######## mem_access_seq ########
<file path="config.mk">
export PLATFORM = sky130hd
export DESIGN_NAME = mem_access_seq
export DESIGN_NICKNAME = d
export VERILOG_FILES = /design/src/rtl/mem_access_seq.sv
export SDC_FILE = /design/constraint.sdc
export NUM_CORES = 1
export LEC_CHECK = 0
export ABC_AREA = 1
export CAP_MARGIN = 10
export CELL_PAD_IN_SITES_DETAIL_PLACEMENT = 0
export CELL_PAD_IN_SITES_GLOBAL_PLACEMENT = 1
export CORE_MARGIN = 2
export CORE_UTILIZATION = 31
export DETAILED_ROUTE_END_ITERATION = 6
export PLACE_DENSITY_LB_ADDON = 0.1
export SLEW_MARGIN = 20
export SYNTH_ARGS = -nofsm -noshare
export SYNTH_HDL_FRONTEND = slang
export SYNTH_SLANG_ARGS = --single-unit
</file>
<file path="constraint.sdc">
create_clock -name clk -period 1.5 [get_ports clk]
set_input_delay 0.225 -clock clk [delete_from_list [all_inputs] [get_ports clk]]
set_output_delay 0.225 -clock clk [all_outputs]
set_load 0.1 [all_outputs]
</file>
<file path="src/rtl/mem_access_seq.sv">
// Read/write sequencer driving the LC-3 MAR/MDR/RAM strobes through a req/busy/done handshake.
// Optional: define MEM_IO_GUARD_EN to reject writes into the 0xFE00-0xFFFF device page.
module mem_access_seq #(
    parameter int RD_LATENCY = 2,
    parameter int WR_CYCLES  = 1
) (
    input  logic        clk,
    input  logic        reset,
    input  logic        req,
    input  logic        we,
    input  logic [15:0] addr,
    input  logic [15:0] wdata,
    output logic        busy,
    output logic        done,
    output logic        err,
    output logic [15:0] rdata,
    output logic [15:0] bus_out,
    output logic        ldMAR,
    output logic        ldMDR,
    output logic        selMDR,
    output logic        memWE,
    input  logic [15:0] mdr_q
);

    typedef enum logic [6:0] {
        IDLE     = 7'b0000001,
        LD_MAR   = 7'b0000010,
        RD_WAIT  = 7'b0000100,
        LD_MDR_R = 7'b0001000,
        LD_MDR_W = 7'b0010000,
        WRITE    = 7'b0100000,
        DONE     = 7'b1000000
    } state_t;

    localparam logic [3:0] RD_LOAD = 4'(RD_LATENCY - 1);
    localparam logic [3:0] WR_LOAD = 4'(WR_CYCLES - 1);

    state_t      state_q;
    state_t      state_d;
    logic [15:0] addr_r;
    logic [15:0] wdata_r;
    logic        we_r;
    logic [3:0]  cnt_q;
    logic [3:0]  cnt_d;
    logic        memwe_q;
    logic        accept;
    logic        reject;

    assign accept = (state_q == IDLE) && req;

`ifdef MEM_IO_GUARD_EN
    logic rej_q;

    assign reject = we && (addr[15:9] == 7'h7F);
    assign err    = (state_q == DONE) && rej_q;

    always_ff @(posedge clk or posedge reset) begin
        if (reset) begin
            rej_q <= 1'b0;
        end else if (accept) begin
            rej_q <= reject;
        end
    end
`else
    assign reject = 1'b0;
    assign err    = 1'b0;
`endif

    always_ff @(posedge clk or posedge reset) begin
        if (reset) begin
            state_q <= IDLE;
            cnt_q   <= 4'd0;
            memwe_q <= 1'b0;
        end else begin
            state_q <= state_d;
            cnt_q   <= cnt_d;
            memwe_q <= (state_d == WRITE);
        end
    end

    always_ff @(posedge clk or posedge reset) begin
        if (reset) begin
            addr_r  <= 16'h0000;
            wdata_r <= 16'h0000;
            we_r    <= 1'b0;
        end else if (accept) begin
            addr_r  <= addr;
            wdata_r <= wdata;
            we_r    <= we;
        end
    end

    always_comb begin
        state_d = state_q;
        cnt_d   = cnt_q;
        unique case (state_q)
            IDLE: begin
                if (req) begin
                    state_d = reject ? DONE : LD_MAR;
                end
            end
            LD_MAR: begin
                if (we_r) begin
                    state_d = LD_MDR_W;
                end else begin
                    state_d = RD_WAIT;
                    cnt_d   = RD_LOAD;
                end
            end
            RD_WAIT: begin
                if (cnt_q == 4'd0) begin
                    state_d = LD_MDR_R;
                end else begin
                    cnt_d = cnt_q - 4'd1;
                end
            end
            LD_MDR_R: state_d = DONE;
            LD_MDR_W: begin
                state_d = WRITE;
                cnt_d   = WR_LOAD;
            end
            WRITE: begin
                if (cnt_q == 4'd0) begin
                    state_d = DONE;
                end else begin
                    cnt_d = cnt_q - 4'd1;
                end
            end
            DONE:    state_d = IDLE;
            default: state_d = IDLE;
        endcase
    end

    // Moore decode; the bus keeps the address through the read and the data through the write
    always_comb begin
        bus_out = 16'h0000;
        ldMAR   = 1'b0;
        ldMDR   = 1'b0;
        selMDR  = 1'b0;
        unique case (state_q)
            LD_MAR: begin
                bus_out = addr_r;
                ldMAR   = 1'b1;
            end
            RD_WAIT:  bus_out = addr_r;
            LD_MDR_R: begin
                bus_out = addr_r;
                ldMDR   = 1'b1;
                selMDR  = 1'b1;
            end
            LD_MDR_W: begin
                bus_out = wdata_r;
                ldMDR   = 1'b1;
            end
            WRITE:   bus_out = wdata_r;
            default: bus_out = 16'h0000;
        endcase
    end

    assign busy  = (state_q != IDLE);
    assign done  = (state_q == DONE);
    assign memWE = memwe_q;
    assign rdata = mdr_q;

endmodule

</file>
Figure 1. Zoomed window (mem_access_seq).
Region (56, 56) to (81, 81) um. Cells in gray, sequential cells in the stronger gray; small squares are vias.
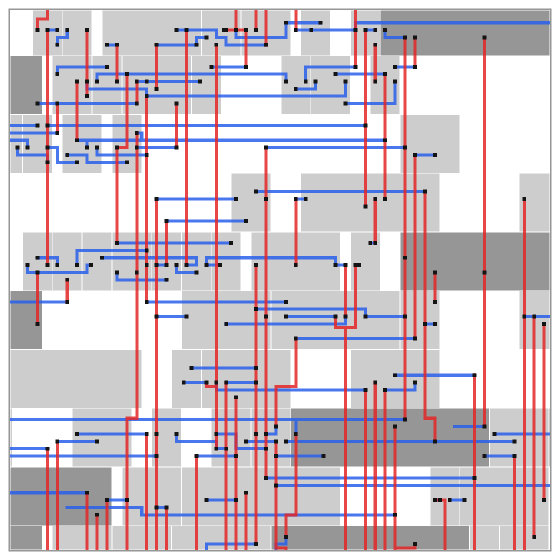
[blue] metal 1
[red] metal 2
cells with their middle in the window: 49
sequential cells in the window: 3
most frequent: nand2_1 (9), inv_1 (7), nand3_1 (6)

Figure 2. Gate families picked out (mem_access_seq).
Drawn at 3 px/um.
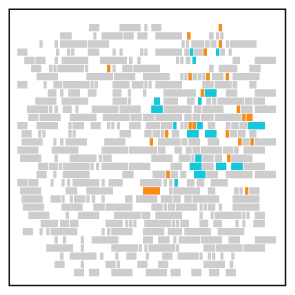
[cyan] nor cells | cells: 18
[orange] inv cells | cells: 23
Non-Filler Instances: 496
Comb area share: 0.359
Top cell excl fill/tap: nand2_1

[per-stage QoR]
step                      instances  TNS, ps
after floorplan                 310   -26180
after global placement          484    -5390
after detailed placement        484    -6050
after CTS                       502    -9760
after global routing            496   -20680
final                           496   -15020
[cells in the mapped netlist]
master / n
a21oi_2: 1
o31ai_1: 1
inv_1: 18
nor3_2: 1
nand2_2: 4
inv_4: 1
inv_2: 4
nor2_2: 3
nor2_4: 4
nor2_1: 9
nand4_1: 2
clkbuf_2: 1
nor3_1: 1
conb_1: 1
nand3_1: 10
xnor2_1: 1
buf_2: 4
dfrtp_1: 44
o21ai_0: 19
nand4_2: 1
nand2_4: 2
dfstp_2: 1
buf_6: 4
o21ai_1: 1
o22ai_1: 1
ha_1: 1
buf_4: 17
nand3_2: 1
nand2_1: 152
[how the worst max path moves through the flow]
stage / startpoint / endpoint / depth (start not counted)
after detailed placement: state_q[2] / bus_out[11] / 7
after global placement: state_q[6] / bus_out[2] / 7
after CTS: state_q[2] / bus_out[12] / 8
final: state_q[1] / bus_out[1] / 10
after global routing: state_q[1] / bus_out[1] / 10
after floorplan: state_q[2] / bus_out[0] / 8
==> impl_metrics.tcl <==
# collected from the flow reports
set metrics [dict create \
    status "complete, but fails checks" \
    fin_ws_ps -514 \
    setup_violations 61 \
    num-nonclk-inverters 23 \
    lay_top_cells "114 x nand2_1, 43 x dfrtp_1, 35 x clkdlybuf4s50_1" \
    postPlaceCellArea_um2 3770 \
    first_iter_violations 81 \
    antenna_cells 0 \
    synth_area_leader_cell "dfrtp_1" \
    synth_area_um2 2380 \
    p_seq_mw 2.19 \
    gr-usage-met1 0.227 \
    port_buffers 57 \
    seq_area_frac 0.258 \
    grt_setup_unrepaired "true" \
    die_h_um 91.6 \
    drt-total-wl_um 6880 \
    violations "setup timing" \
    finalInstanceArea_um2 4380 \
    p_leak_nw 2.17 \
    n_tap_cell 99 \
    worstPathMaxFanout 8 \
    wl_met3_um 308 \
    cp.required_ps 1270 \
    ys_area_um2 2380 \
    n_all_buffers 105 \
]

######## keypad_entry ########
Figure 3. Where the registers sit (keypad_entry).
Drawn at 4 px/um.
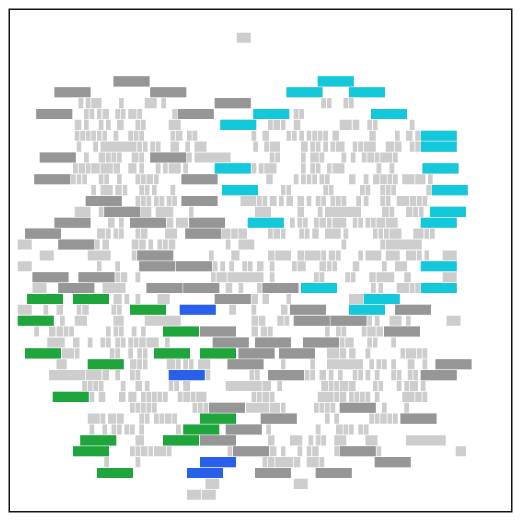
$ cat config.mk
export PLATFORM = sky130hd
export DESIGN_NAME = keypad_entry
export DESIGN_NICKNAME = d
export VERILOG_FILES = /design/src/rtl/room_security_pkg.sv /design/src/rtl/debounce_sync.sv /design/src/rtl/keypad_entry.sv
export SDC_FILE = /design/constraint.sdc
export NUM_CORES = 1
export LEC_CHECK = 0
export ABC_AREA = 1
export CAP_MARGIN = 20
export CORE_UTILIZATION = 33
export CTS_CLUSTER_DIAMETER = 30
export DETAILED_ROUTE_END_ITERATION = 7
export GPL_TIMING_DRIVEN = 0
export SYNTH_ARGS = -nofsm -noshare
export SYNTH_HDL_FRONTEND = slang
export SYNTH_HIERARCHICAL = 1
export SYNTH_SLANG_ARGS = --single-unit
export TNS_END_PERCENT = 5
$ cat constraint.sdc
create_clock -name clock -period 2.55 [get_ports clock]
set_clock_uncertainty 0.05 [all_clocks]
set_input_delay 0.51 -clock clock [delete_from_list [all_inputs] [get_ports clock]]
set_output_delay 0.51 -clock clock [all_outputs]
set_load 0.02 [all_outputs]
$ cat src/rtl/room_security_pkg.sv
// Shared types and constants for the room security front end and lock controller.
package room_security_pkg;

  localparam int unsigned KEY_W = 4;

  typedef enum logic [1:0] {
    IDLE   = 2'd0,
    HELD   = 2'd1,
    SUBMIT = 2'd2
  } entry_state_t;

endpackage

$ cat src/rtl/debounce_sync.sv
// Two-flop synchroniser followed by a stability counter; emits a one-cycle
// pulse when the debounced level rises.
module debounce_sync #(
  parameter int unsigned DEB_CYCLES = 16
) (
  input  logic clock,
  input  logic clear_n,
  input  logic raw,
  output logic rise
);

  logic [1:0]  sync;
  logic        level;
  logic [15:0] cnt;
  logic        differs;
  logic        settle;

  assign differs = (sync[1] != level);
  // The level commits on the edge after the counter has seen DEB_CYCLES-1
  // prior mismatching cycles, i.e. on the DEB_CYCLES-th consecutive mismatch.
  assign settle  = differs && (cnt == 16'(DEB_CYCLES - 1));

  always_ff @(posedge clock or negedge clear_n) begin
    if (!clear_n) begin
      sync  <= '0;
      level <= 1'b0;
      cnt   <= '0;
      rise  <= 1'b0;
    end else begin
      sync <= {sync[0], raw};
      rise <= settle && sync[1];
      if (!differs) begin
        cnt <= '0;
      end else if (settle) begin
        level <= sync[1];
        cnt   <= '0;
      end else begin
        cnt <= cnt + 16'd1;
      end
    end
  end

endmodule

$ cat src/rtl/keypad_entry.sv
// Keypad front end: conditions raw keypad/button inputs, latches one key code
// and presents it with a one-cycle enter strobe; cancel and timeout discard it.
module keypad_entry
  import room_security_pkg::*;
#(
  parameter int unsigned DEB_CYCLES     = 16,
  parameter int unsigned TIMEOUT_CYCLES = 1000000,
  parameter int unsigned CNT_W          = 20
) (
  input  logic             clock,
  input  logic             clear_n,
  input  logic             key_raw,
  input  logic [KEY_W-1:0] key_code,
  input  logic             enter_raw,
  input  logic             cancel_raw,
  output logic [KEY_W-1:0] password_input,
  output logic             enter,
  output logic             digit_ready,
  output logic             entry_timeout
);

  localparam logic [CNT_W-1:0] TIMER_LAST = CNT_W'(TIMEOUT_CYCLES - 1);

  logic             key_evt;
  logic             enter_evt;
  logic             cancel_evt;
  logic [KEY_W-1:0] code_s1;
  logic [KEY_W-1:0] code_s2;

  entry_state_t     state;
  entry_state_t     state_n;
  logic [KEY_W-1:0] pw;
  logic [KEY_W-1:0] pw_n;
  logic [CNT_W-1:0] timer;
  logic [CNT_W-1:0] timer_n;
  logic             timeout_q;
  logic             timeout_n;

  debounce_sync #(.DEB_CYCLES(DEB_CYCLES)) u_key (
    .clock   (clock),
    .clear_n (clear_n),
    .raw     (key_raw),
    .rise    (key_evt)
  );

  debounce_sync #(.DEB_CYCLES(DEB_CYCLES)) u_enter (
    .clock   (clock),
    .clear_n (clear_n),
    .raw     (enter_raw),
    .rise    (enter_evt)
  );

  debounce_sync #(.DEB_CYCLES(DEB_CYCLES)) u_cancel (
    .clock   (clock),
    .clear_n (clear_n),
    .raw     (cancel_raw),
    .rise    (cancel_evt)
  );

  // The code bus is only sampled while key is debounced high, so no debounce.
  always_ff @(posedge clock or negedge clear_n) begin
    if (!clear_n) begin
      code_s1 <= '0;
      code_s2 <= '0;
    end else begin
      code_s1 <= key_code;
      code_s2 <= code_s1;
    end
  end

  always_ff @(posedge clock or negedge clear_n) begin
    if (!clear_n) begin
      state     <= IDLE;
      pw        <= '0;
      timer     <= '0;
      timeout_q <= 1'b0;
    end else begin
      state     <= state_n;
      pw        <= pw_n;
      timer     <= timer_n;
      timeout_q <= timeout_n;
    end
  end

  always_comb begin
    state_n   = state;
    pw_n      = pw;
    timer_n   = timer;
    timeout_n = 1'b0;
    unique case (state)
      IDLE: begin
        // A same-cycle cancel or enter outranks the key and swallows it.
        if (key_evt && !cancel_evt && !enter_evt) begin
          pw_n    = code_s2;
          timer_n = '0;
          state_n = HELD;
        end
      end
      HELD: begin
        if (cancel_evt) begin
          pw_n    = '0;
          state_n = IDLE;
        end else if (enter_evt) begin
          state_n = SUBMIT;
        end else if (timer == TIMER_LAST) begin
          pw_n      = '0;
          timeout_n = 1'b1;
          state_n   = IDLE;
        end else if (key_evt) begin
          pw_n    = code_s2;
          timer_n = '0;
        end else begin
          timer_n = timer + 1'b1;
        end
      end
      SUBMIT: begin
        state_n = IDLE;
      end
      default: begin
        state_n = IDLE;
      end
    endcase
  end

  assign password_input = pw;
  assign enter          = (state == SUBMIT);
  assign digit_ready    = (state == HELD);
  assign entry_timeout  = timeout_q;

endmodule
==> impl_metrics.tcl <==
# collected from the flow reports
set metrics [dict create \
    status "completed" \
    ys_warn_count 6 \
    period_minus_slack_ps 2290 \
    simple_gate_share 0.372 \
    swShare 0.239 \
    top_cell_area_share 0.474 \
    grt_max_degree 61 \
    synth_area_leader_cell "dfrtp_1" \
    port_buffers 15 \
    crit_path_end_kind "primary output" \
    synth_top_cell_by_count "nand2_1" \
    logic_area_um2 2300 \
    warnings 26 \
    xor_share 0.0586 \
    clockBufferCount 9 \
    grt_util_met2 0.220 \
    area_leaders "dfrtp_1 47%, nand2_1 14%, nor2_1 10%" \
    cp.required_ps 1990 \
    die_area_um2 15700 \
    power_frac_comb 0.033 \
    fin_cells 878 \
    worstPathMaxFanout 5 \
    top_usage_layer "met2" \
    clkTransAtPathRegs_ps 70 \
    n_tap_cell 184 \
    ant_nets 0 \
    drive_above_1_share 0.0562 \
    cap_violations 0 \
    worst_hold_slack_ps 68.2 \
    setup.worst_path.start "state[1]" \
    largest_class "sequential cells" \
]
## Picture notes: Figure 3
[green] u_key/cnt | placed flops: 16
[cyan] timer | placed flops: 20
[blue] code_s1 | placed flops: 4
post-layout util: 0.388
Reg area: 2380 um^2
sequential cell area share: 0.416

[kinds of logic (layout without fill, tap and decap cells)]
family | count (synthesis) | count (layout)
AND-OR/OR-AND | 16 | 16
XOR/XNOR | 31 | 31
adder cells (fa/ha/maj) | 4 | 4
buffers and inverters | 76 | 108
flip-flops | 95 | 95
AND/OR/NAND/NOR | 440 | 440
[critical path, cell delays in order (launching register included)]
cell	delay [ps]
dfrtp_1	390
inv_1	80
nand2_1	110
inv_1	170
clkdlybuf4s50_1	630
[sequential cells by signal, indices dropped and copies added, names as in the netlist, 4 cells and up]
signal	cells
timer	20
u_cancel/cnt	16
u_enter/cnt	16
u_key/cnt	16
code_s2	4
code_s1	4
password_input	4
[cell usage in the layout, fill, tap and decap left out, types with 2 or more instances in the layout]
cell and instances:
inv_1 63, ha_1 4, xor2_2 3, clkdlybuf4s50_1 14
inv_2 3, nand3b_1 7, clkbuf_16 9, xnor2_1 8
buf_6 7, buf_1 2, clkinv_4 2, nand4_1 17
nor2_1 134, nand2_1 191, nor3_1 8, nand3_1 74
dfrtp_1 95, xor2_1 20, o21ai_0 10, o21bai_1 3
nor2_2 2, inv_6 3

######## riscv_div ########
Figure 4. Gate families picked out (riscv_div).
Drawn at 1.5 px/um.
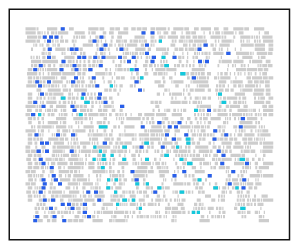
--- src/rtl/riscv_div_pkg.sv ---
// Shared constants, op encoding and FSM state type for the iterative RV32M divider.
package riscv_div_pkg;

    localparam int unsigned XLEN  = 32;
    localparam int unsigned CNT_W = 6;
    localparam int unsigned REM_W = XLEN + 1;

    localparam logic [1:0] OP_DIV  = 2'b00;
    localparam logic [1:0] OP_DIVU = 2'b01;
    localparam logic [1:0] OP_REM  = 2'b10;
    localparam logic [1:0] OP_REMU = 2'b11;

    typedef logic [1:0] state_t;

    localparam state_t S_IDLE = 2'd0;
    localparam state_t S_CALC = 2'd1;
    localparam state_t S_DONE = 2'd2;

    // Two's-complement negate when neg is set; also used for magnitude extraction.
    function automatic logic [XLEN-1:0] cond_neg(input logic [XLEN-1:0] x, input logic neg);
        return neg ? XLEN'(-x) : x;
    endfunction

endpackage

--- src/rtl/riscv_div_step.sv ---
// One restoring shift-subtract iteration: shift in the next dividend bit, subtract if it fits.
module riscv_div_step
    import riscv_div_pkg::*;
(
    input  logic [REM_W-1:0] rem,
    input  logic             shift_in,
    input  logic [XLEN-1:0]  divisor,
    output logic [REM_W-1:0] next_rem,
    output logic             q_bit
);

    logic [REM_W:0]   shifted;
    logic [REM_W+1:0] diff;

    always_comb begin
        shifted  = {rem, shift_in};
        diff     = {1'b0, shifted} - (REM_W+2)'(divisor);
        q_bit    = ~diff[REM_W+1];
        next_rem = REM_W'(q_bit ? diff[REM_W:0] : shifted);
    end

endmodule

--- src/rtl/riscv_div.sv ---
// Multi-cycle RV32M DIV/DIVU/REM/REMU unit: 32-step restoring divider with valid/ready handshakes.
module riscv_div
    import riscv_div_pkg::*;
(
    input  logic            clk,
    input  logic            rst,
    input  logic            in_valid,
    output logic            in_ready,
    input  logic [XLEN-1:0] a,
    input  logic [XLEN-1:0] b,
    input  logic [1:0]      op,
    output logic            out_valid,
    input  logic            out_ready,
    output logic [XLEN-1:0] out,
    output logic            ZF,
    output logic            SF
);

    state_t            state;
    state_t            state_d;
    logic [CNT_W-1:0]  cnt;
    logic [REM_W-1:0]  rem;
    logic [XLEN-1:0]   quo;
    logic [XLEN-1:0]   dvsr;
    logic              neg_q;
    logic              neg_r;
    logic              is_rem;

    logic              in_signed_c;
    logic              a_neg_c;
    logic              b_neg_c;
    logic              b_zero_c;
    logic              ovf_c;
    logic              special_c;
    logic [XLEN-1:0]   special_res_c;
    logic [REM_W-1:0]  next_rem_c;
    logic              q_bit_c;
    logic              last_c;
    logic [XLEN-1:0]   q_fin_c;
    logic [XLEN-1:0]   calc_res_c;
    logic              load_out_c;
    logic [XLEN-1:0]   res_c;

    riscv_div_step u_step (
        .rem      (rem),
        .shift_in (quo[XLEN-1]),
        .divisor  (dvsr),
        .next_rem (next_rem_c),
        .q_bit    (q_bit_c)
    );

    // Request decode and result selection.
    always_comb begin
        in_signed_c   = ~op[0];
        a_neg_c       = in_signed_c & a[XLEN-1];
        b_neg_c       = in_signed_c & b[XLEN-1];
        b_zero_c      = (b == '0);
        ovf_c         = in_signed_c & (a == XLEN'(32'h8000_0000)) & (b == '1);
        special_c     = b_zero_c | ovf_c;
        if (b_zero_c) begin
            special_res_c = op[1] ? a : '1;
        end else begin
            special_res_c = op[1] ? '0 : XLEN'(32'h8000_0000);
        end
        last_c     = (cnt == CNT_W'(XLEN - 1));
        q_fin_c    = {quo[XLEN-2:0], q_bit_c};
        calc_res_c = is_rem ? cond_neg(next_rem_c[XLEN-1:0], neg_r) : cond_neg(q_fin_c, neg_q);
        load_out_c = ((state == S_IDLE) & in_valid & special_c) | ((state == S_CALC) & last_c);
        res_c      = (state == S_IDLE) ? special_res_c : calc_res_c;
    end

    // Next-state logic.
    always_comb begin
        state_d = state;
        case (state)
            S_IDLE:  if (in_valid) state_d = special_c ? S_DONE : S_CALC;
            S_CALC:  if (last_c) state_d = S_DONE;
            S_DONE:  if (out_ready) state_d = S_IDLE;
            default: state_d = S_IDLE;
        endcase
    end

    // State register with registered handshake outputs.
    always_ff @(posedge clk) begin
        if (rst) begin
            state     <= S_IDLE;
            in_ready  <= 1'b1;
            out_valid <= 1'b0;
        end else begin
            state     <= state_d;
            in_ready  <= (state_d == S_IDLE);
            out_valid <= (state_d == S_DONE);
        end
    end

    // Datapath: operand capture, iteration, result register.
    always_ff @(posedge clk) begin
        if (rst) begin
            cnt    <= '0;
            rem    <= '0;
            quo    <= '0;
            dvsr   <= '0;
            neg_q  <= 1'b0;
            neg_r  <= 1'b0;
            is_rem <= 1'b0;
            out    <= '0;
            ZF     <= 1'b0;
            SF     <= 1'b0;
        end else begin
            if (load_out_c) begin
                out <= res_c;
                ZF  <= (res_c == '0);
                SF  <= res_c[XLEN-1];
            end
            case (state)
                S_IDLE: begin
                    if (in_valid && !special_c) begin
                        cnt    <= '0;
                        rem    <= '0;
                        quo    <= cond_neg(a, a_neg_c);
                        dvsr   <= cond_neg(b, b_neg_c);
                        neg_q  <= a_neg_c ^ b_neg_c;
                        neg_r  <= a_neg_c;
                        is_rem <= op[1];
                    end
                end
                S_CALC: begin
                    cnt <= cnt + CNT_W'(1);
                    rem <= next_rem_c;
                    quo <= q_fin_c;
                end
                default: ;
            endcase
        end
    end

endmodule

--- config.mk ---
export PLATFORM = sky130hd
export DESIGN_NAME = riscv_div
export DESIGN_NICKNAME = d
export VERILOG_FILES = /design/src/rtl/riscv_div_pkg.sv /design/src/rtl/riscv_div_step.sv /design/src/rtl/riscv_div.sv
export SDC_FILE = /design/constraint.sdc
export NUM_CORES = 1
export LEC_CHECK = 0
export CORE_ASPECT_RATIO = 0.8
export CORE_MARGIN = 10
export CORE_UTILIZATION = 54
export DETAILED_ROUTE_END_ITERATION = 10
export PLACE_DENSITY_LB_ADDON = 0.2
export SLEW_MARGIN = 5
export SYNTH_ARGS = -nofsm -noshare
export SYNTH_HDL_FRONTEND = slang
export SYNTH_SLANG_ARGS = --single-unit
--- constraint.sdc ---
create_clock -name clk -period 5.7 [get_ports clk]
set_input_delay 0.57 -clock clk [delete_from_list [all_inputs] [get_ports clk]]
set_output_delay 0.57 -clock clk [all_outputs]
set_load 0.005 [all_outputs]
==> impl_metrics.tcl <==
# collected from the flow reports
set metrics [dict create \
    via_per_inst 6.62 \
    grt_pass1_vias 11800 \
    status "completed" \
    die_w_um 186 \
    die_h_um 153 \
    cts_tree "done" \
    topRoutingLayerUsed "met4" \
    slowest_stage "o211ai_1" \
    cts_buffers 17 \
    clkTransAtPathRegs_ps 70 \
    ant_nets 0 \
    regArea_um2 2860 \
    hold_depth 2 \
    hold_viol 0 \
    crit_path_end_kind "flop" \
    initCoreUtil 0.549 \
    cap_violations 0 \
    setup.worst_path.class "reg -> reg" \
    top_cell_area_share 0.241 \
    hold_buffers 0 \
    synth_top_cell_by_count "nor2_1" \
]
Notes on Figure 4 above:
[cyan] non-inverting ao/oa cells | cells: 52
[blue] xor and xnor cells | cells: 128 | where: all over the die

-- per-stage QoR --
stage,hold WS (ps),util,cell area [um^2],cells,setup slack [ps]
3_3_place_gp,440,0.608,13100,1955,258
4_1_cts,457,0.635,13700,1987,35.0
2_1_floorplan,432,-,11900,1647,208
3_5_place_dp,448,0.608,13100,1955,74.1
5_1_grt,489,0.638,13800,1990,-15.2
6_report,451,0.638,13800,1990,212
-- power groups by stage --
| stage | combinational [mW] | sequential [mW] | clock (mW) |
|---|---|---|---|
| finish | 7.11 | 1.32 | 1.16 |
| global route | 7.58 | 1.33 | 1.20 |
| CTS | 6.80 | 1.31 | 1.16 |
| detailed placement | 6.75 | 1.33 | 0 |
| global placement | 6.71 | 1.33 | 0 |
| floorplan | 4.89 | 1.27 | 0 |
-- how the worst max path moves through the flow --
stage | to | slack (ps) | depth (start not counted)
detailed placement | ZF | 70 | 22
global placement | ZF | 260 | 22
global route | ZF | -20 | 22
floorplan | ZF | 210 | 25
CTS | ZF | 30 | 22
finish | ZF | 210 | 21
-- state kept, by name, summed over array words and instances (netlist names), 2 cells and up --
signal / cells
cnt: 6
dvsr: 32
out: 32
quo: 32
rem: 33
state: 2

######## uart_msg_parser ########
`src/rtl/uart_msg_parser.sv`:
```
// uart_msg_parser: pops bytes from a UART RX FIFO and decodes SYNC/TYPE/PRICE/QTY[/CHK] frames.
// Optional build macro UART_MSG_PARSER_CHKSUM_EN adds a trailing XOR checksum byte (7-byte frames);
// without it, frames are 6 bytes and only inter-byte timeouts count as errors.
module uart_msg_parser #(
    parameter logic [7:0]  SYNC_BYTE = 8'hA5,
    parameter logic [19:0] TIMEOUT   = 20'd1_000_000
) (
    input  logic        clk,
    input  logic        reset_n,
    input  logic [7:0]  r_data,
    input  logic        rx_empty,
    output logic        rd_uart,
    output logic        msg_valid,
    output logic [7:0]  msg_type,
    output logic [15:0] price,
    output logic [15:0] qty,
    output logic [7:0]  err_cnt,
    output logic        busy
);
    typedef enum logic [2:0] {HUNT, TYPE, PAYLOAD, CHK, DONE} state_t;

    state_t      state;
    logic        rd_prev;
    logic [1:0]  idx;
    logic [7:0]  xsum;
    logic [7:0]  type_sh;
    logic [15:0] price_sh;
    logic [15:0] qty_sh;
    logic [19:0] timer;
    logic        in_frame;
    logic        expired;

    // Pop whenever data is present, but never on two consecutive cycles and never while in reset.
    assign rd_uart  = reset_n && !rx_empty && !rd_prev;
    assign busy     = state != HUNT;
    assign in_frame = state == TYPE || state == PAYLOAD || state == CHK;
    // A pop in the same cycle as expiry takes priority, so expiry requires no pop.
    assign expired  = in_frame && timer == TIMEOUT && !rd_uart;

    // Remember last cycle's pop to throttle to one byte per two cycles.
    always_ff @(posedge clk or negedge reset_n) begin
        if (!reset_n) rd_prev <= 1'b0;
        else          rd_prev <= rd_uart;
    end

    // Frame FSM, inter-byte timer, shadow fields and registered outputs.
    always_ff @(posedge clk or negedge reset_n) begin
        if (!reset_n) begin
            state     <= HUNT;
            idx       <= '0;
            xsum      <= '0;
            type_sh   <= '0;
            price_sh  <= '0;
            qty_sh    <= '0;
            timer     <= '0;
            msg_valid <= 1'b0;
            msg_type  <= '0;
            price     <= '0;
            qty       <= '0;
            err_cnt   <= '0;
        end else begin
            msg_valid <= 1'b0;
            timer     <= (rd_uart || !in_frame || expired) ? '0 : timer + 1'b1;
            if (expired) begin
                state   <= HUNT;
                err_cnt <= err_cnt + {7'd0, err_cnt != 8'hFF};
            end else if (rd_uart) begin
                case (state)
                    TYPE: begin
                        type_sh <= r_data;
                        xsum    <= r_data;
                        idx     <= '0;
                        state   <= PAYLOAD;
                    end
                    PAYLOAD: begin
                        xsum <= xsum ^ r_data;
                        idx  <= idx + 1'b1;
                        if (idx[1]) qty_sh   <= {qty_sh[7:0], r_data};
                        else        price_sh <= {price_sh[7:0], r_data};
                        if (idx == 2'd3) begin
`ifdef UART_MSG_PARSER_CHKSUM_EN
                            state     <= CHK;
`else
                            state     <= DONE;
                            msg_valid <= 1'b1;
                            msg_type  <= type_sh;
                            price     <= price_sh;
                            qty       <= {qty_sh[7:0], r_data};
`endif
                        end
                    end
`ifdef UART_MSG_PARSER_CHKSUM_EN
                    CHK: begin
                        if (r_data == xsum) begin
                            state     <= DONE;
                            msg_valid <= 1'b1;
                            msg_type  <= type_sh;
                            price     <= price_sh;
                            qty       <= qty_sh;
                        end else begin
                            state   <= HUNT;
                            err_cnt <= err_cnt + {7'd0, err_cnt != 8'hFF};
                        end
                    end
`endif
                    // HUNT and DONE both look for the next sync byte.
                    default: state <= (r_data == SYNC_BYTE) ? TYPE : HUNT;
                endcase
            end else if (state == DONE) begin
                state <= HUNT;
            end
        end
    end
endmodule
```
`config.mk`:
```
export PLATFORM = sky130hd
export DESIGN_NAME = uart_msg_parser
export DESIGN_NICKNAME = d
export VERILOG_FILES = /design/src/rtl/uart_msg_parser.sv
export SDC_FILE = /design/constraint.sdc
export NUM_CORES = 1
export LEC_CHECK = 0
export ABC_CLOCK_PERIOD_IN_PS = 4900
export CAP_MARGIN = 20
export CORE_UTILIZATION = 25
export DETAILED_ROUTE_END_ITERATION = 12
export REMOVE_ABC_BUFFERS = 1
export SLEW_MARGIN = 0
export SYNTH_ARGS = -nofsm -noshare
export SYNTH_HDL_FRONTEND = slang
export SYNTH_SLANG_ARGS = --single-unit
```
`constraint.sdc`:
```
create_clock -name clk -period 4.9 [get_ports clk]
set_clock_uncertainty 0.05 [all_clocks]
set_input_delay 0.49 -clock clk [delete_from_list [all_inputs] [get_ports clk]]
set_output_delay 0.49 -clock clk [all_outputs]
set_load 0.02 [all_outputs]
```
Figure 5. Where the registers sit (uart_msg_parser).
Drawn at 3 px/um.
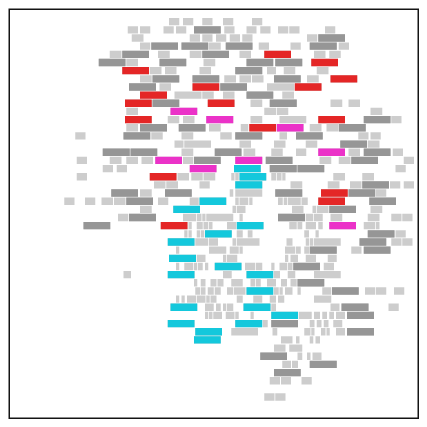
[cyan] timer | placed flops: 20
[red] price_sh | placed flops: 16
[magenta] type_sh | placed flops: 8
not colored: 63

==> impl_metrics.tcl <==
# collected from the flow reports
set metrics [dict create \
    period_minus_slack_ps 2680 \
    warnings 26 \
    hp-class "in -> async" \
    status "completed" \
    area_growth_pct 25.4 \
    num-nonclk-inverters 10 \
    seqPwrFrac 0.537 \
    hold_buffers 0 \
    reg2regPathDepth 7 \
    muxShareOfSynthArea 0.186 \
    yosysCellCount 333 \
    r2r-start "timer[0]" \
    grt_util_met2 0.165 \
    htreeDepth 3 \
    die_h_um 136 \
    grt_pass1_vias 2916 \
    first_iter_violations 155 \
    initCoreUtil 0.257 \
    setup.worst_path.end "rd_uart" \
    maxPowerGroup "sequential cells" \
    clock_area_frac 0.0539 \
    power.switching_uw 422 \
    buf_share 0.111 \
    die_area_um2 18400 \
    ys.flops 107 \
    synthAdderAreaFrac 0.0140 \
    cts_buffers 9 \
    logic_area_um2 1690 \
    irDropWorstVdd_mv 0.168 \
]
-- synthesized netlist by cell type, drive strengths merged --
library cell  count  area share
clkinv            1      0.0011
nor2             25       0.023
xnor2            14       0.027
ha                5       0.014
nand3            16       0.019
dfrtp           107        0.60
nand2b            1      0.0014
and4b             1      0.0022
mux2             74        0.19
nand2            15       0.015
clkbuf            1     0.00084
buf               8       0.015
inv               9      0.0075
or3b              1      0.0020
nor4              8       0.011
or4               1      0.0025
and3              3      0.0045
nand4             7       0.013
a21oi             4      0.0045
xor2              7       0.014
a32o              1      0.0022
or3               3      0.0042
nor4bb            3      0.0067
o21ai             3      0.0034
o211ai            4      0.0067
and4              1      0.0020
o21ba             1      0.0022
nor3              8      0.0089
a31o              1      0.0020
-- stage by stage --
step                      hold slack [ps]  utilization  cell area, um^2
after floorplan                       144            -             4410
after global placement                406        0.305             5310
after detailed placement              414        0.305             5310
after CTS                            30.6        0.322             5610
after global routing                 45.8        0.322             5610
final                                18.9        0.322             5610
-- registers in the layout, indices dropped and copies added (netlist names), 2 cells and up --
signal	count
price	16
idx	2
type_sh	8
state	3
msg_type	8
price_sh	16
err_cnt	8
timer	20
qty_sh	8
qty	16

######## clcd_status_display ########
===== config.mk =====
export PLATFORM = sky130hd
export DESIGN_NAME = clcd_status_display
export DESIGN_NICKNAME = d
export VERILOG_FILES = /design/src/rtl/clcd_status_display.sv
export SDC_FILE = /design/constraint.sdc
export NUM_CORES = 1
export LEC_CHECK = 0
export ABC_AREA = 0
export CAP_MARGIN = 20
export CORE_ASPECT_RATIO = 1.75
export CORE_MARGIN = 5
export CORE_UTILIZATION = 53
export CTS_BUF_LIST = sky130_fd_sc_hd__clkbuf_16
export DETAILED_ROUTE_END_ITERATION = 12
export PLACE_DENSITY_LB_ADDON = 0.05
export SYNTH_ARGS = -nofsm -noshare
export SYNTH_HDL_FRONTEND = slang
export SYNTH_SLANG_ARGS = --single-unit

===== constraint.sdc =====
create_clock -name iCLK -period 2.1 [get_ports iCLK]
set_input_delay 0.21 -clock iCLK [delete_from_list [all_inputs] [get_ports iCLK]]
set_output_delay 0.21 -clock iCLK [all_outputs]
set_load 0.05 [all_outputs]

===== src/rtl/clcd_status_display.sv =====
// rtl/clcd_status_display.sv - character-LCD init/refresh sequencer for the elevator status panel
// Optional line-2 door display is enabled by defining CLCD_LINE2_EN.
module clcd_status_display #(
  parameter int unsigned      FLOOR_W = 4,
  parameter int unsigned      DLY_W   = 18,
  parameter logic [DLY_W-1:0] CMD_DLY = 18'h3FFFE,
  parameter logic [DLY_W-1:0] CLR_DLY = 18'h3FFFE
) (
  input  logic               iCLK,
  input  logic               iRST_N,
  input  logic [FLOOR_W-1:0] iFloor,
  input  logic [1:0]         iDir,
  input  logic               iDoor,
  input  logic               iDone,
  output logic               oStart,
  output logic [7:0]         oDATA,
  output logic               oRS,
  output logic               oReady,
  output logic               oBusy
);

  typedef enum logic [2:0] {S_INIT, S_IDLE, S_REFRESH, S_LOAD, S_WAIT, S_DLY, S_NEXT} stateT;

  localparam logic [DLY_W-1:0] DLY_ONE = {{(DLY_W-1){1'b0}}, 1'b1};
`ifdef CLCD_LINE2_EN
  localparam logic [5:0] REF_LAST = 6'd33;
`else
  localparam logic [5:0] REF_LAST = 6'd16;
`endif

  stateT              state, stateNxt;
  logic [5:0]         idx, idxNxt, lastIdx;
  logic [DLY_W-1:0]   dlyCnt, cntNxt, dlyTarget;
  logic               initMode, initNxt, forceRef, forceNxt, pending, pendNxt, latchSnap;
  logic               startNxt, rsNxt, readyNxt, busyNxt, curRs, changed;
  logic [7:0]         dataNxt, curByte, tensCh, onesCh;
  logic [FLOOR_W-1:0] snapFloor;
  logic [1:0]         snapDir;
  logic [31:0]        dirStr;
  logic [127:0]       line1;
  logic [3:0]         charPos;
  int unsigned        flVal;

`ifdef CLCD_LINE2_EN
  logic         snapDoor;
  logic [127:0] line2;
  assign changed = (iFloor != snapFloor) || (iDir != snapDir) || (iDoor != snapDoor);
  assign line2   = {"DOOR ", (snapDoor ? "OPEN" : "CLSD"), "       "};
`else
  logic unusedDoor;
  assign unusedDoor = iDoor;
  assign changed    = (iFloor != snapFloor) || (iDir != snapDir);
`endif

  // Everything rendered comes from the snapshot so a refresh is internally consistent.
  always_comb begin
    flVal  = 32'(snapFloor);
    tensCh = 8'h20;
    onesCh = 8'h2D;
    if (flVal > 99) begin
      tensCh = 8'h2D;
    end else begin
      if (flVal >= 10) tensCh = 8'(32'd48 + flVal / 32'd10);
      onesCh = 8'(32'd48 + flVal % 32'd10);
    end
    case (snapDir)
      2'b00:   dirStr = "IDLE";
      2'b01:   dirStr = "UP  ";
      2'b10:   dirStr = "DOWN";
      default: dirStr = "----";
    endcase
    line1 = {"FLOOR ", tensCh, onesCh, "  ", dirStr, "  "};
  end

  always_comb begin
    curByte = 8'h00;
    curRs   = 1'b0;
    charPos = 4'd0;
    if (initMode) begin
      case (idx[1:0])
        2'd0:    curByte = 8'h38;
        2'd1:    curByte = 8'h0C;
        2'd2:    curByte = 8'h01;
        default: curByte = 8'h06;
      endcase
    end else if (idx == 6'd0) begin
      curByte = 8'h80;
    end else if (idx <= 6'd16) begin
      charPos = 4'(6'd16 - idx);
      curByte = line1[{charPos, 3'b000} +: 8];
      curRs   = 1'b1;
    end
`ifdef CLCD_LINE2_EN
    else if (idx == 6'd17) begin
      curByte = 8'hC0;
    end else begin
      charPos = 4'(6'd33 - idx);
      curByte = line2[{charPos, 3'b000} +: 8];
      curRs   = 1'b1;
    end
`endif
  end

  assign lastIdx   = initMode ? 6'd3 : REF_LAST;
  assign dlyTarget = (oDATA == 8'h01 && !oRS) ? CLR_DLY : CMD_DLY;

  always_comb begin
    stateNxt  = state;
    idxNxt    = idx;
    cntNxt    = dlyCnt;
    initNxt   = initMode;
    forceNxt  = forceRef;
    pendNxt   = pending;
    latchSnap = 1'b0;
    startNxt  = oStart;
    dataNxt   = oDATA;
    rsNxt     = oRS;
    readyNxt  = oReady;
    // Changes arriving mid-refresh collapse into a single follow-up refresh.
    if (!initMode && (state inside {S_LOAD, S_WAIT, S_DLY, S_NEXT}) && changed) pendNxt = 1'b1;
    case (state)
      S_INIT: begin
        initNxt  = 1'b1;
        idxNxt   = 6'd0;
        stateNxt = S_LOAD;
      end
      S_IDLE: if (forceRef || pending || changed) stateNxt = S_REFRESH;
      S_REFRESH: begin
        latchSnap = 1'b1;
        initNxt   = 1'b0;
        forceNxt  = 1'b0;
        pendNxt   = 1'b0;
        idxNxt    = 6'd0;
        stateNxt  = S_LOAD;
      end
      S_LOAD: begin
        startNxt = 1'b1;
        dataNxt  = curByte;
        rsNxt    = curRs;
        stateNxt = S_WAIT;
      end
      S_WAIT: if (iDone) begin
        startNxt = 1'b0;
        cntNxt   = '0;
        stateNxt = S_DLY;
      end
      S_DLY: begin
        if (dlyCnt == dlyTarget - DLY_ONE) stateNxt = S_NEXT;
        else cntNxt = dlyCnt + DLY_ONE;
      end
      S_NEXT: begin
        if (idx == lastIdx) begin
          idxNxt = 6'd0;
          if (initMode) begin
            readyNxt = 1'b1;
            stateNxt = S_IDLE;
          end else begin
            stateNxt = pending ? S_REFRESH : S_IDLE;
          end
        end else begin
          idxNxt   = idx + 6'd1;
          stateNxt = S_LOAD;
        end
      end
      default: stateNxt = S_INIT;
    endcase
    busyNxt = !(stateNxt == S_IDLE && readyNxt);
  end

  always_ff @(posedge iCLK or negedge iRST_N) begin
    if (!iRST_N) begin
      state     <= S_INIT;
      idx       <= 6'd0;
      dlyCnt    <= '0;
      initMode  <= 1'b1;
      forceRef  <= 1'b1;
      pending   <= 1'b0;
      snapFloor <= '0;
      snapDir   <= 2'b00;
      oStart    <= 1'b0;
      oDATA     <= 8'h00;
      oRS       <= 1'b0;
      oReady    <= 1'b0;
      oBusy     <= 1'b0;
    end else begin
      state    <= stateNxt;
      idx      <= idxNxt;
      dlyCnt   <= cntNxt;
      initMode <= initNxt;
      forceRef <= forceNxt;
      pending  <= pendNxt;
      oStart   <= startNxt;
      oDATA    <= dataNxt;
      oRS      <= rsNxt;
      oReady   <= readyNxt;
      oBusy    <= busyNxt;
      if (latchSnap) begin
        snapFloor <= iFloor;
        snapDir   <= iDir;
      end
    end
  end

`ifdef CLCD_LINE2_EN
  always_ff @(posedge iCLK or negedge iRST_N) begin
    if (!iRST_N) snapDoor <= 1'b0;
    else if (latchSnap) snapDoor <= iDoor;
  end
`endif

endmodule


Figure 6. Congestion heat map (clcd_status_display).
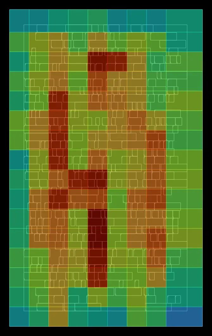
GR Util met1: 0.236
met3 usage: 0.0343
met2 Use GR: 0.414
total track usage: 0.229

==> impl_metrics.tcl <==
# collected from the flow reports
set metrics [dict create \
    fin_tns_setup_ps 0 \
    wl_met1_um 2810 \
    crit_path_end_kind "flop" \
    clock_net_power_uw 918 \
    num-nonclk-inverters 12 \
    seqPwrFrac 0.448 \
    p_leak_nw 1.59 \
    clock_area_frac 0.0452 \
    async_flop_share 1.00 \
    lay_top_cells "46 x dfrtp_1, 42 x nand2_1, 30 x nor2_1" \
    wire_per_inst_um 16.7 \
    clockPowerShare 0.401 \
    clockBufferCount 5 \
    r2r-start "dlyCnt[0]" \
    post_cts_buffers 0 \
    period_minus_slack_ps 1950 \
    first_iter_violations 99 \
    pg_comb_uw 346 \
    avgSynthCellArea_um2 8.63 \
    drive_above_1_share 0.150 \
    setup_violations 0 \
    ys_area_um2 3120 \
    fill_cells 511 \
    cp_slowest_stage_delay_ps 480 \
    status "completed" \
    mostFrequentLayoutCell "dfrtp_1" \
    buf_share 0.107 \
    area_leaders "dfrtp_1 37%, ha_1 6.0%, nand2_1 5.1%" \
    setup.worst_path.end "dlyCnt[11]" \
    reg2regPathDepth 6 \
    first_pass_iters 5 \
    syn_inst 361 \
    maxPowerGroup "sequential cells" \
    slowest_stage "or4_1" \
    wl_met2_um 4530 \
    clock_sinks 48 \
    edf_count 0 \
    syn_nets 386 \
    slew_headroom 0.583 \
    critPathArrivalTime_ps 2170 \
    cp.required_ps 2320 \
    wl_met3_um 173 \
    ios 22 \
]
critical path: cells and delay by family, from the launching register on:
kind,cells,cell delay (ps)
DFF,1,380
and+or+nand+nor,3,900
AOI/OAI and AO/OA,2,410
adders and majority gates,1,190
Yosys cell counts, drive strengths merged (2+ instances only):
library cell / n
dfrtp: 46
nand2: 42
nor2: 31
o21ai: 26
a21oi: 24
nand3: 18
ha: 15
clkbuf: 14
inv: 12
xnor2: 11
buf: 8
and3: 7
nand4: 7
o31ai: 6
a31o: 5
a31oi: 5
and2: 5
o211ai: 5
a21o: 4
nand2b: 4
nor2b: 4
nor3: 4
or3: 4
xor2: 4
and4: 3
mux2i: 3
nor4: 3
or2: 3
a211oi: 2
and3b: 2
dfstp: 2
mux2: 2
o2111ai: 2
o21bai: 2
o22ai: 2
o311ai: 2
o31a: 2
or4: 2
kinds of logic after synthesis:
kind of cell / after synthesis / share of synthesized area
buffers and inverters: 34 / 0.0510
multiplexers: 5 / 0.0169
adder cells (fa/ha/maj): 15 / 0.0602
AND-OR/OR-AND: 98 / 0.206
XOR/XNOR: 15 / 0.0421
AND/OR/NAND/NOR: 145 / 0.236
flip-flops: 48 / 0.386
other: 1 / 0.00120

######## sdram_arbiter ########
Figure 7. Congestion heat map (sdram_arbiter).
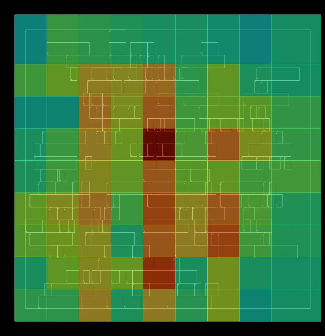
Figure 8. Where the registers sit (sdram_arbiter).
Drawn at 8 px/um.
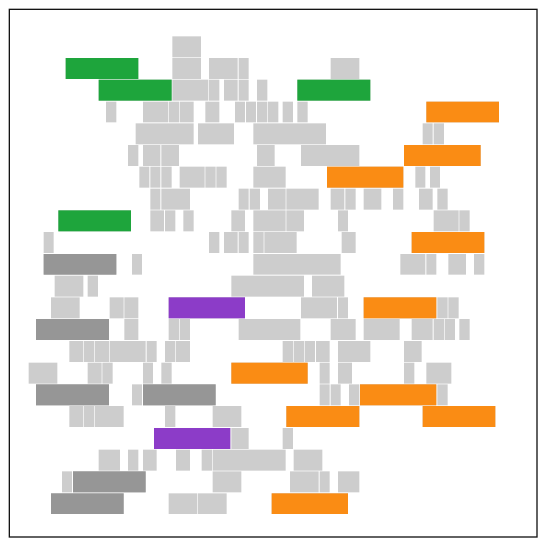
Figure 9. Gate families picked out (sdram_arbiter).
Drawn at 4 px/um.
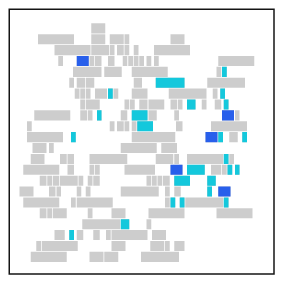
--- config.mk ---
export PLATFORM = sky130hd
export DESIGN_NAME = sdram_arbiter
export DESIGN_NICKNAME = d
export VERILOG_FILES = /design/src/rtl/sdram_arb_pkg.sv /design/src/rtl/sdram_refresh_timer.sv /design/src/rtl/sdram_arbiter.sv
export SDC_FILE = /design/constraint.sdc
export NUM_CORES = 1
export LEC_CHECK = 0
export ABC_AREA = 1
export CELL_PAD_IN_SITES_DETAIL_PLACEMENT = 0
export CELL_PAD_IN_SITES_GLOBAL_PLACEMENT = 2
export CORE_MARGIN = 2
export CORE_UTILIZATION = 33
export CTS_BUF_LIST = sky130_fd_sc_hd__clkbuf_16
export DETAILED_ROUTE_END_ITERATION = 16
export PLACE_DENSITY_LB_ADDON = 0.3
export SLEW_MARGIN = 20
export SYNTH_ARGS = -nofsm -noshare
export SYNTH_HDL_FRONTEND = slang
export SYNTH_SLANG_ARGS = --single-unit
--- constraint.sdc ---
create_clock -name CLK -period 3.1 [get_ports CLK]
set_clock_uncertainty 0.15 [all_clocks]
set_input_delay 0.775 -clock CLK [delete_from_list [all_inputs] [get_ports CLK]]
set_output_delay 0.775 -clock CLK [all_outputs]
set_load 0.02 [all_outputs]
--- src/rtl/sdram_arb_pkg.sv ---
// Shared encodings for the SDRAM arbiter: sequencer select codes, FSM states and
// the ceiling on owed refreshes.
package sdram_arb_pkg;

  typedef enum logic [1:0] {
    SelPort0   = 2'b00,
    SelPort1   = 2'b01,
    SelRefresh = 2'b10,
    SelNone    = 2'b11
  } seq_sel_e;

  typedef enum logic [1:0] {
    StIdle  = 2'b00,
    StStart = 2'b01,
    StBusy  = 2'b10
  } arb_state_e;

  localparam logic [3:0] PendingMax = 4'd8;

endpackage

--- src/rtl/sdram_refresh_timer.sv ---
// Free-running refresh interval timer and saturating count of refreshes owed.
// Held at reload / zero until SDRAM initialisation completes.
module sdram_refresh_timer
  import sdram_arb_pkg::*;
#(
  parameter int unsigned REFRESH_PERIOD = 780
) (
  input  logic       clk_i,
  input  logic       rst_i,
  input  logic       init_done_i,
  input  logic       service_i,
  output logic [3:0] pending_o
);

  localparam int unsigned TimerW = ($clog2(REFRESH_PERIOD) > 0) ? $clog2(REFRESH_PERIOD) : 1;
  localparam logic [TimerW-1:0] Reload = TimerW'(REFRESH_PERIOD - 1);

  logic [TimerW-1:0] timer_q, timer_d;
  logic [3:0]        pending_q, pending_d;
  logic              tick;

  always_comb begin
    timer_d   = timer_q;
    pending_d = pending_q;
    tick      = 1'b0;
    if (!init_done_i) begin
      timer_d   = Reload;
      pending_d = '0;
    end else begin
      if (timer_q == '0) begin
        timer_d = Reload;
        tick    = 1'b1;
      end else begin
        timer_d = timer_q - 1'b1;
      end
      // A tick landing on a serviced refresh cancels out.
      if (tick && !service_i) begin
        if (pending_q != PendingMax) pending_d = pending_q + 4'd1;
      end else if (!tick && service_i && (pending_q != '0)) begin
        pending_d = pending_q - 4'd1;
      end
    end
  end

  always_ff @(posedge clk_i or posedge rst_i) begin
    if (rst_i) begin
      timer_q   <= Reload;
      pending_q <= '0;
    end else begin
      timer_q   <= timer_d;
      pending_q <= pending_d;
    end
  end

  assign pending_o = pending_q;

endmodule

--- src/rtl/sdram_arbiter.sv ---
// Two-port SDRAM sequencer arbiter with refresh scheduling.
// Define SDRAM_ARB_ROUND_ROBIN_EN to alternate between simultaneous requesters.
module sdram_arbiter
  import sdram_arb_pkg::*;
#(
  parameter int unsigned REFRESH_PERIOD = 780,
  parameter int unsigned URGENT_LEVEL   = 4
) (
  input  logic       CLK,
  input  logic       RESET,
  input  logic       INIT_DONE,
  input  logic       REQ0,
  input  logic       REQ1,
  input  logic       SEQ_DONE,
  output logic       GNT0,
  output logic       GNT1,
  output logic       SEQ_START,
  output logic [1:0] SEQ_SEL,
  output logic [3:0] REF_PENDING
);

  localparam logic [3:0] UrgentLvl = 4'(URGENT_LEVEL);

  arb_state_e state_q, state_d;
  seq_sel_e   sel_q, sel_d, pick, port_pick;
  logic       gnt0_q, gnt0_d, gnt1_q, gnt1_d;
  logic       start_q, start_d;
  logic       last1_q, last1_d;
  logic       armed_q, armed_d;
  logic       service;

  assign service = start_q && (sel_q == SelRefresh);

  sdram_refresh_timer #(
    .REFRESH_PERIOD(REFRESH_PERIOD)
  ) u_refresh_timer (
    .clk_i      (CLK),
    .rst_i      (RESET),
    .init_done_i(INIT_DONE),
    .service_i  (service),
    .pending_o  (REF_PENDING)
  );

  always_comb begin
`ifdef SDRAM_ARB_ROUND_ROBIN_EN
    if (REQ0 && REQ1) port_pick = last1_q ? SelPort0 : SelPort1;
    else              port_pick = REQ0 ? SelPort0 : SelPort1;
`else
    port_pick = REQ0 ? SelPort0 : SelPort1;
`endif
    pick = SelNone;
    if (REF_PENDING >= UrgentLvl)    pick = SelRefresh;
    else if (REQ0 || REQ1)           pick = port_pick;
    else if (REF_PENDING != '0)      pick = SelRefresh;
  end

  always_comb begin
    state_d = state_q;
    sel_d   = sel_q;
    gnt0_d  = gnt0_q;
    gnt1_d  = gnt1_q;
    last1_d = last1_q;
    start_d = 1'b0;
    // Blocks selection on the first edge after reset release.
    armed_d = 1'b1;
    unique case (state_q)
      StIdle: begin
        if (INIT_DONE && armed_q && (pick != SelNone)) begin
          state_d = StStart;
          start_d = 1'b1;
          sel_d   = pick;
          gnt0_d  = (pick == SelPort0);
          gnt1_d  = (pick == SelPort1);
          if (pick == SelPort0)      last1_d = 1'b0;
          else if (pick == SelPort1) last1_d = 1'b1;
        end
      end
      StStart: state_d = StBusy;
      StBusy: begin
        if (SEQ_DONE) begin
          state_d = StIdle;
          sel_d   = SelNone;
          gnt0_d  = 1'b0;
          gnt1_d  = 1'b0;
        end
      end
      default: begin
        state_d = StIdle;
        sel_d   = SelNone;
        gnt0_d  = 1'b0;
        gnt1_d  = 1'b0;
      end
    endcase
  end

  always_ff @(posedge CLK or posedge RESET) begin
    if (RESET) begin
      state_q <= StIdle;
      sel_q   <= SelNone;
      gnt0_q  <= 1'b0;
      gnt1_q  <= 1'b0;
      start_q <= 1'b0;
      last1_q <= 1'b1;
      armed_q <= 1'b0;
    end else begin
      state_q <= state_d;
      sel_q   <= sel_d;
      gnt0_q  <= gnt0_d;
      gnt1_q  <= gnt1_d;
      start_q <= start_d;
      last1_q <= last1_d;
      armed_q <= armed_d;
    end
  end

  assign GNT0      = gnt0_q;
  assign GNT1      = gnt1_q;
  assign SEQ_START = start_q;
  assign SEQ_SEL   = sel_q;

endmodule

==> impl_metrics.tcl <==
# collected from the flow reports
set metrics [dict create \
    hold_viol 0 \
    fill_cells 363 \
    ys_seq_share 0.444 \
    ys_warn_count 0 \
    ff2ff_setup_slack_ps 750 \
    n_tap_cell 48 \
    grt_max_degree 23 \
    power_frac_comb 0.235 \
    htreeDepth 1 \
    synth_top_cell_by_count "nand2_1" \
    via_per_inst 4.61 \
    grt_pass1_wl_um 4700 \
    status "completed" \
    setup.worst_path.start "u_refresh_timer.timer_q[0]" \
    cp.required_ps 3100 \
    grt_setup_unrepaired "false" \
    pre_cts_slack_ps 744 \
    pg_comb_uw 226 \
    remaining_drc_errors 0 \
    ios 15 \
    maxPowerGroup "sequential cells" \
    clockBufferCount 3 \
]
Notes on Figure 7 above:
met3 usage: 0.0307
total track usage: 0.146
met2 Use GR: 0.250
post-layout util: 0.429
GR Util met1: 0.170

Notes on Figure 8 above:
[green] u_refresh_timer.pending_o | placed flops: 4 | where: upper left
[orange] u_refresh_timer.timer_q | placed flops: 10
[purple] SEQ_SEL | placed flops: 2
not colored: 6

Notes on Figure 9 above:
[cyan] nor cells | cells: 24
[blue] xor and xnor cells | cells: 5
Top cell excl fill/tap: nand2_1
Comb area share: 0.392
Non-Filler Instances: 213

[cells by family after synthesis]
| kind of cell | after synthesis | share of synthesized area |
|---|---|---|
| flops | 22 | 0.444 |
| other cells | 1 | 0.00298 |
| fa+ha+maj | 4 | 0.0457 |
| buf+inv | 22 | 0.0675 |
| simple gates | 84 | 0.362 |
| compound gates | 9 | 0.0427 |
| xor+xnor | 5 | 0.0348 |
[worst max-delay path, stage by stage, from the launching register on]
cell     delay [ps]
dfstp_2         530
inv_1            60
ha_1            240
nand2_4         140
nor2_8           60
nand2_4         100
inv_4            50
nand2_2          80
ha_1            260
a21oi_1         180
nand3_1          80
nand2_1          90
inv_1            40
nand2_1          50
nand2_1          40
nand2_1          50
nand2_1          40
[registers in the layout, indices dropped and copies added (netlist names)]
signal and flops:
GNT0 1, state_q 2, u_refresh_timer.timer_q 10, u_refresh_timer.pending_o 4, SEQ_START 1, GNT1 1
SEQ_SEL 2, armed_q 1
[routing by layer]
metal | part of all wire | global-route usage | vias to the layer above
li1 | - | - | 502
met5 | 0 | 0 | -
met1 | 0.45 | 0.170 | 467
met4 | 0.021 | 0.0755 | 0
met3 | 0.025 | 0.0307 | 5
met2 | 0.51 | 0.250 | 8

######## mvm_sequencer_flat ########
## config.mk

```make
export PLATFORM = sky130hd
export DESIGN_NAME = mvm_sequencer_flat
export DESIGN_NICKNAME = d
export VERILOG_FILES = /design/src/rtl/mvm_pkg.sv /design/src/rtl/mvm_sequencer_if.sv /design/src/rtl/mvm_idx_cnt.sv /design/src/rtl/mvm_sequencer.sv /design/src/flat_wrapper.sv
export SDC_FILE = /design/constraint.sdc
export NUM_CORES = 1
export LEC_CHECK = 0
export ABC_CLOCK_PERIOD_IN_PS = 1900
export CAP_MARGIN = 10
export CELL_PAD_IN_SITES_DETAIL_PLACEMENT = 0
export CELL_PAD_IN_SITES_GLOBAL_PLACEMENT = 1
export CORE_MARGIN = 4
export CORE_UTILIZATION = 34
export DETAILED_ROUTE_END_ITERATION = 10
export PLACE_DENSITY_LB_ADDON = 0.08
export RECOVER_POWER = 50
export SYNTH_ARGS = -nofsm -noshare
export SYNTH_HDL_FRONTEND = slang
export SYNTH_SLANG_ARGS = --single-unit
```

## constraint.sdc

```tcl
create_clock -name clk -period 1.9 [get_ports clk]
set_input_delay 0.57 -clock clk [delete_from_list [all_inputs] [get_ports clk]]
set_output_delay 0.57 -clock clk [all_outputs]
set_load 0.03 [all_outputs]
```

## src/rtl/mvm_pkg.sv

```systemverilog
// Shared types and sizing for the matrix-vector sequencer.
// RES_MULT is the result width multiplier relative to DATA_WIDTH.
package mvm_pkg;
    localparam int DIM_DEF        = 8;
    localparam int DATA_WIDTH_DEF = 8;
    localparam int RES_MULT       = 3;
    localparam int RES_WIDTH      = RES_MULT * DATA_WIDTH_DEF;
    localparam int IDX_W          = $clog2(DIM_DEF);

    typedef enum logic [2:0] {
        IDLE,
        LOAD_A,
        LOAD_B,
        WAIT,
        UNLOAD,
        CLEAR
    } state_e;

    function automatic int idx_width(input int n);
        return (n > 1) ? $clog2(n) : 1;
    endfunction
endpackage

```

## src/rtl/mvm_sequencer_if.sv

```systemverilog
// Host stream, datapath FIFO strobes and result stream of the sequencer.
// master = sequencer side, slave = host/datapath side.
interface mvm_sequencer_if
    import mvm_pkg::*;
#(
    parameter int DATA_WIDTH = DATA_WIDTH_DEF,
    parameter int DIM        = DIM_DEF
) ();
    logic                           start;
    logic                           in_valid;
    logic [DATA_WIDTH-1:0]          in_data;
    logic                           in_ready;
    logic                           a_wren;
    logic [DATA_WIDTH-1:0]          a_fifo_in [DIM];
    logic                           b_wren;
    logic [DATA_WIDTH-1:0]          b_fifo_in;
    logic                           Clr;
    logic                           mvm_done;
    logic [RES_MULT*DATA_WIDTH-1:0] mvm_out [DIM];
    logic                           res_valid;
    logic [RES_MULT*DATA_WIDTH-1:0] res_data;
    logic                           res_ready;
    logic                           busy;
    logic                           err;

    modport master (
        input  start, in_valid, in_data, mvm_done, mvm_out, res_ready,
        output in_ready, a_wren, a_fifo_in, b_wren, b_fifo_in, Clr,
               res_valid, res_data, busy, err
    );

    modport slave (
        output start, in_valid, in_data, mvm_done, mvm_out, res_ready,
        input  in_ready, a_wren, a_fifo_in, b_wren, b_fifo_in, Clr,
               res_valid, res_data, busy, err
    );
endinterface

```

## src/rtl/mvm_idx_cnt.sv

```systemverilog
// Mod-DIM index counter: synchronous clear wins over enable, wraps after DIM-1.
// last_o flags the final index combinationally from the registered count.
module mvm_idx_cnt
    import mvm_pkg::*;
#(
    parameter  int DIM = DIM_DEF,
    localparam int W   = idx_width(DIM)
) (
    input  logic         clk,
    input  logic         rst_n,
    input  logic         clr_i,
    input  logic         en_i,
    output logic [W-1:0] cnt_o,
    output logic         last_o
);
    logic [W-1:0] cnt_q, cnt_d;

    assign last_o = (cnt_q == W'(DIM - 1));
    assign cnt_o  = cnt_q;

    always_comb begin
        cnt_d = cnt_q;
        if (clr_i) begin
            cnt_d = '0;
        end else if (en_i) begin
            cnt_d = last_o ? '0 : cnt_q + 1'b1;
        end
    end

    always_ff @(posedge clk) begin
        if (!rst_n) begin
            cnt_q <= '0;
        end else begin
            cnt_q <= cnt_d;
        end
    end
endmodule

```

## src/rtl/mvm_sequencer.sv

```systemverilog
// Sequences one job on mat_vec_mult: pack A by columns, write B, wait done, stream results, pulse Clr.
// Latency: A column / B byte strobe 1 cycle after accept; results 1 cycle after done; host stalls via in_valid/res_ready.
// MVM_SEQ_TIMEOUT_EN adds a WAIT watchdog that sets a sticky err and aborts to CLEAR.
module mvm_sequencer
    import mvm_pkg::*;
#(
    parameter int DATA_WIDTH     = DATA_WIDTH_DEF,
    parameter int DIM            = DIM_DEF,
    parameter int TIMEOUT_CYCLES = 1024
) (
    input  logic           clk,
    input  logic           rst_n,
    mvm_sequencer_if.master bus
);
    localparam int IW = idx_width(DIM);
    localparam int RW = RES_MULT * DATA_WIDTH;

    if (DIM < 2 || TIMEOUT_CYCLES < 1) begin : g_bad_cfg
        $error("mvm_sequencer: DIM must be >= 2 and TIMEOUT_CYCLES >= 1");
    end

    state_e                state_q, state_d;
    logic                  accept, cnt_clr, timeout;
    logic                  byte_en, byte_last, col_en, col_last, res_en, res_last;
    logic [IW-1:0]         byte_idx, col_idx_unused, res_idx;
    logic [DATA_WIDTH-1:0] stage_q  [DIM];
    logic [DATA_WIDTH-1:0] a_fifo_q [DIM];
    logic [DATA_WIDTH-1:0] b_fifo_q;
    logic                  a_wren_q, b_wren_q;
    logic [RW-1:0]         result_q [DIM];

    assign bus.in_ready  = (state_q == LOAD_A) || (state_q == LOAD_B);
    assign accept        = bus.in_valid && bus.in_ready;
    assign cnt_clr       = (state_q == IDLE);
    assign byte_en       = accept && (state_q == LOAD_A);
    // The column counter doubles as the B byte counter once A is complete.
    assign col_en        = (byte_en && byte_last) || (accept && (state_q == LOAD_B));
    assign res_en        = (state_q == UNLOAD) && bus.res_ready;

    assign bus.a_wren    = a_wren_q;
    assign bus.a_fifo_in = a_fifo_q;
    assign bus.b_wren    = b_wren_q;
    assign bus.b_fifo_in = b_fifo_q;
    assign bus.Clr       = (state_q == CLEAR);
    assign bus.busy      = (state_q != IDLE);
    assign bus.res_valid = (state_q == UNLOAD);
    assign bus.res_data  = (state_q == UNLOAD) ? result_q[res_idx] : '0;

    mvm_idx_cnt #(.DIM(DIM)) u_byte_cnt (
        .clk(clk), .rst_n(rst_n), .clr_i(cnt_clr), .en_i(byte_en),
        .cnt_o(byte_idx), .last_o(byte_last)
    );

    mvm_idx_cnt #(.DIM(DIM)) u_col_cnt (
        .clk(clk), .rst_n(rst_n), .clr_i(cnt_clr), .en_i(col_en),
        .cnt_o(col_idx_unused), .last_o(col_last)
    );

    mvm_idx_cnt #(.DIM(DIM)) u_res_cnt (
        .clk(clk), .rst_n(rst_n), .clr_i(cnt_clr), .en_i(res_en),
        .cnt_o(res_idx), .last_o(res_last)
    );

    always_comb begin
        state_d = state_q;
        unique case (state_q)
            IDLE:    if (bus.start) state_d = LOAD_A;
            LOAD_A:  if (byte_en && byte_last && col_last) state_d = LOAD_B;
            LOAD_B:  if (accept && col_last) state_d = WAIT;
            WAIT: begin
                if (bus.mvm_done)  state_d = UNLOAD;
                else if (timeout)  state_d = CLEAR;
            end
            UNLOAD:  if (res_en && res_last) state_d = CLEAR;
            CLEAR:   state_d = IDLE;
            default: state_d = IDLE;
        endcase
    end

    always_ff @(posedge clk) begin
        if (!rst_n) begin
            state_q <= IDLE;
        end else begin
            state_q <= state_d;
        end
    end

    always_ff @(posedge clk) begin
        if (!rst_n) begin
            stage_q  <= '{default: '0};
            a_fifo_q <= '{default: '0};
            b_fifo_q <= '0;
            a_wren_q <= 1'b0;
            b_wren_q <= 1'b0;
            result_q <= '{default: '0};
        end else begin
            a_wren_q <= 1'b0;
            b_wren_q <= 1'b0;
            if (byte_en) begin
                stage_q[byte_idx] <= bus.in_data;
                // The closing byte bypasses the stage so the column leaves one cycle later.
                if (byte_last) begin
                    for (int r = 0; r < DIM - 1; r++) begin
                        a_fifo_q[r] <= stage_q[r];
                    end
                    a_fifo_q[DIM-1] <= bus.in_data;
                    a_wren_q        <= 1'b1;
                end
            end
            if (accept && (state_q == LOAD_B)) begin
                b_fifo_q <= bus.in_data;
                b_wren_q <= 1'b1;
            end
            if ((state_q == WAIT) && bus.mvm_done) begin
                result_q <= bus.mvm_out;
            end
        end
    end

`ifdef MVM_SEQ_TIMEOUT_EN
    localparam int WW = $clog2(TIMEOUT_CYCLES + 1);
    logic [WW-1:0] wd_q;
    logic          err_q;

    assign timeout = (state_q == WAIT) && !bus.mvm_done && (wd_q == WW'(TIMEOUT_CYCLES - 1));
    assign bus.err = err_q;

    always_ff @(posedge clk) begin
        if (!rst_n) begin
            wd_q  <= '0;
            err_q <= 1'b0;
        end else begin
            wd_q <= (state_q == WAIT) ? wd_q + 1'b1 : '0;
            if (timeout) begin
                err_q <= 1'b1;
            end
        end
    end
`else
    assign timeout = 1'b0;
    assign bus.err = 1'b0;
`endif
endmodule

```

## src/flat_wrapper.sv

```systemverilog
// flat-port wrapper written by rule: the top's interface ports become plain ports
module mvm_sequencer_flat import mvm_pkg::*;
#(
    parameter int DATA_WIDTH     = DATA_WIDTH_DEF,
    parameter int DIM            = DIM_DEF,
    parameter int TIMEOUT_CYCLES = 1024
)
  (clk, rst_n, bus_start, bus_in_valid, bus_in_data, bus_mvm_done, bus_mvm_out, bus_res_ready, bus_in_ready, bus_a_wren, bus_a_fifo_in, bus_b_wren, bus_b_fifo_in, bus_Clr, bus_res_valid, bus_res_data, bus_busy, bus_err);
  mvm_sequencer_if #(.DATA_WIDTH(DATA_WIDTH), .DIM(DIM)) bus_i ();
  input  logic clk;
  input  logic rst_n;
  input wire logic [$bits(bus_i.start)-1:0] bus_start;
  input wire logic [$bits(bus_i.in_valid)-1:0] bus_in_valid;
  input wire logic [$bits(bus_i.in_data)-1:0] bus_in_data;
  input wire logic [$bits(bus_i.mvm_done)-1:0] bus_mvm_done;
  input wire logic [$bits(bus_i.mvm_out)-1:0] bus_mvm_out;
  input wire logic [$bits(bus_i.res_ready)-1:0] bus_res_ready;
  output wire logic [$bits(bus_i.in_ready)-1:0] bus_in_ready;
  output wire logic [$bits(bus_i.a_wren)-1:0] bus_a_wren;
  output wire logic [$bits(bus_i.a_fifo_in)-1:0] bus_a_fifo_in;
  output wire logic [$bits(bus_i.b_wren)-1:0] bus_b_wren;
  output wire logic [$bits(bus_i.b_fifo_in)-1:0] bus_b_fifo_in;
  output wire logic [$bits(bus_i.Clr)-1:0] bus_Clr;
  output wire logic [$bits(bus_i.res_valid)-1:0] bus_res_valid;
  output wire logic [$bits(bus_i.res_data)-1:0] bus_res_data;
  output wire logic [$bits(bus_i.busy)-1:0] bus_busy;
  output wire logic [$bits(bus_i.err)-1:0] bus_err;
  assign bus_i.start = bus_start;
  assign bus_i.in_valid = bus_in_valid;
  assign bus_i.in_data = bus_in_data;
  assign bus_i.mvm_done = bus_mvm_done;
  assign bus_i.mvm_out = {>>{bus_mvm_out}};
  assign bus_i.res_ready = bus_res_ready;
  assign bus_in_ready = bus_i.in_ready;
  assign bus_a_wren = bus_i.a_wren;
  assign bus_a_fifo_in = {>>{bus_i.a_fifo_in}};
  assign bus_b_wren = bus_i.b_wren;
  assign bus_b_fifo_in = bus_i.b_fifo_in;
  assign bus_Clr = bus_i.Clr;
  assign bus_res_valid = bus_i.res_valid;
  assign bus_res_data = bus_i.res_data;
  assign bus_busy = bus_i.busy;
  assign bus_err = bus_i.err;
  mvm_sequencer #(.DATA_WIDTH(DATA_WIDTH), .DIM(DIM), .TIMEOUT_CYCLES(TIMEOUT_CYCLES)) u_core (.clk(clk), .rst_n(rst_n), .bus(bus_i));
endmodule
```

Figure 10. M1 wires (mvm_sequencer_flat).
Drawn at 1.5 px/um.
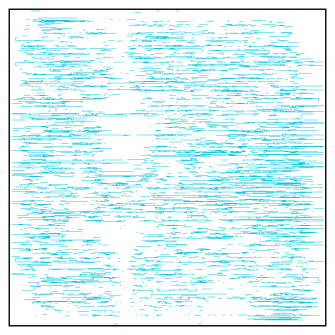
wire length on this layer: 18800 um
nets with wire on the layer: 1935
longest straight run: 69.9 um
main direction: horizontal
GR Util met1: 0.242
WL final: 46900 um

Figure 11. Where the registers sit (mvm_sequencer_flat).
Drawn at 2 px/um.
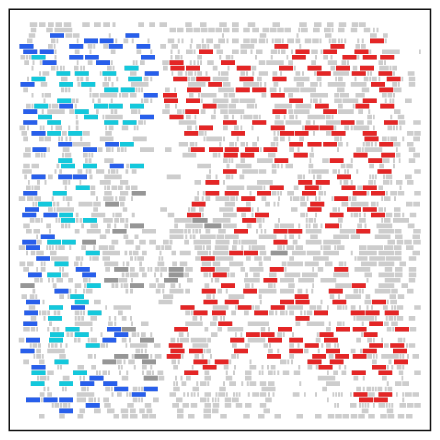
[cyan] u_core.stage_q | placed flops: 56 | where: a column on the left
[blue] u_core.bus.a_fifo_in | placed flops: 64
[red] u_core.result_q | placed flops: 192
post-layout util: 0.502
Seq power: 7.39 mW

==> impl_metrics.tcl <==
# collected from the flow reports
set metrics [dict create \
    period_minus_slack_ps 2720 \
    place_inst 2337 \
    die_area_um2 44100 \
    avgSynthCellArea_um2 8.99 \
    violations "setup timing" \
    vias 11800 \
    ys_warn_count 0 \
    synth_area_um2 13900 \
    hold_path_end "u_core.bus.b_fifo_in[5]" \
    fin_ws_ps -815 \
    power.internal_mw 12.7 \
    cts_buffers 38 \
    die_w_um 210 \
    status "complete, but fails checks" \
    antenna_found_initial 3 \
    grt_pass1_vias 11900 \
    p_leak_nw 6.84 \
    synth_top_cell_by_count "nand2_1" \
    grt_pass1_wl_um 70800 \
    setup_violations 125 \
    syn_nets 1754 \
]
## area by class of cell
class / count / area, um^2
Clock buffer: 59 / 1150
Sequential cell: 334 / 6700
Fill cell: 3892 / 19900
Clock inverter: 9 / 78.8
Multi-Input combinational cell: 1085 / 7040
Antenna cell: 1 / 2.50
Timing Repair Buffer: 421 / 4430
Tap cell: 525 / 657
Inverter: 1 / 16.3
## state kept, by name, summed over array words and instances, names as in the netlist, 3 cells and up
register and cells:
u_core.u_col_cnt.cnt_o 3, u_core.stage_q 56, u_core.u_res_cnt.cnt_o 3, u_core.result_q 192, u_core.bus.a_fifo_in 64, u_core.u_byte_cnt.cnt_o 3, u_core.state_q 3, u_core.bus.b_fifo_in 8
## per-layer routing
| layer | vias to the layer above | global-route usage | part of all wire | wire length [um] |
|---|---|---|---|---|
| met1 | 5643 | 0.242 | 0.40 | 18800 |
| met5 | - | 0 | 0.00072 | 34 |
| met2 | 276 | 0.375 | 0.52 | 24300 |
| met4 | 4 | 0.0792 | 0.034 | 1590 |
| li1 | 5838 | - | - | - |
| met3 | 75 | 0.0408 | 0.048 | 2240 |

######## mem_port_arbiter ########
<file path="config.mk">
export PLATFORM = sky130hd
export DESIGN_NAME = mem_port_arbiter
export DESIGN_NICKNAME = d
export VERILOG_FILES = /design/src/rtl/mem_port_arbiter.sv
export SDC_FILE = /design/constraint.sdc
export NUM_CORES = 1
export LEC_CHECK = 0
export CAP_MARGIN = 30
export CORE_ASPECT_RATIO = 1.25
export CORE_MARGIN = 1.5
export CORE_UTILIZATION = 38
export CTS_CLUSTER_DIAMETER = 100
export DETAILED_ROUTE_END_ITERATION = 8
export PLACE_DENSITY = 0.74
export SLEW_MARGIN = 40
export SYNTH_ARGS = -nofsm -noshare
export SYNTH_HDL_FRONTEND = slang
export SYNTH_SLANG_ARGS = --single-unit
</file>
<file path="constraint.sdc">
create_clock -name clk -period 4.3 [get_ports clk]
set_clock_uncertainty 0.15 [all_clocks]
set_input_delay 1.29 -clock clk [delete_from_list [all_inputs] [get_ports clk]]
set_output_delay 1.29 -clock clk [all_outputs]
set_load 0.1 [all_outputs]
</file>
<file path="src/rtl/mem_port_arbiter.sv">
// Two-requester arbiter (instruction fetch, data load/store) for one unified memory port.
// Optional build macro MEM_ARB_RR_EN selects round-robin tie-break instead of fixed D-over-IF.
module mem_port_arbiter #(
  parameter int AW = 16,
  parameter int DW = 32
) (
  input  logic          clk,
  input  logic          rst,
  input  logic          if_req,
  input  logic [AW-1:0] if_addr,
  output logic          if_ack,
  output logic [DW-1:0] if_rdata,
  input  logic          d_req,
  input  logic          d_we,
  input  logic [AW-1:0] d_addr,
  input  logic [DW-1:0] d_wdata,
  output logic          d_ack,
  output logic [DW-1:0] d_rdata,
  output logic [AW-1:0] mem_a,
  output logic          mem_we,
  output logic [DW-1:0] mem_wd,
  input  logic [DW-1:0] mem_out,
  output logic          busy,
  output logic [1:0]    dbg_state
);

  typedef enum logic [1:0] {
    S_IDLE   = 2'd0,
    S_ACCESS = 2'd1,
    S_RESP   = 2'd2
  } state_e;

  // Handshake: a requester raises req with a stable payload and holds both until the
  // cycle in which its ack pulses; req is only sampled while the FSM is in S_IDLE.

  state_e        state_q, state_d;
  logic [AW-1:0] addr_q, addr_d;
  logic [DW-1:0] wd_q, wd_d;
  logic          we_q, we_d;
  logic          gnt_q, gnt_d;   // 0 = IF, 1 = D
  logic          if_ack_q, if_ack_d;
  logic          d_ack_q, d_ack_d;
  logic [DW-1:0] if_rdata_q, if_rdata_d;
  logic [DW-1:0] d_rdata_q, d_rdata_d;
  logic          pick_d;

`ifdef MEM_ARB_RR_EN
  logic          last_gnt_q, last_gnt_d;

  // On a tie, D wins only if IF was granted last.
  assign pick_d = d_req & (~if_req | ~last_gnt_q);
`else
  assign pick_d = d_req;
`endif

  always_comb begin
    state_d    = state_q;
    addr_d     = addr_q;
    wd_d       = wd_q;
    we_d       = we_q;
    gnt_d      = gnt_q;
    if_ack_d   = 1'b0;
    d_ack_d    = 1'b0;
    if_rdata_d = if_rdata_q;
    d_rdata_d  = d_rdata_q;
`ifdef MEM_ARB_RR_EN
    last_gnt_d = last_gnt_q;
`endif
    case (state_q)
      S_IDLE: begin
        if (if_req || d_req) begin
          state_d = S_ACCESS;
          gnt_d   = pick_d;
`ifdef MEM_ARB_RR_EN
          last_gnt_d = pick_d;
`endif
          if (pick_d) begin
            addr_d = d_addr;
            we_d   = d_we;
            wd_d   = d_wdata;
          end else begin
            addr_d = if_addr;
            we_d   = 1'b0;
          end
        end
      end
      S_ACCESS: begin
        state_d = S_RESP;
        if (gnt_q) begin
          d_ack_d = 1'b1;
          if (!we_q) d_rdata_d = mem_out;
        end else begin
          if_ack_d   = 1'b1;
          if_rdata_d = mem_out;
        end
      end
      S_RESP: begin
        state_d = S_IDLE;
      end
      default: begin
        state_d = S_IDLE;
      end
    endcase
  end

  always_ff @(posedge clk or posedge rst) begin
    if (rst) begin
      state_q    <= S_IDLE;
      addr_q     <= '0;
      wd_q       <= '0;
      we_q       <= 1'b0;
      gnt_q      <= 1'b0;
      if_ack_q   <= 1'b0;
      d_ack_q    <= 1'b0;
      if_rdata_q <= '0;
      d_rdata_q  <= '0;
`ifdef MEM_ARB_RR_EN
      last_gnt_q <= 1'b0;
`endif
    end else begin
      state_q    <= state_d;
      addr_q     <= addr_d;
      wd_q       <= wd_d;
      we_q       <= we_d;
      gnt_q      <= gnt_d;
      if_ack_q   <= if_ack_d;
      d_ack_q    <= d_ack_d;
      if_rdata_q <= if_rdata_d;
      d_rdata_q  <= d_rdata_d;
`ifdef MEM_ARB_RR_EN
      last_gnt_q <= last_gnt_d;
`endif
    end
  end

  // Write enable is decoded from the state so an asynchronous reset drops it at once.
  assign mem_a     = addr_q;
  assign mem_wd    = wd_q;
  assign mem_we    = (state_q == S_ACCESS) & we_q;
  assign busy      = (state_q != S_IDLE);
  assign if_ack    = if_ack_q;
  assign d_ack     = d_ack_q;
  assign if_rdata  = if_rdata_q;
  assign d_rdata   = d_rdata_q;
  assign dbg_state = state_q;

endmodule

</file>
==> impl_metrics.tcl <==
# collected from the flow reports
set metrics [dict create \
    wire_per_inst_um 16.4 \
    hold_viol 0 \
    num-nonclk-inverters 3 \
    avgSynthCellArea_um2 17.0 \
    ant_nets 0 \
    setup.worst_path.start "dbg_state[1]" \
    initCoreUtil 0.391 \
    ys.flops 118 \
    grt_max_degree 69 \
    max_freq_ghz 0.325 \
    cap_violations 0 \
    crit_path_end_kind "primary output" \
    post_cts_buffers 0 \
    die_h_um 131 \
    seq_cells 118 \
    remaining_drc_errors 0 \
    wl_met3_um 751 \
    grt_pass1_vias 3520 \
    num_rows 46 \
    worstPathMaxFanout 17 \
    slew_headroom 0.509 \
    cp.required_ps 2860 \
    drive_above_1_share 0.491 \
    grt_util_met2 0.284 \
    setup_violations 0 \
    cts_tree "done" \
    status "completed" \
    worst_pin_slew_ps 737 \
    clockBufferCount 19 \
    worst-path-buf-inv 2 \
    coreArea_um2 12800 \
    finalClockPeriodUsage 0.715 \
    clock_area_frac 0.0799 \
    mostFrequentLayoutCell "dfrtp_1" \
    antenna_cells 0 \
    die_w_um 106 \
    largest_class "sequential cells" \
    hold_buffers 0 \
    r2r-start "dbg_state[0]" \
]
registers in the layout (all words and copies together), names as in the netlist:
name	flops
if_rdata	32
dbg_state	2
we_q	1
d_rdata	32
mem_wd	32
d_ack	1
mem_a	16
if_ack	1
gnt_q	1
metrics by stage:
stage | utilization | cells | hold WS, ps | worst slack, ps
2_1_floorplan | - | 293 | 321 | 637
3_3_place_gp | 0.565 | 666 | 338 | 997
3_5_place_dp | 0.520 | 666 | 337 | 894
4_1_cts | 0.565 | 698 | 353 | 1230
5_1_grt | 0.565 | 698 | 362 | 1160
6_report | 0.565 | 698 | 352 | 1220
logic make-up after synthesis:
kind of cell,after synthesis,synth area share
muxes,112,0.314
and+or+nand+nor,8,0.0128
buffers and inverters,20,0.0449
AOI/OAI and AO/OA,35,0.0371
DFF,118,0.591
synthesized netlist by cell type, drive strengths merged:
library cell  instances
and2b                 1
and2                  3
mux2i                16
a22o                  1
and3b                 1
dfrtp               118
mux2                 96
o21ai                33
buf                  15
nor2                  2
a21o                  1
clkbuf                2
inv                   3
nor2b                 1
worst register-to-register path, cell delays in order, from the launching register on:
cell and delay (ps):
dfrtp_1 430, nor2b_4 210, and3b_2 600, buf_4 430, mux2_2 380
Figure 12. Zoomed window (mem_port_arbiter).
Region (67, 86) to (92, 111) um. Cells in gray, sequential cells in the stronger gray; small squares are vias.
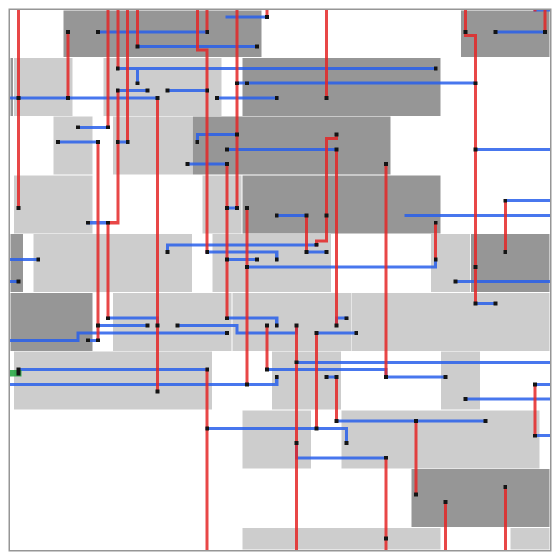
[red] metal 2
[blue] metal 1
[green] metal 3
netlist names of flops here include: d_rdata (3), if_rdata (2)
cells with their middle in the window: 22
sequential cells in the window: 5
most frequent: dfrtp_1 (5), mux2_4 (4)

Figure 13. Where the registers sit (mem_port_arbiter).
Drawn at 4 px/um.
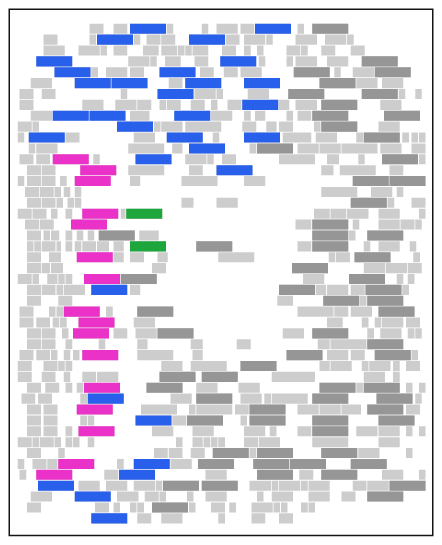
[blue] mem_wd | placed flops: 32
[green] dbg_state | placed flops: 2
[magenta] mem_a | placed flops: 16
not colored: 68


######## mips_perf_counter_bank ########
Figure 14. M1 wires (mips_perf_counter_bank).
Drawn at 1 px/um.
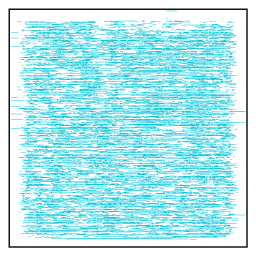
Figure 15. Congestion heat map (mips_perf_counter_bank).
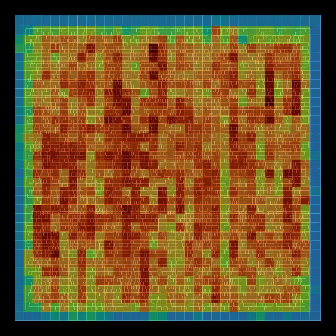
Figure 16. Where the registers sit (mips_perf_counter_bank).
Drawn at 2 px/um.
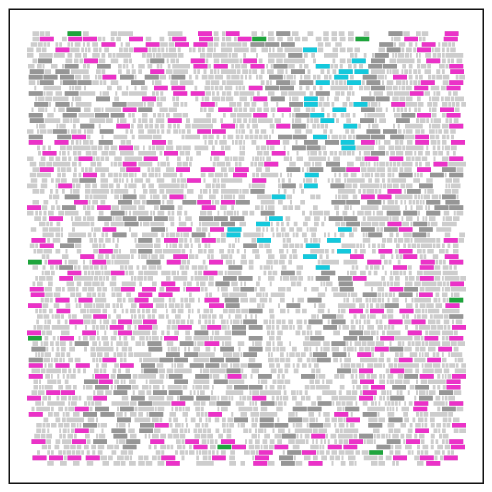
### src/rtl/mips_perf_pkg.sv
// Shared definitions for the MIPS performance-counter bank: register
// map offsets, CTRL bit positions and the control-register layout.
package mips_perf_pkg;

  localparam int DATA_W       = 32;
  localparam int CTRL_EN_BIT  = 0;
  localparam int CTRL_FRZ_BIT = 1;

  typedef struct packed {
    logic frz;
    logic en;
  } ctrl_t;

  // The OVF register sits directly after the last counter slot.
  function automatic int ovf_ofs(input int num_cnt);
    return num_cnt;
  endfunction

  // The CTRL register sits directly after OVF.
  function automatic int ctrl_ofs(input int num_cnt);
    return num_cnt + 1;
  endfunction

endpackage

### src/rtl/mips_perf_counter.sv
// One performance-counter channel. It supports clear, preload and a gated
// increment that either wraps or saturates at all-ones. ovf_pulse is high
// in any cycle where an increment is attempted from all-ones.
module mips_perf_counter #(
  parameter int CNT_WIDTH = 32,
  parameter bit SATURATE  = 1'b0
) (
  input  logic                 clk,
  input  logic                 rst_n,
  input  logic                 clr,
  input  logic                 load,
  input  logic [CNT_WIDTH-1:0] load_val,
  input  logic                 inc,
  output logic [CNT_WIDTH-1:0] cnt,
  output logic                 ovf_pulse
);

  localparam logic [CNT_WIDTH-1:0] ALL_ONES = '1;

  logic at_max;
  logic step;

  assign at_max    = (cnt == ALL_ONES);
  // Clear and preload both take priority over an increment.
  assign step      = inc & ~clr & ~load;
  assign ovf_pulse = step & at_max;

  // Counter register: clear > preload > increment > hold.
  always_ff @(posedge clk) begin
    // NOTE: sequential state uses non-blocking assignments so that every
    // register samples pre-edge values, with no dependence on block order.
    if (!rst_n) begin
      cnt <= '0;
    end else if (clr) begin
      cnt <= '0;
    end else if (load) begin
      cnt <= load_val;
    end else if (step) begin
      if (SATURATE && at_max) begin
        cnt <= cnt;
      end else begin
        cnt <= cnt + CNT_WIDTH'(1);
      end
    end
  end

endmodule

### src/rtl/mips_perf_counter_bank.sv
// Performance-counter bank for the MIPS CPU. It holds NUM_CNT event
// counters with snapshot shadows, sticky overflow flags and enable/freeze
// control. All of these are reached through a 1-cycle-latency register
// port. perf_sig exports a registered non-zero flag for each counter.
module mips_perf_counter_bank
  import mips_perf_pkg::*;
#(
  parameter int NUM_CNT      = 8,
  parameter int CNT_WIDTH    = 32,
  parameter bit SATURATE     = 1'b0,
  parameter bit CH0_IS_CYCLE = 1'b1,
  parameter int AW           = $clog2(NUM_CNT + 2)
) (
  input  logic               clk,
  input  logic               rst_n,
  input  logic [NUM_CNT-1:0] evt,
  input  logic               snap,
  input  logic               clr,
  input  logic               rd_en,
  input  logic [AW-1:0]      rd_addr,
  output logic [DATA_W-1:0]  rd_data,
  output logic               rd_valid,
  input  logic               wr_en,
  input  logic [AW-1:0]      wr_addr,
  input  logic [DATA_W-1:0]  wr_data,
  output logic [NUM_CNT-1:0] perf_sig
);

  localparam int OVF_OFS  = ovf_ofs(NUM_CNT);
  localparam int CTRL_OFS = ctrl_ofs(NUM_CNT);

  logic [CNT_WIDTH-1:0] live   [NUM_CNT];
  logic [CNT_WIDTH-1:0] shadow [NUM_CNT];
  logic [NUM_CNT-1:0]   ovf;
  logic [NUM_CNT-1:0]   ovf_pulse;
  logic [NUM_CNT-1:0]   load;
  logic [NUM_CNT-1:0]   inc;
  logic [NUM_CNT-1:0]   ovf_w1c;
  logic                 ctrl_wr;
  logic [DATA_W-1:0]    rd_mux;
  ctrl_t                ctrl;

  // Write decode and per-channel increment qualification.
  always_comb begin
    // NOTE: every signal gets a default before any conditional assignment,
    // so no path leaves a value unassigned and no latch is inferred.
    load    = '0;
    inc     = '0;
    ovf_w1c = '0;
    ctrl_wr = wr_en && (wr_addr == AW'(CTRL_OFS));
    if (wr_en && (wr_addr == AW'(OVF_OFS))) begin
      ovf_w1c = wr_data[NUM_CNT-1:0];
    end
    for (int i = 0; i < NUM_CNT; i++) begin
      load[i] = wr_en && (wr_addr == AW'(i));
      inc[i]  = ctrl.en & ~ctrl.frz & (((i == 0) && CH0_IS_CYCLE) ? 1'b1 : evt[i]);
    end
  end

  for (genvar g = 0; g < NUM_CNT; g++) begin : gen_ch
    mips_perf_counter #(
      .CNT_WIDTH (CNT_WIDTH),
      .SATURATE  (SATURATE)
    ) u_cnt (
      .clk       (clk),
      .rst_n     (rst_n),
      .clr       (clr),
      .load      (load[g]),
      .load_val  (wr_data[CNT_WIDTH-1:0]),
      .inc       (inc[g]),
      .cnt       (live[g]),
      .ovf_pulse (ovf_pulse[g])
    );
  end

  // Sticky overflow flags: a new overflow wins over a same-cycle W1C.
  always_ff @(posedge clk) begin
    if (!rst_n) begin
      ovf <= '0;
    end else if (clr) begin
      ovf <= '0;
    end else begin
      ovf <= (ovf & ~ovf_w1c) | ovf_pulse;
    end
  end

  // Control register: counting is enabled and not frozen out of reset.
  always_ff @(posedge clk) begin
    if (!rst_n) begin
      ctrl.en  <= 1'b1;
      ctrl.frz <= 1'b0;
    end else if (ctrl_wr) begin
      ctrl.en  <= wr_data[CTRL_EN_BIT];
      ctrl.frz <= wr_data[CTRL_FRZ_BIT];
    end
  end

  // Snapshot shadows capture the live values from before this edge's update.
  always_ff @(posedge clk) begin
    // NOTE: the shadow array is reset deliberately, because software can
    // read it before the first snapshot and must see zero there.
    if (!rst_n) begin
      for (int i = 0; i < NUM_CNT; i++) begin
        shadow[i] <= '0;
      end
    end else if (snap) begin
      shadow <= live;
    end
  end

  // Read mux. Unmapped addresses return zero.
  always_comb begin
    rd_mux = '0;
    for (int i = 0; i < NUM_CNT; i++) begin
      if (rd_addr == AW'(i)) begin
        rd_mux = DATA_W'(shadow[i]);
      end
    end
    if (rd_addr == AW'(OVF_OFS)) begin
      rd_mux = DATA_W'(ovf);
    end
    if (rd_addr == AW'(CTRL_OFS)) begin
      rd_mux[CTRL_EN_BIT]  = ctrl.en;
      rd_mux[CTRL_FRZ_BIT] = ctrl.frz;
    end
  end

  // Registered read port. rd_data holds its value between reads.
  always_ff @(posedge clk) begin
    if (!rst_n) begin
      rd_data  <= '0;
      rd_valid <= 1'b0;
    end else begin
      rd_valid <= rd_en;
      if (rd_en) begin
        rd_data <= rd_mux;
      end
    end
  end

  // Registered non-zero flag per counter, which keeps the counters
  // observable at the pins.
  always_ff @(posedge clk) begin
    if (!rst_n) begin
      perf_sig <= '0;
    end else begin
      for (int i = 0; i < NUM_CNT; i++) begin
        perf_sig[i] <= |live[i];
      end
    end
  end

endmodule

### config.mk
export PLATFORM = sky130hd
export DESIGN_NAME = mips_perf_counter_bank
export DESIGN_NICKNAME = d
export VERILOG_FILES = /design/src/rtl/mips_perf_pkg.sv /design/src/rtl/mips_perf_counter.sv /design/src/rtl/mips_perf_counter_bank.sv
export SDC_FILE = /design/constraint.sdc
export NUM_CORES = 2
export LEC_CHECK = 0
export ABC_CLOCK_PERIOD_IN_PS = 2000
export CAP_MARGIN = 40
export CORE_MARGIN = 8
export CORE_UTILIZATION = 56
export DETAILED_ROUTE_END_ITERATION = 8
export GPL_TIMING_DRIVEN = 1
export PLACE_DENSITY_LB_ADDON = 0.08
export SYNTH_ARGS = -nofsm -noshare
export SYNTH_HDL_FRONTEND = slang
export SYNTH_SLANG_ARGS = --single-unit
### constraint.sdc
create_clock -name clk -period 2 [get_ports clk]
set_input_delay 0.3 -clock clk [delete_from_list [all_inputs] [get_ports clk]]
set_output_delay 0.3 -clock clk [all_outputs]
set_load 0.05 [all_outputs]
==> impl_metrics.tcl <==
# collected from the flow reports
set metrics [dict create \
    simple_gate_share 0.202 \
    xor_share 0.0774 \
    hold_path_end "shadow[150]" \
    power.switching_mw 6.45 \
    clkTransAtPathRegs_ps 60 \
    cts_root_buf "clkbuf_16" \
    cap_violations 0 \
    cp_slowest_stage_delay_ps 610 \
    synthAdderAreaFrac 0.00737 \
    setup.worst_path.class "reg -> reg" \
    fin_tns_setup_ps -4780 \
    fin_ws_ps -246 \
    synthAoiAreaFrac 0.137 \
    gp_congestion 1.01 \
    setup_violations 56 \
    avgSynthCellArea_um2 8.54 \
    status "complete, but fails checks" \
    finalMaxSlewViolations 0 \
    reg_top3 "gen_ch.u_cnt.cnt x256, shadow x256, rd_data x32" \
    ys_types 60 \
    violations "setup timing" \
]
Notes on Figure 14 above:
longest straight run: 121 um
wire length on this layer: 41.6 mm
nets with wire on the layer: 3386
share of all routed wire: 38%

Notes on Figure 15 above:
GR Util met1: 0.470
post-layout util: 0.729
total track usage: 0.366
WL/cell: 26.0 um

Notes on Figure 16 above:
[green] perf_sig | placed flops: 8 | where: all over the die
[cyan] rd_data | placed flops: 32
[magenta] gen_ch.u_cnt.cnt | placed flops: 256 | where: all over the die
Reg area: 11300 um^2
Seq power: 11.4 mW

## layout make-up
cell class                 instances  area [um^2]  share of cell area
inverter                          43          169             0.00484
clock inverter                    31          373              0.0107
clock buffer                      82         1750              0.0500
antenna                           13         32.5            0.000932
multi-input combinational       2317        15800               0.454
tap                              615          769              0.0221
sequential                       563        11300               0.323
timing repair buffer             516         4690               0.134
## repair_timing
item	4_1_cts	5_1_grt
pin swaps	41	109
resized	102	161
endpoints found under the setup margin	111	125
hold endpoints to repair	0	0
setup buffers	10	23
cloned	3	5
## worst max-delay path by stage
stage / start / end / slack [ps] / cells past startpoint
after CTS: gen_ch[2].u_cnt.cnt[9] / gen_ch[2].u_cnt.cnt[27] / -320 / 6
after global placement: clr / gen_ch[5].u_cnt.cnt[26] / -890 / 10
final: gen_ch[2].u_cnt.cnt[9] / gen_ch[2].u_cnt.cnt[27] / -250 / 6
after detailed placement: clr / gen_ch[5].u_cnt.cnt[31] / -930 / 10
after floorplan: gen_ch[2].u_cnt.cnt[6] / gen_ch[2].u_cnt.cnt[27] / -190 / 7
after global routing: gen_ch[2].u_cnt.cnt[9] / gen_ch[2].u_cnt.cnt[28] / -280 / 9

######## operand_sequencer ########
<file path="src/rtl/operand_sequencer_pkg.sv">
// Shared state codes and default widths for the operand sequencer and its
// pad synchroniser.
package operand_sequencer_pkg;

  localparam int DATA_W     = 8;
  localparam int SYNC_DEPTH = 2;

  typedef enum logic [1:0] {
    ST_IDLE    = 2'b00,
    ST_GOT_A   = 2'b01,
    ST_PRESENT = 2'b10
  } state_t;

endpackage

</file>
<file path="src/rtl/operand_sequencer_pad_sync.sv">
// Multi-bit flop-chain synchroniser for pad signals. All bits travel through
// the same depth so a bus and its strobe stay aligned.
module pad_sync
  import operand_sequencer_pkg::*;
#(
  parameter int WIDTH  = DATA_W + 1,
  parameter int STAGES = SYNC_DEPTH
) (
  input  logic             clk,
  input  logic             rst_n,
  input  logic [WIDTH-1:0] d,
  output logic [WIDTH-1:0] q
);

  logic [WIDTH-1:0] stage [STAGES];

  always_ff @(posedge clk or negedge rst_n) begin
    if (!rst_n) begin
      for (int i = 0; i < STAGES; i++) stage[i] <= '0;
    end else begin
      stage[0] <= d;
      for (int i = 1; i < STAGES; i++) stage[i] <= stage[i-1];
    end
  end

  assign q = stage[STAGES-1];

endmodule

</file>
<file path="src/rtl/operand_sequencer.sv">
// Captures two operands from an asynchronous pad bus on successive strobe
// edges and presents them to the compute stage with a valid/ready handshake.
module operand_sequencer
  import operand_sequencer_pkg::*;
#(
  parameter int WIDTH       = DATA_W,
  parameter int SYNC_STAGES = SYNC_DEPTH
) (
  input  logic             clk,
  input  logic             rst_n,
  input  logic             ena,
  input  logic             clear,
  input  logic [WIDTH-1:0] din,
  input  logic             strobe,
  output logic [WIDTH-1:0] op_a,
  output logic [WIDTH-1:0] op_b,
  output logic             op_valid,
  input  logic             op_ready,
  output logic [1:0]       state,
  output logic             overrun
);

  logic [WIDTH:0]   sync_bus;
  logic [WIDTH-1:0] sync_din;
  logic             sync_strobe;
  logic             strobe_prev;
  logic             edge_det;

  state_t           state_q, state_d;
  logic [WIDTH-1:0] op_a_d, op_b_d;
  logic             op_valid_d, overrun_d;

  pad_sync #(
    .WIDTH  (WIDTH + 1),
    .STAGES (SYNC_STAGES)
  ) u_pad_sync (
    .clk   (clk),
    .rst_n (rst_n),
    .d     ({strobe, din}),
    .q     (sync_bus)
  );

  assign sync_strobe = sync_bus[WIDTH];
  assign sync_din    = sync_bus[WIDTH-1:0];
  assign edge_det    = sync_strobe & ~strobe_prev;

  // strobe_prev tracks regardless of ena so re-enabling never sees a stale edge
  always_ff @(posedge clk or negedge rst_n) begin
    if (!rst_n) strobe_prev <= 1'b0;
    else        strobe_prev <= sync_strobe;
  end

  always_ff @(posedge clk or negedge rst_n) begin
    if (!rst_n) begin
      state_q  <= ST_IDLE;
      op_a     <= '0;
      op_b     <= '0;
      op_valid <= 1'b0;
      overrun  <= 1'b0;
    end else begin
      state_q  <= state_d;
      op_a     <= op_a_d;
      op_b     <= op_b_d;
      op_valid <= op_valid_d;
      overrun  <= overrun_d;
    end
  end

  always_comb begin
    state_d    = state_q;
    op_a_d     = op_a;
    op_b_d     = op_b;
    op_valid_d = op_valid;
    overrun_d  = overrun;

    if (clear) begin
      state_d    = ST_IDLE;
      op_a_d     = '0;
      op_b_d     = '0;
      op_valid_d = 1'b0;
      overrun_d  = 1'b0;
    end else begin
      case (state_q)
        ST_IDLE: begin
          if (ena && edge_det) begin
            op_a_d  = sync_din;
            state_d = ST_GOT_A;
          end
        end
        ST_GOT_A: begin
          if (ena && edge_det) begin
            op_b_d     = sync_din;
            op_valid_d = 1'b1;
            state_d    = ST_PRESENT;
          end
        end
        ST_PRESENT: begin
          // A transfer coinciding with an edge starts the next pair at once
          if (ena && op_ready) begin
            op_valid_d = 1'b0;
            if (edge_det) begin
              op_a_d  = sync_din;
              state_d = ST_GOT_A;
            end else begin
              state_d = ST_IDLE;
            end
          end else if (ena && edge_det) begin
            overrun_d = 1'b1;
          end
        end
        default: begin
          state_d    = ST_IDLE;
          op_valid_d = 1'b0;
        end
      endcase
    end
  end

  assign state = state_q;

endmodule

</file>
<file path="config.mk">
export PLATFORM = sky130hd
export DESIGN_NAME = operand_sequencer
export DESIGN_NICKNAME = d
export VERILOG_FILES = /design/src/rtl/operand_sequencer_pkg.sv /design/src/rtl/operand_sequencer_pad_sync.sv /design/src/rtl/operand_sequencer.sv
export SDC_FILE = /design/constraint.sdc
export NUM_CORES = 1
export LEC_CHECK = 0
export CORE_AREA = 5 5 58 111
export CTS_CLUSTER_DIAMETER = 60
export DETAILED_ROUTE_END_ITERATION = 16
export DIE_AREA = 0 0 63 116
export GPL_ROUTABILITY_DRIVEN = 0
export GPL_TIMING_DRIVEN = 0
export HOLD_SLACK_MARGIN = 0.12
export SYNTH_ARGS = -nofsm -noshare
export SYNTH_HDL_FRONTEND = slang
export SYNTH_HIERARCHICAL = 1
export SYNTH_SLANG_ARGS = --single-unit
</file>
<file path="constraint.sdc">
create_clock -name clk -period 2.6 [get_ports clk]
set_input_delay 0.26 -clock clk [delete_from_list [all_inputs] [get_ports clk]]
set_output_delay 0.26 -clock clk [all_outputs]
set_load 0.01 [all_outputs]
</file>
Figure 17. Zoomed window (operand_sequencer).
Region (35, 74) to (60, 99) um. Cells in gray, sequential cells in the stronger gray; small squares are vias.
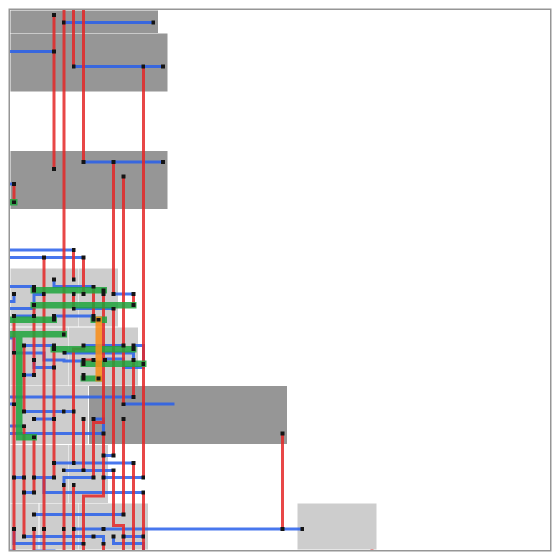
[red] metal 2
[blue] metal 1
[green] metal 3
[orange] metal 4
most frequent: o2111ai_1 (4), nand3_1 (3), dfrtp_1 (3)
netlist names of flops here include: op_a (3)
cells with their middle in the window: 13
sequential cells in the window: 3

Figure 18. Congestion heat map (operand_sequencer).
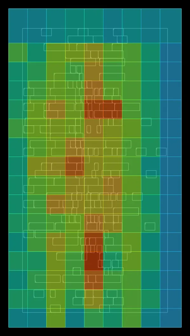
met2 Use GR: 0.187
WL/cell: 14.3 um
met3 usage: 0.0330
Top Usage Layer GRT: met2

==> impl_metrics.tcl <==
# collected from the flow reports
set metrics [dict create \
    status "completed" \
    hp-class "reg -> reg" \
    regArea_um2 976 \
    remaining_drc_errors 0 \
    cts_root_buf "clkbuf_8" \
    coreArea_um2 5470 \
    ios 34 \
    fill_cells 543 \
    grt_pass1_vias 1235 \
    clock_sinks 39 \
    grt_setup_unrepaired "false" \
    max_freq_ghz 0.595 \
    critPathArrivalTime_ps 1870 \
    path_cells "buf_6 > nor3_1 > nand3_1 > o311ai_1" \
    cp.required_ps 2790 \
    die_h_um 116 \
    postPlaceCellArea_um2 1970 \
    period_minus_slack_ps 1680 \
    first_iter_violations 19 \
    hold_path_end "u_pad_sync/q[0]" \
    num_rows 38 \
    crit_family "simple AND/OR/NAND/NOR gates" \
    hpwl_um 2600 \
    hold_buffers 1 \
    finalMaxSlewViolations 0 \
    irDropWorstVdd_mv 0.358 \
    cts-resized-gates 0 \
    synth_area_um2 1570 \
    clock.latency.late_pin_ps 290 \
    warnings 26 \
    ys_seq_share 0.621 \
    ys_area_um2 1570 \
    setup.worst_path.start "state[0]" \
    cts_buffer_depth 2 \
    cts_tree "done" \
    worst_pin_slew_ps 911 \
    die_area_um2 7310 \
    setup.worst_path.class "reg -> reg" \
    slowest_stage "nor3_1" \
    hold_depth 0 \
    fin_cells 238 \
]
routing by layer:
| layer | track usage | wire (um) | vias up |
|---|---|---|---|
| met2 | 0.187 | 1990 | 38 |
| met1 | 0.0884 | 1120 | 573 |
| met3 | 0.0330 | 221 | 8 |
| met5 | 0 | 0 | - |
| li1 | - | - | 571 |
| met4 | 0.0538 | 80 | 0 |
kinds of logic after synthesis:
| kind of cell | after synthesis | share of synthesized area |
|---|---|---|
| DFF | 39 | 0.621 |
| AOI/OAI and AO/OA | 39 | 0.173 |
| and+or+nand+nor | 38 | 0.123 |
| buffers and inverters | 20 | 0.0835 |
area by class of cell:
class | count | area share
Clock inverter | 2 | 0.00605
Timing Repair Buffer | 34 | 0.162
Tap cell | 60 | 0.0363
Clock buffer | 6 | 0.0351
Buffer | 18 | 0.0599
Inverter | 2 | 0.00363
Sequential cell | 39 | 0.472
Multi-Input combinational cell | 77 | 0.225
registers in the layout, indices dropped and copies added, names as in the netlist:
name              count
u_pad_sync/stage      9
op_b                  8
state                 2
op_valid              1
op_a                  8
overrun               1
u_pad_sync/q          9
strobe_prev           1
power breakdown:
group          internal (mW)  switching, mW
sequential             0.637         0.0168
clock                  0.187          0.208
combinational         0.0768         0.0764
total                  0.901          0.301

######## wb_arbiter ########
`src/rtl/wb_pkg.sv`:
```
// Shared definitions for the write-back arbiter: widths, the buffered
// entry layout and the wrap-aware tag age comparison.
package wb_pkg;

  localparam int DATAW = 32;
  localparam int TAGW  = 4;
  localparam int REGW  = 5;

  typedef struct packed {
    logic [REGW-1:0]  rd;
    logic [DATAW-1:0] data;
    logic [TAGW-1:0]  tag;
  } wb_entry_t;

  // True when tag a was issued before tag b: (a - b) mod 2^w has its MSB set.
  // Tags are passed zero-extended; the low w bits of the difference do not
  // depend on the upper bits, so one body serves any tag width up to 32.
  function automatic logic tag_older(input logic [31:0] a,
                                     input logic [31:0] b,
                                     input int unsigned w = TAGW);
    logic [31:0] diff;
    diff = (a - b) >> (w - 1);
    return diff[0];
  endfunction

endpackage

```
`src/rtl/wb_fifo.sv`:
```
// Small per-channel result buffer. The head entry is visible combinationally
// so the arbiter can pick and pop it in the same cycle it becomes valid.
// Ready is a flop driven from next-cycle occupancy, so it never depends on
// this cycle's inputs and is held low during reset.
module wb_fifo #(
  parameter int  DEPTH   = 2,
  parameter type entry_t = wb_pkg::wb_entry_t
) (
  input  logic   clk,
  input  logic   rst,
  input  logic   in_valid,
  output logic   in_ready,
  input  entry_t in_data,
  input  logic   pop,
  output logic   head_valid,
  output entry_t head
);
  import wb_pkg::*;

  localparam int PW = (DEPTH > 1) ? $clog2(DEPTH) : 1;
  localparam int CW = $clog2(DEPTH + 1);

  entry_t        mem [DEPTH];
  logic [PW-1:0] wr_ptr_reg, rd_ptr_reg;
  logic [CW-1:0] count_reg, count_next;
  logic          ready_reg;
  logic          push, do_pop;

  function automatic logic [PW-1:0] next_ptr(input logic [PW-1:0] p);
    return (p == PW'(DEPTH - 1)) ? '0 : p + 1'b1;
  endfunction

  assign push       = in_valid & ready_reg;
  assign in_ready   = ready_reg;
  assign head_valid = (count_reg != '0);
  assign do_pop     = pop & head_valid;
  assign head       = mem[rd_ptr_reg];

  // Occupancy after this cycle's push/pop; a simultaneous push and pop cancel.
  always_comb begin
    count_next = count_reg;
    if (push && !do_pop)
      count_next = count_reg + 1'b1;
    else if (!push && do_pop)
      count_next = count_reg - 1'b1;
  end

  // Entry storage; contents need no reset because occupancy gates their use.
  always_ff @(posedge clk) begin
    if (push)
      mem[wr_ptr_reg] <= in_data;
  end

  // Pointers, occupancy and the registered ready flag.
  always_ff @(posedge clk or negedge rst) begin
    if (!rst) begin
      wr_ptr_reg <= '0;
      rd_ptr_reg <= '0;
      count_reg  <= '0;
      ready_reg  <= 1'b0;
    end else begin
      if (push)
        wr_ptr_reg <= next_ptr(wr_ptr_reg);
      if (do_pop)
        rd_ptr_reg <= next_ptr(rd_ptr_reg);
      count_reg <= count_next;
      ready_reg <= (count_next != CW'(DEPTH));
    end
  end

endmodule

```
`src/rtl/wb_arbiter.sv`:
```
// Write-back arbiter: two result channels (ALU on A, MEM/MUL on B) are each
// buffered, and every cycle the older head by issue tag is popped and written
// to the register file through a registered write port. Writes to x0 are
// consumed without touching the port.
module wb_arbiter #(
  parameter int DATAW = wb_pkg::DATAW,
  parameter int TAGW  = wb_pkg::TAGW,
  parameter int DEPTH = 2
) (
  input  logic             clk,
  input  logic             rst,
  input  logic             a_valid,
  output logic             a_ready,
  input  logic [4:0]       a_rd,
  input  logic [DATAW-1:0] a_data,
  input  logic [TAGW-1:0]  a_tag,
  input  logic             b_valid,
  output logic             b_ready,
  input  logic [4:0]       b_rd,
  input  logic [DATAW-1:0] b_data,
  input  logic [TAGW-1:0]  b_tag,
  output logic             rf_we,
  output logic [4:0]       rf_waddr,
  output logic [DATAW-1:0] rf_wdata,
  output logic [DATAW-1:0] writedata
);
  import wb_pkg::*;

  typedef struct packed {
    logic [REGW-1:0]  rd;
    logic [DATAW-1:0] data;
    logic [TAGW-1:0]  tag;
  } entry_t;

  // Channel 0 is A, channel 1 is B.
  entry_t     in_ent   [2];
  entry_t     head_ent [2];
  logic [1:0] in_valid, in_ready, head_valid, pop;
  logic       b_older;
  entry_t     sel;

  assign in_valid  = {b_valid, a_valid};
  assign in_ent[0] = '{rd: a_rd, data: a_data, tag: a_tag};
  assign in_ent[1] = '{rd: b_rd, data: b_data, tag: b_tag};
  assign a_ready   = in_ready[0];
  assign b_ready   = in_ready[1];

  genvar gi;
  generate
    for (gi = 0; gi < 2; gi++) begin : g_ch
      wb_fifo #(
        .DEPTH   (DEPTH),
        .entry_t (entry_t)
      ) u_fifo (
        .clk        (clk),
        .rst        (rst),
        .in_valid   (in_valid[gi]),
        .in_ready   (in_ready[gi]),
        .in_data    (in_ent[gi]),
        .pop        (pop[gi]),
        .head_valid (head_valid[gi]),
        .head       (head_ent[gi])
      );
    end
  endgenerate

  // Grant B only when it is strictly older (or alone); ties go to A.
  always_comb begin
    b_older = tag_older(32'(head_ent[1].tag), 32'(head_ent[0].tag), TAGW);
    pop     = 2'b00;
    pop[1]  = head_valid[1] & (~head_valid[0] | b_older);
    pop[0]  = head_valid[0] & ~pop[1];
    sel     = pop[1] ? head_ent[1] : head_ent[0];
  end

  // Registered write port; address/data hold unless a nonzero rd is granted.
  always_ff @(posedge clk or negedge rst) begin
    if (!rst) begin
      rf_we     <= 1'b0;
      rf_waddr  <= '0;
      rf_wdata  <= '0;
      writedata <= '0;
    end else begin
      rf_we <= 1'b0;
      if ((|pop) && (sel.rd != '0)) begin
        rf_we     <= 1'b1;
        rf_waddr  <= sel.rd;
        rf_wdata  <= sel.data;
        writedata <= sel.data;
      end
    end
  end

endmodule

```
`config.mk`:
```
export PLATFORM = sky130hd
export DESIGN_NAME = wb_arbiter
export DESIGN_NICKNAME = d
export VERILOG_FILES = /design/src/rtl/wb_pkg.sv /design/src/rtl/wb_fifo.sv /design/src/rtl/wb_arbiter.sv
export SDC_FILE = /design/constraint.sdc
export NUM_CORES = 1
export LEC_CHECK = 0
export CORE_MARGIN = 2
export CORE_UTILIZATION = 54
export CTS_BUF_LIST = sky130_fd_sc_hd__clkbuf_8
export CTS_CLUSTER_SIZE = 20
export DETAILED_ROUTE_END_ITERATION = 8
export PLACE_DENSITY_LB_ADDON = 0.15
export SYNTH_ARGS = -nofsm -noshare
export SYNTH_HDL_FRONTEND = slang
export SYNTH_SLANG_ARGS = --single-unit
```
`constraint.sdc`:
```
create_clock -name clk -period 5 [get_ports clk]
set_input_delay 1 -clock clk [delete_from_list [all_inputs] [get_ports clk]]
set_output_delay 1 -clock clk [all_outputs]
set_load 0.03 [all_outputs]
```
Figure 19. Where the registers sit (wb_arbiter).
Drawn at 4 px/um.
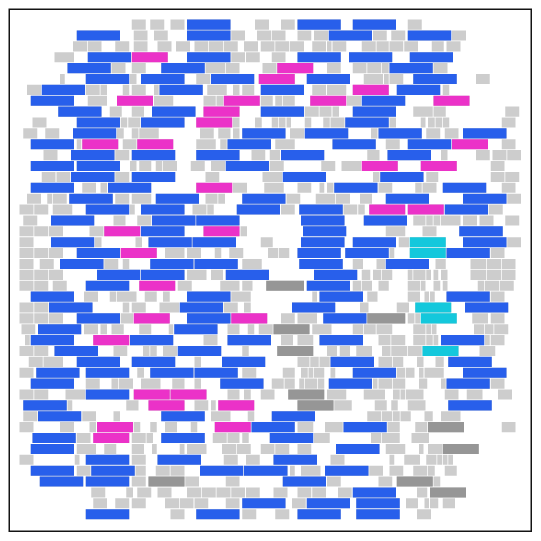
[magenta] writedata | placed flops: 32
[cyan] rf_waddr | placed flops: 5 | where: middle right
[blue] g_ch.u_fifo.mem | placed flops: 164 | where: all over the die
not colored: 11
Reg area: 6130 um^2
Seq power: 2.82 mW
sequential cell area share: 0.569
post-layout util: 0.685

Figure 20. Congestion heat map (wb_arbiter).
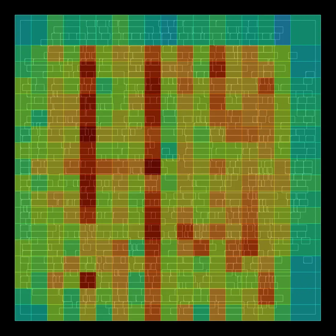
total track usage: 0.223
met2 Use GR: 0.393
Top Usage Layer GRT: met2
GR Util met1: 0.279
WL/cell: 19.8 um

Figure 21. M1 wires (wb_arbiter).
Drawn at 2 px/um.
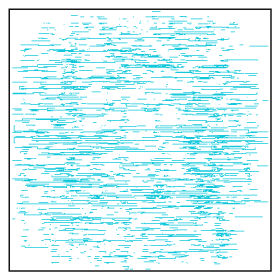
wire length on this layer: 7520 um
nets with wire on the layer: 700
WL final: 18400 um
via count: 5142

==> impl_metrics.tcl <==
# collected from the flow reports
set metrics [dict create \
    status "completed" \
    cts_buffer_depth 3 \
    ff2ff_setup_slack_ps 1220 \
    synthTopCellsByCount "164 x edfxtp_1, 69 x mux2i_1, 67 x nor3_1" \
    clock.latency.late_pin_ps 510 \
    avgSynthCellArea_um2 15.7 \
    hold_viol 0 \
    ys_area_um2 8590 \
    clock_sinks 212 \
    via_per_inst 5.52 \
    first_iter_violations 312 \
    die_area_um2 16900 \
    area_leaders "edfxtp_1 57%, dfrtp_1 14%, mux2i_1 8.0%" \
    ys.flops 212 \
    lay_top_cells "164 x edfxtp_1, 156 x clkdlybuf4s50_1, 69 x mux2i_1" \
    port_buffers 157 \
    area_growth_pct 25.3 \
]
==> metrics by stage <==
stage               worst slack [ps]  std cells  hold slack, ps  instance area, um^2   util
global placement                1400        869             490                10100  0.645
detailed placement              1250        869             501                10100  0.645
global route                     953        931             545                10800  0.685
finish                          1220        931             516                10800  0.685
CTS                             1240        931             513                10800  0.685
floorplan                       1430        547             460                 8590      -
==> layout make-up <==
type / count / share of cell area
inverter: 12 / 0.00419
sequential: 212 / 0.569
multi-input combinational: 264 / 0.192
clock inverter: 23 / 0.00837
clock buffer: 39 / 0.0499
tap: 216 / 0.0251
timing repair buffer: 165 / 0.151
==> layer usage <==
| metal | track usage | vias up |
|---|---|---|
| met5 | 0 | - |
| met4 | 0.0797 | 0 |
| met3 | 0.0390 | 26 |
| met2 | 0.393 | 178 |
| met1 | 0.279 | 2568 |
| li1 | - | 2370 |
==> power breakdown <==
group / switching (mW) / total (mW) / internal [mW]
Clock: 0.631 / 1.34 / 0.711
Sequential: 0.348 / 2.82 / 2.47
Combinational: 2.04 / 3.53 / 1.48

######## ps2_rx_fifo ########
===== src/rtl/ps2_rx_fifo.sv =====
// PS/2 device-to-host receiver: synchroniser, 11-bit deframer with
// parity/framing/timeout checks, and a small scan-code FIFO.
module ps2_rx_fifo #(
   parameter int FIFO_AW        = 3,
   parameter int TIMEOUT_CYCLES = 100000
) (
   input  logic       clk,
   input  logic       clrn,
   input  logic       ps2_clk,
   input  logic       ps2_data,
   input  logic       nextdata_n,
   input  logic       ovf_clr,
   output logic [7:0] data,
   output logic       ready,
   output logic       overflow,
   output logic       frame_err,
   output logic [7:0] err_count
);

   localparam int TW    = $clog2(TIMEOUT_CYCLES + 1);
   localparam int DEPTH = 1 << FIFO_AW;

   typedef enum logic {IDLE, RECV} state_t;

   state_t state, state_nx;

   logic clk_s1, clk_s2, clk_h;
   logic dat_s1, dat_s2;
   logic fall;

   logic [3:0]    bitcnt;
   logic [9:0]    sr;
   logic [TW-1:0] tcnt;
   logic          last, good, bad, tmo;

   logic       push_q, err_q;
   logic [7:0] byte_q;

   logic [7:0]     mem [DEPTH];
   logic [FIFO_AW:0] wptr, rptr;
   logic empty, full, pop, wr, ovf_set;

   // Presetting to 1 keeps a reset release from looking like a falling edge
   always_ff @(posedge clk or negedge clrn) begin
      if (!clrn) begin
         clk_s1 <= 1'b1;
         clk_s2 <= 1'b1;
         clk_h  <= 1'b1;
         dat_s1 <= 1'b1;
         dat_s2 <= 1'b1;
      end else begin
         clk_s1 <= ps2_clk;
         clk_s2 <= clk_s1;
         clk_h  <= clk_s2;
         dat_s1 <= ps2_data;
         dat_s2 <= dat_s1;
      end
   end

   assign fall = clk_h & ~clk_s2;

   always_ff @(posedge clk or negedge clrn) begin
      if (!clrn) state <= IDLE;
      else       state <= state_nx;
   end

   // sr[0] = start, sr[8:1] = data, sr[9] = parity once bitcnt reaches 10
   always_comb begin
      state_nx = state;
      last     = 1'b0;
      good     = 1'b0;
      bad      = 1'b0;
      tmo      = 1'b0;
      unique case (state)
         IDLE: begin
            if (fall) state_nx = RECV;
         end
         RECV: begin
            if (fall && bitcnt == 4'd10) begin
               last     = 1'b1;
               good     = ~sr[0] & dat_s2 & (^sr[9:1]);
               bad      = ~good;
               state_nx = IDLE;
            end else if (!fall && tcnt == TW'(TIMEOUT_CYCLES - 1)) begin
               tmo      = 1'b1;
               state_nx = IDLE;
            end
         end
      endcase
   end

   always_ff @(posedge clk or negedge clrn) begin
      if (!clrn) begin
         bitcnt <= '0;
         sr     <= '0;
         tcnt   <= '0;
      end else begin
         if (fall || state == IDLE)
            tcnt <= '0;
         else
            tcnt <= tcnt + {{(TW-1){1'b0}}, 1'b1};
         if (fall) begin
            if (state == IDLE) bitcnt <= 4'd1;
            else if (last)     bitcnt <= 4'd0;
            else               bitcnt <= bitcnt + 4'd1;
            if (!last) sr <= {dat_s2, sr[9:1]};
         end else if (tmo) begin
            bitcnt <= 4'd0;
         end
      end
   end

   always_ff @(posedge clk or negedge clrn) begin
      if (!clrn) begin
         push_q    <= 1'b0;
         byte_q    <= '0;
         err_q     <= 1'b0;
         err_count <= '0;
      end else begin
         push_q <= good;
         err_q  <= bad | tmo;
         if (last) byte_q <= sr[8:1];
         if ((bad | tmo) && err_count != 8'hFF)
            err_count <= err_count + 8'd1;
      end
   end

   assign frame_err = err_q;

   assign empty   = (wptr == rptr);
   assign full    = (wptr[FIFO_AW] != rptr[FIFO_AW]) &&
                    (wptr[FIFO_AW-1:0] == rptr[FIFO_AW-1:0]);
   assign pop     = ~nextdata_n & ~empty;
   assign wr      = push_q & (~full | pop);
   assign ovf_set = push_q & full & ~pop;

   always_ff @(posedge clk) begin
      if (wr) mem[wptr[FIFO_AW-1:0]] <= byte_q;
   end

   always_ff @(posedge clk or negedge clrn) begin
      if (!clrn) begin
         wptr     <= '0;
         rptr     <= '0;
         overflow <= 1'b0;
      end else begin
         if (wr)  wptr <= wptr + {{FIFO_AW{1'b0}}, 1'b1};
         if (pop) rptr <= rptr + {{FIFO_AW{1'b0}}, 1'b1};
         if (ovf_set)      overflow <= 1'b1;
         else if (ovf_clr) overflow <= 1'b0;
      end
   end

   assign ready = ~empty;
   assign data  = empty ? 8'h00 : mem[rptr[FIFO_AW-1:0]];

endmodule

===== config.mk =====
export PLATFORM = sky130hd
export DESIGN_NAME = ps2_rx_fifo
export DESIGN_NICKNAME = d
export VERILOG_FILES = /design/src/rtl/ps2_rx_fifo.sv
export SDC_FILE = /design/constraint.sdc
export NUM_CORES = 1
export LEC_CHECK = 0
export CORE_MARGIN = 3
export CORE_UTILIZATION = 55
export CTS_BUF_LIST = sky130_fd_sc_hd__clkbuf_8
export CTS_CLUSTER_DIAMETER = 100
export DETAILED_ROUTE_END_ITERATION = 12
export GPL_TIMING_DRIVEN = 0
export HOLD_SLACK_MARGIN = 0.15
export PLACE_DENSITY = 0.74
export SYNTH_ARGS = -nofsm -noshare
export SYNTH_HDL_FRONTEND = slang
export SYNTH_SLANG_ARGS = --single-unit

===== constraint.sdc =====
create_clock -name clk -period 3.75 [get_ports clk]
set_clock_uncertainty 0.05 [all_clocks]
set_input_delay 0.75 -clock clk [delete_from_list [all_inputs] [get_ports clk]]
set_output_delay 0.75 -clock clk [all_outputs]
set_load 0.02 [all_outputs]

Figure 22. Congestion heat map (ps2_rx_fifo).
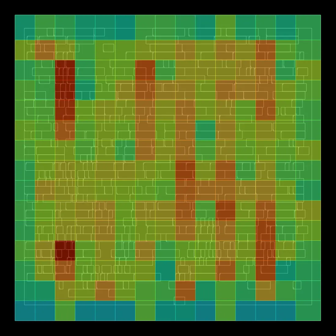
post-layout util: 0.662
Top Usage Layer GRT: met2
WL/cell: 16.1 um

==> impl_metrics.tcl <==
# collected from the flow reports
set metrics [dict create \
    htreeDepth 4 \
    hold_path_end "dat_s2" \
    cts-resized-gates 1 \
    finalClockPeriodUsage 0.957 \
    remaining_drc_errors 0 \
    slowest_stage "clkdlybuf4s50_1" \
    ys_warn_count 0 \
    reg2regPathDepth 6 \
    port_buffers 24 \
    setup.worst_path.class "reg -> out" \
    status "completed" \
    topRoutingLayerUsed "met4" \
    power.internal_mw 2.66 \
    powerDensity_nw_per_um2 607 \
    wl_met1_um 3900 \
    cts_buffer_depth 2 \
    clock.latency.late_pin_ps 420 \
]
Figure 23. Gate families picked out (ps2_rx_fifo).
Drawn at 3 px/um.
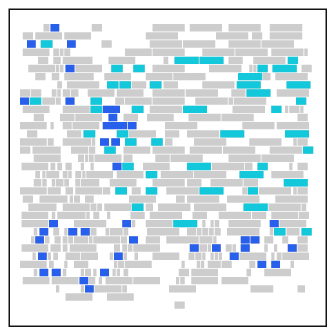
[cyan] mux cells | cells: 45
[blue] xor and xnor cells | cells: 37
Non-Filler Instances: 543
Comb area share: 0.293
Top cell excl fill/tap: edfxtp_1

cell type report:
type | count | area (um^2)
multi-input cells | 211 | 1820
flip-flops and latches | 128 | 3530
clock inverters | 15 | 158
fillers | 711 | 3180
clock buffers | 17 | 234
inverters | 6 | 22.5
plain buffers | 12 | 57.6
repair buffers | 25 | 245
well taps | 129 | 161
routing by layer:
layer  GRT usage  up-vias
met5           0        -
met2       0.283       57
met4      0.0506        0
met1       0.220     1487
met3      0.0506        6
li1            -     1404
cell families after synthesis:
kind of cell             Yosys count  synth area share
adder cells (fa/ha/maj)            6            0.0139
buffers and inverters             18            0.0143
multiplexers                      45             0.125
flip-flops                       128             0.652
AND/OR/NAND/NOR                  104            0.0997
XOR/XNOR                          37            0.0638
AND-OR/OR-AND                     19            0.0310
stage by stage:
step / instances / instance area (um^2)
after global routing: 543 / 6230
after detailed placement: 511 / 5820
after global placement: 510 / 5810
final: 543 / 6230
after floorplan: 357 / 5410
after CTS: 543 / 6220
state kept, by name, summed over array words and instances, names as in the netlist, 4 cells and up:
| signal | flops |
|---|---|
| mem | 64 |
| tcnt | 17 |
| sr | 10 |
| byte_q | 8 |
| err_count | 8 |
| bitcnt | 4 |
| rptr | 4 |
| wptr | 4 |

######## rr_mux_arbiter4 ########
--- src/rtl/rr_mux_arbiter4_pkg.sv ---
// Shared types and constants for the 4-way round-robin result-path arbiter.
package rr_mux_arbiter4_pkg;

  localparam int unsigned NUM_REQ    = 4;
  localparam int unsigned SEL_W      = 2;
  localparam int unsigned WIDTH_DEF  = 16;
  localparam int unsigned STALL_W    = 8;

  typedef enum logic {
    IDLE = 1'b0,
    BUSY = 1'b1
  } state_e;

  // One-hot encoding of a requester index.
  function automatic logic [NUM_REQ-1:0] onehot4(input logic [SEL_W-1:0] idx);
    return NUM_REQ'(1) << idx;
  endfunction

endpackage

--- src/rtl/Mux16_4.sv ---
// Generic 4:1 word multiplexer used on the shared result path.
module Mux16_4 #(
  parameter int unsigned WIDTH = 16
) (
  input  logic [WIDTH-1:0] d0,
  input  logic [WIDTH-1:0] d1,
  input  logic [WIDTH-1:0] d2,
  input  logic [WIDTH-1:0] d3,
  input  logic [1:0]       sel,
  output logic [WIDTH-1:0] y
);

  always_comb begin
    y = d0;
    unique case (sel)
      2'd0: y = d0;
      2'd1: y = d1;
      2'd2: y = d2;
      2'd3: y = d3;
      default: y = d0;
    endcase
  end

endmodule

--- src/rtl/rr_pick4.sv ---
// Combinational rotate-priority picker: first set request at or after ptr, wrapping.
module rr_pick4
  import rr_mux_arbiter4_pkg::*;
(
  input  logic [NUM_REQ-1:0] req,
  input  logic [SEL_W-1:0]   ptr,
  output logic [SEL_W-1:0]   pick,
  output logic               any_req
);

  logic [SEL_W-1:0] idx;

  always_comb begin
    pick    = '0;
    any_req = 1'b0;
    idx     = '0;
    for (int k = 0; k < int'(NUM_REQ); k++) begin
      idx = SEL_W'(ptr + SEL_W'(k));
      if (!any_req && req[idx]) begin
        pick    = idx;
        any_req = 1'b1;
      end
    end
  end

endmodule

--- src/rtl/rr_mux_arbiter4.sv ---
// Round-robin arbiter sharing one registered WIDTH-bit result path among four
// requesters, presented downstream with a VALID/READY handshake.
module rr_mux_arbiter4
  import rr_mux_arbiter4_pkg::*;
#(
  parameter int unsigned WIDTH    = WIDTH_DEF,
  parameter int unsigned MAX_WAIT = 15
) (
  input  logic               CLK,
  input  logic               RST,
  input  logic [NUM_REQ-1:0] REQ,
  input  logic [WIDTH-1:0]   D0,
  input  logic [WIDTH-1:0]   D1,
  input  logic [WIDTH-1:0]   D2,
  input  logic [WIDTH-1:0]   D3,
  input  logic               READY,
  output logic [NUM_REQ-1:0] GNT,
  output logic [SEL_W-1:0]   SEL,
  output logic [WIDTH-1:0]   O,
  output logic               VALID,
  output logic               TIMEOUT
);

  localparam logic [STALL_W-1:0] STALL_MAX = '1;
  localparam logic [STALL_W-1:0] WAIT_LIM  = STALL_W'(MAX_WAIT);

  state_e               state, state_next;
  logic [SEL_W-1:0]     ptr;
  logic [STALL_W-1:0]   stall_cnt;
  logic [STALL_W-1:0]   stall_inc;
  logic [NUM_REQ-1:0]   req_elig;
  logic [SEL_W-1:0]     pick;
  logic                 any_req;
  logic [WIDTH-1:0]     mux_y;
  logic                 load;
  logic                 stall;

  // A requester granted this cycle may still hold REQ; keep it out of the search.
  assign req_elig = REQ & ~GNT;

  rr_pick4 u_pick (
    .req     (req_elig),
    .ptr     (ptr),
    .pick    (pick),
    .any_req (any_req)
  );

  Mux16_4 #(.WIDTH(WIDTH)) u_mux (
    .d0  (D0),
    .d1  (D1),
    .d2  (D2),
    .d3  (D3),
    .sel (pick),
    .y   (mux_y)
  );

  always_comb begin
    state_next = state;
    load       = 1'b0;
    stall      = 1'b0;
    unique case (state)
      IDLE: begin
        if (any_req) begin
          load       = 1'b1;
          state_next = BUSY;
        end
      end
      BUSY: begin
        if (READY) begin
          load       = any_req;
          state_next = any_req ? BUSY : IDLE;
        end else begin
          stall = 1'b1;
        end
      end
      default: state_next = IDLE;
    endcase
  end

  assign stall_inc = (stall_cnt == STALL_MAX) ? stall_cnt : stall_cnt + STALL_W'(1);

  always_ff @(posedge CLK) begin
    if (RST) begin
      state     <= IDLE;
      ptr       <= '0;
      stall_cnt <= '0;
      GNT       <= '0;
      SEL       <= '0;
      O         <= '0;
      TIMEOUT   <= 1'b0;
    end else begin
      state <= state_next;
      GNT   <= load ? onehot4(pick) : '0;
      if (load) begin
        O   <= mux_y;
        SEL <= pick;
        ptr <= SEL_W'(pick + SEL_W'(1));
      end
      // Stall counter only runs while a word waits on READY; timeout is sticky.
      if (stall) begin
        stall_cnt <= stall_inc;
        if (stall_inc >= WAIT_LIM) TIMEOUT <= 1'b1;
      end else begin
        stall_cnt <= '0;
      end
    end
  end

  assign VALID = (state == BUSY);

endmodule

--- config.mk ---
export PLATFORM = sky130hd
export DESIGN_NAME = rr_mux_arbiter4
export DESIGN_NICKNAME = d
export VERILOG_FILES = /design/src/rtl/rr_mux_arbiter4_pkg.sv /design/src/rtl/Mux16_4.sv /design/src/rtl/rr_pick4.sv /design/src/rtl/rr_mux_arbiter4.sv
export SDC_FILE = /design/constraint.sdc
export NUM_CORES = 1
export LEC_CHECK = 0
export CAP_MARGIN = 15
export CORE_ASPECT_RATIO = 1.25
export CORE_UTILIZATION = 31
export DETAILED_ROUTE_END_ITERATION = 6
export PLACE_DENSITY = 0.66
export SYNTH_ARGS = -nofsm -noshare
export SYNTH_HDL_FRONTEND = slang
export SYNTH_SLANG_ARGS = --single-unit
--- constraint.sdc ---
create_clock -name CLK -period 2.8 [get_ports CLK]
set_clock_uncertainty 0.15 [all_clocks]
set_input_delay 0.56 -clock CLK [delete_from_list [all_inputs] [get_ports CLK]]
set_output_delay 0.56 -clock CLK [all_outputs]
set_load 0.02 [all_outputs]
Figure 24. Congestion heat map (rr_mux_arbiter4).
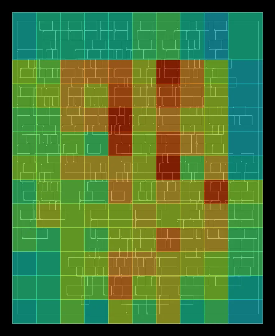
Top Usage Layer GRT: met2
total track usage: 0.183
GR Util met1: 0.214

Figure 25. Gate families picked out (rr_mux_arbiter4).
Drawn at 3 px/um.
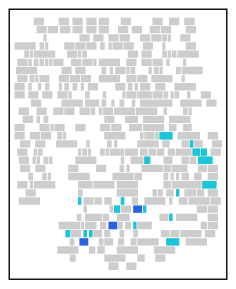
[blue] xor and xnor cells | cells: 3
[cyan] nor cells | cells: 18

==> impl_metrics.tcl <==
# collected from the flow reports
set metrics [dict create \
    status "completed" \
    grt_pass1_vias 1896 \
    slew_headroom 0.793 \
    gp_congestion 0.856 \
    ys_warn_count 0 \
    cts_buffer_depth 2 \
    pre_cts_slack_ps -234 \
    xor_share 0.0138 \
    wl_met1_um 2480 \
    crit_family "AND-OR/OR-AND gates" \
    hold_viol 0 \
    coreArea_um2 5860 \
    grt_max_degree 33 \
    clock_sinks 34 \
    clock.latency.late_pin_ps 280 \
    initCoreUtil 0.324 \
    wl_met2_um 3150 \
    warnings 29 \
    ios 95 \
    antenna_found_initial 0 \
    wl_met3_um 258 \
    post_cts_buffers 0 \
    worst-path-buf-inv 3 \
    cts-resized-gates 0 \
    p_leak_nw 1.18 \
    cap_violations 0 \
    postPlaceCellArea_um2 3050 \
    path_cells "clkdlybuf4s50_1 > and2b_4 > a211oi_4 > o31ai_4 > buf_4 > ha_1 > buf_12 > a222oi_1 > o21ai_0 > nand2_1 > a21oi_1" \
    num_rows 31 \
    finalClockPeriodUsage 0.958 \
    period_minus_slack_ps 2680 \
    place_inst 410 \
    finalMaxSlewViolations 0 \
    fin_ws_ps 118 \
    async_flop_share 0 \
    use_met3 0.0395 \
    die_w_um 72.0 \
    ys_types 47 \
    worst_pin_slew_ps 306 \
    avgSynthCellArea_um2 8.19 \
    lay_top_cells "94 x clkdlybuf4s50_1, 56 x nand2_1, 34 x dfxtp_1" \
]
final timing paths:
| check | start | to | slack [ps] | cells after the start |
|---|---|---|---|---|
| setup / recovery | REQ[1] | O[4] | 120 | 11 |
| hold reg to reg | O[13] | O[13] | 300 | 2 |
| setup reg to reg | GNT[1] | O[4] | 460 | 10 |
| hold / removal | O[13] | O[13] | 300 | 2 |
synthesized netlist by cell type (2+ instances only):
master    instances
clkbuf_1         10
nand2b_1          3
and4_1            3
nand4_1           2
a21oi_1          22
buf_4             2
nor2b_4           2
inv_1             2
mux2i_1           2
buf_2             4
a222oi_1         16
ha_1              5
dfxtp_1          34
o221ai_1          3
xnor2_1           3
nor2_1            9
nand2_1          56
a31oi_1           4
nor4_1            2
o21ai_0          19
nand3_1           3
where the power goes:
group	total (mW)	switching, mW	leakage, nW	internal [mW]
clock network	0.444	0.182	0.0579	0.262
registers	0.641	0.0637	0.278	0.577
logic	1.18	0.577	0.845	0.600
total	2.26	0.823	1.18	1.44
cell type report:
cell class                 instances  area (um^2)
timing repair buffer             114         1140
clock inverter                     3         40.0
sequential                        34          681
clock buffer                       5         68.8
tap                               82          103
fill                             572         2660
multi-input combinational        177         1150
inverter                           3         11.3

######## td4_prog_ctrl_flat ########
Figure 26. Gate families picked out (td4_prog_ctrl_flat).
Drawn at 2 px/um.
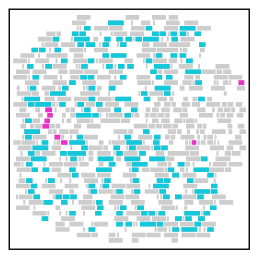
Figure 27. Where the registers sit (td4_prog_ctrl_flat).
Drawn at 4 px/um.
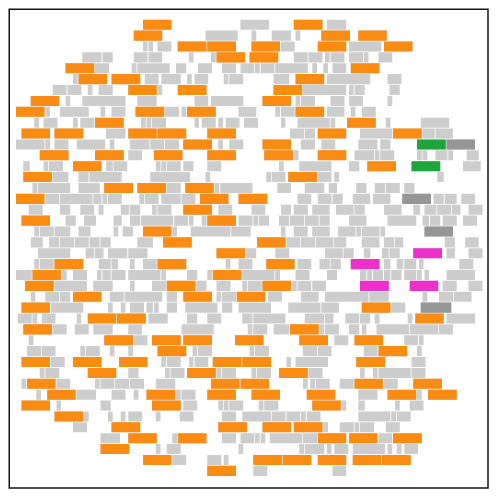
`config.mk`:
```
export PLATFORM = sky130hd
export DESIGN_NAME = td4_prog_ctrl_flat
export DESIGN_NICKNAME = d
export VERILOG_FILES = /design/src/rtl/td4_pkg.sv /design/src/rtl/td4_prog_ctrl_if.sv /design/src/rtl/td4_prog_mem.sv /design/src/rtl/td4_prog_ctrl.sv /design/src/flat_wrapper.sv
export SDC_FILE = /design/constraint.sdc
export NUM_CORES = 1
export LEC_CHECK = 0
export CAP_MARGIN = 20
export CORE_UTILIZATION = 45
export CTS_BUF_LIST = sky130_fd_sc_hd__clkbuf_2 sky130_fd_sc_hd__clkbuf_4 sky130_fd_sc_hd__clkbuf_8
export DETAILED_ROUTE_END_ITERATION = 8
export HOLD_SLACK_MARGIN = 0.15
export MAX_ROUTING_LAYER = met4
export PLACE_DENSITY = 0.61
export SETUP_SLACK_MARGIN = 0.3
export SYNTH_ARGS = -nofsm -noshare
export SYNTH_HDL_FRONTEND = slang
export SYNTH_SLANG_ARGS = --single-unit
export TNS_END_PERCENT = 50
```
`constraint.sdc`:
```
create_clock -name clk -period 3 [get_ports clk]
set_clock_uncertainty 0.15 [all_clocks]
set_input_delay 0.6 -clock clk [delete_from_list [all_inputs] [get_ports clk]]
set_output_delay 0.6 -clock clk [all_outputs]
set_load 0.05 [all_outputs]
```
`src/rtl/td4_pkg.sv`:
```
// Shared types and constants for the TD4 program-memory controller.
package td4_pkg;

  localparam int DEPTH = 16;
  localparam int AW    = $clog2(DEPTH);
  localparam int DW    = 8;

  // Instruction word layout: opcode in the upper nibble, immediate below.
  localparam int OP_MSB = 7;
  localparam int OP_LSB = 4;
  localparam int IM_MSB = 3;
  localparam int IM_LSB = 0;

  localparam logic [DW-1:0] NOP_WORD = 8'h00;

  typedef enum logic [1:0] {
    S_CPURST = 2'd0,
    S_HALT   = 2'd1,
    S_LOAD   = 2'd2,
    S_RUN    = 2'd3
  } state_e;

endpackage

```
`src/rtl/td4_prog_ctrl_if.sv`:
```
// Command, loader and fetch signals between the front end / CPU and the controller.
interface td4_prog_ctrl_if;
  import td4_pkg::*;

  logic          cmd_run;
  logic          cmd_step;
  logic          cmd_halt;
  logic          cmd_load;
  logic          ld_valid;
  logic [DW-1:0] ld_data;
  logic          ld_ready;
  logic          ld_done;
  logic [AW-1:0] fetch_addr;
  logic [DW-1:0] fetch_data;
  logic          cpu_en;
  logic          cpu_n_rst;
  logic [1:0]    run_state;

  // Front end / CPU side.
  modport master (
    output cmd_run, cmd_step, cmd_halt, cmd_load, ld_valid, ld_data, fetch_addr,
    input  ld_ready, ld_done, fetch_data, cpu_en, cpu_n_rst, run_state
  );

  // Controller side.
  modport slave (
    input  cmd_run, cmd_step, cmd_halt, cmd_load, ld_valid, ld_data, fetch_addr,
    output ld_ready, ld_done, fetch_data, cpu_en, cpu_n_rst, run_state
  );

endinterface

```
`src/rtl/td4_prog_mem.sv`:
```
// Program store: DEPTH x DW registers, synchronous write and clear, combinational read.
module td4_prog_mem
  import td4_pkg::*;
(
  input  logic          clk,
  input  logic          clr,
  input  logic          we,
  input  logic [AW-1:0] waddr,
  input  logic [DW-1:0] wdata,
  input  logic [AW-1:0] raddr,
  output logic [DW-1:0] rdata
);

  logic [DW-1:0] mem_q [DEPTH];
  logic [DW-1:0] mem_d [DEPTH];

  // Next image: clear wins over a write so a reset always yields an all-NOP program.
  always_comb begin
    mem_d = mem_q;
    if (we) begin
      mem_d[waddr] = wdata;
    end
    if (clr) begin
      for (int i = 0; i < DEPTH; i++) begin
        mem_d[i] = NOP_WORD;
      end
    end
  end

  // Word storage.
  always_ff @(posedge clk) begin
    mem_q <= mem_d;
  end

  assign rdata = mem_q[raddr];

endmodule

```
`src/rtl/td4_prog_ctrl.sv`:
```
// Run controller: owns the program image, sequences CPU reset/run/step/halt and loading.
module td4_prog_ctrl
  import td4_pkg::*;
#(
  parameter int DIV = 4
) (
  input  logic             clk,
  input  logic             n_rst,
  td4_prog_ctrl_if.slave   bus
);

  // Divider needs at least one bit even when DIV==1 (count then stays at 0).
  localparam int            CW       = (DIV > 1) ? $clog2(DIV) : 1;
  localparam logic [CW-1:0] CNT_LAST = CW'(DIV - 1);

  state_e        state_q, state_d;
  logic [CW-1:0] cnt_q, cnt_d;
  logic [AW-1:0] ptr_q, ptr_d;
  logic          step_q, step_d;
  logic          done_q, done_d;
  logic          wr_en;
  logic [DW-1:0] mem_rdata;

  // State registers with synchronous active-low reset.
  always_ff @(posedge clk) begin
    if (!n_rst) begin
      state_q <= S_CPURST;
      cnt_q   <= '0;
      ptr_q   <= '0;
      step_q  <= 1'b0;
      done_q  <= 1'b0;
    end else begin
      state_q <= state_d;
      cnt_q   <= cnt_d;
      ptr_q   <= ptr_d;
      step_q  <= step_d;
      done_q  <= done_d;
    end
  end

  // Next-state logic; commands are resolved halt > load > step > run.
  always_comb begin
    state_d = state_q;
    cnt_d   = cnt_q;
    ptr_d   = ptr_q;
    step_d  = 1'b0;
    done_d  = 1'b0;
    wr_en   = 1'b0;
    case (state_q)
      S_CPURST: state_d = S_HALT;
      S_HALT: begin
        if (!bus.cmd_halt) begin
          if (bus.cmd_load) begin
            state_d = S_LOAD;
            ptr_d   = '0;
          end else if (bus.cmd_step) begin
            step_d = 1'b1;
          end else if (bus.cmd_run) begin
            state_d = S_RUN;
            cnt_d   = '0;
          end
        end
      end
      S_LOAD: begin
        // A byte offered alongside an abort is still written.
        if (bus.ld_valid) begin
          wr_en = 1'b1;
          ptr_d = ptr_q + AW'(1);
        end
        if (bus.cmd_halt) begin
          state_d = S_CPURST;
        end else if (bus.ld_valid && ptr_q == AW'(DEPTH - 1)) begin
          state_d = S_CPURST;
          done_d  = 1'b1;
        end
      end
      S_RUN: begin
        cnt_d = (cnt_q == CNT_LAST) ? '0 : cnt_q + CW'(1);
        if (bus.cmd_halt) begin
          state_d = S_HALT;
        end else if (bus.cmd_load) begin
          state_d = S_LOAD;
          ptr_d   = '0;
        end
      end
      default: state_d = S_CPURST;
    endcase
  end

  td4_prog_mem u_mem (
    .clk   (clk),
    .clr   (!n_rst),
    .we    (wr_en),
    .waddr (ptr_q),
    .wdata (bus.ld_data),
    .raddr (bus.fetch_addr),
    .rdata (mem_rdata)
  );

  // CPU is held in reset while loading, so it never fetches a partial image.
  assign bus.cpu_n_rst  = !(state_q == S_CPURST || state_q == S_LOAD);
  assign bus.ld_ready   = (state_q == S_LOAD);
  assign bus.ld_done    = done_q;
  assign bus.cpu_en     = (state_q == S_RUN && cnt_q == CNT_LAST) || step_q;
  assign bus.run_state  = state_q;
  assign bus.fetch_data = bus.cpu_n_rst ? mem_rdata : NOP_WORD;

endmodule

```
`src/flat_wrapper.sv`:
```
// flat-port wrapper written by rule: the top's interface ports become plain ports
module td4_prog_ctrl_flat import td4_pkg::*;
#(
  parameter int DIV = 4
)
  (clk, n_rst, bus_cmd_run, bus_cmd_step, bus_cmd_halt, bus_cmd_load, bus_ld_valid, bus_ld_data, bus_fetch_addr, bus_ld_ready, bus_ld_done, bus_fetch_data, bus_cpu_en, bus_cpu_n_rst, bus_run_state);
  td4_prog_ctrl_if bus_i ();
  input  logic clk;
  input  logic n_rst;
  input wire logic [$bits(bus_i.cmd_run)-1:0] bus_cmd_run;
  input wire logic [$bits(bus_i.cmd_step)-1:0] bus_cmd_step;
  input wire logic [$bits(bus_i.cmd_halt)-1:0] bus_cmd_halt;
  input wire logic [$bits(bus_i.cmd_load)-1:0] bus_cmd_load;
  input wire logic [$bits(bus_i.ld_valid)-1:0] bus_ld_valid;
  input wire logic [$bits(bus_i.ld_data)-1:0] bus_ld_data;
  input wire logic [$bits(bus_i.fetch_addr)-1:0] bus_fetch_addr;
  output wire logic [$bits(bus_i.ld_ready)-1:0] bus_ld_ready;
  output wire logic [$bits(bus_i.ld_done)-1:0] bus_ld_done;
  output wire logic [$bits(bus_i.fetch_data)-1:0] bus_fetch_data;
  output wire logic [$bits(bus_i.cpu_en)-1:0] bus_cpu_en;
  output wire logic [$bits(bus_i.cpu_n_rst)-1:0] bus_cpu_n_rst;
  output wire logic [$bits(bus_i.run_state)-1:0] bus_run_state;
  assign bus_i.cmd_run = bus_cmd_run;
  assign bus_i.cmd_step = bus_cmd_step;
  assign bus_i.cmd_halt = bus_cmd_halt;
  assign bus_i.cmd_load = bus_cmd_load;
  assign bus_i.ld_valid = bus_ld_valid;
  assign bus_i.ld_data = bus_ld_data;
  assign bus_i.fetch_addr = bus_fetch_addr;
  assign bus_ld_ready = bus_i.ld_ready;
  assign bus_ld_done = bus_i.ld_done;
  assign bus_fetch_data = bus_i.fetch_data;
  assign bus_cpu_en = bus_i.cpu_en;
  assign bus_cpu_n_rst = bus_i.cpu_n_rst;
  assign bus_run_state = bus_i.run_state;
  td4_prog_ctrl #(.DIV(DIV)) u_core (.clk(clk), .n_rst(n_rst), .bus(bus_i));
endmodule
```
==> impl_metrics.tcl <==
# collected from the flow reports
set metrics [dict create \
    utilization 0.567 \
    seq_cells 138 \
    area_growth_pct 22.2 \
    irDropWorstVdd_mv 0.278 \
    n_tap_cell 176 \
    comb.multi_input.count 384 \
    n_all_buffers 80 \
    place_inst 770 \
    finalPower_mw 3.77 \
    grt_pass1_wl_um 25000 \
    cts_tree "done" \
    status "completed" \
    slew_headroom 0.567 \
    hold_depth 2 \
    grt_pass1_vias 4480 \
    regArea_um2 2760 \
    pre_cts_slack_ps -257 \
    lay_top_cells "141 x mux2i_1, 137 x nor2_1, 137 x dfxtp_1" \
    clkTransAtPathRegs_ps 70 \
]
Notes on Figure 26 above:
[cyan] mux cells | cells: 173 | where: all over the die
[magenta] non-inverting ao/oa cells | cells: 8

Notes on Figure 27 above:
[green] u_core.cnt_q | placed flops: 2
[magenta] u_core.ptr_q | placed flops: 4 | where: middle right
[orange] u_core.u_mem.mem_q | placed flops: 128 | where: all over the die
not colored: 4
sequential cell area share: 0.365
Seq power: 1.84 mW

## cell usage after synthesis
cell type	count	share of area
clkbuf_1	24	0.015
o22ai_1	5	0.0051
buf_4	3	0.0036
a2111oi_0	1	0.0014
nor2b_1	4	0.0040
inv_1	2	0.0012
a22oi_1	2	0.0024
a21boi_0	1	0.0012
nand3b_1	2	0.0024
mux4_2	28	0.10
nand4_1	1	0.0010
dfxtp_1	138	0.45
ha_1	5	0.010
buf_8	1	0.0024
a22o_1	3	0.0042
and2_1	2	0.0020
o21a_1	1	0.0012
nor3b_1	4	0.0049
buf_6	2	0.0036
nand2b_1	2	0.0020
mux2i_1	144	0.23
nor2_1	137	0.083
nand3_1	4	0.0032
mux4_1	1	0.0042
nand2_1	3	0.0018
buf_2	10	0.0081
nand3_2	8	0.013
a21oi_1	4	0.0032
a221o_1	3	0.0049
and3b_1	1	0.0014
nand4_2	7	0.014
o21ai_0	1	0.00081
a32oi_1	2	0.0028
inv_2	1	0.00061
nor4b_1	1	0.0014
and3_1	3	0.0030
a31o_2	1	0.0014
xnor2_1	2	0.0028
and4b_1	1	0.0016
## critical path, cell delays in order
cell,delay [ps]
buf_12,110
buf_12,140
mux4_2,510
a22o_1,190
a221o_1,330
buf_6,170

######## matmul_mac_sequencer ########
Figure 28. Zoomed window (matmul_mac_sequencer).
Region (26, 26) to (51, 51) um. Cells in gray, sequential cells in the stronger gray; small squares are vias.
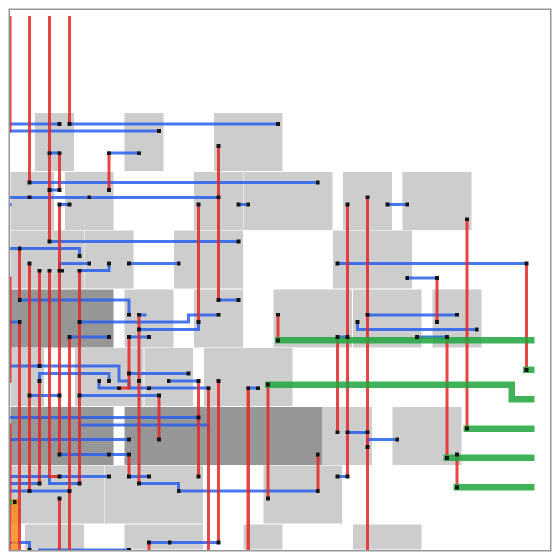
==> config.mk <==
export PLATFORM = sky130hd
export DESIGN_NAME = matmul_mac_sequencer
export DESIGN_NICKNAME = d
export VERILOG_FILES = /design/src/rtl/matmul_mac_sequencer.sv
export SDC_FILE = /design/constraint.sdc
export NUM_CORES = 1
export LEC_CHECK = 0
export CORE_MARGIN = 3
export CORE_UTILIZATION = 44
export CTS_CLUSTER_DIAMETER = 80
export DETAILED_ROUTE_END_ITERATION = 10
export GPL_TIMING_DRIVEN = 0
export PLACE_DENSITY = 0.85
export SLEW_MARGIN = 20
export SYNTH_ARGS = -nofsm -noshare
export SYNTH_HDL_FRONTEND = slang
export SYNTH_SLANG_ARGS = --single-unit
==> constraint.sdc <==
create_clock -name clock_i -period 2 [get_ports clock_i]
set_clock_uncertainty 0.05 [all_clocks]
set_input_delay 0.2 -clock clock_i [delete_from_list [all_inputs] [get_ports clock_i]]
set_output_delay 0.2 -clock clock_i [all_outputs]
set_load 0.02 [all_outputs]
==> src/rtl/matmul_mac_sequencer.sv <==
// -----------------------------------------------------------------------------
// matmul_mac_sequencer
//
// Sequences a single shared MAC to compute C = A x B for square DIM x DIM
// matrices. For every element C[i][j] it clears the MAC, then streams
// A[i][k] / B[k][j] out of two registered-read buffers. Once the MAC pipeline
// has drained, the truncated result is written into the C buffer.
//
// Ports:
//   clock_i        system clock, rising edge
//   reset_ni       asynchronous active-low reset
//   start_i        begin a full multiply (sampled in IDLE only)
//   busy_o         high in every state except IDLE
//   done_o         one-cycle pulse after the last C element is written
//   a_rd_en_o      A buffer read strobe
//   a_addr_o       A address, row-major i*DIM+k
//   b_rd_en_o      B buffer read strobe
//   b_addr_o       B address, row-major k*DIM+j
//   mac_clear_n_o  MAC synchronous active-low clear
//   mac_enable_o   MAC enable
//   mac_result_i   MAC truncated accumulator
//   mac_overflow_i MAC overflow flag
//   c_wr_en_o      C buffer write strobe
//   c_addr_o       C address i*DIM+j
//   c_data_o       value written to C
//   c_overflow_o   MAC overflow for the element being written
//   ovf_sticky_o   OR of c_overflow over the current/last run
// -----------------------------------------------------------------------------
module matmul_mac_sequencer #(
    parameter int DIM        = 4,
    parameter int DATA_WIDTH = 8,
    parameter int ADDR_WIDTH = 4
) (
    input  logic                  clock_i,
    input  logic                  reset_ni,
    input  logic                  start_i,
    output logic                  busy_o,
    output logic                  done_o,
    output logic                  a_rd_en_o,
    output logic [ADDR_WIDTH-1:0] a_addr_o,
    output logic                  b_rd_en_o,
    output logic [ADDR_WIDTH-1:0] b_addr_o,
    output logic                  mac_clear_n_o,
    output logic                  mac_enable_o,
    input  logic [DATA_WIDTH-1:0] mac_result_i,
    input  logic                  mac_overflow_i,
    output logic                  c_wr_en_o,
    output logic [ADDR_WIDTH-1:0] c_addr_o,
    output logic [DATA_WIDTH-1:0] c_data_o,
    output logic                  c_overflow_o,
    output logic                  ovf_sticky_o
);

    localparam int IW = $clog2(DIM);
    // k doubles as the ACCUM cycle number, which runs up to DIM+1.
    localparam int KW = $clog2(DIM + 2);

    localparam logic [IW-1:0]         IDX_LAST = IW'(DIM - 1);
    localparam logic [IW-1:0]         IDX_ONE  = IW'(1);
    localparam logic [KW-1:0]         K_ONE    = KW'(1);
    localparam logic [KW-1:0]         K_DIM    = KW'(DIM);
    localparam logic [KW-1:0]         K_LAST   = KW'(DIM + 1);
    localparam logic [ADDR_WIDTH-1:0] DIM_A    = ADDR_WIDTH'(DIM);
    localparam logic [ADDR_WIDTH-1:0] K_HOLD_A = ADDR_WIDTH'(DIM - 1);

    typedef enum logic [2:0] {
        S_IDLE,
        S_CLEAR,
        S_ACCUM,
        S_WRITE,
        S_DONE
    } state_e;

    state_e          state_q, state_d;
    logic [IW-1:0]   i_q, i_d;
    logic [IW-1:0]   j_q, j_d;
    logic [KW-1:0]   k_q, k_d;
    logic            sticky_q, sticky_d;

    always_ff @(posedge clock_i or negedge reset_ni) begin
        if (!reset_ni) begin
            state_q  <= S_IDLE;
            i_q      <= '0;
            j_q      <= '0;
            k_q      <= '0;
            sticky_q <= 1'b0;
        end else begin
            state_q  <= state_d;
            i_q      <= i_d;
            j_q      <= j_d;
            k_q      <= k_d;
            sticky_q <= sticky_d;
        end
    end

    always_comb begin
        state_d  = state_q;
        i_d      = i_q;
        j_d      = j_q;
        k_d      = k_q;
        sticky_d = sticky_q;
        case (state_q)
            S_IDLE: begin
                if (start_i) begin
                    state_d  = S_CLEAR;
                    i_d      = '0;
                    j_d      = '0;
                    k_d      = '0;
                    sticky_d = 1'b0;
                end
            end
            S_CLEAR: begin
                k_d     = K_ONE;
                state_d = S_ACCUM;
            end
            S_ACCUM: begin
                // Two extra cycles after the last read let the buffer
                // latency and the MAC's second stage drain.
                if (k_q == K_LAST) begin
                    state_d = S_WRITE;
                end else begin
                    k_d = k_q + K_ONE;
                end
            end
            S_WRITE: begin
                sticky_d = sticky_q | mac_overflow_i;
                k_d      = '0;
                if (j_q != IDX_LAST) begin
                    j_d     = j_q + IDX_ONE;
                    state_d = S_CLEAR;
                end else if (i_q != IDX_LAST) begin
                    j_d     = '0;
                    i_d     = i_q + IDX_ONE;
                    state_d = S_CLEAR;
                end else begin
                    state_d = S_DONE;
                end
            end
            S_DONE: begin
                state_d = S_IDLE;
            end
            default: begin
                state_d = S_IDLE;
            end
        endcase
    end

    logic [ADDR_WIDTH-1:0] k_addr;
    logic [ADDR_WIDTH-1:0] row_base;
    logic [ADDR_WIDTH-1:0] col;

    always_comb begin
        // Once the reads stop, the operand addresses freeze at k = DIM-1.
        k_addr   = (k_q >= K_DIM) ? K_HOLD_A : ADDR_WIDTH'(k_q);
        row_base = ADDR_WIDTH'(i_q) * DIM_A;
        col      = ADDR_WIDTH'(j_q);

        busy_o        = (state_q != S_IDLE);
        done_o        = 1'b0;
        a_rd_en_o     = 1'b0;
        b_rd_en_o     = 1'b0;
        a_addr_o      = '0;
        b_addr_o      = '0;
        mac_clear_n_o = 1'b0;
        mac_enable_o  = 1'b0;
        c_wr_en_o     = 1'b0;
        c_addr_o      = '0;
        c_data_o      = '0;
        c_overflow_o  = 1'b0;
        ovf_sticky_o  = sticky_q;

        case (state_q)
            S_CLEAR: begin
                a_rd_en_o = 1'b1;
                b_rd_en_o = 1'b1;
                a_addr_o  = row_base + k_addr;
                b_addr_o  = k_addr * DIM_A + col;
            end
            S_ACCUM: begin
                mac_clear_n_o = 1'b1;
                mac_enable_o  = 1'b1;
                a_rd_en_o     = (k_q < K_DIM);
                b_rd_en_o     = (k_q < K_DIM);
                a_addr_o      = row_base + k_addr;
                b_addr_o      = k_addr * DIM_A + col;
            end
            S_WRITE: begin
                // Keep the MAC out of clear so its result stays stable.
                mac_clear_n_o = 1'b1;
                a_addr_o      = row_base + k_addr;
                b_addr_o      = k_addr * DIM_A + col;
                c_wr_en_o     = 1'b1;
                c_addr_o      = row_base + col;
                c_data_o      = mac_result_i;
                c_overflow_o  = mac_overflow_i;
            end
            S_DONE: begin
                done_o = 1'b1;
            end
            default: begin
            end
        endcase
    end

endmodule

==> impl_metrics.tcl <==
# collected from the flow reports
set metrics [dict create \
    antenna_cells 0 \
    p_leak_nw 0.677 \
    clock.latency.late_pin_ps 280 \
    clockPowerShare 0.088 \
    num_rows 15 \
    edf_count 0 \
    wl_met3_um 136 \
    powerDensity_nw_per_um2 1420 \
    p_seq_uw 391 \
    fin_cells 170 \
    slowest_stage "or3_2" \
    finalClockPeriodUsage 0.982 \
    die_h_um 50.8 \
    synth_area_um2 885 \
    first_pass_iters 4 \
    hold_buffers 0 \
    crit_family "buffers and inverters" \
    ios 41 \
    ant_nets 0 \
    mostFrequentLayoutCell "and2_1" \
    power.switching_uw 894 \
    logic_area_um2 553 \
    cts_buffer_depth 2 \
    avgSynthCellArea_um2 8.85 \
    die_area_um2 2580 \
    cap_violations 0 \
    cp_slowest_stage_delay_ps 490 \
    grt_usage 0.221 \
    cts_tree "done" \
    hold_viol 0 \
    fill_cells 158 \
    grt_pass1_wl_um 4280 \
    ys.flops 11 \
    postPlaceCellArea_um2 1320 \
    vias 891 \
    slew_headroom 0.638 \
    initCoreUtil 0.486 \
    setup.worst_path.class "reg -> out" \
    gr-usage-met1 0.289 \
    ys_seq_share 0.311 \
    pg_comb_mw 1.32 \
    status "completed" \
    worstPathMaxFanout 10 \
    ff2ff_setup_slack_ps 510 \
]
## Picture notes: Figure 28
[orange] metal 4
[green] metal 3
[red] metal 2
[blue] metal 1
cells with their middle in the window: 30
netlist names of flops here include: j_q (2), state_q (1)
sequential cells in the window: 3
most frequent: and2_1 (8), dlygate4sd2_1 (5)

what timing repair did:
action,in CTS,in global routing
buffers inserted,1,1
resized,46,18
setup endpoints to repair,27,15
gates cloned,0,0
cells in the mapped netlist, drive strengths merged, types with 3 or more instances:
| cell | n | area share |
|---|---|---|
| a21oi | 6 | 0.034 |
| and2 | 18 | 0.13 |
| buf | 8 | 0.059 |
| dfrtp | 11 | 0.31 |
| ha | 6 | 0.085 |
| inv | 5 | 0.021 |
| nand2b | 4 | 0.028 |
| nor2 | 5 | 0.021 |
| nor2b | 3 | 0.021 |
| o21ai | 3 | 0.017 |
metrics by stage:
stage                     power (mW)  hold WS (ps)  setup slack (ps)
final                           1.87           214              36.6
after global routing            2.01           234              11.3
after CTS                       1.86           237              4.05
after detailed placement        1.76           473              -103
after global placement          1.72           454             -75.4
after floorplan                 1.21          -146               178
area by class of cell:
type                       instances  share of cell area
buffer                             8              0.0493
multi-input combinational         75               0.419
tap                               25              0.0237
inverter                           5              0.0142
sequential                        11               0.209
timing repair buffer              42               0.265
clock buffer                       4              0.0199

######## oscillator_phase_gen ########
`config.mk`:
```
export PLATFORM = sky130hd
export DESIGN_NAME = oscillator_phase_gen
export DESIGN_NICKNAME = d
export VERILOG_FILES = /design/src/rtl/oscillator_phase_gen_pkg.sv /design/src/rtl/oscillator_phase_gen_accumulator.sv /design/src/rtl/oscillator_phase_gen.sv
export SDC_FILE = /design/constraint.sdc
export NUM_CORES = 1
export LEC_CHECK = 0
export CAP_MARGIN = 10
export CORE_ASPECT_RATIO = 0.75
export CORE_MARGIN = 5
export CORE_UTILIZATION = 50
export CTS_CLUSTER_DIAMETER = 200
export DETAILED_ROUTE_END_ITERATION = 10
export MAX_ROUTING_LAYER = met4
export PLACE_DENSITY = 0.73
export SYNTH_ARGS = -nofsm -noshare
export SYNTH_HDL_FRONTEND = slang
export SYNTH_HIERARCHICAL = 1
export SYNTH_SLANG_ARGS = --single-unit
```
`constraint.sdc`:
```
create_clock -name clk_i -period 2.5 [get_ports clk_i]
set_input_delay 0.5 -clock clk_i [delete_from_list [all_inputs] [get_ports clk_i]]
set_output_delay 0.5 -clock clk_i [all_outputs]
set_load 0.1 [all_outputs]
```
`src/rtl/oscillator_phase_gen_pkg.sv`:
```
// Shared configuration and oscillator types for the per-voice phase generator.
// CONFIG holds global widths; OSCILLATOR holds the half-cycle flag and phase-gen FSM types.
package CONFIG;

  localparam int LONG_PERCENT_WIDTH = 8;
  localparam int OSC_FRAC_WIDTH     = 8;

  typedef logic [LONG_PERCENT_WIDTH-1:0] long_percent_t;

endpackage

package OSCILLATOR;

  typedef enum logic {
    FRONT = 1'b0,
    BACK  = 1'b1
  } oscillator_state_t;

  typedef enum logic [1:0] {
    PG_IDLE  = 2'd0,
    PG_FRONT = 2'd1,
    PG_BACK  = 2'd2
  } phase_gen_fsm_t;

  // IDLE presents as FRONT so shapers see a quiet rising-half start value.
  function automatic oscillator_state_t fsm_to_osc_state(input phase_gen_fsm_t fsm);
    return (fsm == PG_BACK) ? BACK : FRONT;
  endfunction

endpackage

```
`src/rtl/oscillator_phase_gen_accumulator.sv`:
```
// Fixed-point phase accumulator: synchronous clear, add-enable, and a combinational
// carry-out of the pending addition. Only the MSB phase slice leaves the block.
module phase_accumulator #(
  parameter int PHASE_WIDTH = 8,
  parameter int FRAC_WIDTH  = 8,
  localparam int ACC_WIDTH  = PHASE_WIDTH + FRAC_WIDTH
) (
  input  logic                   clk_i,
  input  logic                   rst_n_i,
  input  logic                   clear_i,
  input  logic                   add_en_i,
  input  logic [ACC_WIDTH-1:0]   inc_i,
  output logic [PHASE_WIDTH-1:0] phase_o,
  output logic                   carry_o
);

  logic [ACC_WIDTH-1:0] acc_q, acc_d;
  logic [ACC_WIDTH:0]   sum;

  assign sum     = {1'b0, acc_q} + {1'b0, inc_i};
  assign carry_o = sum[ACC_WIDTH];
  assign phase_o = acc_q[ACC_WIDTH-1 -: PHASE_WIDTH];

  // Residual fraction is kept across a wrap so the period does not drift.
  always_comb begin
    acc_d = acc_q;
    if (clear_i) begin
      acc_d = '0;
    end else if (add_en_i) begin
      acc_d = sum[ACC_WIDTH-1:0];
    end
  end

  always_ff @(posedge clk_i or negedge rst_n_i) begin
    if (!rst_n_i) begin
      acc_q <= '0;
    end else begin
      acc_q <= acc_d;
    end
  end

endmodule

```
`src/rtl/oscillator_phase_gen.sv`:
```
// Per-voice phase source: gates the accumulator on note events and flips the
// FRONT/BACK half-cycle flag on each wrap. Tuning words change only at period starts.
//
//   state    | meaning
//   PG_IDLE  | voice stopped, accumulator held at zero
//   PG_FRONT | rising half of the waveform period
//   PG_BACK  | falling half of the waveform period
module oscillator_phase_gen
  import CONFIG::*;
  import OSCILLATOR::*;
#(
  parameter int PHASE_WIDTH = LONG_PERCENT_WIDTH,
  parameter int FRAC_WIDTH  = OSC_FRAC_WIDTH,
  localparam int ACC_WIDTH  = PHASE_WIDTH + FRAC_WIDTH
) (
  input  logic                   clk_i,
  input  logic                   rst_n_i,
  input  logic                   sample_tick_i,
  input  logic                   note_on_i,
  input  logic                   note_off_i,
  input  logic [ACC_WIDTH-1:0]   increment_i,
  output oscillator_state_t      state_o,
  output logic [PHASE_WIDTH-1:0] phase_o,
  output logic                   active_o,
  output logic                   sample_valid_o,
  output logic                   cycle_start_o
);

  phase_gen_fsm_t       fsm_q, fsm_d;
  logic [ACC_WIDTH-1:0] inc_q, inc_d;
  logic                 active_q, active_d;
  logic                 valid_q, valid_d;
  logic                 cstart_q, cstart_d;
  logic                 acc_clear;
  logic                 acc_add;
  logic                 acc_carry;

  phase_accumulator #(
    .PHASE_WIDTH (PHASE_WIDTH),
    .FRAC_WIDTH  (FRAC_WIDTH)
  ) u_acc (
    .clk_i    (clk_i),
    .rst_n_i  (rst_n_i),
    .clear_i  (acc_clear),
    .add_en_i (acc_add),
    .inc_i    (inc_q),
    .phase_o  (phase_o),
    .carry_o  (acc_carry)
  );

  always_ff @(posedge clk_i or negedge rst_n_i) begin
    if (!rst_n_i) begin
      fsm_q    <= PG_IDLE;
      inc_q    <= '0;
      active_q <= 1'b0;
      valid_q  <= 1'b0;
      cstart_q <= 1'b0;
    end else begin
      fsm_q    <= fsm_d;
      inc_q    <= inc_d;
      active_q <= active_d;
      valid_q  <= valid_d;
      cstart_q <= cstart_d;
    end
  end

  // note_on wins over note_off, which wins over sample_tick.
  always_comb begin
    fsm_d     = fsm_q;
    inc_d     = inc_q;
    active_d  = active_q;
    valid_d   = 1'b0;
    cstart_d  = 1'b0;
    acc_clear = 1'b0;
    acc_add   = 1'b0;

    if (note_on_i) begin
      acc_clear = 1'b1;
      inc_d     = increment_i;
      fsm_d     = PG_FRONT;
      active_d  = 1'b1;
    end else if (note_off_i && (fsm_q != PG_IDLE)) begin
      acc_clear = 1'b1;
      fsm_d     = PG_IDLE;
      active_d  = 1'b0;
    end else if (sample_tick_i && (fsm_q != PG_IDLE)) begin
      acc_add = 1'b1;
      valid_d = 1'b1;
      if (acc_carry) begin
        unique case (fsm_q)
          PG_FRONT: fsm_d = PG_BACK;
          PG_BACK: begin
            fsm_d    = PG_FRONT;
            cstart_d = 1'b1;
            inc_d    = increment_i;
          end
          default: fsm_d = PG_IDLE;
        endcase
      end
    end
  end

  assign state_o        = fsm_to_osc_state(fsm_q);
  assign active_o       = active_q;
  assign sample_valid_o = valid_q;
  assign cycle_start_o  = cstart_q;

endmodule

```
Figure 29. M1 wires (oscillator_phase_gen).
Drawn at 3 px/um.
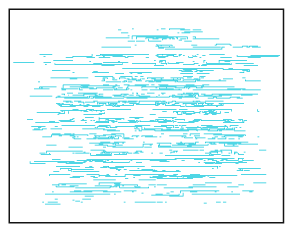
wire length on this layer: 2790 um
longest straight run: 33.6 um
share of all routed wire: 45%
GR Util met1: 0.269
WL final: 6150 um
via count: 2121

==> impl_metrics.tcl <==
# collected from the flow reports
set metrics [dict create \
    status "complete, but fails checks" \
    violations "setup timing" \
    pg_comb_uw 397 \
    num_rows 22 \
    nNetsFinal 336 \
    avgSynthCellArea_um2 10.2 \
    area_growth_pct 26.9 \
    finalMaxSlewViolations 0 \
    overflow 0 \
    clock_sinks 37 \
    setup.worst_path.end "inc_q[7]" \
    ys.flops 37 \
    start_kind "flop" \
    synthAdderAreaFrac 0.0897 \
    wire_per_inst_um 17.2 \
    crit_top_cell "o31a_1" \
    seqPwrFrac 0.448 \
    fin_worst_skew_ps 2.94 \
    setup_violations 11 \
    remaining_drc_errors 0 \
    fin_ws_ps -49.8 \
    hold_buffers 0 \
    cp_slowest_stage_delay_ps 390 \
    place_inst 343 \
    antenna_found_initial 0 \
    path_cells "ha_2 > inv_2 > fa_2 > nor2b_4 > o31a_1 > o31a_1 > a21oi_2 > o21ai_2 > a31oi_4 > buf_6 > buf_12 > mux2_2" \
    clockPowerShare 0.284 \
    worst-path-buf-inv 3 \
    cts_buffers 5 \
    worst_pin_slew_ps 800 \
    fin_tns_setup_ps -368 \
    wl_met1_um 2790 \
    antenna_cells 0 \
    grt_max_degree 38 \
    reg_top3 "inc_q x16, u_acc/acc_q x16, fsm_q x2" \
    power_frac_comb 0.268 \
    grt_pass1_vias 2081 \
    edf_count 0 \
    synth_area_um2 2460 \
    top_usage_layer "met2" \
    slowest_stage "dfrtp_1" \
    muxShareOfSynthArea 0.113 \
    syn_inst 241 \
]
Figure 30. Where the registers sit (oscillator_phase_gen).
Drawn at 4 px/um.
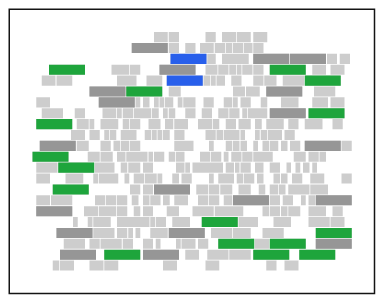
[green] inc_q | placed flops: 16 | where: all over the die
[blue] fsm_q | placed flops: 2
sequential cell area share: 0.297
post-layout util: 0.647

==> logic make-up after synthesis <==
group | count (synthesis)
mux | 22
fa+ha+maj | 17
flops | 37
simple gates | 75
xor+xnor | 3
buf+inv | 22
compound gates | 65
==> worst register-to-register path: cells and delay by family, from the launching register on <==
kind | cells | cell delay, ps
AND/OR/NAND/NOR | 1 | 50
adder cells (fa/ha/maj) | 2 | 420
flip-flops | 1 | 390
buffers and inverters | 3 | 320
AND-OR/OR-AND | 5 | 940
multiplexers | 1 | 330
==> cells in the mapped netlist, drive strengths merged (5+ instances only) <==
cell type,count
dfrtp,37
a21oi,19
nor2,18
ha,16
mux2,16
nand2,14
o21ai,11
buf,9
clkbuf,8
nand3,8
mux2i,6
a21o,5
inv,5
==> repair_timing <==
item / CTS / global route
gates cloned: 1 / 0
gates resized: 7 / 2
endpoints found under the setup margin: 16 / 17
buffers inserted: 6 / 2
pin swaps: 3 / 1
==> area by class of cell <==
cell class | count | area (um^2)
sequential | 37 | 926
fill | 389 | 1700
clock buffer | 7 | 86.3
inverter | 5 | 18.8
timing repair buffer | 67 | 576
tap | 60 | 75.1
multi-input combinational | 182 | 1440

######## dmem_arbiter ########
Figure 31. Gate families picked out (dmem_arbiter).
Drawn at 2 px/um.
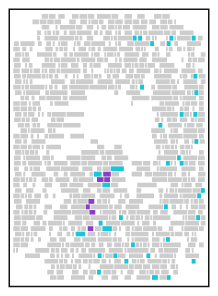
<file path="config.mk">
export PLATFORM = sky130hd
export DESIGN_NAME = dmem_arbiter
export DESIGN_NICKNAME = d
export VERILOG_FILES = /design/src/rtl/dmem_arb_pkg.sv /design/src/rtl/dmem_arb_rr_pick2.sv /design/src/rtl/dmem_arbiter.sv
export SDC_FILE = /design/constraint.sdc
export NUM_CORES = 1
export LEC_CHECK = 0
export CAP_MARGIN = 10
export CORE_ASPECT_RATIO = 1.4
export CORE_MARGIN = 1
export CORE_UTILIZATION = 37
export CTS_CLUSTER_SIZE = 25
export DETAILED_ROUTE_END_ITERATION = 7
export HOLD_SLACK_MARGIN = 0.06
export PLACE_DENSITY = 0.82
export SLEW_MARGIN = 20
export SYNTH_ARGS = -nofsm -noshare
export SYNTH_HDL_FRONTEND = slang
export SYNTH_SLANG_ARGS = --single-unit
</file>
<file path="constraint.sdc">
create_clock -name clock -period 1.1 [get_ports clock]
set_input_delay 0.165 -clock clock [delete_from_list [all_inputs] [get_ports clock]]
set_output_delay 0.165 -clock clock [all_outputs]
set_load 0.03 [all_outputs]
</file>
<file path="src/rtl/dmem_arb_pkg.sv">
// rtl/dmem_arb_pkg.sv - shared constants for the data-memory arbiter
package dmem_arb_pkg;

   localparam int ADDR_W_DEF = 12;
   localparam int DATA_W_DEF = 32;

   // FSM state encoding
   localparam logic [1:0] S_IDLE  = 2'd0;
   localparam logic [1:0] S_ISSUE = 2'd1;
   localparam logic [1:0] S_RESP  = 2'd2;

   // requester identifiers
   localparam logic PORT_P = 1'b0;
   localparam logic PORT_D = 1'b1;

endpackage

</file>
<file path="src/rtl/dmem_arb_rr_pick2.sv">
// rtl/dmem_arb_rr_pick2.sv - combinational two-way round-robin / fixed-priority picker
module rr_pick2
   import dmem_arb_pkg::*;
(
   input  logic req_p,
   input  logic req_d,
   input  logic last_grant,
   input  logic fixed_prio,
   output logic grant_valid,
   output logic grant_id
);

   // tie goes to P in fixed mode, otherwise to whichever port was not served last
   always_comb begin
      grant_valid = req_p | req_d;
      grant_id    = PORT_P;
      if (req_p && req_d) begin
         grant_id = fixed_prio ? PORT_P : ~last_grant;
      end else if (req_d) begin
         grant_id = PORT_D;
      end
   end

endmodule

</file>
<file path="src/rtl/dmem_arbiter.sv">
// rtl/dmem_arbiter.sv - serialises processor and debug accesses onto one dmem port
module dmem_arbiter
   import dmem_arb_pkg::*;
#(
   parameter int ADDR_W     = ADDR_W_DEF,
   parameter int DATA_W     = DATA_W_DEF,
   parameter int DEPTH      = 4096,
   parameter bit FIXED_PRIO = 1'b0
) (
   input  logic              clock,
   input  logic              reset,
   input  logic              p_req,
   input  logic              p_we,
   input  logic [ADDR_W-1:0] p_addr,
   input  logic [DATA_W-1:0] p_wdata,
   output logic              p_ack,
   output logic [DATA_W-1:0] p_rdata,
   output logic              p_err,
   output logic              p_stall,
   input  logic              d_req,
   input  logic              d_we,
   input  logic [ADDR_W-1:0] d_addr,
   input  logic [DATA_W-1:0] d_wdata,
   output logic              d_ack,
   output logic [DATA_W-1:0] d_rdata,
   output logic              d_err,
   output logic [ADDR_W-1:0] address_dmem,
   output logic [DATA_W-1:0] data_dmem,
   output logic              wren,
   input  logic [DATA_W-1:0] q_dmem
);

   // one extra bit so DEPTH == 2**ADDR_W is representable
   localparam logic [ADDR_W:0] DEPTH_L = (ADDR_W+1)'(DEPTH);

   logic [1:0]        state_q, state_d;
   logic              last_grant_q, last_grant_d;
   logic              owner_q, owner_d;
   logic              we_q, we_d;
   logic [ADDR_W-1:0] addr_q, addr_d;
   logic [DATA_W-1:0] wdata_q, wdata_d;
   logic              oor_q, oor_d;
   logic              p_ack_q, p_ack_d;
   logic              d_ack_q, d_ack_d;
   logic              p_err_q, p_err_d;
   logic              d_err_q, d_err_d;
   logic [DATA_W-1:0] p_rdata_q, p_rdata_d;
   logic [DATA_W-1:0] d_rdata_q, d_rdata_d;

   logic              p_elig, d_elig;
   logic              grant_valid, grant_id;
   logic [ADDR_W-1:0] sel_addr;
   logic [DATA_W-1:0] resp_data;

   // a port whose ack is high this cycle is masked so a requester dropping req on ack is not re-served
   assign p_elig = p_req & ~p_ack_q;
   assign d_elig = d_req & ~d_ack_q;

   rr_pick2 u_pick (
      .req_p       (p_elig),
      .req_d       (d_elig),
      .last_grant  (last_grant_q),
      .fixed_prio  (FIXED_PRIO),
      .grant_valid (grant_valid),
      .grant_id    (grant_id)
   );

   // state and datapath registers; reset drops any in-flight access without an ack
   always_ff @(posedge clock) begin
      if (!reset) begin
         state_q      <= S_IDLE;
         last_grant_q <= PORT_D;
         owner_q      <= PORT_P;
         we_q         <= 1'b0;
         addr_q       <= '0;
         wdata_q      <= '0;
         oor_q        <= 1'b0;
         p_ack_q      <= 1'b0;
         d_ack_q      <= 1'b0;
         p_err_q      <= 1'b0;
         d_err_q      <= 1'b0;
         p_rdata_q    <= '0;
         d_rdata_q    <= '0;
      end else begin
         state_q      <= state_d;
         last_grant_q <= last_grant_d;
         owner_q      <= owner_d;
         we_q         <= we_d;
         addr_q       <= addr_d;
         wdata_q      <= wdata_d;
         oor_q        <= oor_d;
         p_ack_q      <= p_ack_d;
         d_ack_q      <= d_ack_d;
         p_err_q      <= p_err_d;
         d_err_q      <= d_err_d;
         p_rdata_q    <= p_rdata_d;
         d_rdata_q    <= d_rdata_d;
      end
   end

   // next-state: IDLE waits for a grant, then a fixed ISSUE -> RESP -> IDLE walk
   always_comb begin
      state_d = state_q;
      case (state_q)
         S_IDLE:  if (grant_valid) state_d = S_ISSUE;
         S_ISSUE: state_d = S_RESP;
         S_RESP:  state_d = S_IDLE;
         default: state_d = S_IDLE;
      endcase
   end

   // request latching on grant and response capture on the RESP -> IDLE edge
   always_comb begin
      last_grant_d = last_grant_q;
      owner_d      = owner_q;
      we_d         = we_q;
      addr_d       = addr_q;
      wdata_d      = wdata_q;
      oor_d        = oor_q;
      p_ack_d      = 1'b0;
      d_ack_d      = 1'b0;
      p_err_d      = p_err_q;
      d_err_d      = d_err_q;
      p_rdata_d    = p_rdata_q;
      d_rdata_d    = d_rdata_q;
      sel_addr     = (grant_id == PORT_D) ? d_addr : p_addr;
      resp_data    = (oor_q || we_q) ? '0 : q_dmem;

      if (state_q == S_IDLE && grant_valid) begin
         owner_d      = grant_id;
         last_grant_d = grant_id;
         we_d         = (grant_id == PORT_D) ? d_we : p_we;
         addr_d       = sel_addr;
         wdata_d      = (grant_id == PORT_D) ? d_wdata : p_wdata;
         oor_d        = ({1'b0, sel_addr} >= DEPTH_L);
      end

      if (state_q == S_RESP) begin
         if (owner_q == PORT_P) begin
            p_ack_d   = 1'b1;
            p_rdata_d = resp_data;
            p_err_d   = oor_q;
         end else begin
            d_ack_d   = 1'b1;
            d_rdata_d = resp_data;
            d_err_d   = oor_q;
         end
      end
   end

   // memory-side outputs; wren is also gated by reset so it falls immediately
   always_comb begin
      address_dmem = addr_q;
      data_dmem    = wdata_q;
      wren         = (state_q == S_ISSUE) & we_q & ~oor_q & reset;
   end

   assign p_ack   = p_ack_q;
   assign d_ack   = d_ack_q;
   assign p_err   = p_err_q;
   assign d_err   = d_err_q;
   assign p_rdata = p_rdata_q;
   assign d_rdata = d_rdata_q;
   assign p_stall = p_req & ~p_ack_q;

endmodule

</file>
==> impl_metrics.tcl <==
# collected from the flow reports
set metrics [dict create \
    violations "setup timing" \
    grt_setup_unrepaired "true" \
    synthAdderAreaFrac 0 \
    ys_area_um2 4880 \
    warnings 29 \
    drt-total-wl_um 16300 \
    clock_sinks 115 \
    ff2ff_setup_slack_ps -240 \
    die_w_um 99.0 \
    cts_root_buf "clkbuf_16" \
    fill_cells 1015 \
    p_leak_nw 3.55 \
    muxShareOfSynthArea 0 \
    fin_ws_ps -274 \
    setup.worst_path.start "state_q[1]" \
    gp_congestion 0.824 \
    setup_violations 117 \
    first_pass_iters 4 \
    n_all_buffers 285 \
    first_iter_violations 127 \
    topRoutingLayerUsed "met4" \
    crit_family "flip-flops" \
    critPathArrivalTime_ps 1210 \
    status "complete, but fails checks" \
    antenna_found_initial 0 \
    cp.depth 4 \
    ios 240 \
    utilization 0.671 \
    area_growth_pct 77.1 \
    simple_gate_share 0.253 \
    cts_buffer_depth 2 \
    use_met3 0.0396 \
    hold_buffers 0 \
    finalClockPeriodUsage 1.25 \
    drive_above_1_share 0.357 \
    synth_area_um2 4880 \
    hpwl_um 9730 \
    ys.flops 115 \
]
About Figure 31:
[cyan] nor cells | cells: 37
[purple] and/or cells | cells: 7
Non-Filler Instances: 1013
Top cell excl fill/tap: nand2_1
Comb area share: 0.284

==> synthesized netlist by cell type <==
| cell type | n |
|---|---|
| nor2b_2 | 1 |
| nand3_1 | 1 |
| a21boi_0 | 3 |
| nand3b_1 | 2 |
| nand2b_1 | 2 |
| nand2_2 | 31 |
| nand2_1 | 190 |
| conb_1 | 1 |
| nor2b_1 | 32 |
| nor2_1 | 2 |
| clkbuf_1 | 17 |
| o21ai_1 | 15 |
| or3b_1 | 1 |
| and2_1 | 4 |
| buf_4 | 8 |
| buf_2 | 17 |
| buf_12 | 4 |
| and2_4 | 1 |
| buf_6 | 4 |
| a21boi_1 | 62 |
| o21a_2 | 1 |
| a31oi_1 | 45 |
| and3b_1 | 1 |
| dfxtp_1 | 115 |
| o21ai_0 | 30 |
| nor3b_2 | 1 |
| nor2b_4 | 1 |
==> repair_timing <==
action / 4_1_cts / 5_1_grt
gates cloned: 7 / 5
setup endpoints to repair: 124 / 157
setup buffers: 9 / 5
resized: 63 / 128
pin swaps: 16 / 39
==> where the power goes <==
group	leakage [nW]	switching (mW)	internal, mW
sequential	0.951	0.185	4.45
combinational	2.31	1.53	1.49
clock	0.290	2.00	3.60

######## alu_op_sequencer ########
<file path="config.mk">
export PLATFORM = sky130hd
export DESIGN_NAME = alu_op_sequencer
export DESIGN_NICKNAME = d
export VERILOG_FILES = /design/src/rtl/alu_pkg.sv /design/src/rtl/alu_req_fifo.sv /design/src/rtl/alu_op_sequencer.sv
export SDC_FILE = /design/constraint.sdc
export NUM_CORES = 1
export LEC_CHECK = 0
export CORE_MARGIN = 4
export CORE_UTILIZATION = 55
export DETAILED_ROUTE_END_ITERATION = 6
export PLACE_DENSITY = 0.8
export SYNTH_ARGS = -nofsm -noshare
export SYNTH_HDL_FRONTEND = slang
export SYNTH_SLANG_ARGS = --single-unit
</file>
<file path="constraint.sdc">
create_clock -name clk -period 4 [get_ports clk]
set_input_delay 0.8 -clock clk [delete_from_list [all_inputs] [get_ports clk]]
set_output_delay 0.8 -clock clk [all_outputs]
set_load 0.03 [all_outputs]
</file>
<file path="src/rtl/alu_pkg.sv">
// Shared types for the ALU operation sequencer.
// Function encodings, the reserved code and the request bundle.
package alu_pkg;

  localparam int ALU_W = 32;

  typedef enum logic [2:0] {
    ALU_AND  = 3'b000,
    ALU_OR   = 3'b001,
    ALU_ADD  = 3'b010,
    ALU_ANDN = 3'b100,
    ALU_ORN  = 3'b101,
    ALU_SUB  = 3'b110,
    ALU_SLT  = 3'b111
  } alu_op_e;

  localparam logic [2:0] ALU_ILLEGAL = 3'b011;

  typedef struct packed {
    logic [ALU_W-1:0] a;
    logic [ALU_W-1:0] b;
    logic [2:0]       f;
  } alu_req_t;

  function automatic logic is_illegal(input logic [2:0] f);
    return f == ALU_ILLEGAL;
  endfunction

endpackage

</file>
<file path="src/rtl/alu_req_fifo.sv">
// Synchronous request FIFO; pointers carry one extra wrap bit
// so full and empty are told apart without a counter.
module alu_req_fifo
  import alu_pkg::*;
#(
  parameter int  DEPTH = 4,
  parameter type T     = alu_req_t
) (
  input  logic clk,
  input  logic rst_n,
  input  logic push,
  input  T     din,
  input  logic pop,
  output T     dout,
  output logic full,
  output logic empty
);

  localparam int AW = $clog2(DEPTH);
  localparam logic [AW:0] ONE = {{AW{1'b0}}, 1'b1};

  logic [AW:0] wr_q, wr_d;
  logic [AW:0] rd_q, rd_d;
  T            mem_q [DEPTH];
  T            mem_d [DEPTH];
  logic        do_push;
  logic        do_pop;

  assign full  = (wr_q[AW] != rd_q[AW]) &&
                 (wr_q[AW-1:0] == rd_q[AW-1:0]);
  assign empty = (wr_q == rd_q);
  assign dout  = mem_q[rd_q[AW-1:0]];

  assign do_push = push && !full;
  assign do_pop  = pop && !empty;

  always_comb begin
    mem_d = mem_q;
    wr_d  = wr_q;
    rd_d  = rd_q;
    if (do_push) begin
      mem_d[wr_q[AW-1:0]] = din;
      wr_d = wr_q + ONE;
    end
    if (do_pop) begin
      rd_d = rd_q + ONE;
    end
  end

  always_ff @(posedge clk or negedge rst_n) begin
    if (!rst_n) begin
      wr_q  <= '0;
      rd_q  <= '0;
      mem_q <= '{default: '0};
    end else begin
      wr_q  <= wr_d;
      rd_q  <= rd_d;
      mem_q <= mem_d;
    end
  end

endmodule

</file>
<file path="src/rtl/alu_op_sequencer.sv">
// Buffers ALU requests, drives them onto a shared ALU from
// registers and returns each result on a valid/ready channel.
module alu_op_sequencer
  import alu_pkg::*;
#(
  parameter int WIDTH = 32,
  parameter int DEPTH = 4,
  parameter int CNT_W = 16
) (
  input  logic             clk,
  input  logic             rst_n,
  input  logic             req_valid,
  output logic             req_ready,
  input  logic [WIDTH-1:0] req_a,
  input  logic [WIDTH-1:0] req_b,
  input  logic [2:0]       req_f,
  output logic [WIDTH-1:0] alu_a,
  output logic [WIDTH-1:0] alu_b,
  output logic [2:0]       alu_f,
  input  logic [WIDTH-1:0] alu_y,
  input  logic             alu_z,
  output logic             rsp_valid,
  input  logic             rsp_ready,
  output logic [WIDTH-1:0] rsp_y,
  output logic             rsp_z,
  output logic [2:0]       rsp_f,
  output logic             rsp_err,
  output logic [CNT_W-1:0] op_count
);

  typedef struct packed {
    logic [WIDTH-1:0] a;
    logic [WIDTH-1:0] b;
    logic [2:0]       f;
  } req_t;

  typedef enum logic [1:0] {
    S_IDLE,
    S_DRIVE,
    S_RESP
  } state_e;

  localparam logic [CNT_W-1:0] CNT_ONE = {{(CNT_W-1){1'b0}}, 1'b1};

  state_e           state_q, state_d;
  req_t             fifo_din;
  req_t             head;
  logic             fifo_push;
  logic             fifo_pop;
  logic             full;
  logic             empty;

  logic [WIDTH-1:0] alu_a_q, alu_a_d;
  logic [WIDTH-1:0] alu_b_q, alu_b_d;
  logic [2:0]       alu_f_q, alu_f_d;
  logic             rsp_valid_q, rsp_valid_d;
  logic [WIDTH-1:0] rsp_y_q, rsp_y_d;
  logic             rsp_z_q, rsp_z_d;
  logic [2:0]       rsp_f_q, rsp_f_d;
  logic             rsp_err_q, rsp_err_d;
  logic [CNT_W-1:0] cnt_q, cnt_d;

  assign fifo_din  = '{a: req_a, b: req_b, f: req_f};
  assign req_ready = !full;
  assign fifo_push = req_valid && !full;

  alu_req_fifo #(
    .DEPTH (DEPTH),
    .T     (req_t)
  ) u_fifo (
    .clk   (clk),
    .rst_n (rst_n),
    .push  (fifo_push),
    .din   (fifo_din),
    .pop   (fifo_pop),
    .dout  (head),
    .full  (full),
    .empty (empty)
  );

  always_comb begin
    state_d     = state_q;
    fifo_pop    = 1'b0;
    alu_a_d     = alu_a_q;
    alu_b_d     = alu_b_q;
    alu_f_d     = alu_f_q;
    rsp_valid_d = rsp_valid_q;
    rsp_y_d     = rsp_y_q;
    rsp_z_d     = rsp_z_q;
    rsp_f_d     = rsp_f_q;
    rsp_err_d   = rsp_err_q;
    cnt_d       = cnt_q;
    unique case (1'b1)
      state_q == S_IDLE: begin
        if (!empty) begin
          fifo_pop = 1'b1;
          alu_a_d  = head.a;
          alu_b_d  = head.b;
          alu_f_d  = head.f;
          state_d  = S_DRIVE;
        end
      end
      state_q == S_DRIVE: begin
        rsp_valid_d = 1'b1;
        rsp_f_d     = alu_f_q;
        rsp_err_d   = is_illegal(alu_f_q);
        rsp_y_d     = is_illegal(alu_f_q) ? '0 : alu_y;
        rsp_z_d     = is_illegal(alu_f_q) ? 1'b0 : alu_z;
        state_d     = S_RESP;
      end
      state_q == S_RESP: begin
        if (rsp_ready) begin
          rsp_valid_d = 1'b0;
          if (cnt_q != '1) cnt_d = cnt_q + CNT_ONE;
          // Chain straight into the next op to keep 2 cycles/result
          if (!empty) begin
            fifo_pop = 1'b1;
            alu_a_d  = head.a;
            alu_b_d  = head.b;
            alu_f_d  = head.f;
            state_d  = S_DRIVE;
          end else begin
            state_d  = S_IDLE;
          end
        end
      end
      default: state_d = S_IDLE;
    endcase
  end

  always_ff @(posedge clk or negedge rst_n) begin
    if (!rst_n) begin
      state_q     <= S_IDLE;
      alu_a_q     <= '0;
      alu_b_q     <= '0;
      alu_f_q     <= '0;
      rsp_valid_q <= 1'b0;
      rsp_y_q     <= '0;
      rsp_z_q     <= 1'b0;
      rsp_f_q     <= '0;
      rsp_err_q   <= 1'b0;
      cnt_q       <= '0;
    end else begin
      state_q     <= state_d;
      alu_a_q     <= alu_a_d;
      alu_b_q     <= alu_b_d;
      alu_f_q     <= alu_f_d;
      rsp_valid_q <= rsp_valid_d;
      rsp_y_q     <= rsp_y_d;
      rsp_z_q     <= rsp_z_d;
      rsp_f_q     <= rsp_f_d;
      rsp_err_q   <= rsp_err_d;
      cnt_q       <= cnt_d;
    end
  end

  assign alu_a     = alu_a_q;
  assign alu_b     = alu_b_q;
  assign alu_f     = alu_f_q;
  assign rsp_valid = rsp_valid_q;
  assign rsp_y     = rsp_y_q;
  assign rsp_z     = rsp_z_q;
  assign rsp_f     = rsp_f_q;
  assign rsp_err   = rsp_err_q;
  assign op_count  = cnt_q;

endmodule

</file>
Figure 32. Gate families picked out (alu_op_sequencer).
Drawn at 1.5 px/um.
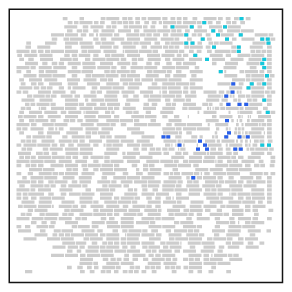
[blue] xor and xnor cells | cells: 21 | where: middle right
[cyan] non-inverting ao/oa cells | cells: 33 | where: upper right

==> impl_metrics.tcl <==
# collected from the flow reports
set metrics [dict create \
    synth_area_um2 16500 \
    drive_above_1_share 0.310 \
    mostFrequentLayoutCell "dfrtp_1" \
    synthTopCellsByCount "397 x dfrtp_1, 224 x mux2_2, 115 x mux2_1" \
    vias 9335 \
    regArea_um2 9940 \
    die_h_um 181 \
    warnings 29 \
    grt_usage 0.210 \
    crit_family "buffers and inverters" \
    maxPowerGroup "combinational cells" \
    n_tap_cell 390 \
    swShare 0.331 \
    finalClockPeriodUsage 0.772 \
    port_buffers 225 \
    num-nonclk-inverters 5 \
    path_cells "xnor2_1 > nand3_1 > clkdlybuf4s50_1" \
    worst_hold_slack_ps 314 \
    top_cell_area_share 0.602 \
    first_pass_iters 4 \
    setup.worst_path.start "u_fifo.rd_q[0]" \
    ys_types 34 \
    first_iter_violations 502 \
    power.switching_mw 6.36 \
    synth_top_cell_by_count "dfrtp_1" \
    postPlaceCellArea_um2 19200 \
    edf_count 0 \
    worst-path-buf-inv 1 \
    slew_headroom 0.297 \
    area_growth_pct 24.8 \
    setup_violations 0 \
    grt_pass1_wl_um 56200 \
    status "completed" \
    slowest_stage "clkdlybuf4s50_1" \
]
==> cells by family (layout without fill, tap and decap cells) <==
group,after synthesis,after routing,share of synthesized area
xor gates and xnor gates,21,21,0.0111
DFF,397,397,0.602
AOI/OAI and AO/OA,42,42,0.0220
and+or+nand+nor,50,50,0.0167
adders and majority gates,6,6,0.00455
muxes,406,406,0.323
buffers and inverters,66,327,0.0206
==> stage by stage <==
stage	setup slack, ps	util
2_1_floorplan	1920	-
3_3_place_gp	955	0.648
5_1_grt	779	0.694
4_1_cts	872	0.694
6_report	911	0.694
3_5_place_dp	930	0.648
==> sequential cells by signal, indices dropped and copies added, names as in the netlist <==
signal	flops
u_fifo.mem_q	268
alu_b	32
rsp_z	1
rsp_err	1
u_fifo.wr_q	3
alu_a	32
alu_f	3
rsp_valid	1
rsp_y	32
u_fifo.rd_q	3
rsp_f	3
op_count	16
state_q	2
==> per-layer routing <==
metal  GRT usage  wire (um)  vias to the layer above
met1       0.296      15200                     4985
met4      0.0405        394                        0
li1            -          -                     4120
met3      0.0401       1520                       29
met2       0.349      17200                      201
met5           0          0                        -

######## link_monitor_mc ########
## config.mk

```make
export PLATFORM = sky130hd
export DESIGN_NAME = link_monitor_mc
export DESIGN_NICKNAME = d
export VERILOG_FILES = /design/src/rtl/link_mon_pkg.sv /design/src/rtl/link_lane_mon.sv /design/src/rtl/link_monitor_mc.sv
export SDC_FILE = /design/constraint.sdc
export NUM_CORES = 2
export LEC_CHECK = 0
export CORE_UTILIZATION = 50
export DETAILED_ROUTE_END_ITERATION = 8
export PLACE_DENSITY = 0.66
export RECOVER_POWER = 25
export SLEW_MARGIN = 40
export SYNTH_ARGS = -nofsm -noshare
export SYNTH_HDL_FRONTEND = slang
export SYNTH_SLANG_ARGS = --single-unit
```

## constraint.sdc

```tcl
create_clock -name clk -period 5.5 [get_ports clk]
set_clock_uncertainty 0.2 [all_clocks]
set_input_delay 1.1 -clock clk [delete_from_list [all_inputs] [get_ports clk]]
set_output_delay 1.1 -clock clk [all_outputs]
set_load 0.005 [all_outputs]
```

## src/rtl/link_mon_pkg.sv

```systemverilog
// Shared lane state type and saturating counter helper for the multi-lane CRC link monitor.
package link_mon_pkg;

    typedef enum logic [0:0] {
        LANE_DOWN = 1'b0,
        LANE_UP   = 1'b1
    } lane_state_e;

    // Counters of any width up to SAT_W share this helper; callers pass their own ceiling.
    localparam int SAT_W = 64;

    function automatic logic [SAT_W-1:0] sat_inc(input logic [SAT_W-1:0] cnt,
                                                 input logic [SAT_W-1:0] max_val);
        logic [SAT_W-1:0] res;
        if (cnt >= max_val) begin
            res = cnt;
        end else begin
            res = cnt + 64'd1;
        end
        return res;
    endfunction

endpackage

```

## src/rtl/link_lane_mon.sv

```systemverilog
// One lane of the link monitor: saturating statistics, fail-rate window and DOWN/UP hysteresis FSM.
module link_lane_mon
    import link_mon_pkg::*;
#(
    parameter int CNT_W         = 32,
    parameter int FAILS_TO_DOWN = 4,
    parameter int PASSES_TO_UP  = 8,
    parameter int WIN_LOG2      = 10,
    parameter int WIN_FAIL_MAX  = 8
) (
    input  logic             clk,
    input  logic             rst_n,
    input  logic             i_valid,
    input  logic             i_crc_fail,
    input  logic             i_clear,
    output logic             o_link_up,
    output logic [CNT_W-1:0] o_total_frames,
    output logic [CNT_W-1:0] o_total_fails,
    output logic [CNT_W-1:0] o_consec_fails,
    output logic [CNT_W-1:0] o_consec_passes,
    output logic [CNT_W-1:0] o_last_win
);

    localparam logic [SAT_W-1:0]    CNT_MAX  = SAT_W'({CNT_W{1'b1}});
    localparam logic [CNT_W-1:0]    CNT_ZERO = {CNT_W{1'b0}};
    localparam logic [CNT_W-1:0]    PASS_TH  = CNT_W'(PASSES_TO_UP);
    localparam logic [CNT_W-1:0]    FAIL_TH  = CNT_W'(FAILS_TO_DOWN);
    localparam logic [CNT_W-1:0]    WIN_MAX  = CNT_W'(WIN_FAIL_MAX);
    localparam logic [WIN_LOG2-1:0] WIN_LAST = {WIN_LOG2{1'b1}};

    function automatic logic [CNT_W-1:0] cnt_inc(input logic [CNT_W-1:0] cnt);
        return CNT_W'(sat_inc(SAT_W'(cnt), CNT_MAX));
    endfunction

    lane_state_e         r_state;
    lane_state_e         w_state_nx;
    logic [CNT_W-1:0]    r_total_frames, w_total_frames_nx;
    logic [CNT_W-1:0]    r_total_fails, w_total_fails_nx;
    logic [CNT_W-1:0]    r_consec_fails, w_consec_fails_nx;
    logic [CNT_W-1:0]    r_consec_passes, w_consec_passes_nx;
    logic [CNT_W-1:0]    r_last_win, w_last_win_nx;
    logic [CNT_W-1:0]    r_win_fails, w_win_fails_nx, w_win_total;
    logic [WIN_LOG2-1:0] r_win_idx, w_win_idx_nx;
    logic                w_win_close;
    logic                w_win_drop;

    // Statistics and window bookkeeping; clear wins over a coincident frame for these counters.
    always_comb begin
        w_total_frames_nx = r_total_frames;
        w_total_fails_nx  = r_total_fails;
        w_last_win_nx     = r_last_win;
        w_win_fails_nx    = r_win_fails;
        w_win_idx_nx      = r_win_idx;
        w_win_total       = r_win_fails;
        w_win_close       = 1'b0;
        if (i_clear) begin
            w_total_frames_nx = CNT_ZERO;
            w_total_fails_nx  = CNT_ZERO;
            w_last_win_nx     = CNT_ZERO;
            w_win_fails_nx    = CNT_ZERO;
            w_win_idx_nx      = {WIN_LOG2{1'b0}};
        end else if (i_valid) begin
            w_total_frames_nx = cnt_inc(r_total_frames);
            if (i_crc_fail) begin
                w_total_fails_nx = cnt_inc(r_total_fails);
                w_win_total      = cnt_inc(r_win_fails);
            end else begin
                w_total_fails_nx = r_total_fails;
                w_win_total      = r_win_fails;
            end
            if (r_win_idx == WIN_LAST) begin
                w_win_close    = 1'b1;
                w_last_win_nx  = w_win_total;
                w_win_fails_nx = CNT_ZERO;
                w_win_idx_nx   = {WIN_LOG2{1'b0}};
            end else begin
                w_win_fails_nx = w_win_total;
                w_win_idx_nx   = r_win_idx + WIN_LOG2'(1);
            end
        end else begin
            w_win_close = 1'b0;
        end
    end

    // Consecutive pass/fail run lengths follow every valid frame, cleared or not.
    always_comb begin
        w_consec_fails_nx  = r_consec_fails;
        w_consec_passes_nx = r_consec_passes;
        if (i_valid && i_crc_fail) begin
            w_consec_fails_nx  = cnt_inc(r_consec_fails);
            w_consec_passes_nx = CNT_ZERO;
        end else if (i_valid) begin
            w_consec_fails_nx  = CNT_ZERO;
            w_consec_passes_nx = cnt_inc(r_consec_passes);
        end else begin
            w_consec_fails_nx  = r_consec_fails;
            w_consec_passes_nx = r_consec_passes;
        end
    end

    // Link FSM next state; a window drop and a fail-run drop on the same frame merge into one exit.
    always_comb begin
        w_state_nx = r_state;
        w_win_drop = 1'b0;
        case (r_state)
            LANE_DOWN: begin
                if (i_valid && !i_crc_fail && (w_consec_passes_nx >= PASS_TH)) begin
                    w_state_nx = LANE_UP;
                end else begin
                    w_state_nx = LANE_DOWN;
                end
            end
            LANE_UP: begin
                if (w_win_close && (w_win_total > WIN_MAX)) begin
                    w_state_nx = LANE_DOWN;
                    w_win_drop = 1'b1;
                end else if (i_valid && i_crc_fail && (w_consec_fails_nx >= FAIL_TH)) begin
                    w_state_nx = LANE_DOWN;
                end else begin
                    w_state_nx = LANE_UP;
                end
            end
            default: begin
                w_state_nx = LANE_DOWN;
            end
        endcase
    end

    // Lane state registers.
    always_ff @(posedge clk or negedge rst_n) begin
        if (!rst_n) begin
            r_state         <= LANE_DOWN;
            r_total_frames  <= CNT_ZERO;
            r_total_fails   <= CNT_ZERO;
            r_consec_fails  <= CNT_ZERO;
            r_consec_passes <= CNT_ZERO;
            r_last_win      <= CNT_ZERO;
            r_win_fails     <= CNT_ZERO;
            r_win_idx       <= {WIN_LOG2{1'b0}};
        end else begin
            r_state         <= w_state_nx;
            r_total_frames  <= w_total_frames_nx;
            r_total_fails   <= w_total_fails_nx;
            r_consec_fails  <= w_consec_fails_nx;
            r_consec_passes <= w_win_drop ? CNT_ZERO : w_consec_passes_nx;
            r_last_win      <= w_last_win_nx;
            r_win_fails     <= w_win_fails_nx;
            r_win_idx       <= w_win_idx_nx;
        end
    end

    assign o_link_up       = (r_state == LANE_UP);
    assign o_total_frames  = r_total_frames;
    assign o_total_fails   = r_total_fails;
    assign o_consec_fails  = r_consec_fails;
    assign o_consec_passes = r_consec_passes;
    assign o_last_win      = r_last_win;

endmodule

```

## src/rtl/link_monitor_mc.sv

```systemverilog
// Multi-lane CRC link monitor: per-lane monitors, link change detect, all-up flag and registered readback.
module link_monitor_mc
    import link_mon_pkg::*;
#(
    parameter int NUM_LANES     = 4,
    parameter int CNT_W         = 32,
    parameter int FAILS_TO_DOWN = 4,
    parameter int PASSES_TO_UP  = 8,
    parameter int WIN_LOG2      = 10,
    parameter int WIN_FAIL_MAX  = 8,
    localparam int SEL_W        = $clog2(NUM_LANES) + 1
) (
    input  logic                 clk,
    input  logic                 rst_n,
    input  logic [NUM_LANES-1:0] valid,
    input  logic [NUM_LANES-1:0] crc_fail,
    input  logic                 clear,
    input  logic [SEL_W-1:0]     rd_lane,
    output logic [NUM_LANES-1:0] link_up,
    output logic [NUM_LANES-1:0] link_chg,
    output logic                 all_up,
    output logic [CNT_W-1:0]     rd_total_frames,
    output logic [CNT_W-1:0]     rd_total_fails,
    output logic [CNT_W-1:0]     rd_consec_fails,
    output logic [CNT_W-1:0]     rd_consec_passes,
    output logic [CNT_W-1:0]     rd_last_win
);

    localparam logic [CNT_W-1:0] CNT_ZERO = {CNT_W{1'b0}};

    logic [NUM_LANES-1:0] w_link_up;
    logic [NUM_LANES-1:0] r_link_prev;
    logic [CNT_W-1:0]     w_total_frames  [NUM_LANES];
    logic [CNT_W-1:0]     w_total_fails   [NUM_LANES];
    logic [CNT_W-1:0]     w_consec_fails  [NUM_LANES];
    logic [CNT_W-1:0]     w_consec_passes [NUM_LANES];
    logic [CNT_W-1:0]     w_last_win      [NUM_LANES];
    logic [CNT_W-1:0]     w_sel_tf, w_sel_tfl, w_sel_cf, w_sel_cp, w_sel_lw;
    logic [CNT_W-1:0]     r_rd_tf, r_rd_tfl, r_rd_cf, r_rd_cp, r_rd_lw;

    for (genvar g = 0; g < NUM_LANES; g++) begin : g_lane
        link_lane_mon #(
            .CNT_W         (CNT_W),
            .FAILS_TO_DOWN (FAILS_TO_DOWN),
            .PASSES_TO_UP  (PASSES_TO_UP),
            .WIN_LOG2      (WIN_LOG2),
            .WIN_FAIL_MAX  (WIN_FAIL_MAX)
        ) u_lane (
            .clk             (clk),
            .rst_n           (rst_n),
            .i_valid         (valid[g]),
            .i_crc_fail      (crc_fail[g]),
            .i_clear         (clear),
            .o_link_up       (w_link_up[g]),
            .o_total_frames  (w_total_frames[g]),
            .o_total_fails   (w_total_fails[g]),
            .o_consec_fails  (w_consec_fails[g]),
            .o_consec_passes (w_consec_passes[g]),
            .o_last_win      (w_last_win[g])
        );
    end

    // Lane select as an AND-OR mux; an out-of-range selection matches no lane and yields zero.
    always_comb begin
        w_sel_tf  = CNT_ZERO;
        w_sel_tfl = CNT_ZERO;
        w_sel_cf  = CNT_ZERO;
        w_sel_cp  = CNT_ZERO;
        w_sel_lw  = CNT_ZERO;
        for (int i = 0; i < NUM_LANES; i++) begin
            w_sel_tf  = w_sel_tf  | (w_total_frames[i]  & {CNT_W{rd_lane == SEL_W'(i)}});
            w_sel_tfl = w_sel_tfl | (w_total_fails[i]   & {CNT_W{rd_lane == SEL_W'(i)}});
            w_sel_cf  = w_sel_cf  | (w_consec_fails[i]  & {CNT_W{rd_lane == SEL_W'(i)}});
            w_sel_cp  = w_sel_cp  | (w_consec_passes[i] & {CNT_W{rd_lane == SEL_W'(i)}});
            w_sel_lw  = w_sel_lw  | (w_last_win[i]      & {CNT_W{rd_lane == SEL_W'(i)}});
        end
    end

    // Readback registers and previous link state for change detection.
    always_ff @(posedge clk or negedge rst_n) begin
        if (!rst_n) begin
            r_link_prev <= {NUM_LANES{1'b0}};
            r_rd_tf     <= CNT_ZERO;
            r_rd_tfl    <= CNT_ZERO;
            r_rd_cf     <= CNT_ZERO;
            r_rd_cp     <= CNT_ZERO;
            r_rd_lw     <= CNT_ZERO;
        end else begin
            r_link_prev <= w_link_up;
            r_rd_tf     <= w_sel_tf;
            r_rd_tfl    <= w_sel_tfl;
            r_rd_cf     <= w_sel_cf;
            r_rd_cp     <= w_sel_cp;
            r_rd_lw     <= w_sel_lw;
        end
    end

    assign link_up          = w_link_up;
    assign link_chg         = w_link_up ^ r_link_prev;
    assign all_up           = &w_link_up;
    assign rd_total_frames  = r_rd_tf;
    assign rd_total_fails   = r_rd_tfl;
    assign rd_consec_fails  = r_rd_cf;
    assign rd_consec_passes = r_rd_cp;
    assign rd_last_win      = r_rd_lw;

endmodule

```

Figure 33. M1 wires (link_monitor_mc).
Drawn at 1 px/um.
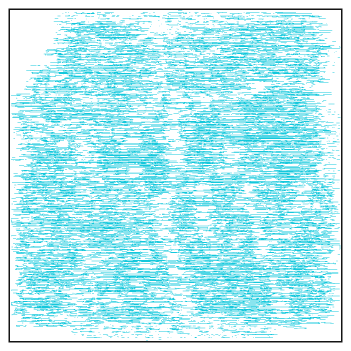
wire length on this layer: 77.0 mm
nets with wire on the layer: 5718
share of all routed wire: 44%
longest straight run: 106 um
WL final: 175000 um
GR Util met1: 0.452
via count: 47400

Figure 34. Zoomed window (link_monitor_mc).
Region (236, 236) to (261, 261) um. Cells in gray, sequential cells in the stronger gray; small squares are vias.
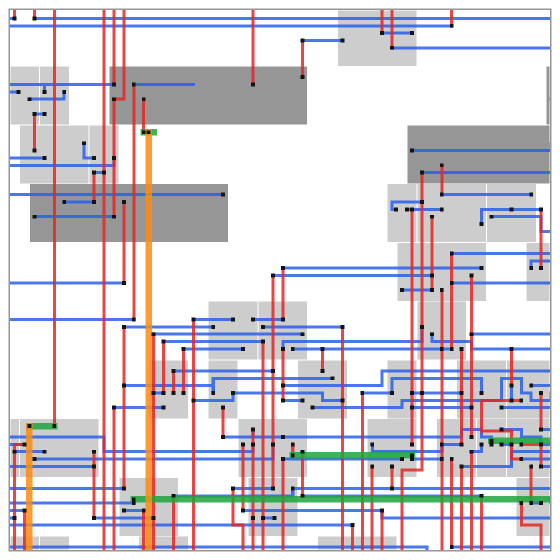
[orange] metal 4
[blue] metal 1
[red] metal 2
[green] metal 3
most frequent: nor4_1 (3), nor2_1 (3), dfrtp_1 (3)
sequential cells in the window: 3
cells with their middle in the window: 30

[metrics by stage]
step           area [um^2]  setup slack (ps)  cells   util  hold slack (ps)
6_report             61000              1180   7549  0.569              279
5_1_grt              61000               541   7549  0.569              300
4_1_cts              61000              1190   7544  0.569              242
3_5_place_dp         57100               727   7342  0.533              271
3_3_place_gp         57100               707   7342  0.533              261
2_1_floorplan        54200              1390   6068      -              212
[cells by family after synthesis]
logic type / count (synthesis)
compound gates: 1180
xor+xnor: 540
fa+ha+maj: 24
buf+inv: 517
flops: 976
mux: 58
simple gates: 2773
[worst min-delay path: stages, from the launching register on]
cell and delay [ps]:
dfrtp_1 340, nand2_1 40, o21ai_0 60
[state kept, by name, summed over array words and instances, names as in the netlist]
signal and cells:
r_link_prev 4, g_lane.u_lane.o_link_up 4, rd_consec_fails 32, g_lane.u_lane.r_win_idx 40, g_lane.u_lane.r_win_fails 128, rd_total_frames 32
rd_last_win 32, g_lane.u_lane.o_total_fails 128, g_lane.u_lane.o_total_frames 128, g_lane.u_lane.o_consec_passes 128, rd_total_fails 32, rd_consec_passes 32
g_lane.u_lane.o_consec_fails 128, g_lane.u_lane.o_last_win 128
==> impl_metrics.tcl <==
# collected from the flow reports
set metrics [dict create \
    area_growth_pct 12.7 \
    cp.required_ps 5890 \
    violations "capacitance limit, slew limit" \
    area_leaders "dfrtp_1 45%, nand2_1 5.6%, xor2_1 4.6%" \
    die_h_um 331 \
    cp_slowest_stage_delay_ps 790 \
    warnings 35 \
    synth_area_um2 54200 \
    finalMaxSlewViolations 309 \
    cap_violations 5 \
    start_kind "flop" \
    post_cts_buffers 0 \
    status "complete, but fails checks" \
    synthAdderAreaFrac 0.00555 \
    setup_violations 0 \
    maxPowerGroup "clock" \
    power.switching_mw 4.09 \
    top_usage_layer "met2" \
    die_w_um 331 \
    coreArea_um2 107000 \
    ff2ff_setup_slack_ps 1180 \
    async_flop_share 1.00 \
    wl_met2_um 80000 \
]

######## ram_port_arbiter ########
### config.mk
export PLATFORM = sky130hd
export DESIGN_NAME = ram_port_arbiter
export DESIGN_NICKNAME = d
export VERILOG_FILES = /design/src/rtl/ram_arb_pkg.sv /design/src/rtl/rr_arbiter2.sv /design/src/rtl/ram_port_arbiter.sv
export SDC_FILE = /design/constraint.sdc
export NUM_CORES = 1
export LEC_CHECK = 0
export CORE_ASPECT_RATIO = 0.6
export CORE_UTILIZATION = 42
export DETAILED_ROUTE_END_ITERATION = 16
export GPL_TIMING_DRIVEN = 0
export MAX_ROUTING_LAYER = met4
export PLACE_DENSITY = 0.8
export SLEW_MARGIN = 20
export SYNTH_ARGS = -nofsm -noshare
export SYNTH_HDL_FRONTEND = slang
export SYNTH_SLANG_ARGS = --single-unit
### constraint.sdc
create_clock -name clock -period 2.03 [get_ports clock]
set_input_delay 0.406 -clock clock [delete_from_list [all_inputs] [get_ports clock]]
set_output_delay 0.406 -clock clock [all_outputs]
set_load 0.02 [all_outputs]
### src/rtl/ram_arb_pkg.sv
// Shared definitions for the two-port RAM arbiter: FSM state encoding,
// requester ids and default widths.
package ram_arb_pkg;

    localparam int DEF_ADDR_W   = 5;
    localparam int DEF_DATA_W   = 8;
    localparam int DEF_READ_LAT = 1;

    // Port 0 is the cache refill/write-back path, port 1 the auxiliary master.
    localparam logic PORT_CACHE = 1'b0;
    localparam logic PORT_AUX   = 1'b1;

    // Encoding is shown on the 7-segment display; 4..7 are unused.
    typedef enum logic [2:0] {
        ST_IDLE  = 3'd0,
        ST_ISSUE = 3'd1,
        ST_WAIT  = 3'd2,
        ST_DONE  = 3'd3
    } state_t;

    // The port that did not win the previous grant.
    function automatic logic other_port(input logic id);
        return ~id;
    endfunction

endpackage

### src/rtl/rr_arbiter2.sv
// Two-way round-robin grant logic. Purely combinational; the "last"
// pointer is owned by the parent so it only moves when a transaction ends.
module rr_arbiter2
    import ram_arb_pkg::*;
(
    input  logic req0,
    input  logic req1,
    input  logic last,
    output logic gnt_valid,
    output logic gnt_id
);

    // A lone requester always wins; on contention the port that was not served last wins.
    always_comb begin
        gnt_valid = req0 | req1;
        gnt_id    = PORT_CACHE;
        if (req0 && req1) begin
            gnt_id = other_port(last);
        end else if (req1) begin
            gnt_id = PORT_AUX;
        end
    end

endmodule

### src/rtl/ram_port_arbiter.sv
// Two-requester controller for a single-port synchronous RAM.
// Handshake: a requester raises reqN with stable weN/addrN/wdataN and keeps
// them until doneN pulses for one cycle; it drops reqN on the edge that ends
// the done cycle. A req still high in the following IDLE cycle starts a new
// transaction. Operands are latched at grant, so later input changes are
// ignored until the FSM is back in IDLE.
module ram_port_arbiter
    import ram_arb_pkg::*;
#(
    parameter int ADDR_W   = DEF_ADDR_W,
    parameter int DATA_W   = DEF_DATA_W,
    parameter int READ_LAT = DEF_READ_LAT   // legal range 1..7
) (
    input  logic              clock,
    input  logic              reset,

    input  logic              req0,
    input  logic              we0,
    input  logic [ADDR_W-1:0] addr0,
    input  logic [DATA_W-1:0] wdata0,
    output logic              done0,
    output logic [DATA_W-1:0] rdata0,

    input  logic              req1,
    input  logic              we1,
    input  logic [ADDR_W-1:0] addr1,
    input  logic [DATA_W-1:0] wdata1,
    output logic              done1,
    output logic [DATA_W-1:0] rdata1,

    output logic [ADDR_W-1:0] ram_addr,
    output logic [DATA_W-1:0] ram_data,
    output logic              ram_wren,
    input  logic [DATA_W-1:0] ram_q,

    output logic              busy,
    output logic              owner,
    output logic [2:0]        state
);

    // Final wait count: ram_q is valid on this cycle of WAIT.
    localparam logic [2:0] WAIT_LAST = 3'(READ_LAT - 1);

    state_t              state_q;
    logic                last_q;
    logic                owner_q;
    logic                we_q;
    logic [2:0]          wait_cnt_q;
    logic [ADDR_W-1:0]   ram_addr_q;
    logic [DATA_W-1:0]   ram_data_q;
    logic                ram_wren_q;
    logic                done0_q;
    logic                done1_q;
    logic [DATA_W-1:0]   rdata0_q;
    logic [DATA_W-1:0]   rdata1_q;

    logic                gnt_valid;
    logic                gnt_id;
    logic                we_d;
    logic [ADDR_W-1:0]   addr_d;
    logic [DATA_W-1:0]   wdata_d;

    rr_arbiter2 u_rr (
        .req0      (req0),
        .req1      (req1),
        .last      (last_q),
        .gnt_valid (gnt_valid),
        .gnt_id    (gnt_id)
    );

    // Operands of whichever port the arbiter is granting this cycle.
    always_comb begin
        we_d    = we0;
        addr_d  = addr0;
        wdata_d = wdata0;
        if (gnt_id == PORT_AUX) begin
            we_d    = we1;
            addr_d  = addr1;
            wdata_d = wdata1;
        end
    end

    // Transaction FSM with registered RAM strobes, done pulses and read data.
    always_ff @(posedge clock) begin
        if (reset) begin
            state_q    <= ST_IDLE;
            last_q     <= PORT_AUX;
            owner_q    <= PORT_AUX;
            we_q       <= 1'b0;
            wait_cnt_q <= 3'd0;
            ram_addr_q <= '0;
            ram_data_q <= '0;
            ram_wren_q <= 1'b0;
            done0_q    <= 1'b0;
            done1_q    <= 1'b0;
            rdata0_q   <= '0;
            rdata1_q   <= '0;
        end else begin
            ram_wren_q <= 1'b0;
            done0_q    <= 1'b0;
            done1_q    <= 1'b0;
            case (state_q)
                ST_IDLE: begin
                    if (gnt_valid) begin
                        owner_q    <= gnt_id;
                        we_q       <= we_d;
                        ram_addr_q <= addr_d;
                        ram_data_q <= wdata_d;
                        ram_wren_q <= we_d;
                        state_q    <= ST_ISSUE;
                    end
                end
                ST_ISSUE: begin
                    wait_cnt_q <= 3'd0;
                    if (we_q) begin
                        done0_q <= (owner_q == PORT_CACHE);
                        done1_q <= (owner_q == PORT_AUX);
                        state_q <= ST_DONE;
                    end else begin
                        state_q <= ST_WAIT;
                    end
                end
                ST_WAIT: begin
                    if (wait_cnt_q == WAIT_LAST) begin
                        if (owner_q == PORT_CACHE) begin
                            rdata0_q <= ram_q;
                        end else begin
                            rdata1_q <= ram_q;
                        end
                        done0_q <= (owner_q == PORT_CACHE);
                        done1_q <= (owner_q == PORT_AUX);
                        state_q <= ST_DONE;
                    end else begin
                        wait_cnt_q <= wait_cnt_q + 3'd1;
                    end
                end
                ST_DONE: begin
                    last_q  <= owner_q;
                    state_q <= ST_IDLE;
                end
                default: begin
                    state_q <= ST_IDLE;
                end
            endcase
        end
    end

    assign done0    = done0_q;
    assign done1    = done1_q;
    assign rdata0   = rdata0_q;
    assign rdata1   = rdata1_q;
    assign ram_addr = ram_addr_q;
    assign ram_data = ram_data_q;
    assign ram_wren = ram_wren_q;
    assign busy     = (state_q != ST_IDLE);
    assign owner    = owner_q;
    assign state    = state_q;

endmodule

Figure 35. Zoomed window (ram_port_arbiter).
Region (52, 27) to (77, 52) um. Cells in gray, sequential cells in the stronger gray; small squares are vias.
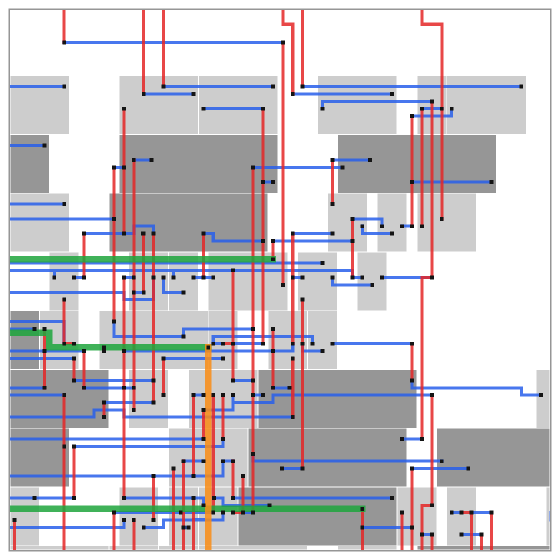
[orange] metal 4
[blue] metal 1
[green] metal 3
[red] metal 2
netlist names of flops here include: rdata1 (6)
sequential cells in the window: 8
most frequent: dfxtp_1 (8)
cells with their middle in the window: 37

==> impl_metrics.tcl <==
# collected from the flow reports
set metrics [dict create \
    seqPwrFrac 0.345 \
    drt-total-wl_um 4890 \
    status "completed" \
    p_leak_nw 1.02 \
    topRoutingLayerUsed "met4" \
    maxPowerGroup "combinational cells" \
    wl_met1_um 2470 \
    power.internal_mw 1.94 \
    grt_pass1_vias 1547 \
    async_flop_share 0 \
    nNetsFinal 327 \
    max_freq_ghz 0.520 \
    crit_path_end_kind "primary output" \
    antenna_found_initial 0 \
    clock_net_power_uw 569 \
]
## critical path, stage by stage, from the launching register on
cell           delay (ps)
dfxtp_1               420
inv_1                 110
ha_1                  280
inv_1                  80
dlygate4sd2_1         330
## layout by cell type (no fill, tap or decap), types with 6 or more instances in the layout
| master | n |
|---|---|
| nor2_1 | 25 |
| dfxtp_1 | 40 |
| mux2i_1 | 9 |
| nand2_1 | 31 |
| a211oi_1 | 6 |
| ha_1 | 7 |
| clkbuf_8 | 6 |
| a21oi_1 | 25 |
| inv_1 | 6 |
| a211oi_2 | 9 |
| clkdlybuf4s50_1 | 74 |
## stage by stage
stage	power [mW]	util
6_report	3.20	0.697
5_1_grt	3.38	0.697
4_1_cts	3.21	0.697
3_5_place_dp	2.65	0.673
3_3_place_gp	2.62	0.673
2_1_floorplan	2.02	-
## cell families after synthesis
| logic type | share of synthesized area |
|---|---|
| mux | 0.0568 |
| other cells | 0.00210 |
| flops | 0.449 |
| simple gates | 0.179 |
| compound gates | 0.213 |
| fa+ha+maj | 0.0491 |
| buf+inv | 0.0512 |

######## exp7_mostra_sequencia ########
Figure 36. M1 wires (exp7_mostra_sequencia).
Drawn at 4 px/um.
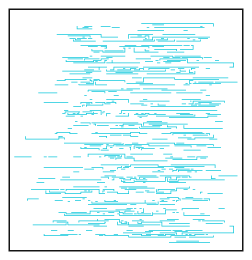
==> src/rtl/exp7_pkg.sv <==
// Shared definitions for the sequence playback block: state codes
// (also used by the display decoder) and default lit/dark durations.
package exp7_pkg;

  typedef enum logic [3:0] {
    OCIOSO    = 4'd0,
    LE        = 4'd1,
    ACENDE    = 4'd2,
    APAGA     = 4'd3,
    PROXIMO   = 4'd4,
    TERMINADO = 4'd5
  } estado_t;

  localparam int ON_CYCLES_DEFAULT  = 1000;
  localparam int OFF_CYCLES_DEFAULT = 500;

  // Timer width able to hold the larger of the two terminal counts; never
  // narrower than one bit so a 1-cycle on/off time still elaborates.
  function automatic int largura_timer(input int on_c, input int off_c);
    int maior;
    int largura;
    maior   = (on_c > off_c) ? on_c : off_c;
    largura = $clog2(maior);
    return (largura < 1) ? 1 : largura;
  endfunction

endpackage

==> src/rtl/exp7_contador_tempo.sv <==
// Up-counter used to time how long each item stays lit or dark.
// fim_contagem flags the cycle in which the count equals valor_final.
module exp7_contador_tempo #(
  parameter int WIDTH = 10
) (
  input  logic             clock,
  input  logic             reset,
  input  logic             clear,
  input  logic             enable,
  input  logic [WIDTH-1:0] valor_final,
  output logic             fim_contagem
);

  logic [WIDTH-1:0] contagem;

  // Count while enabled; clear has priority so the owner can restart it at terminal count.
  always_ff @(posedge clock or posedge reset) begin
    if (reset) begin
      contagem <= '0;
    end else if (clear) begin
      contagem <= '0;
    end else if (enable) begin
      contagem <= contagem + WIDTH'(1);
    end
  end

  assign fim_contagem = (contagem == valor_final);

endmodule

==> src/rtl/exp7_mostra_sequencia.sv <==
// Playback sequencer for the memory game: walks memory from address 0 up to
// a latched limit, lighting each colour for ON_CYCLES and blanking it for
// OFF_CYCLES, then pulses fim once the last item has gone dark.
module exp7_mostra_sequencia
  import exp7_pkg::*;
#(
  parameter int ADDR_W     = 4,
  parameter int DATA_W     = 4,
  parameter int ON_CYCLES  = ON_CYCLES_DEFAULT,
  parameter int OFF_CYCLES = OFF_CYCLES_DEFAULT
) (
  input  logic              clock,
  input  logic              reset,
  input  logic              iniciar,
  input  logic              abortar,
  input  logic [ADDR_W-1:0] limite,
  input  logic [DATA_W-1:0] dado_mem,
  output logic [ADDR_W-1:0] endereco,
  output logic [DATA_W-1:0] leds,
  output logic              ocupado,
  output logic              fim,
  output logic [3:0]        db_estado
);

  localparam int TIMER_W = largura_timer(ON_CYCLES, OFF_CYCLES);
  localparam logic [TIMER_W-1:0] ULTIMO_ACESO    = TIMER_W'(ON_CYCLES - 1);
  localparam logic [TIMER_W-1:0] ULTIMO_APAGADO  = TIMER_W'(OFF_CYCLES - 1);

  estado_t              estado;
  logic [ADDR_W-1:0]    limite_reg;
  logic                 timer_clear;
  logic                 timer_enable;
  logic                 timer_fim;
  logic [TIMER_W-1:0]   timer_final;

  // The single timer runs only while lit or dark and restarts at each terminal count,
  // so leaving either timed state always hands the next one a zeroed timer.
  always_comb begin
    timer_enable = (estado == ACENDE) || (estado == APAGA);
    timer_clear  = abortar || timer_fim || !timer_enable;
    timer_final  = (estado == ACENDE) ? ULTIMO_ACESO : ULTIMO_APAGADO;
  end

  exp7_contador_tempo #(
    .WIDTH(TIMER_W)
  ) u_contador_tempo (
    .clock       (clock),
    .reset       (reset),
    .clear       (timer_clear),
    .enable      (timer_enable),
    .valor_final (timer_final),
    .fim_contagem(timer_fim)
  );

  // Playback FSM; every output is registered and abortar overrides all states.
  always_ff @(posedge clock or posedge reset) begin
    if (reset) begin
      estado     <= OCIOSO;
      endereco   <= '0;
      leds       <= '0;
      ocupado    <= 1'b0;
      fim        <= 1'b0;
      limite_reg <= '0;
    end else if (abortar) begin
      estado   <= OCIOSO;
      endereco <= '0;
      leds     <= '0;
      ocupado  <= 1'b0;
      fim      <= 1'b0;
    end else begin
      fim <= 1'b0;
      case (estado)
        OCIOSO: begin
          endereco <= '0;
          leds     <= '0;
          if (iniciar) begin
            limite_reg <= limite;
            ocupado    <= 1'b1;
            estado     <= LE;
          end
        end
        LE: begin
          leds   <= dado_mem;
          estado <= ACENDE;
        end
        ACENDE: begin
          if (timer_fim) begin
            leds   <= '0;
            estado <= APAGA;
          end
        end
        APAGA: begin
          leds <= '0;
          if (timer_fim) begin
            if (endereco == limite_reg) begin
              fim    <= 1'b1;
              estado <= TERMINADO;
            end else begin
              estado <= PROXIMO;
            end
          end
        end
        PROXIMO: begin
          endereco <= endereco + ADDR_W'(1);
          estado   <= LE;
        end
        TERMINADO: begin
          endereco <= '0;
          ocupado  <= 1'b0;
          estado   <= OCIOSO;
        end
        default: begin
          endereco <= '0;
          leds     <= '0;
          ocupado  <= 1'b0;
          estado   <= OCIOSO;
        end
      endcase
    end
  end

  assign db_estado = estado;

endmodule

==> config.mk <==
export PLATFORM = sky130hd
export DESIGN_NAME = exp7_mostra_sequencia
export DESIGN_NICKNAME = d
export VERILOG_FILES = /design/src/rtl/exp7_pkg.sv /design/src/rtl/exp7_contador_tempo.sv /design/src/rtl/exp7_mostra_sequencia.sv
export SDC_FILE = /design/constraint.sdc
export NUM_CORES = 1
export LEC_CHECK = 0
export CORE_AREA = 2 2 56 58
export CTS_CLUSTER_SIZE = 8
export DETAILED_ROUTE_END_ITERATION = 10
export DIE_AREA = 0 0 58 60
export PLACE_DENSITY = 0.82
export REMOVE_ABC_BUFFERS = 1
export SETUP_SLACK_MARGIN = 0.5
export SLEW_MARGIN = 0
export SYNTH_ARGS = -nofsm -noshare
export SYNTH_HDL_FRONTEND = slang
export SYNTH_SLANG_ARGS = --single-unit
==> constraint.sdc <==
create_clock -name clock -period 1.9 [get_ports clock]
set_clock_uncertainty 0.1 [all_clocks]
set_input_delay 0.38 -clock clock [delete_from_list [all_inputs] [get_ports clock]]
set_output_delay 0.38 -clock clock [all_outputs]
set_load 0.01 [all_outputs]
==> impl_metrics.tcl <==
# collected from the flow reports
set metrics [dict create \
    hp-class "in -> async" \
    mostFrequentLayoutCell "buf_4" \
    synth_top_cell_by_count "dfrtp_1" \
    via_per_inst 5.77 \
    cts_buffer_depth 2 \
    powerDensity_nw_per_um2 581 \
    grt_pass1_vias 1339 \
    area_growth_pct 64.8 \
    clockPowerShare 0.196 \
    largest_register_ffs 10 \
    synthTopCellsByCount "27 x dfrtp_1, 20 x nor2_1, 9 x inv_1" \
    cts-resized-gates 92 \
    wl_met1_um 1850 \
    syn_inst 137 \
    ys_area_um2 1370 \
    setup_violations 0 \
    wire_per_inst_um 19.4 \
    ys_seq_share 0.494 \
    synth_area_leader_cell "dfrtp_1" \
    status "completed" \
    post_cts_buffers 23 \
    setup.worst_path.start "db_estado[2]" \
    ys.flops 27 \
]
About Figure 36:
longest straight run: 23.9 um
nets with wire on the layer: 202
wire length on this layer: 1850 um
via count: 1355
WL final: 4570 um
GR Util met1: 0.303

power by group through the flow:
stage          logic (mW)  clock network [mW]  registers, mW
2_1_floorplan       0.105                   0          0.660
3_3_place_gp        0.211                   0          0.648
3_5_place_dp        0.223                   0          0.651
4_1_cts             0.344               0.254          0.639
5_1_grt             0.434               0.280          0.644
6_report            0.412               0.257          0.640
worst max-delay path, cell delays in order, from the launching register on:
cell and delay, ps:
dfrtp_1 430, nor3b_2 270, mux2i_2 330, buf_4 170, o211ai_4 100, buf_6 170, o31ai_4 170
logic make-up (layout without fill, tap and decap cells):
kind of cell,Yosys count,in the layout,share of synthesized area
simple gates,53,53,0.206
flops,27,27,0.494
compound gates,19,19,0.0997
buf+inv,17,82,0.0558
xor+xnor,13,13,0.0833
mux,5,5,0.0403
fa+ha+maj,2,2,0.0183
other cells,1,1,0.00274
per-layer routing:
metal / vias to the layer above / GRT usage
met4: 0 / 0.126
met1: 676 / 0.303
li1: 609 / -
met5: - / 0
met2: 57 / 0.427
met3: 13 / 0.0325
final cells by class:
cell class,count,share of cell area
multi-input cells,93,0.383
repair buffers,68,0.267
well taps,33,0.0183
clock buffers,4,0.0117
flip-flops and latches,27,0.301
inverters,10,0.0183

######## ppi_bus_master ########
**config.mk**
```make
export PLATFORM = sky130hd
export DESIGN_NAME = ppi_bus_master
export DESIGN_NICKNAME = d
export VERILOG_FILES = /design/src/rtl/ppi_pkg.sv /design/src/rtl/ppi_cycle_timer.sv /design/src/rtl/ppi_bus_master.sv
export SDC_FILE = /design/constraint.sdc
export NUM_CORES = 1
export LEC_CHECK = 0
export CORE_ASPECT_RATIO = 0.75
export CORE_UTILIZATION = 50
export DETAILED_ROUTE_END_ITERATION = 6
export GPL_ROUTABILITY_DRIVEN = 0
export PLACE_DENSITY = 0.82
export REMOVE_ABC_BUFFERS = 1
export SYNTH_ARGS = -nofsm -noshare
export SYNTH_HDL_FRONTEND = slang
export SYNTH_SLANG_ARGS = --single-unit
```
**constraint.sdc**
```tcl
create_clock -name clk -period 5.65 [get_ports clk]
set_input_delay 1.13 -clock clk [delete_from_list [all_inputs] [get_ports clk]]
set_output_delay 1.13 -clock clk [all_outputs]
set_load 0.005 [all_outputs]
```
**src/rtl/ppi_pkg.sv**
```systemverilog
// Shared encodings for the PPI bus master: request ops, PPI port addresses,
// bus-cycle FSM states and the mode-word flag bit.
package ppi_pkg;

  typedef enum logic [1:0] {
    OP_WR   = 2'b00,
    OP_RD   = 2'b01,
    OP_CTRL = 2'b10,
    OP_BSR  = 2'b11
  } op_e;

  localparam logic [1:0] A_PA   = 2'b00;
  localparam logic [1:0] A_PB   = 2'b01;
  localparam logic [1:0] A_PC   = 2'b10;
  localparam logic [1:0] A_CTRL = 2'b11;

  typedef enum logic [2:0] {
    IDLE,
    SETUP,
    STROBE,
    HOLD,
    TURN,
    RESP
  } state_e;

  localparam int unsigned CTRL_MODE_BIT = 7;

  function automatic int unsigned max4(input int unsigned a, input int unsigned b,
                                       input int unsigned c, input int unsigned d);
    int unsigned m;
    m = a;
    if (b > m) m = b;
    if (c > m) m = c;
    if (d > m) m = d;
    return m;
  endfunction

endpackage

```
**src/rtl/ppi_cycle_timer.sv**
```systemverilog
// Loadable down-counter shared by all timed bus-cycle phases; done while zero.
module ppi_cycle_timer #(
  parameter int unsigned W = 2
) (
  input  logic         clk,
  input  logic         reset,
  input  logic         load,
  input  logic [W-1:0] load_val,
  output logic         done
);

  logic [W-1:0] cnt;

  always_ff @(posedge clk or posedge reset) begin
    if (reset) begin
      cnt <= '0;
    end else if (load) begin
      cnt <= load_val;
    end else if (cnt != '0) begin
      cnt <= cnt - 1'b1;
    end
  end

  assign done = (cnt == '0);

endmodule

```
**src/rtl/ppi_bus_master.sv**
```systemverilog
// Host-side initiator for the 8255-style PPI bus: one request -> one timed bus cycle.
// Define PPI_BSR_EN to execute BSR (op 11) requests; otherwise they are rejected.
module ppi_bus_master #(
  parameter int unsigned SETUP_CYC     = 1,
  parameter int unsigned STROBE_CYC    = 2,
  parameter int unsigned HOLD_CYC      = 1,
  parameter int unsigned TURN_CYC      = 1,
  parameter bit          STROBE_ACT_HI = 1'b1
) (
  input  logic       clk,
  input  logic       reset,
  input  logic       req_valid,
  output logic       req_ready,
  input  logic [1:0] req_op,
  input  logic [1:0] req_port,
  input  logic [7:0] req_data,
  output logic       rsp_valid,
  output logic [7:0] rsp_data,
  output logic       rsp_err,
  output logic [7:0] bus_d_out,
  output logic       bus_d_oe,
  input  logic [7:0] bus_d_in,
  output logic [1:0] bus_a,
  output logic       bus_cs,
  output logic       bus_rd,
  output logic       bus_wr
);
  import ppi_pkg::*;

  localparam int unsigned MAXC = max4(SETUP_CYC, STROBE_CYC, HOLD_CYC, TURN_CYC);
  localparam int unsigned CW   = $clog2(MAXC + 1);

  localparam logic [CW-1:0] LD_SETUP  = CW'(SETUP_CYC - 1);
  localparam logic [CW-1:0] LD_STROBE = CW'(STROBE_CYC - 1);
  localparam logic [CW-1:0] LD_HOLD   = CW'(HOLD_CYC - 1);
  localparam logic [CW-1:0] LD_TURN   = CW'(TURN_CYC - 1);

  state_e          state;
  op_e             op_q;
  op_e             req_op_e;
  logic            cs_q, rd_q, wr_q;
  logic [7:0]      rd_cap;
  logic            accept, bad, is_rd;
  logic [1:0]      acc_a;
  logic [7:0]      acc_d;
  logic            tmr_load, tmr_done;
  logic [CW-1:0]   tmr_val;

  assign req_op_e = op_e'(req_op);
  assign is_rd    = (op_q == OP_RD);
  assign accept   = (state == IDLE) && req_ready && req_valid;

  always_comb begin
    bad   = 1'b0;
    acc_a = A_CTRL;
    acc_d = '0;
    case (req_op_e)
      OP_WR: begin
        bad   = (req_port == A_CTRL);
        acc_a = req_port;
        acc_d = req_data;
      end
      OP_RD: begin
        bad   = (req_port == A_CTRL);
        acc_a = req_port;
      end
      OP_CTRL: begin
        bad   = !req_data[CTRL_MODE_BIT];
        acc_d = req_data;
      end
      default: begin
`ifdef PPI_BSR_EN
        acc_d = {4'b0000, req_data[3:0]};
`else
        bad   = 1'b1;
`endif
      end
    endcase
  end

  // Timer is reloaded on each timed-state entry so 'done' marks the phase's last cycle.
  always_comb begin
    tmr_load = 1'b0;
    tmr_val  = '0;
    case (state)
      IDLE:   if (accept && !bad) begin tmr_load = 1'b1; tmr_val = LD_SETUP;  end
      SETUP:  if (tmr_done)       begin tmr_load = 1'b1; tmr_val = LD_STROBE; end
      STROBE: if (tmr_done)       begin tmr_load = 1'b1; tmr_val = LD_HOLD;   end
      HOLD:   if (tmr_done && is_rd) begin tmr_load = 1'b1; tmr_val = LD_TURN; end
      default: ;
    endcase
  end

  ppi_cycle_timer #(.W(CW)) u_timer (
    .clk      (clk),
    .reset    (reset),
    .load     (tmr_load),
    .load_val (tmr_val),
    .done     (tmr_done)
  );

  always_ff @(posedge clk or posedge reset) begin
    if (reset) begin
      state     <= IDLE;
      op_q      <= OP_WR;
      req_ready <= 1'b0;
      rsp_valid <= 1'b0;
      rsp_data  <= '0;
      rsp_err   <= 1'b0;
      cs_q      <= 1'b0;
      rd_q      <= 1'b0;
      wr_q      <= 1'b0;
      bus_d_oe  <= 1'b0;
      bus_d_out <= '0;
      bus_a     <= '0;
      rd_cap    <= '0;
    end else begin
      case (state)
        IDLE: begin
          if (accept) begin
            req_ready <= 1'b0;
            op_q      <= req_op_e;
            if (bad) begin
              state     <= RESP;
              rsp_valid <= 1'b1;
              rsp_err   <= 1'b1;
              rsp_data  <= '0;
            end else begin
              state     <= SETUP;
              cs_q      <= 1'b1;
              bus_a     <= acc_a;
              bus_d_out <= acc_d;
              bus_d_oe  <= (req_op_e != OP_RD);
            end
          end else begin
            req_ready <= 1'b1;
          end
        end
        SETUP: if (tmr_done) begin
          state <= STROBE;
          rd_q  <= is_rd;
          wr_q  <= !is_rd;
        end
        STROBE: if (tmr_done) begin
          state <= HOLD;
          rd_q  <= 1'b0;
          wr_q  <= 1'b0;
          if (is_rd) rd_cap <= bus_d_in;
        end
        HOLD: if (tmr_done) begin
          cs_q     <= 1'b0;
          bus_d_oe <= 1'b0;
          if (is_rd) begin
            state <= TURN;
          end else begin
            state     <= RESP;
            rsp_valid <= 1'b1;
            rsp_err   <= 1'b0;
            rsp_data  <= '0;
          end
        end
        TURN: if (tmr_done) begin
          state     <= RESP;
          rsp_valid <= 1'b1;
          rsp_err   <= 1'b0;
          rsp_data  <= rd_cap;
        end
        RESP: begin
          state     <= IDLE;
          rsp_valid <= 1'b0;
          req_ready <= 1'b1;
        end
        default: state <= IDLE;
      endcase
    end
  end

  assign bus_cs = STROBE_ACT_HI ? cs_q : ~cs_q;
  assign bus_rd = STROBE_ACT_HI ? rd_q : ~rd_q;
  assign bus_wr = STROBE_ACT_HI ? wr_q : ~wr_q;

endmodule
```
Figure 37. Gate families picked out (ppi_bus_master).
Drawn at 4 px/um.
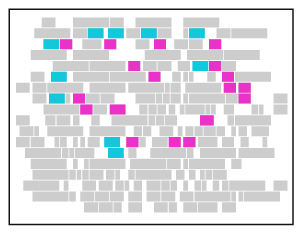
[magenta] non-inverting ao/oa cells | cells: 18
[cyan] mux cells | cells: 10
Top cell excl fill/tap: clkdlybuf4s50_1
Comb area share: 0.304
Non-Filler Instances: 247

==> impl_metrics.tcl <==
# collected from the flow reports
set metrics [dict create \
    status "complete, but fails checks" \
    violations "DRC" \
    max_freq_ghz 0.348 \
    warnings 25 \
    synthAdderAreaFrac 0.00710 \
    power_frac_comb 0.402 \
    port_buffers 47 \
    vias 1348 \
    use_met3 0.0724 \
    area_leaders "dfrtp_1 57%, a22o_1 6.5%, mux2_2 6.4%" \
    ys_warn_count 0 \
    crit_path_end_kind "flop" \
    utilization 0.704 \
    remaining_drc_errors 4 \
    htreeDepth 2 \
    simple_gate_share 0.166 \
    drt-total-wl_um 3910 \
    cp_slowest_stage_delay_ps 700 \
    num_rows 18 \
    cap_violations 0 \
    hold_start "bus_d_out[6]" \
    topRoutingLayerUsed "met4" \
    slew_headroom 0.519 \
    fin_ws_ps 2780 \
]
==> cells in the mapped netlist, types with 2 or more instances <==
library cell	instances
dfrtp_1	40
nand2_1	17
a22o_1	13
nand2b_1	11
mux2_2	10
o21ai_1	9
nor2_1	7
o21ai_0	7
nor2b_1	5
inv_1	4
buf_2	3
clkbuf_1	3
nand3_1	3
a21oi_1	2
a31oi_1	2
nand4b_1	2
xnor2_1	2
==> critical path: cells and delay by family <==
kind            cells  cell delay (ps)
compound gates      2             1080
buf+inv             1              600
simple gates        1              230
==> flip-flops by register name, summed over array words and instances, names as in the netlist <==
signal and cells:
bus_a 2, bus_cs 1, bus_d_oe 1, bus_d_out 8, bus_rd 1, bus_wr 1, op_q 2, rd_cap 8
req_ready 1, rsp_data 8, rsp_err 1, rsp_valid 1, state 3, u_timer.cnt 2
==> layout make-up <==
cell class	instances	area [um^2]	area share
tap	40	50.0	0.0213
multi-input combinational	107	713	0.304
clock buffer	8	90.1	0.0384
timing repair buffer	48	478	0.204
sequential	40	1000	0.426
inverter	4	15.0	0.00640

######## memory_port_arbiter_flat ########
Figure 38. Gate families picked out (memory_port_arbiter_flat).
Drawn at 2 px/um.
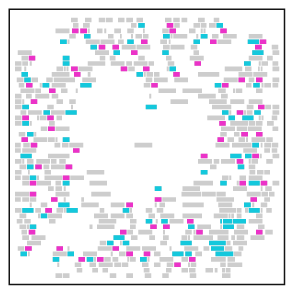
Figure 39. M1 wires (memory_port_arbiter_flat).
Drawn at 2 px/um.
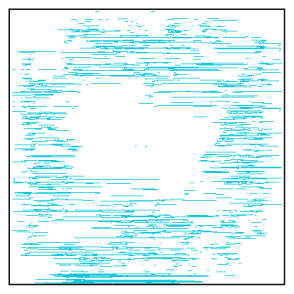
`config.mk`:
```
export PLATFORM = sky130hd
export DESIGN_NAME = memory_port_arbiter_flat
export DESIGN_NICKNAME = d
export VERILOG_FILES = /design/src/rtl/memory_port_arbiter_if.sv /design/src/rtl/memory_port_arbiter.sv /design/src/flat_wrapper.sv
export SDC_FILE = /design/constraint.sdc
export NUM_CORES = 1
export LEC_CHECK = 0
export CAP_MARGIN = 20
export CELL_PAD_IN_SITES_DETAIL_PLACEMENT = 0
export CELL_PAD_IN_SITES_GLOBAL_PLACEMENT = 1
export CORE_MARGIN = 2
export CORE_UTILIZATION = 21
export CTS_CLUSTER_SIZE = 10
export DETAILED_ROUTE_END_ITERATION = 8
export PLACE_DENSITY_LB_ADDON = 0.3
export REMOVE_ABC_BUFFERS = 1
export SYNTH_ARGS = -nofsm -noshare
export SYNTH_HDL_FRONTEND = slang
export SYNTH_SLANG_ARGS = --single-unit
```
`constraint.sdc`:
```
create_clock -name clk -period 1.4 [get_ports clk]
set_input_delay 0.28 -clock clk [delete_from_list [all_inputs] [get_ports clk]]
set_output_delay 0.28 -clock clk [all_outputs]
set_load 0.01 [all_outputs]
```
`src/rtl/memory_port_arbiter_if.sv`:
```
// Per-core request/response bundle between the MEM-stage data ports and the
// shared memory port arbiter. Core i owns bits [32*i+31:32*i] of the wide fields.
interface memory_port_arbiter_if #(
    parameter int NUM_CORES = 2
);
    logic [NUM_CORES-1:0]    req_valid;
    logic [NUM_CORES-1:0]    req_ready;
    logic [NUM_CORES*32-1:0] req_address;
    logic [NUM_CORES*32-1:0] req_write_data;
    logic [NUM_CORES-1:0]    req_write_enable;
    logic [NUM_CORES*4-1:0]  req_byte_enable;
    logic [NUM_CORES-1:0]    resp_valid;
    logic [31:0]             resp_read_data;

    modport master (
        output req_valid, req_address, req_write_data, req_write_enable, req_byte_enable,
        input  req_ready, resp_valid, resp_read_data
    );

    modport slave (
        input  req_valid, req_address, req_write_data, req_write_enable, req_byte_enable,
        output req_ready, resp_valid, resp_read_data
    );
endinterface

```
`src/rtl/memory_port_arbiter.sv`:
```
// Round-robin arbiter placing one core request at a time on main_memory port B
// and routing the registered 1-cycle read back to the granted core.
module memory_port_arbiter #(
    parameter int NUM_CORES = 2
) (
    input  logic                 clk,
    input  logic                 rst,
    memory_port_arbiter_if.slave bus,
    output logic [31:0]          mem_address,
    output logic [31:0]          mem_write_data,
    output logic                 mem_write_enable,
    output logic [3:0]           mem_byte_enable,
    input  logic [31:0]          mem_read_data
);
    localparam int GW = (NUM_CORES > 1) ? $clog2(NUM_CORES) : 1;

    typedef enum logic [1:0] {
        IDLE   = 2'd0,
        ACCESS = 2'd1,
        RESP   = 2'd2
    } state_e;

    state_e        state_q, state_d;
    logic [GW-1:0] last_grant_q, last_grant_d;
    logic [31:0]   addr_q, addr_d;
    logic [31:0]   wdata_q, wdata_d;
    logic          we_q, we_d;
    logic [3:0]    be_q, be_d;

    logic [GW-1:0] winner;
    logic [GW-1:0] cand;
    logic          any_valid;

    // Round-robin search starting just after the last granted core.
    // NOTE: every always_comb output is defaulted first so no path can infer a latch.
    always_comb begin
        winner    = last_grant_q;
        cand      = '0;
        any_valid = 1'b0;
        for (int i = 1; i <= NUM_CORES; i++) begin
            cand = GW'((int'(last_grant_q) + i) % NUM_CORES);
            if (!any_valid && bus.req_valid[cand]) begin
                any_valid = 1'b1;
                winner    = cand;
            end
        end
    end

    always_comb begin
        state_d      = state_q;
        last_grant_d = last_grant_q;
        addr_d       = addr_q;
        wdata_d      = wdata_q;
        we_d         = we_q;
        be_d         = be_q;
        unique case (state_q)
            IDLE: begin
                if (any_valid) begin
                    state_d      = ACCESS;
                    last_grant_d = winner;
                    addr_d       = bus.req_address[32*winner +: 32];
                    wdata_d      = bus.req_write_data[32*winner +: 32];
                    we_d         = bus.req_write_enable[winner];
                    be_d         = bus.req_byte_enable[4*winner +: 4];
                end
            end
            ACCESS:  state_d = RESP;
            RESP:    state_d = IDLE;
            default: state_d = IDLE;
        endcase
    end

    // Handshake and response strobes; both are silenced while reset is asserted.
    always_comb begin
        bus.req_ready  = '0;
        bus.resp_valid = '0;
        if (!rst && state_q == IDLE && any_valid) begin
            bus.req_ready[winner] = 1'b1;
        end
        if (!rst && state_q == RESP) begin
            bus.resp_valid[last_grant_q] = 1'b1;
        end
    end

    assign bus.resp_read_data = mem_read_data;

    // Memory fields hold their latched values; only the write strobe is gated.
    assign mem_address      = addr_q;
    assign mem_write_data   = wdata_q;
    assign mem_byte_enable  = be_q;
    assign mem_write_enable = (state_q == ACCESS) && we_q && !rst;

    // NOTE: sequential state uses non-blocking assignments so every flop samples pre-edge values.
    always_ff @(posedge clk) begin
        if (rst) begin
            state_q      <= IDLE;
            last_grant_q <= GW'(NUM_CORES - 1);
            addr_q       <= '0;
            wdata_q      <= '0;
            we_q         <= 1'b0;
            be_q         <= '0;
        end else begin
            state_q      <= state_d;
            last_grant_q <= last_grant_d;
            addr_q       <= addr_d;
            wdata_q      <= wdata_d;
            we_q         <= we_d;
            be_q         <= be_d;
        end
    end
endmodule

```
`src/flat_wrapper.sv`:
```
// flat-port wrapper written by rule: the top's interface ports become plain ports
module memory_port_arbiter_flat 
#(
    parameter int NUM_CORES = 2
)
  (clk, rst, mem_address, mem_write_data, mem_write_enable, mem_byte_enable, mem_read_data, bus_req_valid, bus_req_address, bus_req_write_data, bus_req_write_enable, bus_req_byte_enable, bus_req_ready, bus_resp_valid, bus_resp_read_data);
  memory_port_arbiter_if #(.NUM_CORES(NUM_CORES)) bus_i ();
  input  logic clk;
  input  logic rst;
  output logic [31:0] mem_address;
  output logic [31:0] mem_write_data;
  output logic mem_write_enable;
  output logic [3:0] mem_byte_enable;
  input  logic [31:0] mem_read_data;
  input wire logic [$bits(bus_i.req_valid)-1:0] bus_req_valid;
  input wire logic [$bits(bus_i.req_address)-1:0] bus_req_address;
  input wire logic [$bits(bus_i.req_write_data)-1:0] bus_req_write_data;
  input wire logic [$bits(bus_i.req_write_enable)-1:0] bus_req_write_enable;
  input wire logic [$bits(bus_i.req_byte_enable)-1:0] bus_req_byte_enable;
  output wire logic [$bits(bus_i.req_ready)-1:0] bus_req_ready;
  output wire logic [$bits(bus_i.resp_valid)-1:0] bus_resp_valid;
  output wire logic [$bits(bus_i.resp_read_data)-1:0] bus_resp_read_data;
  assign bus_i.req_valid = bus_req_valid;
  assign bus_i.req_address = bus_req_address;
  assign bus_i.req_write_data = bus_req_write_data;
  assign bus_i.req_write_enable = bus_req_write_enable;
  assign bus_i.req_byte_enable = bus_req_byte_enable;
  assign bus_req_ready = bus_i.req_ready;
  assign bus_resp_valid = bus_i.resp_valid;
  assign bus_resp_read_data = bus_i.resp_read_data;
  memory_port_arbiter #(.NUM_CORES(NUM_CORES)) u_core (.clk(clk), .rst(rst), .bus(bus_i), .mem_address(mem_address), .mem_write_data(mem_write_data), .mem_write_enable(mem_write_enable), .mem_byte_enable(mem_byte_enable), .mem_read_data(mem_read_data));
endmodule
```
==> impl_metrics.tcl <==
# collected from the flow reports
set metrics [dict create \
    r2r-start "u_core.state_q[0]" \
    first_iter_violations 150 \
    cts_root_buf "clkbuf_16" \
    fin_ws_ps -280 \
    remaining_drc_errors 0 \
    reg2regPathDepth 6 \
    cts_buffer_depth 2 \
    synth_area_um2 3710 \
    setup.worst_path.class "reg -> out" \
    hold_start "bus_req_valid[1]" \
    cts_tree "done" \
    ff2ff_setup_slack_ps -180 \
    powerDensity_nw_per_um2 1060 \
    coreArea_um2 17300 \
    violations "setup timing" \
    postPlaceCellArea_um2 5820 \
    first_pass_iters 5 \
    setup_violations 74 \
    worstPathMaxFanout 2 \
    overflow 0 \
    status "complete, but fails checks" \
    port_buffers 214 \
    post_cts_buffers 2 \
    finalInstanceArea_um2 6780 \
    initCoreUtil 0.214 \
    worst_hold_slack_ps 430 \
    hold_viol 0 \
]
Notes on Figure 38 above:
[magenta] non-inverting ao/oa cells | cells: 69 | where: all over the die
[cyan] nor cells | cells: 76 | where: all over the die
Top cell excl fill/tap: clkdlybuf4s50_1
Comb area share: 0.284
Non-Filler Instances: 785

Notes on Figure 39 above:
nets with wire on the layer: 603
main direction: horizontal
longest straight run: 77.3 um
share of all routed wire: 43%
WL final: 16500 um
GR Util met1: 0.191
via count: 3715

critical path, stage by stage, from the launching register on:
cell	delay (ps)
dfxtp_2	330
or3_4	380
nor3b_4	190
buf_2	170
Yosys cell counts:
cell and number:
nor3_1 1, or2_1 1, nor3b_2 1, buf_4 33, nor3b_1 1, nor2b_1 1, or3_1 1, a221o_1 69
buf_2 15, nor2_1 1, dfxtp_1 72, inv_1 1, clkbuf_1 8, and2_1 2, and3_1 1, nor3_2 69
nand2_1 70, a21oi_2 1, nor4b_1 1, a21oi_1 1, buf_6 15, nor4bb_1 1
power by group:
part / switching (mW) / total (mW) / internal [mW]
combinational: 0.827 / 1.89 / 1.06
clock: 0.950 / 2.92 / 1.96
sequential: 0.113 / 2.38 / 2.27
total: 1.89 / 7.18 / 5.29
metal layers:
metal / up-vias / wire [um] / track usage
met4: 2 / 172 / 0.0430
met5: - / 11 / 0.0139
met2: 192 / 7260 / 0.240
met1: 1789 / 7160 / 0.191
met3: 15 / 1940 / 0.0859
li1: 1717 / - / -
layout make-up:
cell class,instances,area [um^2]
clock buffer,10,239
clock inverter,6,130
fill,1690,10500
inverter,1,3.75
multi-input combinational,222,1930
sequential,72,1450
tap,225,282
timing repair buffer,249,2750

######## controller_flat ########
Figure 40. Zoomed window (controller_flat).
Region (24, 24) to (49, 49) um. Cells in gray, sequential cells in the stronger gray; small squares are vias.
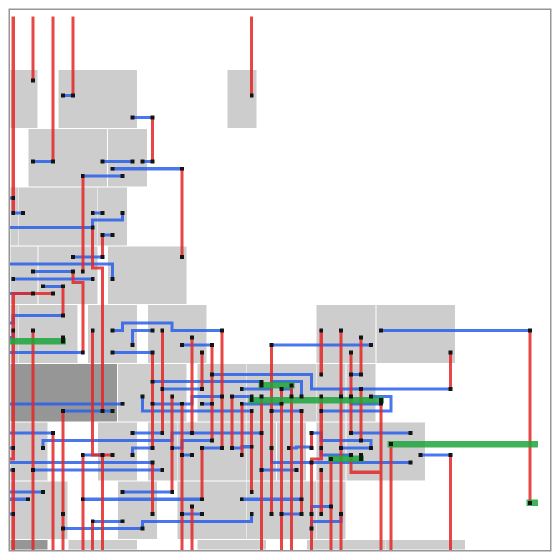
Figure 41. Congestion heat map (controller_flat).
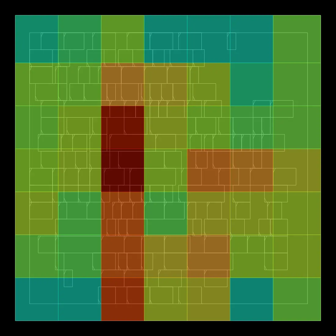
<file path="config.mk">
export PLATFORM = sky130hd
export DESIGN_NAME = controller_flat
export DESIGN_NICKNAME = d
export VERILOG_FILES = /design/src/rtl/controller_if.sv /design/src/rtl/controller.sv /design/src/flat_wrapper.sv
export SDC_FILE = /design/constraint.sdc
export NUM_CORES = 1
export LEC_CHECK = 0
export CAP_MARGIN = 20
export CORE_MARGIN = 2
export CORE_UTILIZATION = 42
export DETAILED_ROUTE_END_ITERATION = 6
export GPL_ROUTABILITY_DRIVEN = 0
export PLACE_DENSITY = 0.95
export RECOVER_POWER = 50
export SLEW_MARGIN = 20
export SYNTH_ARGS = -nofsm -noshare
export SYNTH_HDL_FRONTEND = slang
export SYNTH_SLANG_ARGS = --single-unit
</file>
<file path="constraint.sdc">
create_clock -name clk -period 3.05 [get_ports clk]
set_input_delay 0.305 -clock clk [delete_from_list [all_inputs] [get_ports clk]]
set_output_delay 0.305 -clock clk [all_outputs]
set_load 0.05 [all_outputs]
</file>
<file path="src/rtl/controller_if.sv">
// rtl/controller_if.sv - control bus between the multi-cycle controller and its datapath
interface controller_if;
    logic [19:0] Instr;
    logic [3:0]  ALUFlags;
    logic        PCWrite;
    logic        MemWrite;
    logic        RegWrite;
    logic        IRWrite;
    logic        AdrSrc;
    logic [1:0]  RegSrc;
    logic [1:0]  ALUSrcA;
    logic [1:0]  ALUSrcB;
    logic [1:0]  ResultSrc;
    logic [1:0]  ImmSrc;
    logic [3:0]  ALUControl;

    modport slave (
        input  Instr, ALUFlags,
        output PCWrite, MemWrite, RegWrite, IRWrite, AdrSrc, RegSrc,
               ALUSrcA, ALUSrcB, ResultSrc, ImmSrc, ALUControl
    );

    modport master (
        output Instr, ALUFlags,
        input  PCWrite, MemWrite, RegWrite, IRWrite, AdrSrc, RegSrc,
               ALUSrcA, ALUSrcB, ResultSrc, ImmSrc, ALUControl
    );
endinterface

</file>
<file path="src/rtl/controller.sv">
// rtl/controller.sv - multi-cycle ARM-subset control unit: decoder, Moore FSM, NZCV flags, condition check
module controller (
    input  logic         clk,
    input  logic         reset,
    controller_if.slave  bus
);
    typedef enum logic [3:0] {
        S_FETCH, S_DECODE, S_MEMADR, S_MEMREAD, S_MEMWB,
        S_MEMWRITE, S_EXECR, S_EXECI, S_ALUWB, S_BRANCH
    } state_t;

    state_t      state_q, state_d;
    logic [3:0]  flags_q, flags_d;   // {N, Z, C, V}
    logic        condex_q, condex_d;

    logic [3:0]  cond;
    logic [1:0]  op;
    logic [5:0]  funct;
    logic [3:0]  cmd;
    logic        rd_pc;
    logic        cond_ex;
    logic        is_cmp;
    logic        is_arith;
    logic [3:0]  alu_ctl;

    assign cond     = bus.Instr[19:16];
    assign op       = bus.Instr[15:14];
    assign funct    = bus.Instr[13:8];
    assign cmd      = funct[4:1];
    assign rd_pc    = (bus.Instr[3:0] == 4'b1111);
    assign is_cmp   = (cmd == 4'b1010);

    // Condition evaluation against the architectural flags
    always_comb begin
        logic n, z, c, v;
        {n, z, c, v} = flags_q;
        cond_ex = 1'b0;
        case (cond)
            4'b0000: cond_ex = z;
            4'b0001: cond_ex = ~z;
            4'b0010: cond_ex = c;
            4'b0011: cond_ex = ~c;
            4'b0100: cond_ex = n;
            4'b0101: cond_ex = ~n;
            4'b0110: cond_ex = v;
            4'b0111: cond_ex = ~v;
            4'b1000: cond_ex = c & ~z;
            4'b1001: cond_ex = ~(c & ~z);
            4'b1010: cond_ex = (n == v);
            4'b1011: cond_ex = (n != v);
            4'b1100: cond_ex = ~z & (n == v);
            4'b1101: cond_ex = ~(~z & (n == v));
            4'b1110: cond_ex = 1'b1;
            default: cond_ex = 1'b0;
        endcase
    end

    // Data-processing command to ALU operation; C/V only meaningful for arithmetic ops
    always_comb begin
        alu_ctl  = 4'b0000;
        is_arith = 1'b0;
        case (cmd)
            4'b0100: begin alu_ctl = 4'b0000; is_arith = 1'b1; end
            4'b0010: begin alu_ctl = 4'b0010; is_arith = 1'b1; end
            4'b1010: begin alu_ctl = 4'b0010; is_arith = 1'b1; end
            4'b0000: alu_ctl = 4'b0100;
            4'b1100: alu_ctl = 4'b0101;
            default: alu_ctl = 4'b0000;
        endcase
    end

    // Next state and Moore outputs; architectural writes gated by the latched condition
    always_comb begin
        state_d        = state_q;
        bus.PCWrite    = 1'b0;
        bus.MemWrite   = 1'b0;
        bus.RegWrite   = 1'b0;
        bus.IRWrite    = 1'b0;
        bus.AdrSrc     = 1'b0;
        bus.ALUSrcA    = 2'b00;
        bus.ALUSrcB    = 2'b00;
        bus.ResultSrc  = 2'b00;
        bus.ALUControl = 4'b0000;
        bus.RegSrc     = {(op == 2'b01) & ~funct[0], (op == 2'b10)};
        bus.ImmSrc     = op;
        case (state_q)
            S_FETCH: begin
                bus.ALUSrcA   = 2'b01;
                bus.ALUSrcB   = 2'b10;
                bus.ResultSrc = 2'b10;
                bus.IRWrite   = 1'b1;
                bus.PCWrite   = 1'b1;
                state_d       = S_DECODE;
            end
            S_DECODE: begin
                bus.ALUSrcA   = 2'b01;
                bus.ALUSrcB   = 2'b10;
                bus.ResultSrc = 2'b10;
                case (op)
                    2'b00:   state_d = funct[5] ? S_EXECI : S_EXECR;
                    2'b01:   state_d = S_MEMADR;
                    2'b10:   state_d = S_BRANCH;
                    default: state_d = S_FETCH;
                endcase
            end
            S_MEMADR: begin
                bus.ALUSrcB = 2'b01;
                state_d     = funct[0] ? S_MEMREAD : S_MEMWRITE;
            end
            S_MEMREAD: begin
                bus.AdrSrc = 1'b1;
                state_d    = S_MEMWB;
            end
            S_MEMWB: begin
                bus.ResultSrc = 2'b01;
                bus.RegWrite  = condex_q;
                bus.PCWrite   = condex_q & rd_pc;
                state_d       = S_FETCH;
            end
            S_MEMWRITE: begin
                bus.AdrSrc   = 1'b1;
                bus.MemWrite = condex_q;
                state_d      = S_FETCH;
            end
            S_EXECR: begin
                bus.ALUControl = alu_ctl;
                state_d        = S_ALUWB;
            end
            S_EXECI: begin
                bus.ALUSrcB    = 2'b01;
                bus.ALUControl = alu_ctl;
                state_d        = S_ALUWB;
            end
            S_ALUWB: begin
                bus.RegWrite = condex_q & ~is_cmp;
                bus.PCWrite  = condex_q & rd_pc;
                state_d      = S_FETCH;
            end
            S_BRANCH: begin
                bus.ALUSrcA   = 2'b10;
                bus.ALUSrcB   = 2'b01;
                bus.ResultSrc = 2'b10;
                bus.PCWrite   = condex_q;
                state_d       = S_FETCH;
            end
            default: state_d = S_FETCH;
        endcase
    end

    // Condition latch at end of DECODE and flag update at end of execute
    always_comb begin
        condex_d = condex_q;
        flags_d  = flags_q;
        if (state_q == S_DECODE) begin
            condex_d = cond_ex;
        end
        if ((state_q == S_EXECR || state_q == S_EXECI) && funct[0] && condex_q) begin
            flags_d[3:2] = bus.ALUFlags[3:2];
            if (is_arith) begin
                flags_d[1:0] = bus.ALUFlags[1:0];
            end
        end
    end

    // State, flag and condition registers with synchronous reset
    always_ff @(posedge clk) begin
        if (reset) begin
            state_q  <= S_FETCH;
            flags_q  <= 4'b0000;
            condex_q <= 1'b0;
        end else begin
            state_q  <= state_d;
            flags_q  <= flags_d;
            condex_q <= condex_d;
        end
    end
endmodule

</file>
<file path="src/flat_wrapper.sv">
// flat-port wrapper written by rule: the top's interface ports become plain ports
module controller_flat 
  (clk, reset, bus_Instr, bus_ALUFlags, bus_PCWrite, bus_MemWrite, bus_RegWrite, bus_IRWrite, bus_AdrSrc, bus_RegSrc, bus_ALUSrcA, bus_ALUSrcB, bus_ResultSrc, bus_ImmSrc, bus_ALUControl);
  controller_if bus_i ();
  input  logic clk;
  input  logic reset;
  input wire logic [$bits(bus_i.Instr)-1:0] bus_Instr;
  input wire logic [$bits(bus_i.ALUFlags)-1:0] bus_ALUFlags;
  output wire logic [$bits(bus_i.PCWrite)-1:0] bus_PCWrite;
  output wire logic [$bits(bus_i.MemWrite)-1:0] bus_MemWrite;
  output wire logic [$bits(bus_i.RegWrite)-1:0] bus_RegWrite;
  output wire logic [$bits(bus_i.IRWrite)-1:0] bus_IRWrite;
  output wire logic [$bits(bus_i.AdrSrc)-1:0] bus_AdrSrc;
  output wire logic [$bits(bus_i.RegSrc)-1:0] bus_RegSrc;
  output wire logic [$bits(bus_i.ALUSrcA)-1:0] bus_ALUSrcA;
  output wire logic [$bits(bus_i.ALUSrcB)-1:0] bus_ALUSrcB;
  output wire logic [$bits(bus_i.ResultSrc)-1:0] bus_ResultSrc;
  output wire logic [$bits(bus_i.ImmSrc)-1:0] bus_ImmSrc;
  output wire logic [$bits(bus_i.ALUControl)-1:0] bus_ALUControl;
  assign bus_i.Instr = bus_Instr;
  assign bus_i.ALUFlags = bus_ALUFlags;
  assign bus_PCWrite = bus_i.PCWrite;
  assign bus_MemWrite = bus_i.MemWrite;
  assign bus_RegWrite = bus_i.RegWrite;
  assign bus_IRWrite = bus_i.IRWrite;
  assign bus_AdrSrc = bus_i.AdrSrc;
  assign bus_RegSrc = bus_i.RegSrc;
  assign bus_ALUSrcA = bus_i.ALUSrcA;
  assign bus_ALUSrcB = bus_i.ALUSrcB;
  assign bus_ResultSrc = bus_i.ResultSrc;
  assign bus_ImmSrc = bus_i.ImmSrc;
  assign bus_ALUControl = bus_i.ALUControl;
  controller u_core (.clk(clk), .reset(reset), .bus(bus_i));
endmodule
</file>
==> impl_metrics.tcl <==
# collected from the flow reports
set metrics [dict create \
    edf_count 0 \
    htreeDepth 1 \
    worstPathMaxFanout 14 \
    fin_worst_skew_ps 2.48 \
    n_all_buffers 39 \
    clock.latency.late_pin_ps 280 \
    status "completed" \
    simple_gate_share 0.377 \
    p_seq_uw 134 \
    clock_sinks 9 \
    logic_family "simple AND/OR/NAND/NOR gates" \
    synthAdderAreaFrac 0 \
    num-nonclk-inverters 4 \
    fin_cells 178 \
    power.switching_uw 165 \
    ys_types 37 \
    area_leaders "dfxtp_1 21%, nor3_1 5.9%, xor2_1 5.1%" \
    remaining_drc_errors 0 \
    seqPwrFrac 0.328 \
    cts_root_buf "clkbuf_4" \
    top_cell_area_share 0.211 \
    crit_path_end_kind "primary output" \
    largest_class "multi-input combinational cells" \
    via_per_inst 5.60 \
    grt_pass1_wl_um 3970 \
    slew_headroom 0.367 \
]
## Picture notes: Figure 40
[red] metal 2
[green] metal 3
[blue] metal 1
most frequent: clkdlybuf4s50_1 (5), nand2_1 (4)
cells with their middle in the window: 33
netlist names of flops here include: u_core.condex_q (1)
sequential cells in the window: 1

## Picture notes: Figure 41
post-layout util: 0.635
met3 usage: 0.0429
Top Usage Layer GRT: met2
GR Util met1: 0.211
total track usage: 0.208

-- per-layer routing --
layer	global-route usage	wire length, um	vias up
met5	0	0	-
met1	0.211	972	472
met2	0.406	1290	30
met4	0.0857	30	0
met3	0.0429	114	3
li1	-	-	492
-- worst max path at each step --
stage / start / to / cells past startpoint
2_1_floorplan: u_core.state_q[2] / bus_ResultSrc[1] / 3
3_3_place_gp: bus_Instr[11] / bus_RegWrite / 6
3_5_place_dp: bus_Instr[11] / bus_RegWrite / 6
4_1_cts: u_core.state_q[2] / bus_ALUControl[2] / 3
5_1_grt: u_core.state_q[2] / bus_ALUControl[2] / 3
6_report: u_core.state_q[2] / bus_ALUControl[2] / 3
-- layout by cell type, fill, tap and decap left out, drive strengths merged, types with 2 or more instances in the layout --
cell           count
o21ai              6
a211oi             3
nand3b             2
xnor2              2
clkbuf             4
nor2              11
nor3              10
nor4bb             2
nor4               3
dlygate4sd3        6
a21oi              7
o31ai              2
a31oi              2
nand2              9
clkdlybuf4s50     33
inv                4
xor2               5
nand2b             4
nor2b              5
or3                3
mux2i              3
dfxtp              9
nor3b              4
-- critical path, cell delays in order, from the launching register on --
cell,delay (ps)
dfxtp_1,610
nand3b_1,290
nor4_1,340
clkdlybuf4s50_1,860


==> notes/layouts.md <==
Pictures saved along the way, in no particular order.

Zoomed window.
(a)
Region (127, 102) to (152, 127) um. Cells in gray, sequential cells in the stronger gray; small squares are vias.
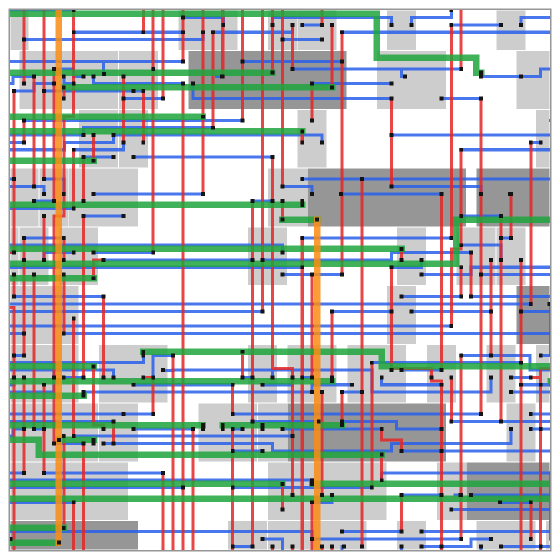
(b)
Region (42, 55) to (67, 80) um. Cells in gray, sequential cells in the stronger gray; small squares are vias.
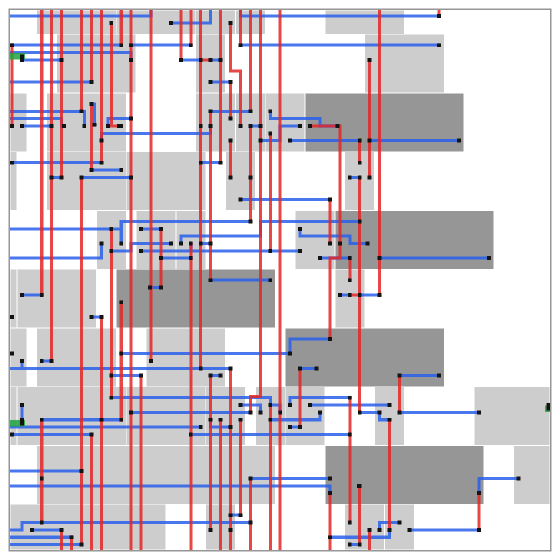
(c)
Region (89, 89) to (114, 114) um. Cells in gray, sequential cells in the stronger gray; small squares are vias.
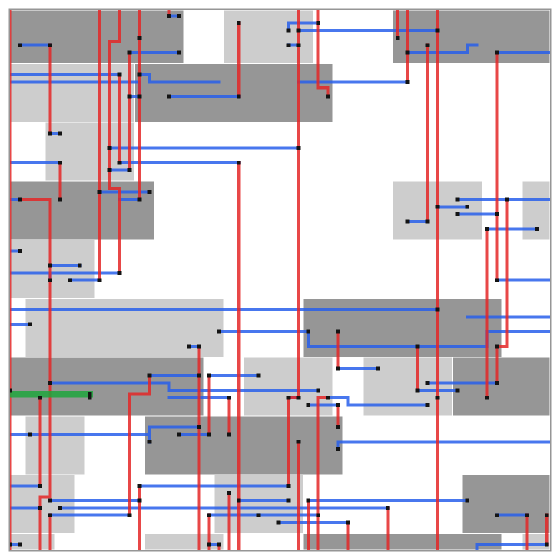
(d)
Region (165, 165) to (190, 190) um. Cells in gray, sequential cells in the stronger gray; small squares are vias.
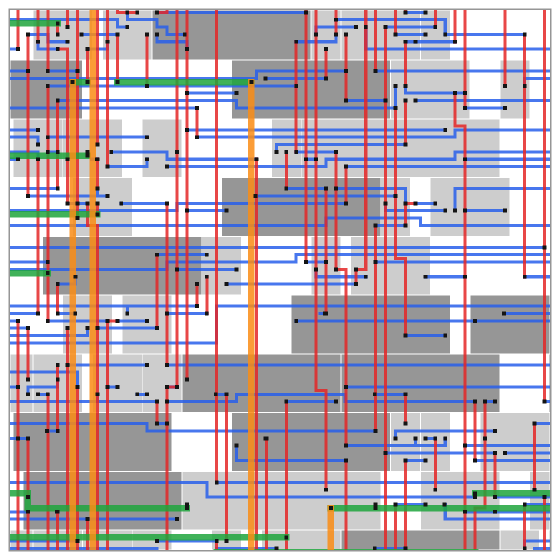
(e)
Region (77, 77) to (102, 102) um. Cells in gray, sequential cells in the stronger gray; small squares are vias.
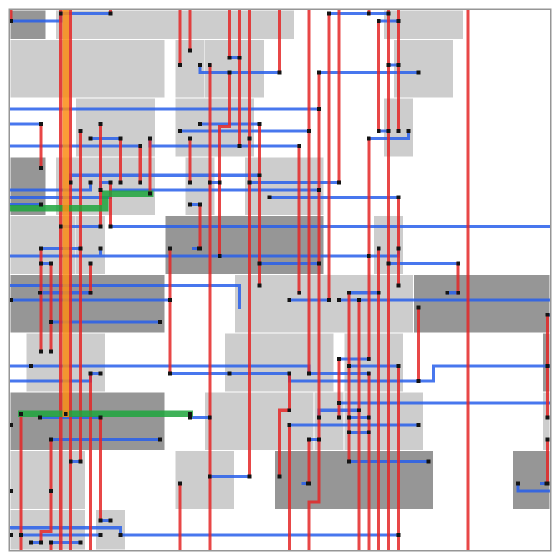
(f)
Region (31, 32) to (56, 57) um. Cells in gray, sequential cells in the stronger gray; small squares are vias.
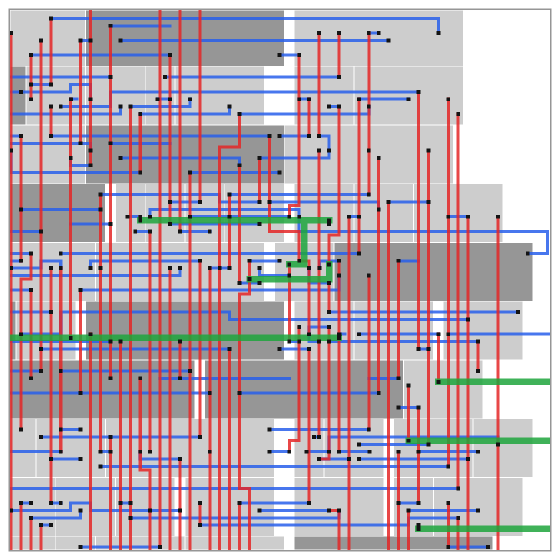
(d): mips_perf_counter_bank
(c): uart_msg_parser
(f): exp7_mostra_sequencia
(a): riscv_div
(b): rr_mux_arbiter4
(e): td4_prog_ctrl_flat


## Gallery

Zoomed window.
Plate I
Region (37, 37) to (62, 62) um. Cells in gray, sequential cells in the stronger gray; small squares are vias.
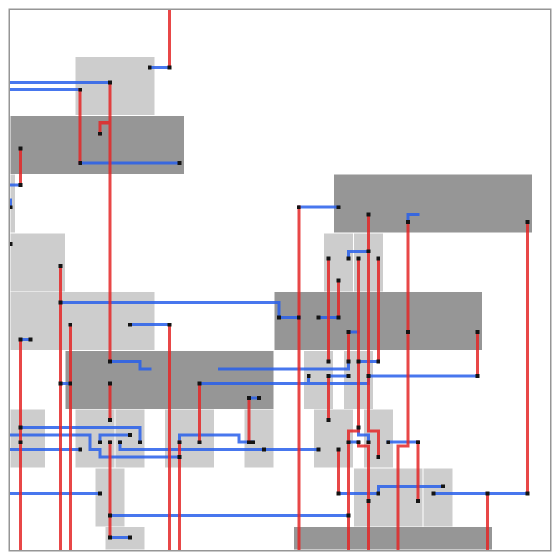
Plate II
Region (56, 41) to (81, 66) um. Cells in gray, sequential cells in the stronger gray; small squares are vias.
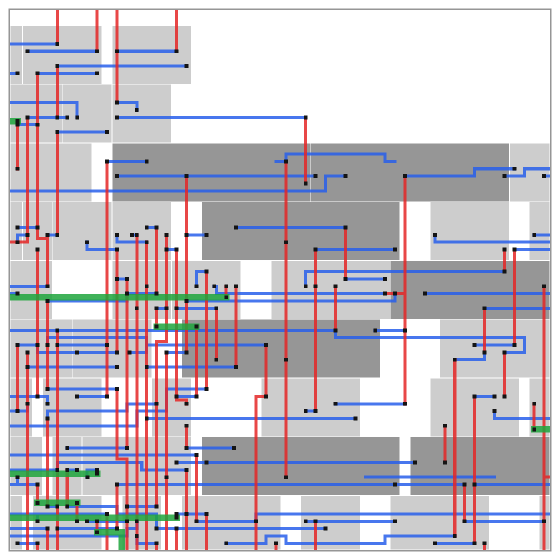
Plate III
Region (62, 91) to (87, 116) um. Cells in gray, sequential cells in the stronger gray; small squares are vias.
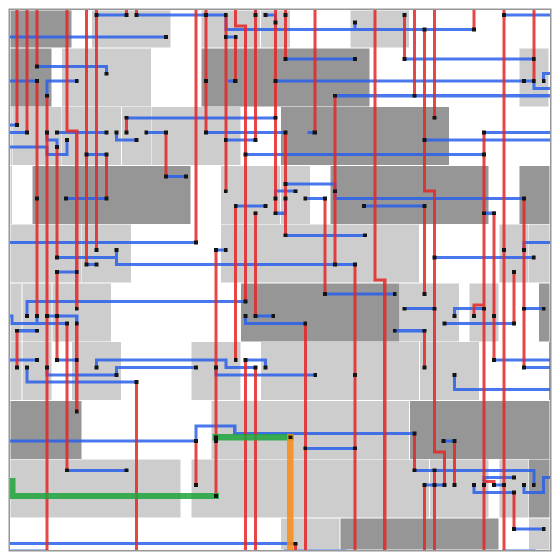
Plate IV
Region (40, 28) to (65, 53) um. Cells in gray, sequential cells in the stronger gray; small squares are vias.
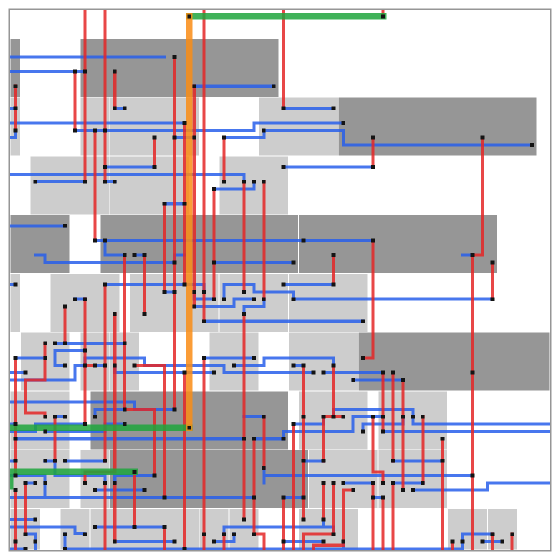
Plate V
Region (145, 145) to (170, 170) um. Cells in gray, sequential cells in the stronger gray; small squares are vias.
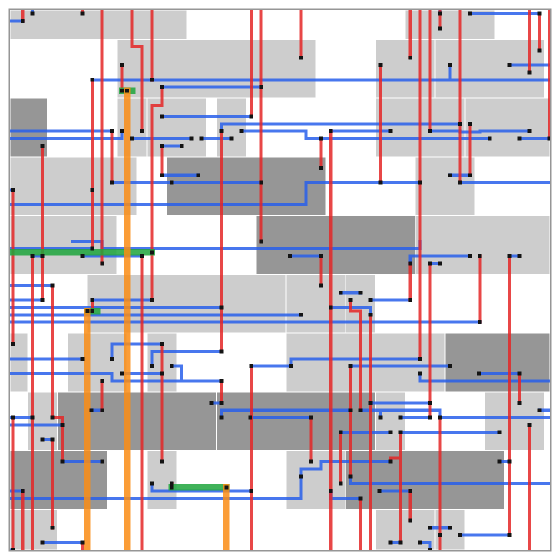
Plate VI
Region (90, 90) to (115, 115) um. Cells in gray, sequential cells in the stronger gray; small squares are vias.
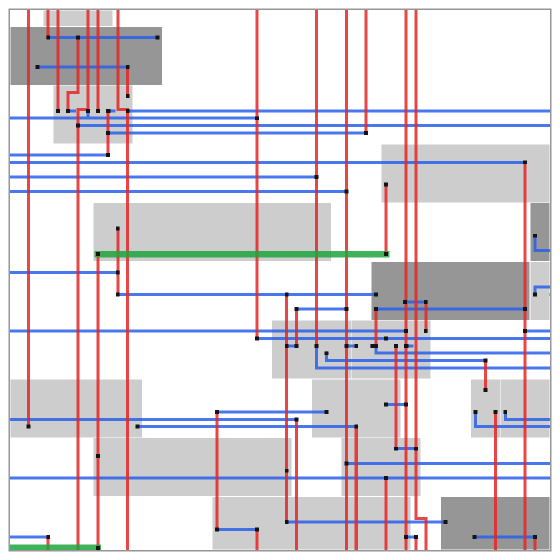
Plate VI -> memory_port_arbiter_flat
Plate II -> oscillator_phase_gen
Plate IV -> ppi_bus_master
Plate V -> mvm_sequencer_flat
Plate III -> dmem_arbiter
Plate I -> sdram_arbiter

Power is estimated from default activity; no workload was simulated.
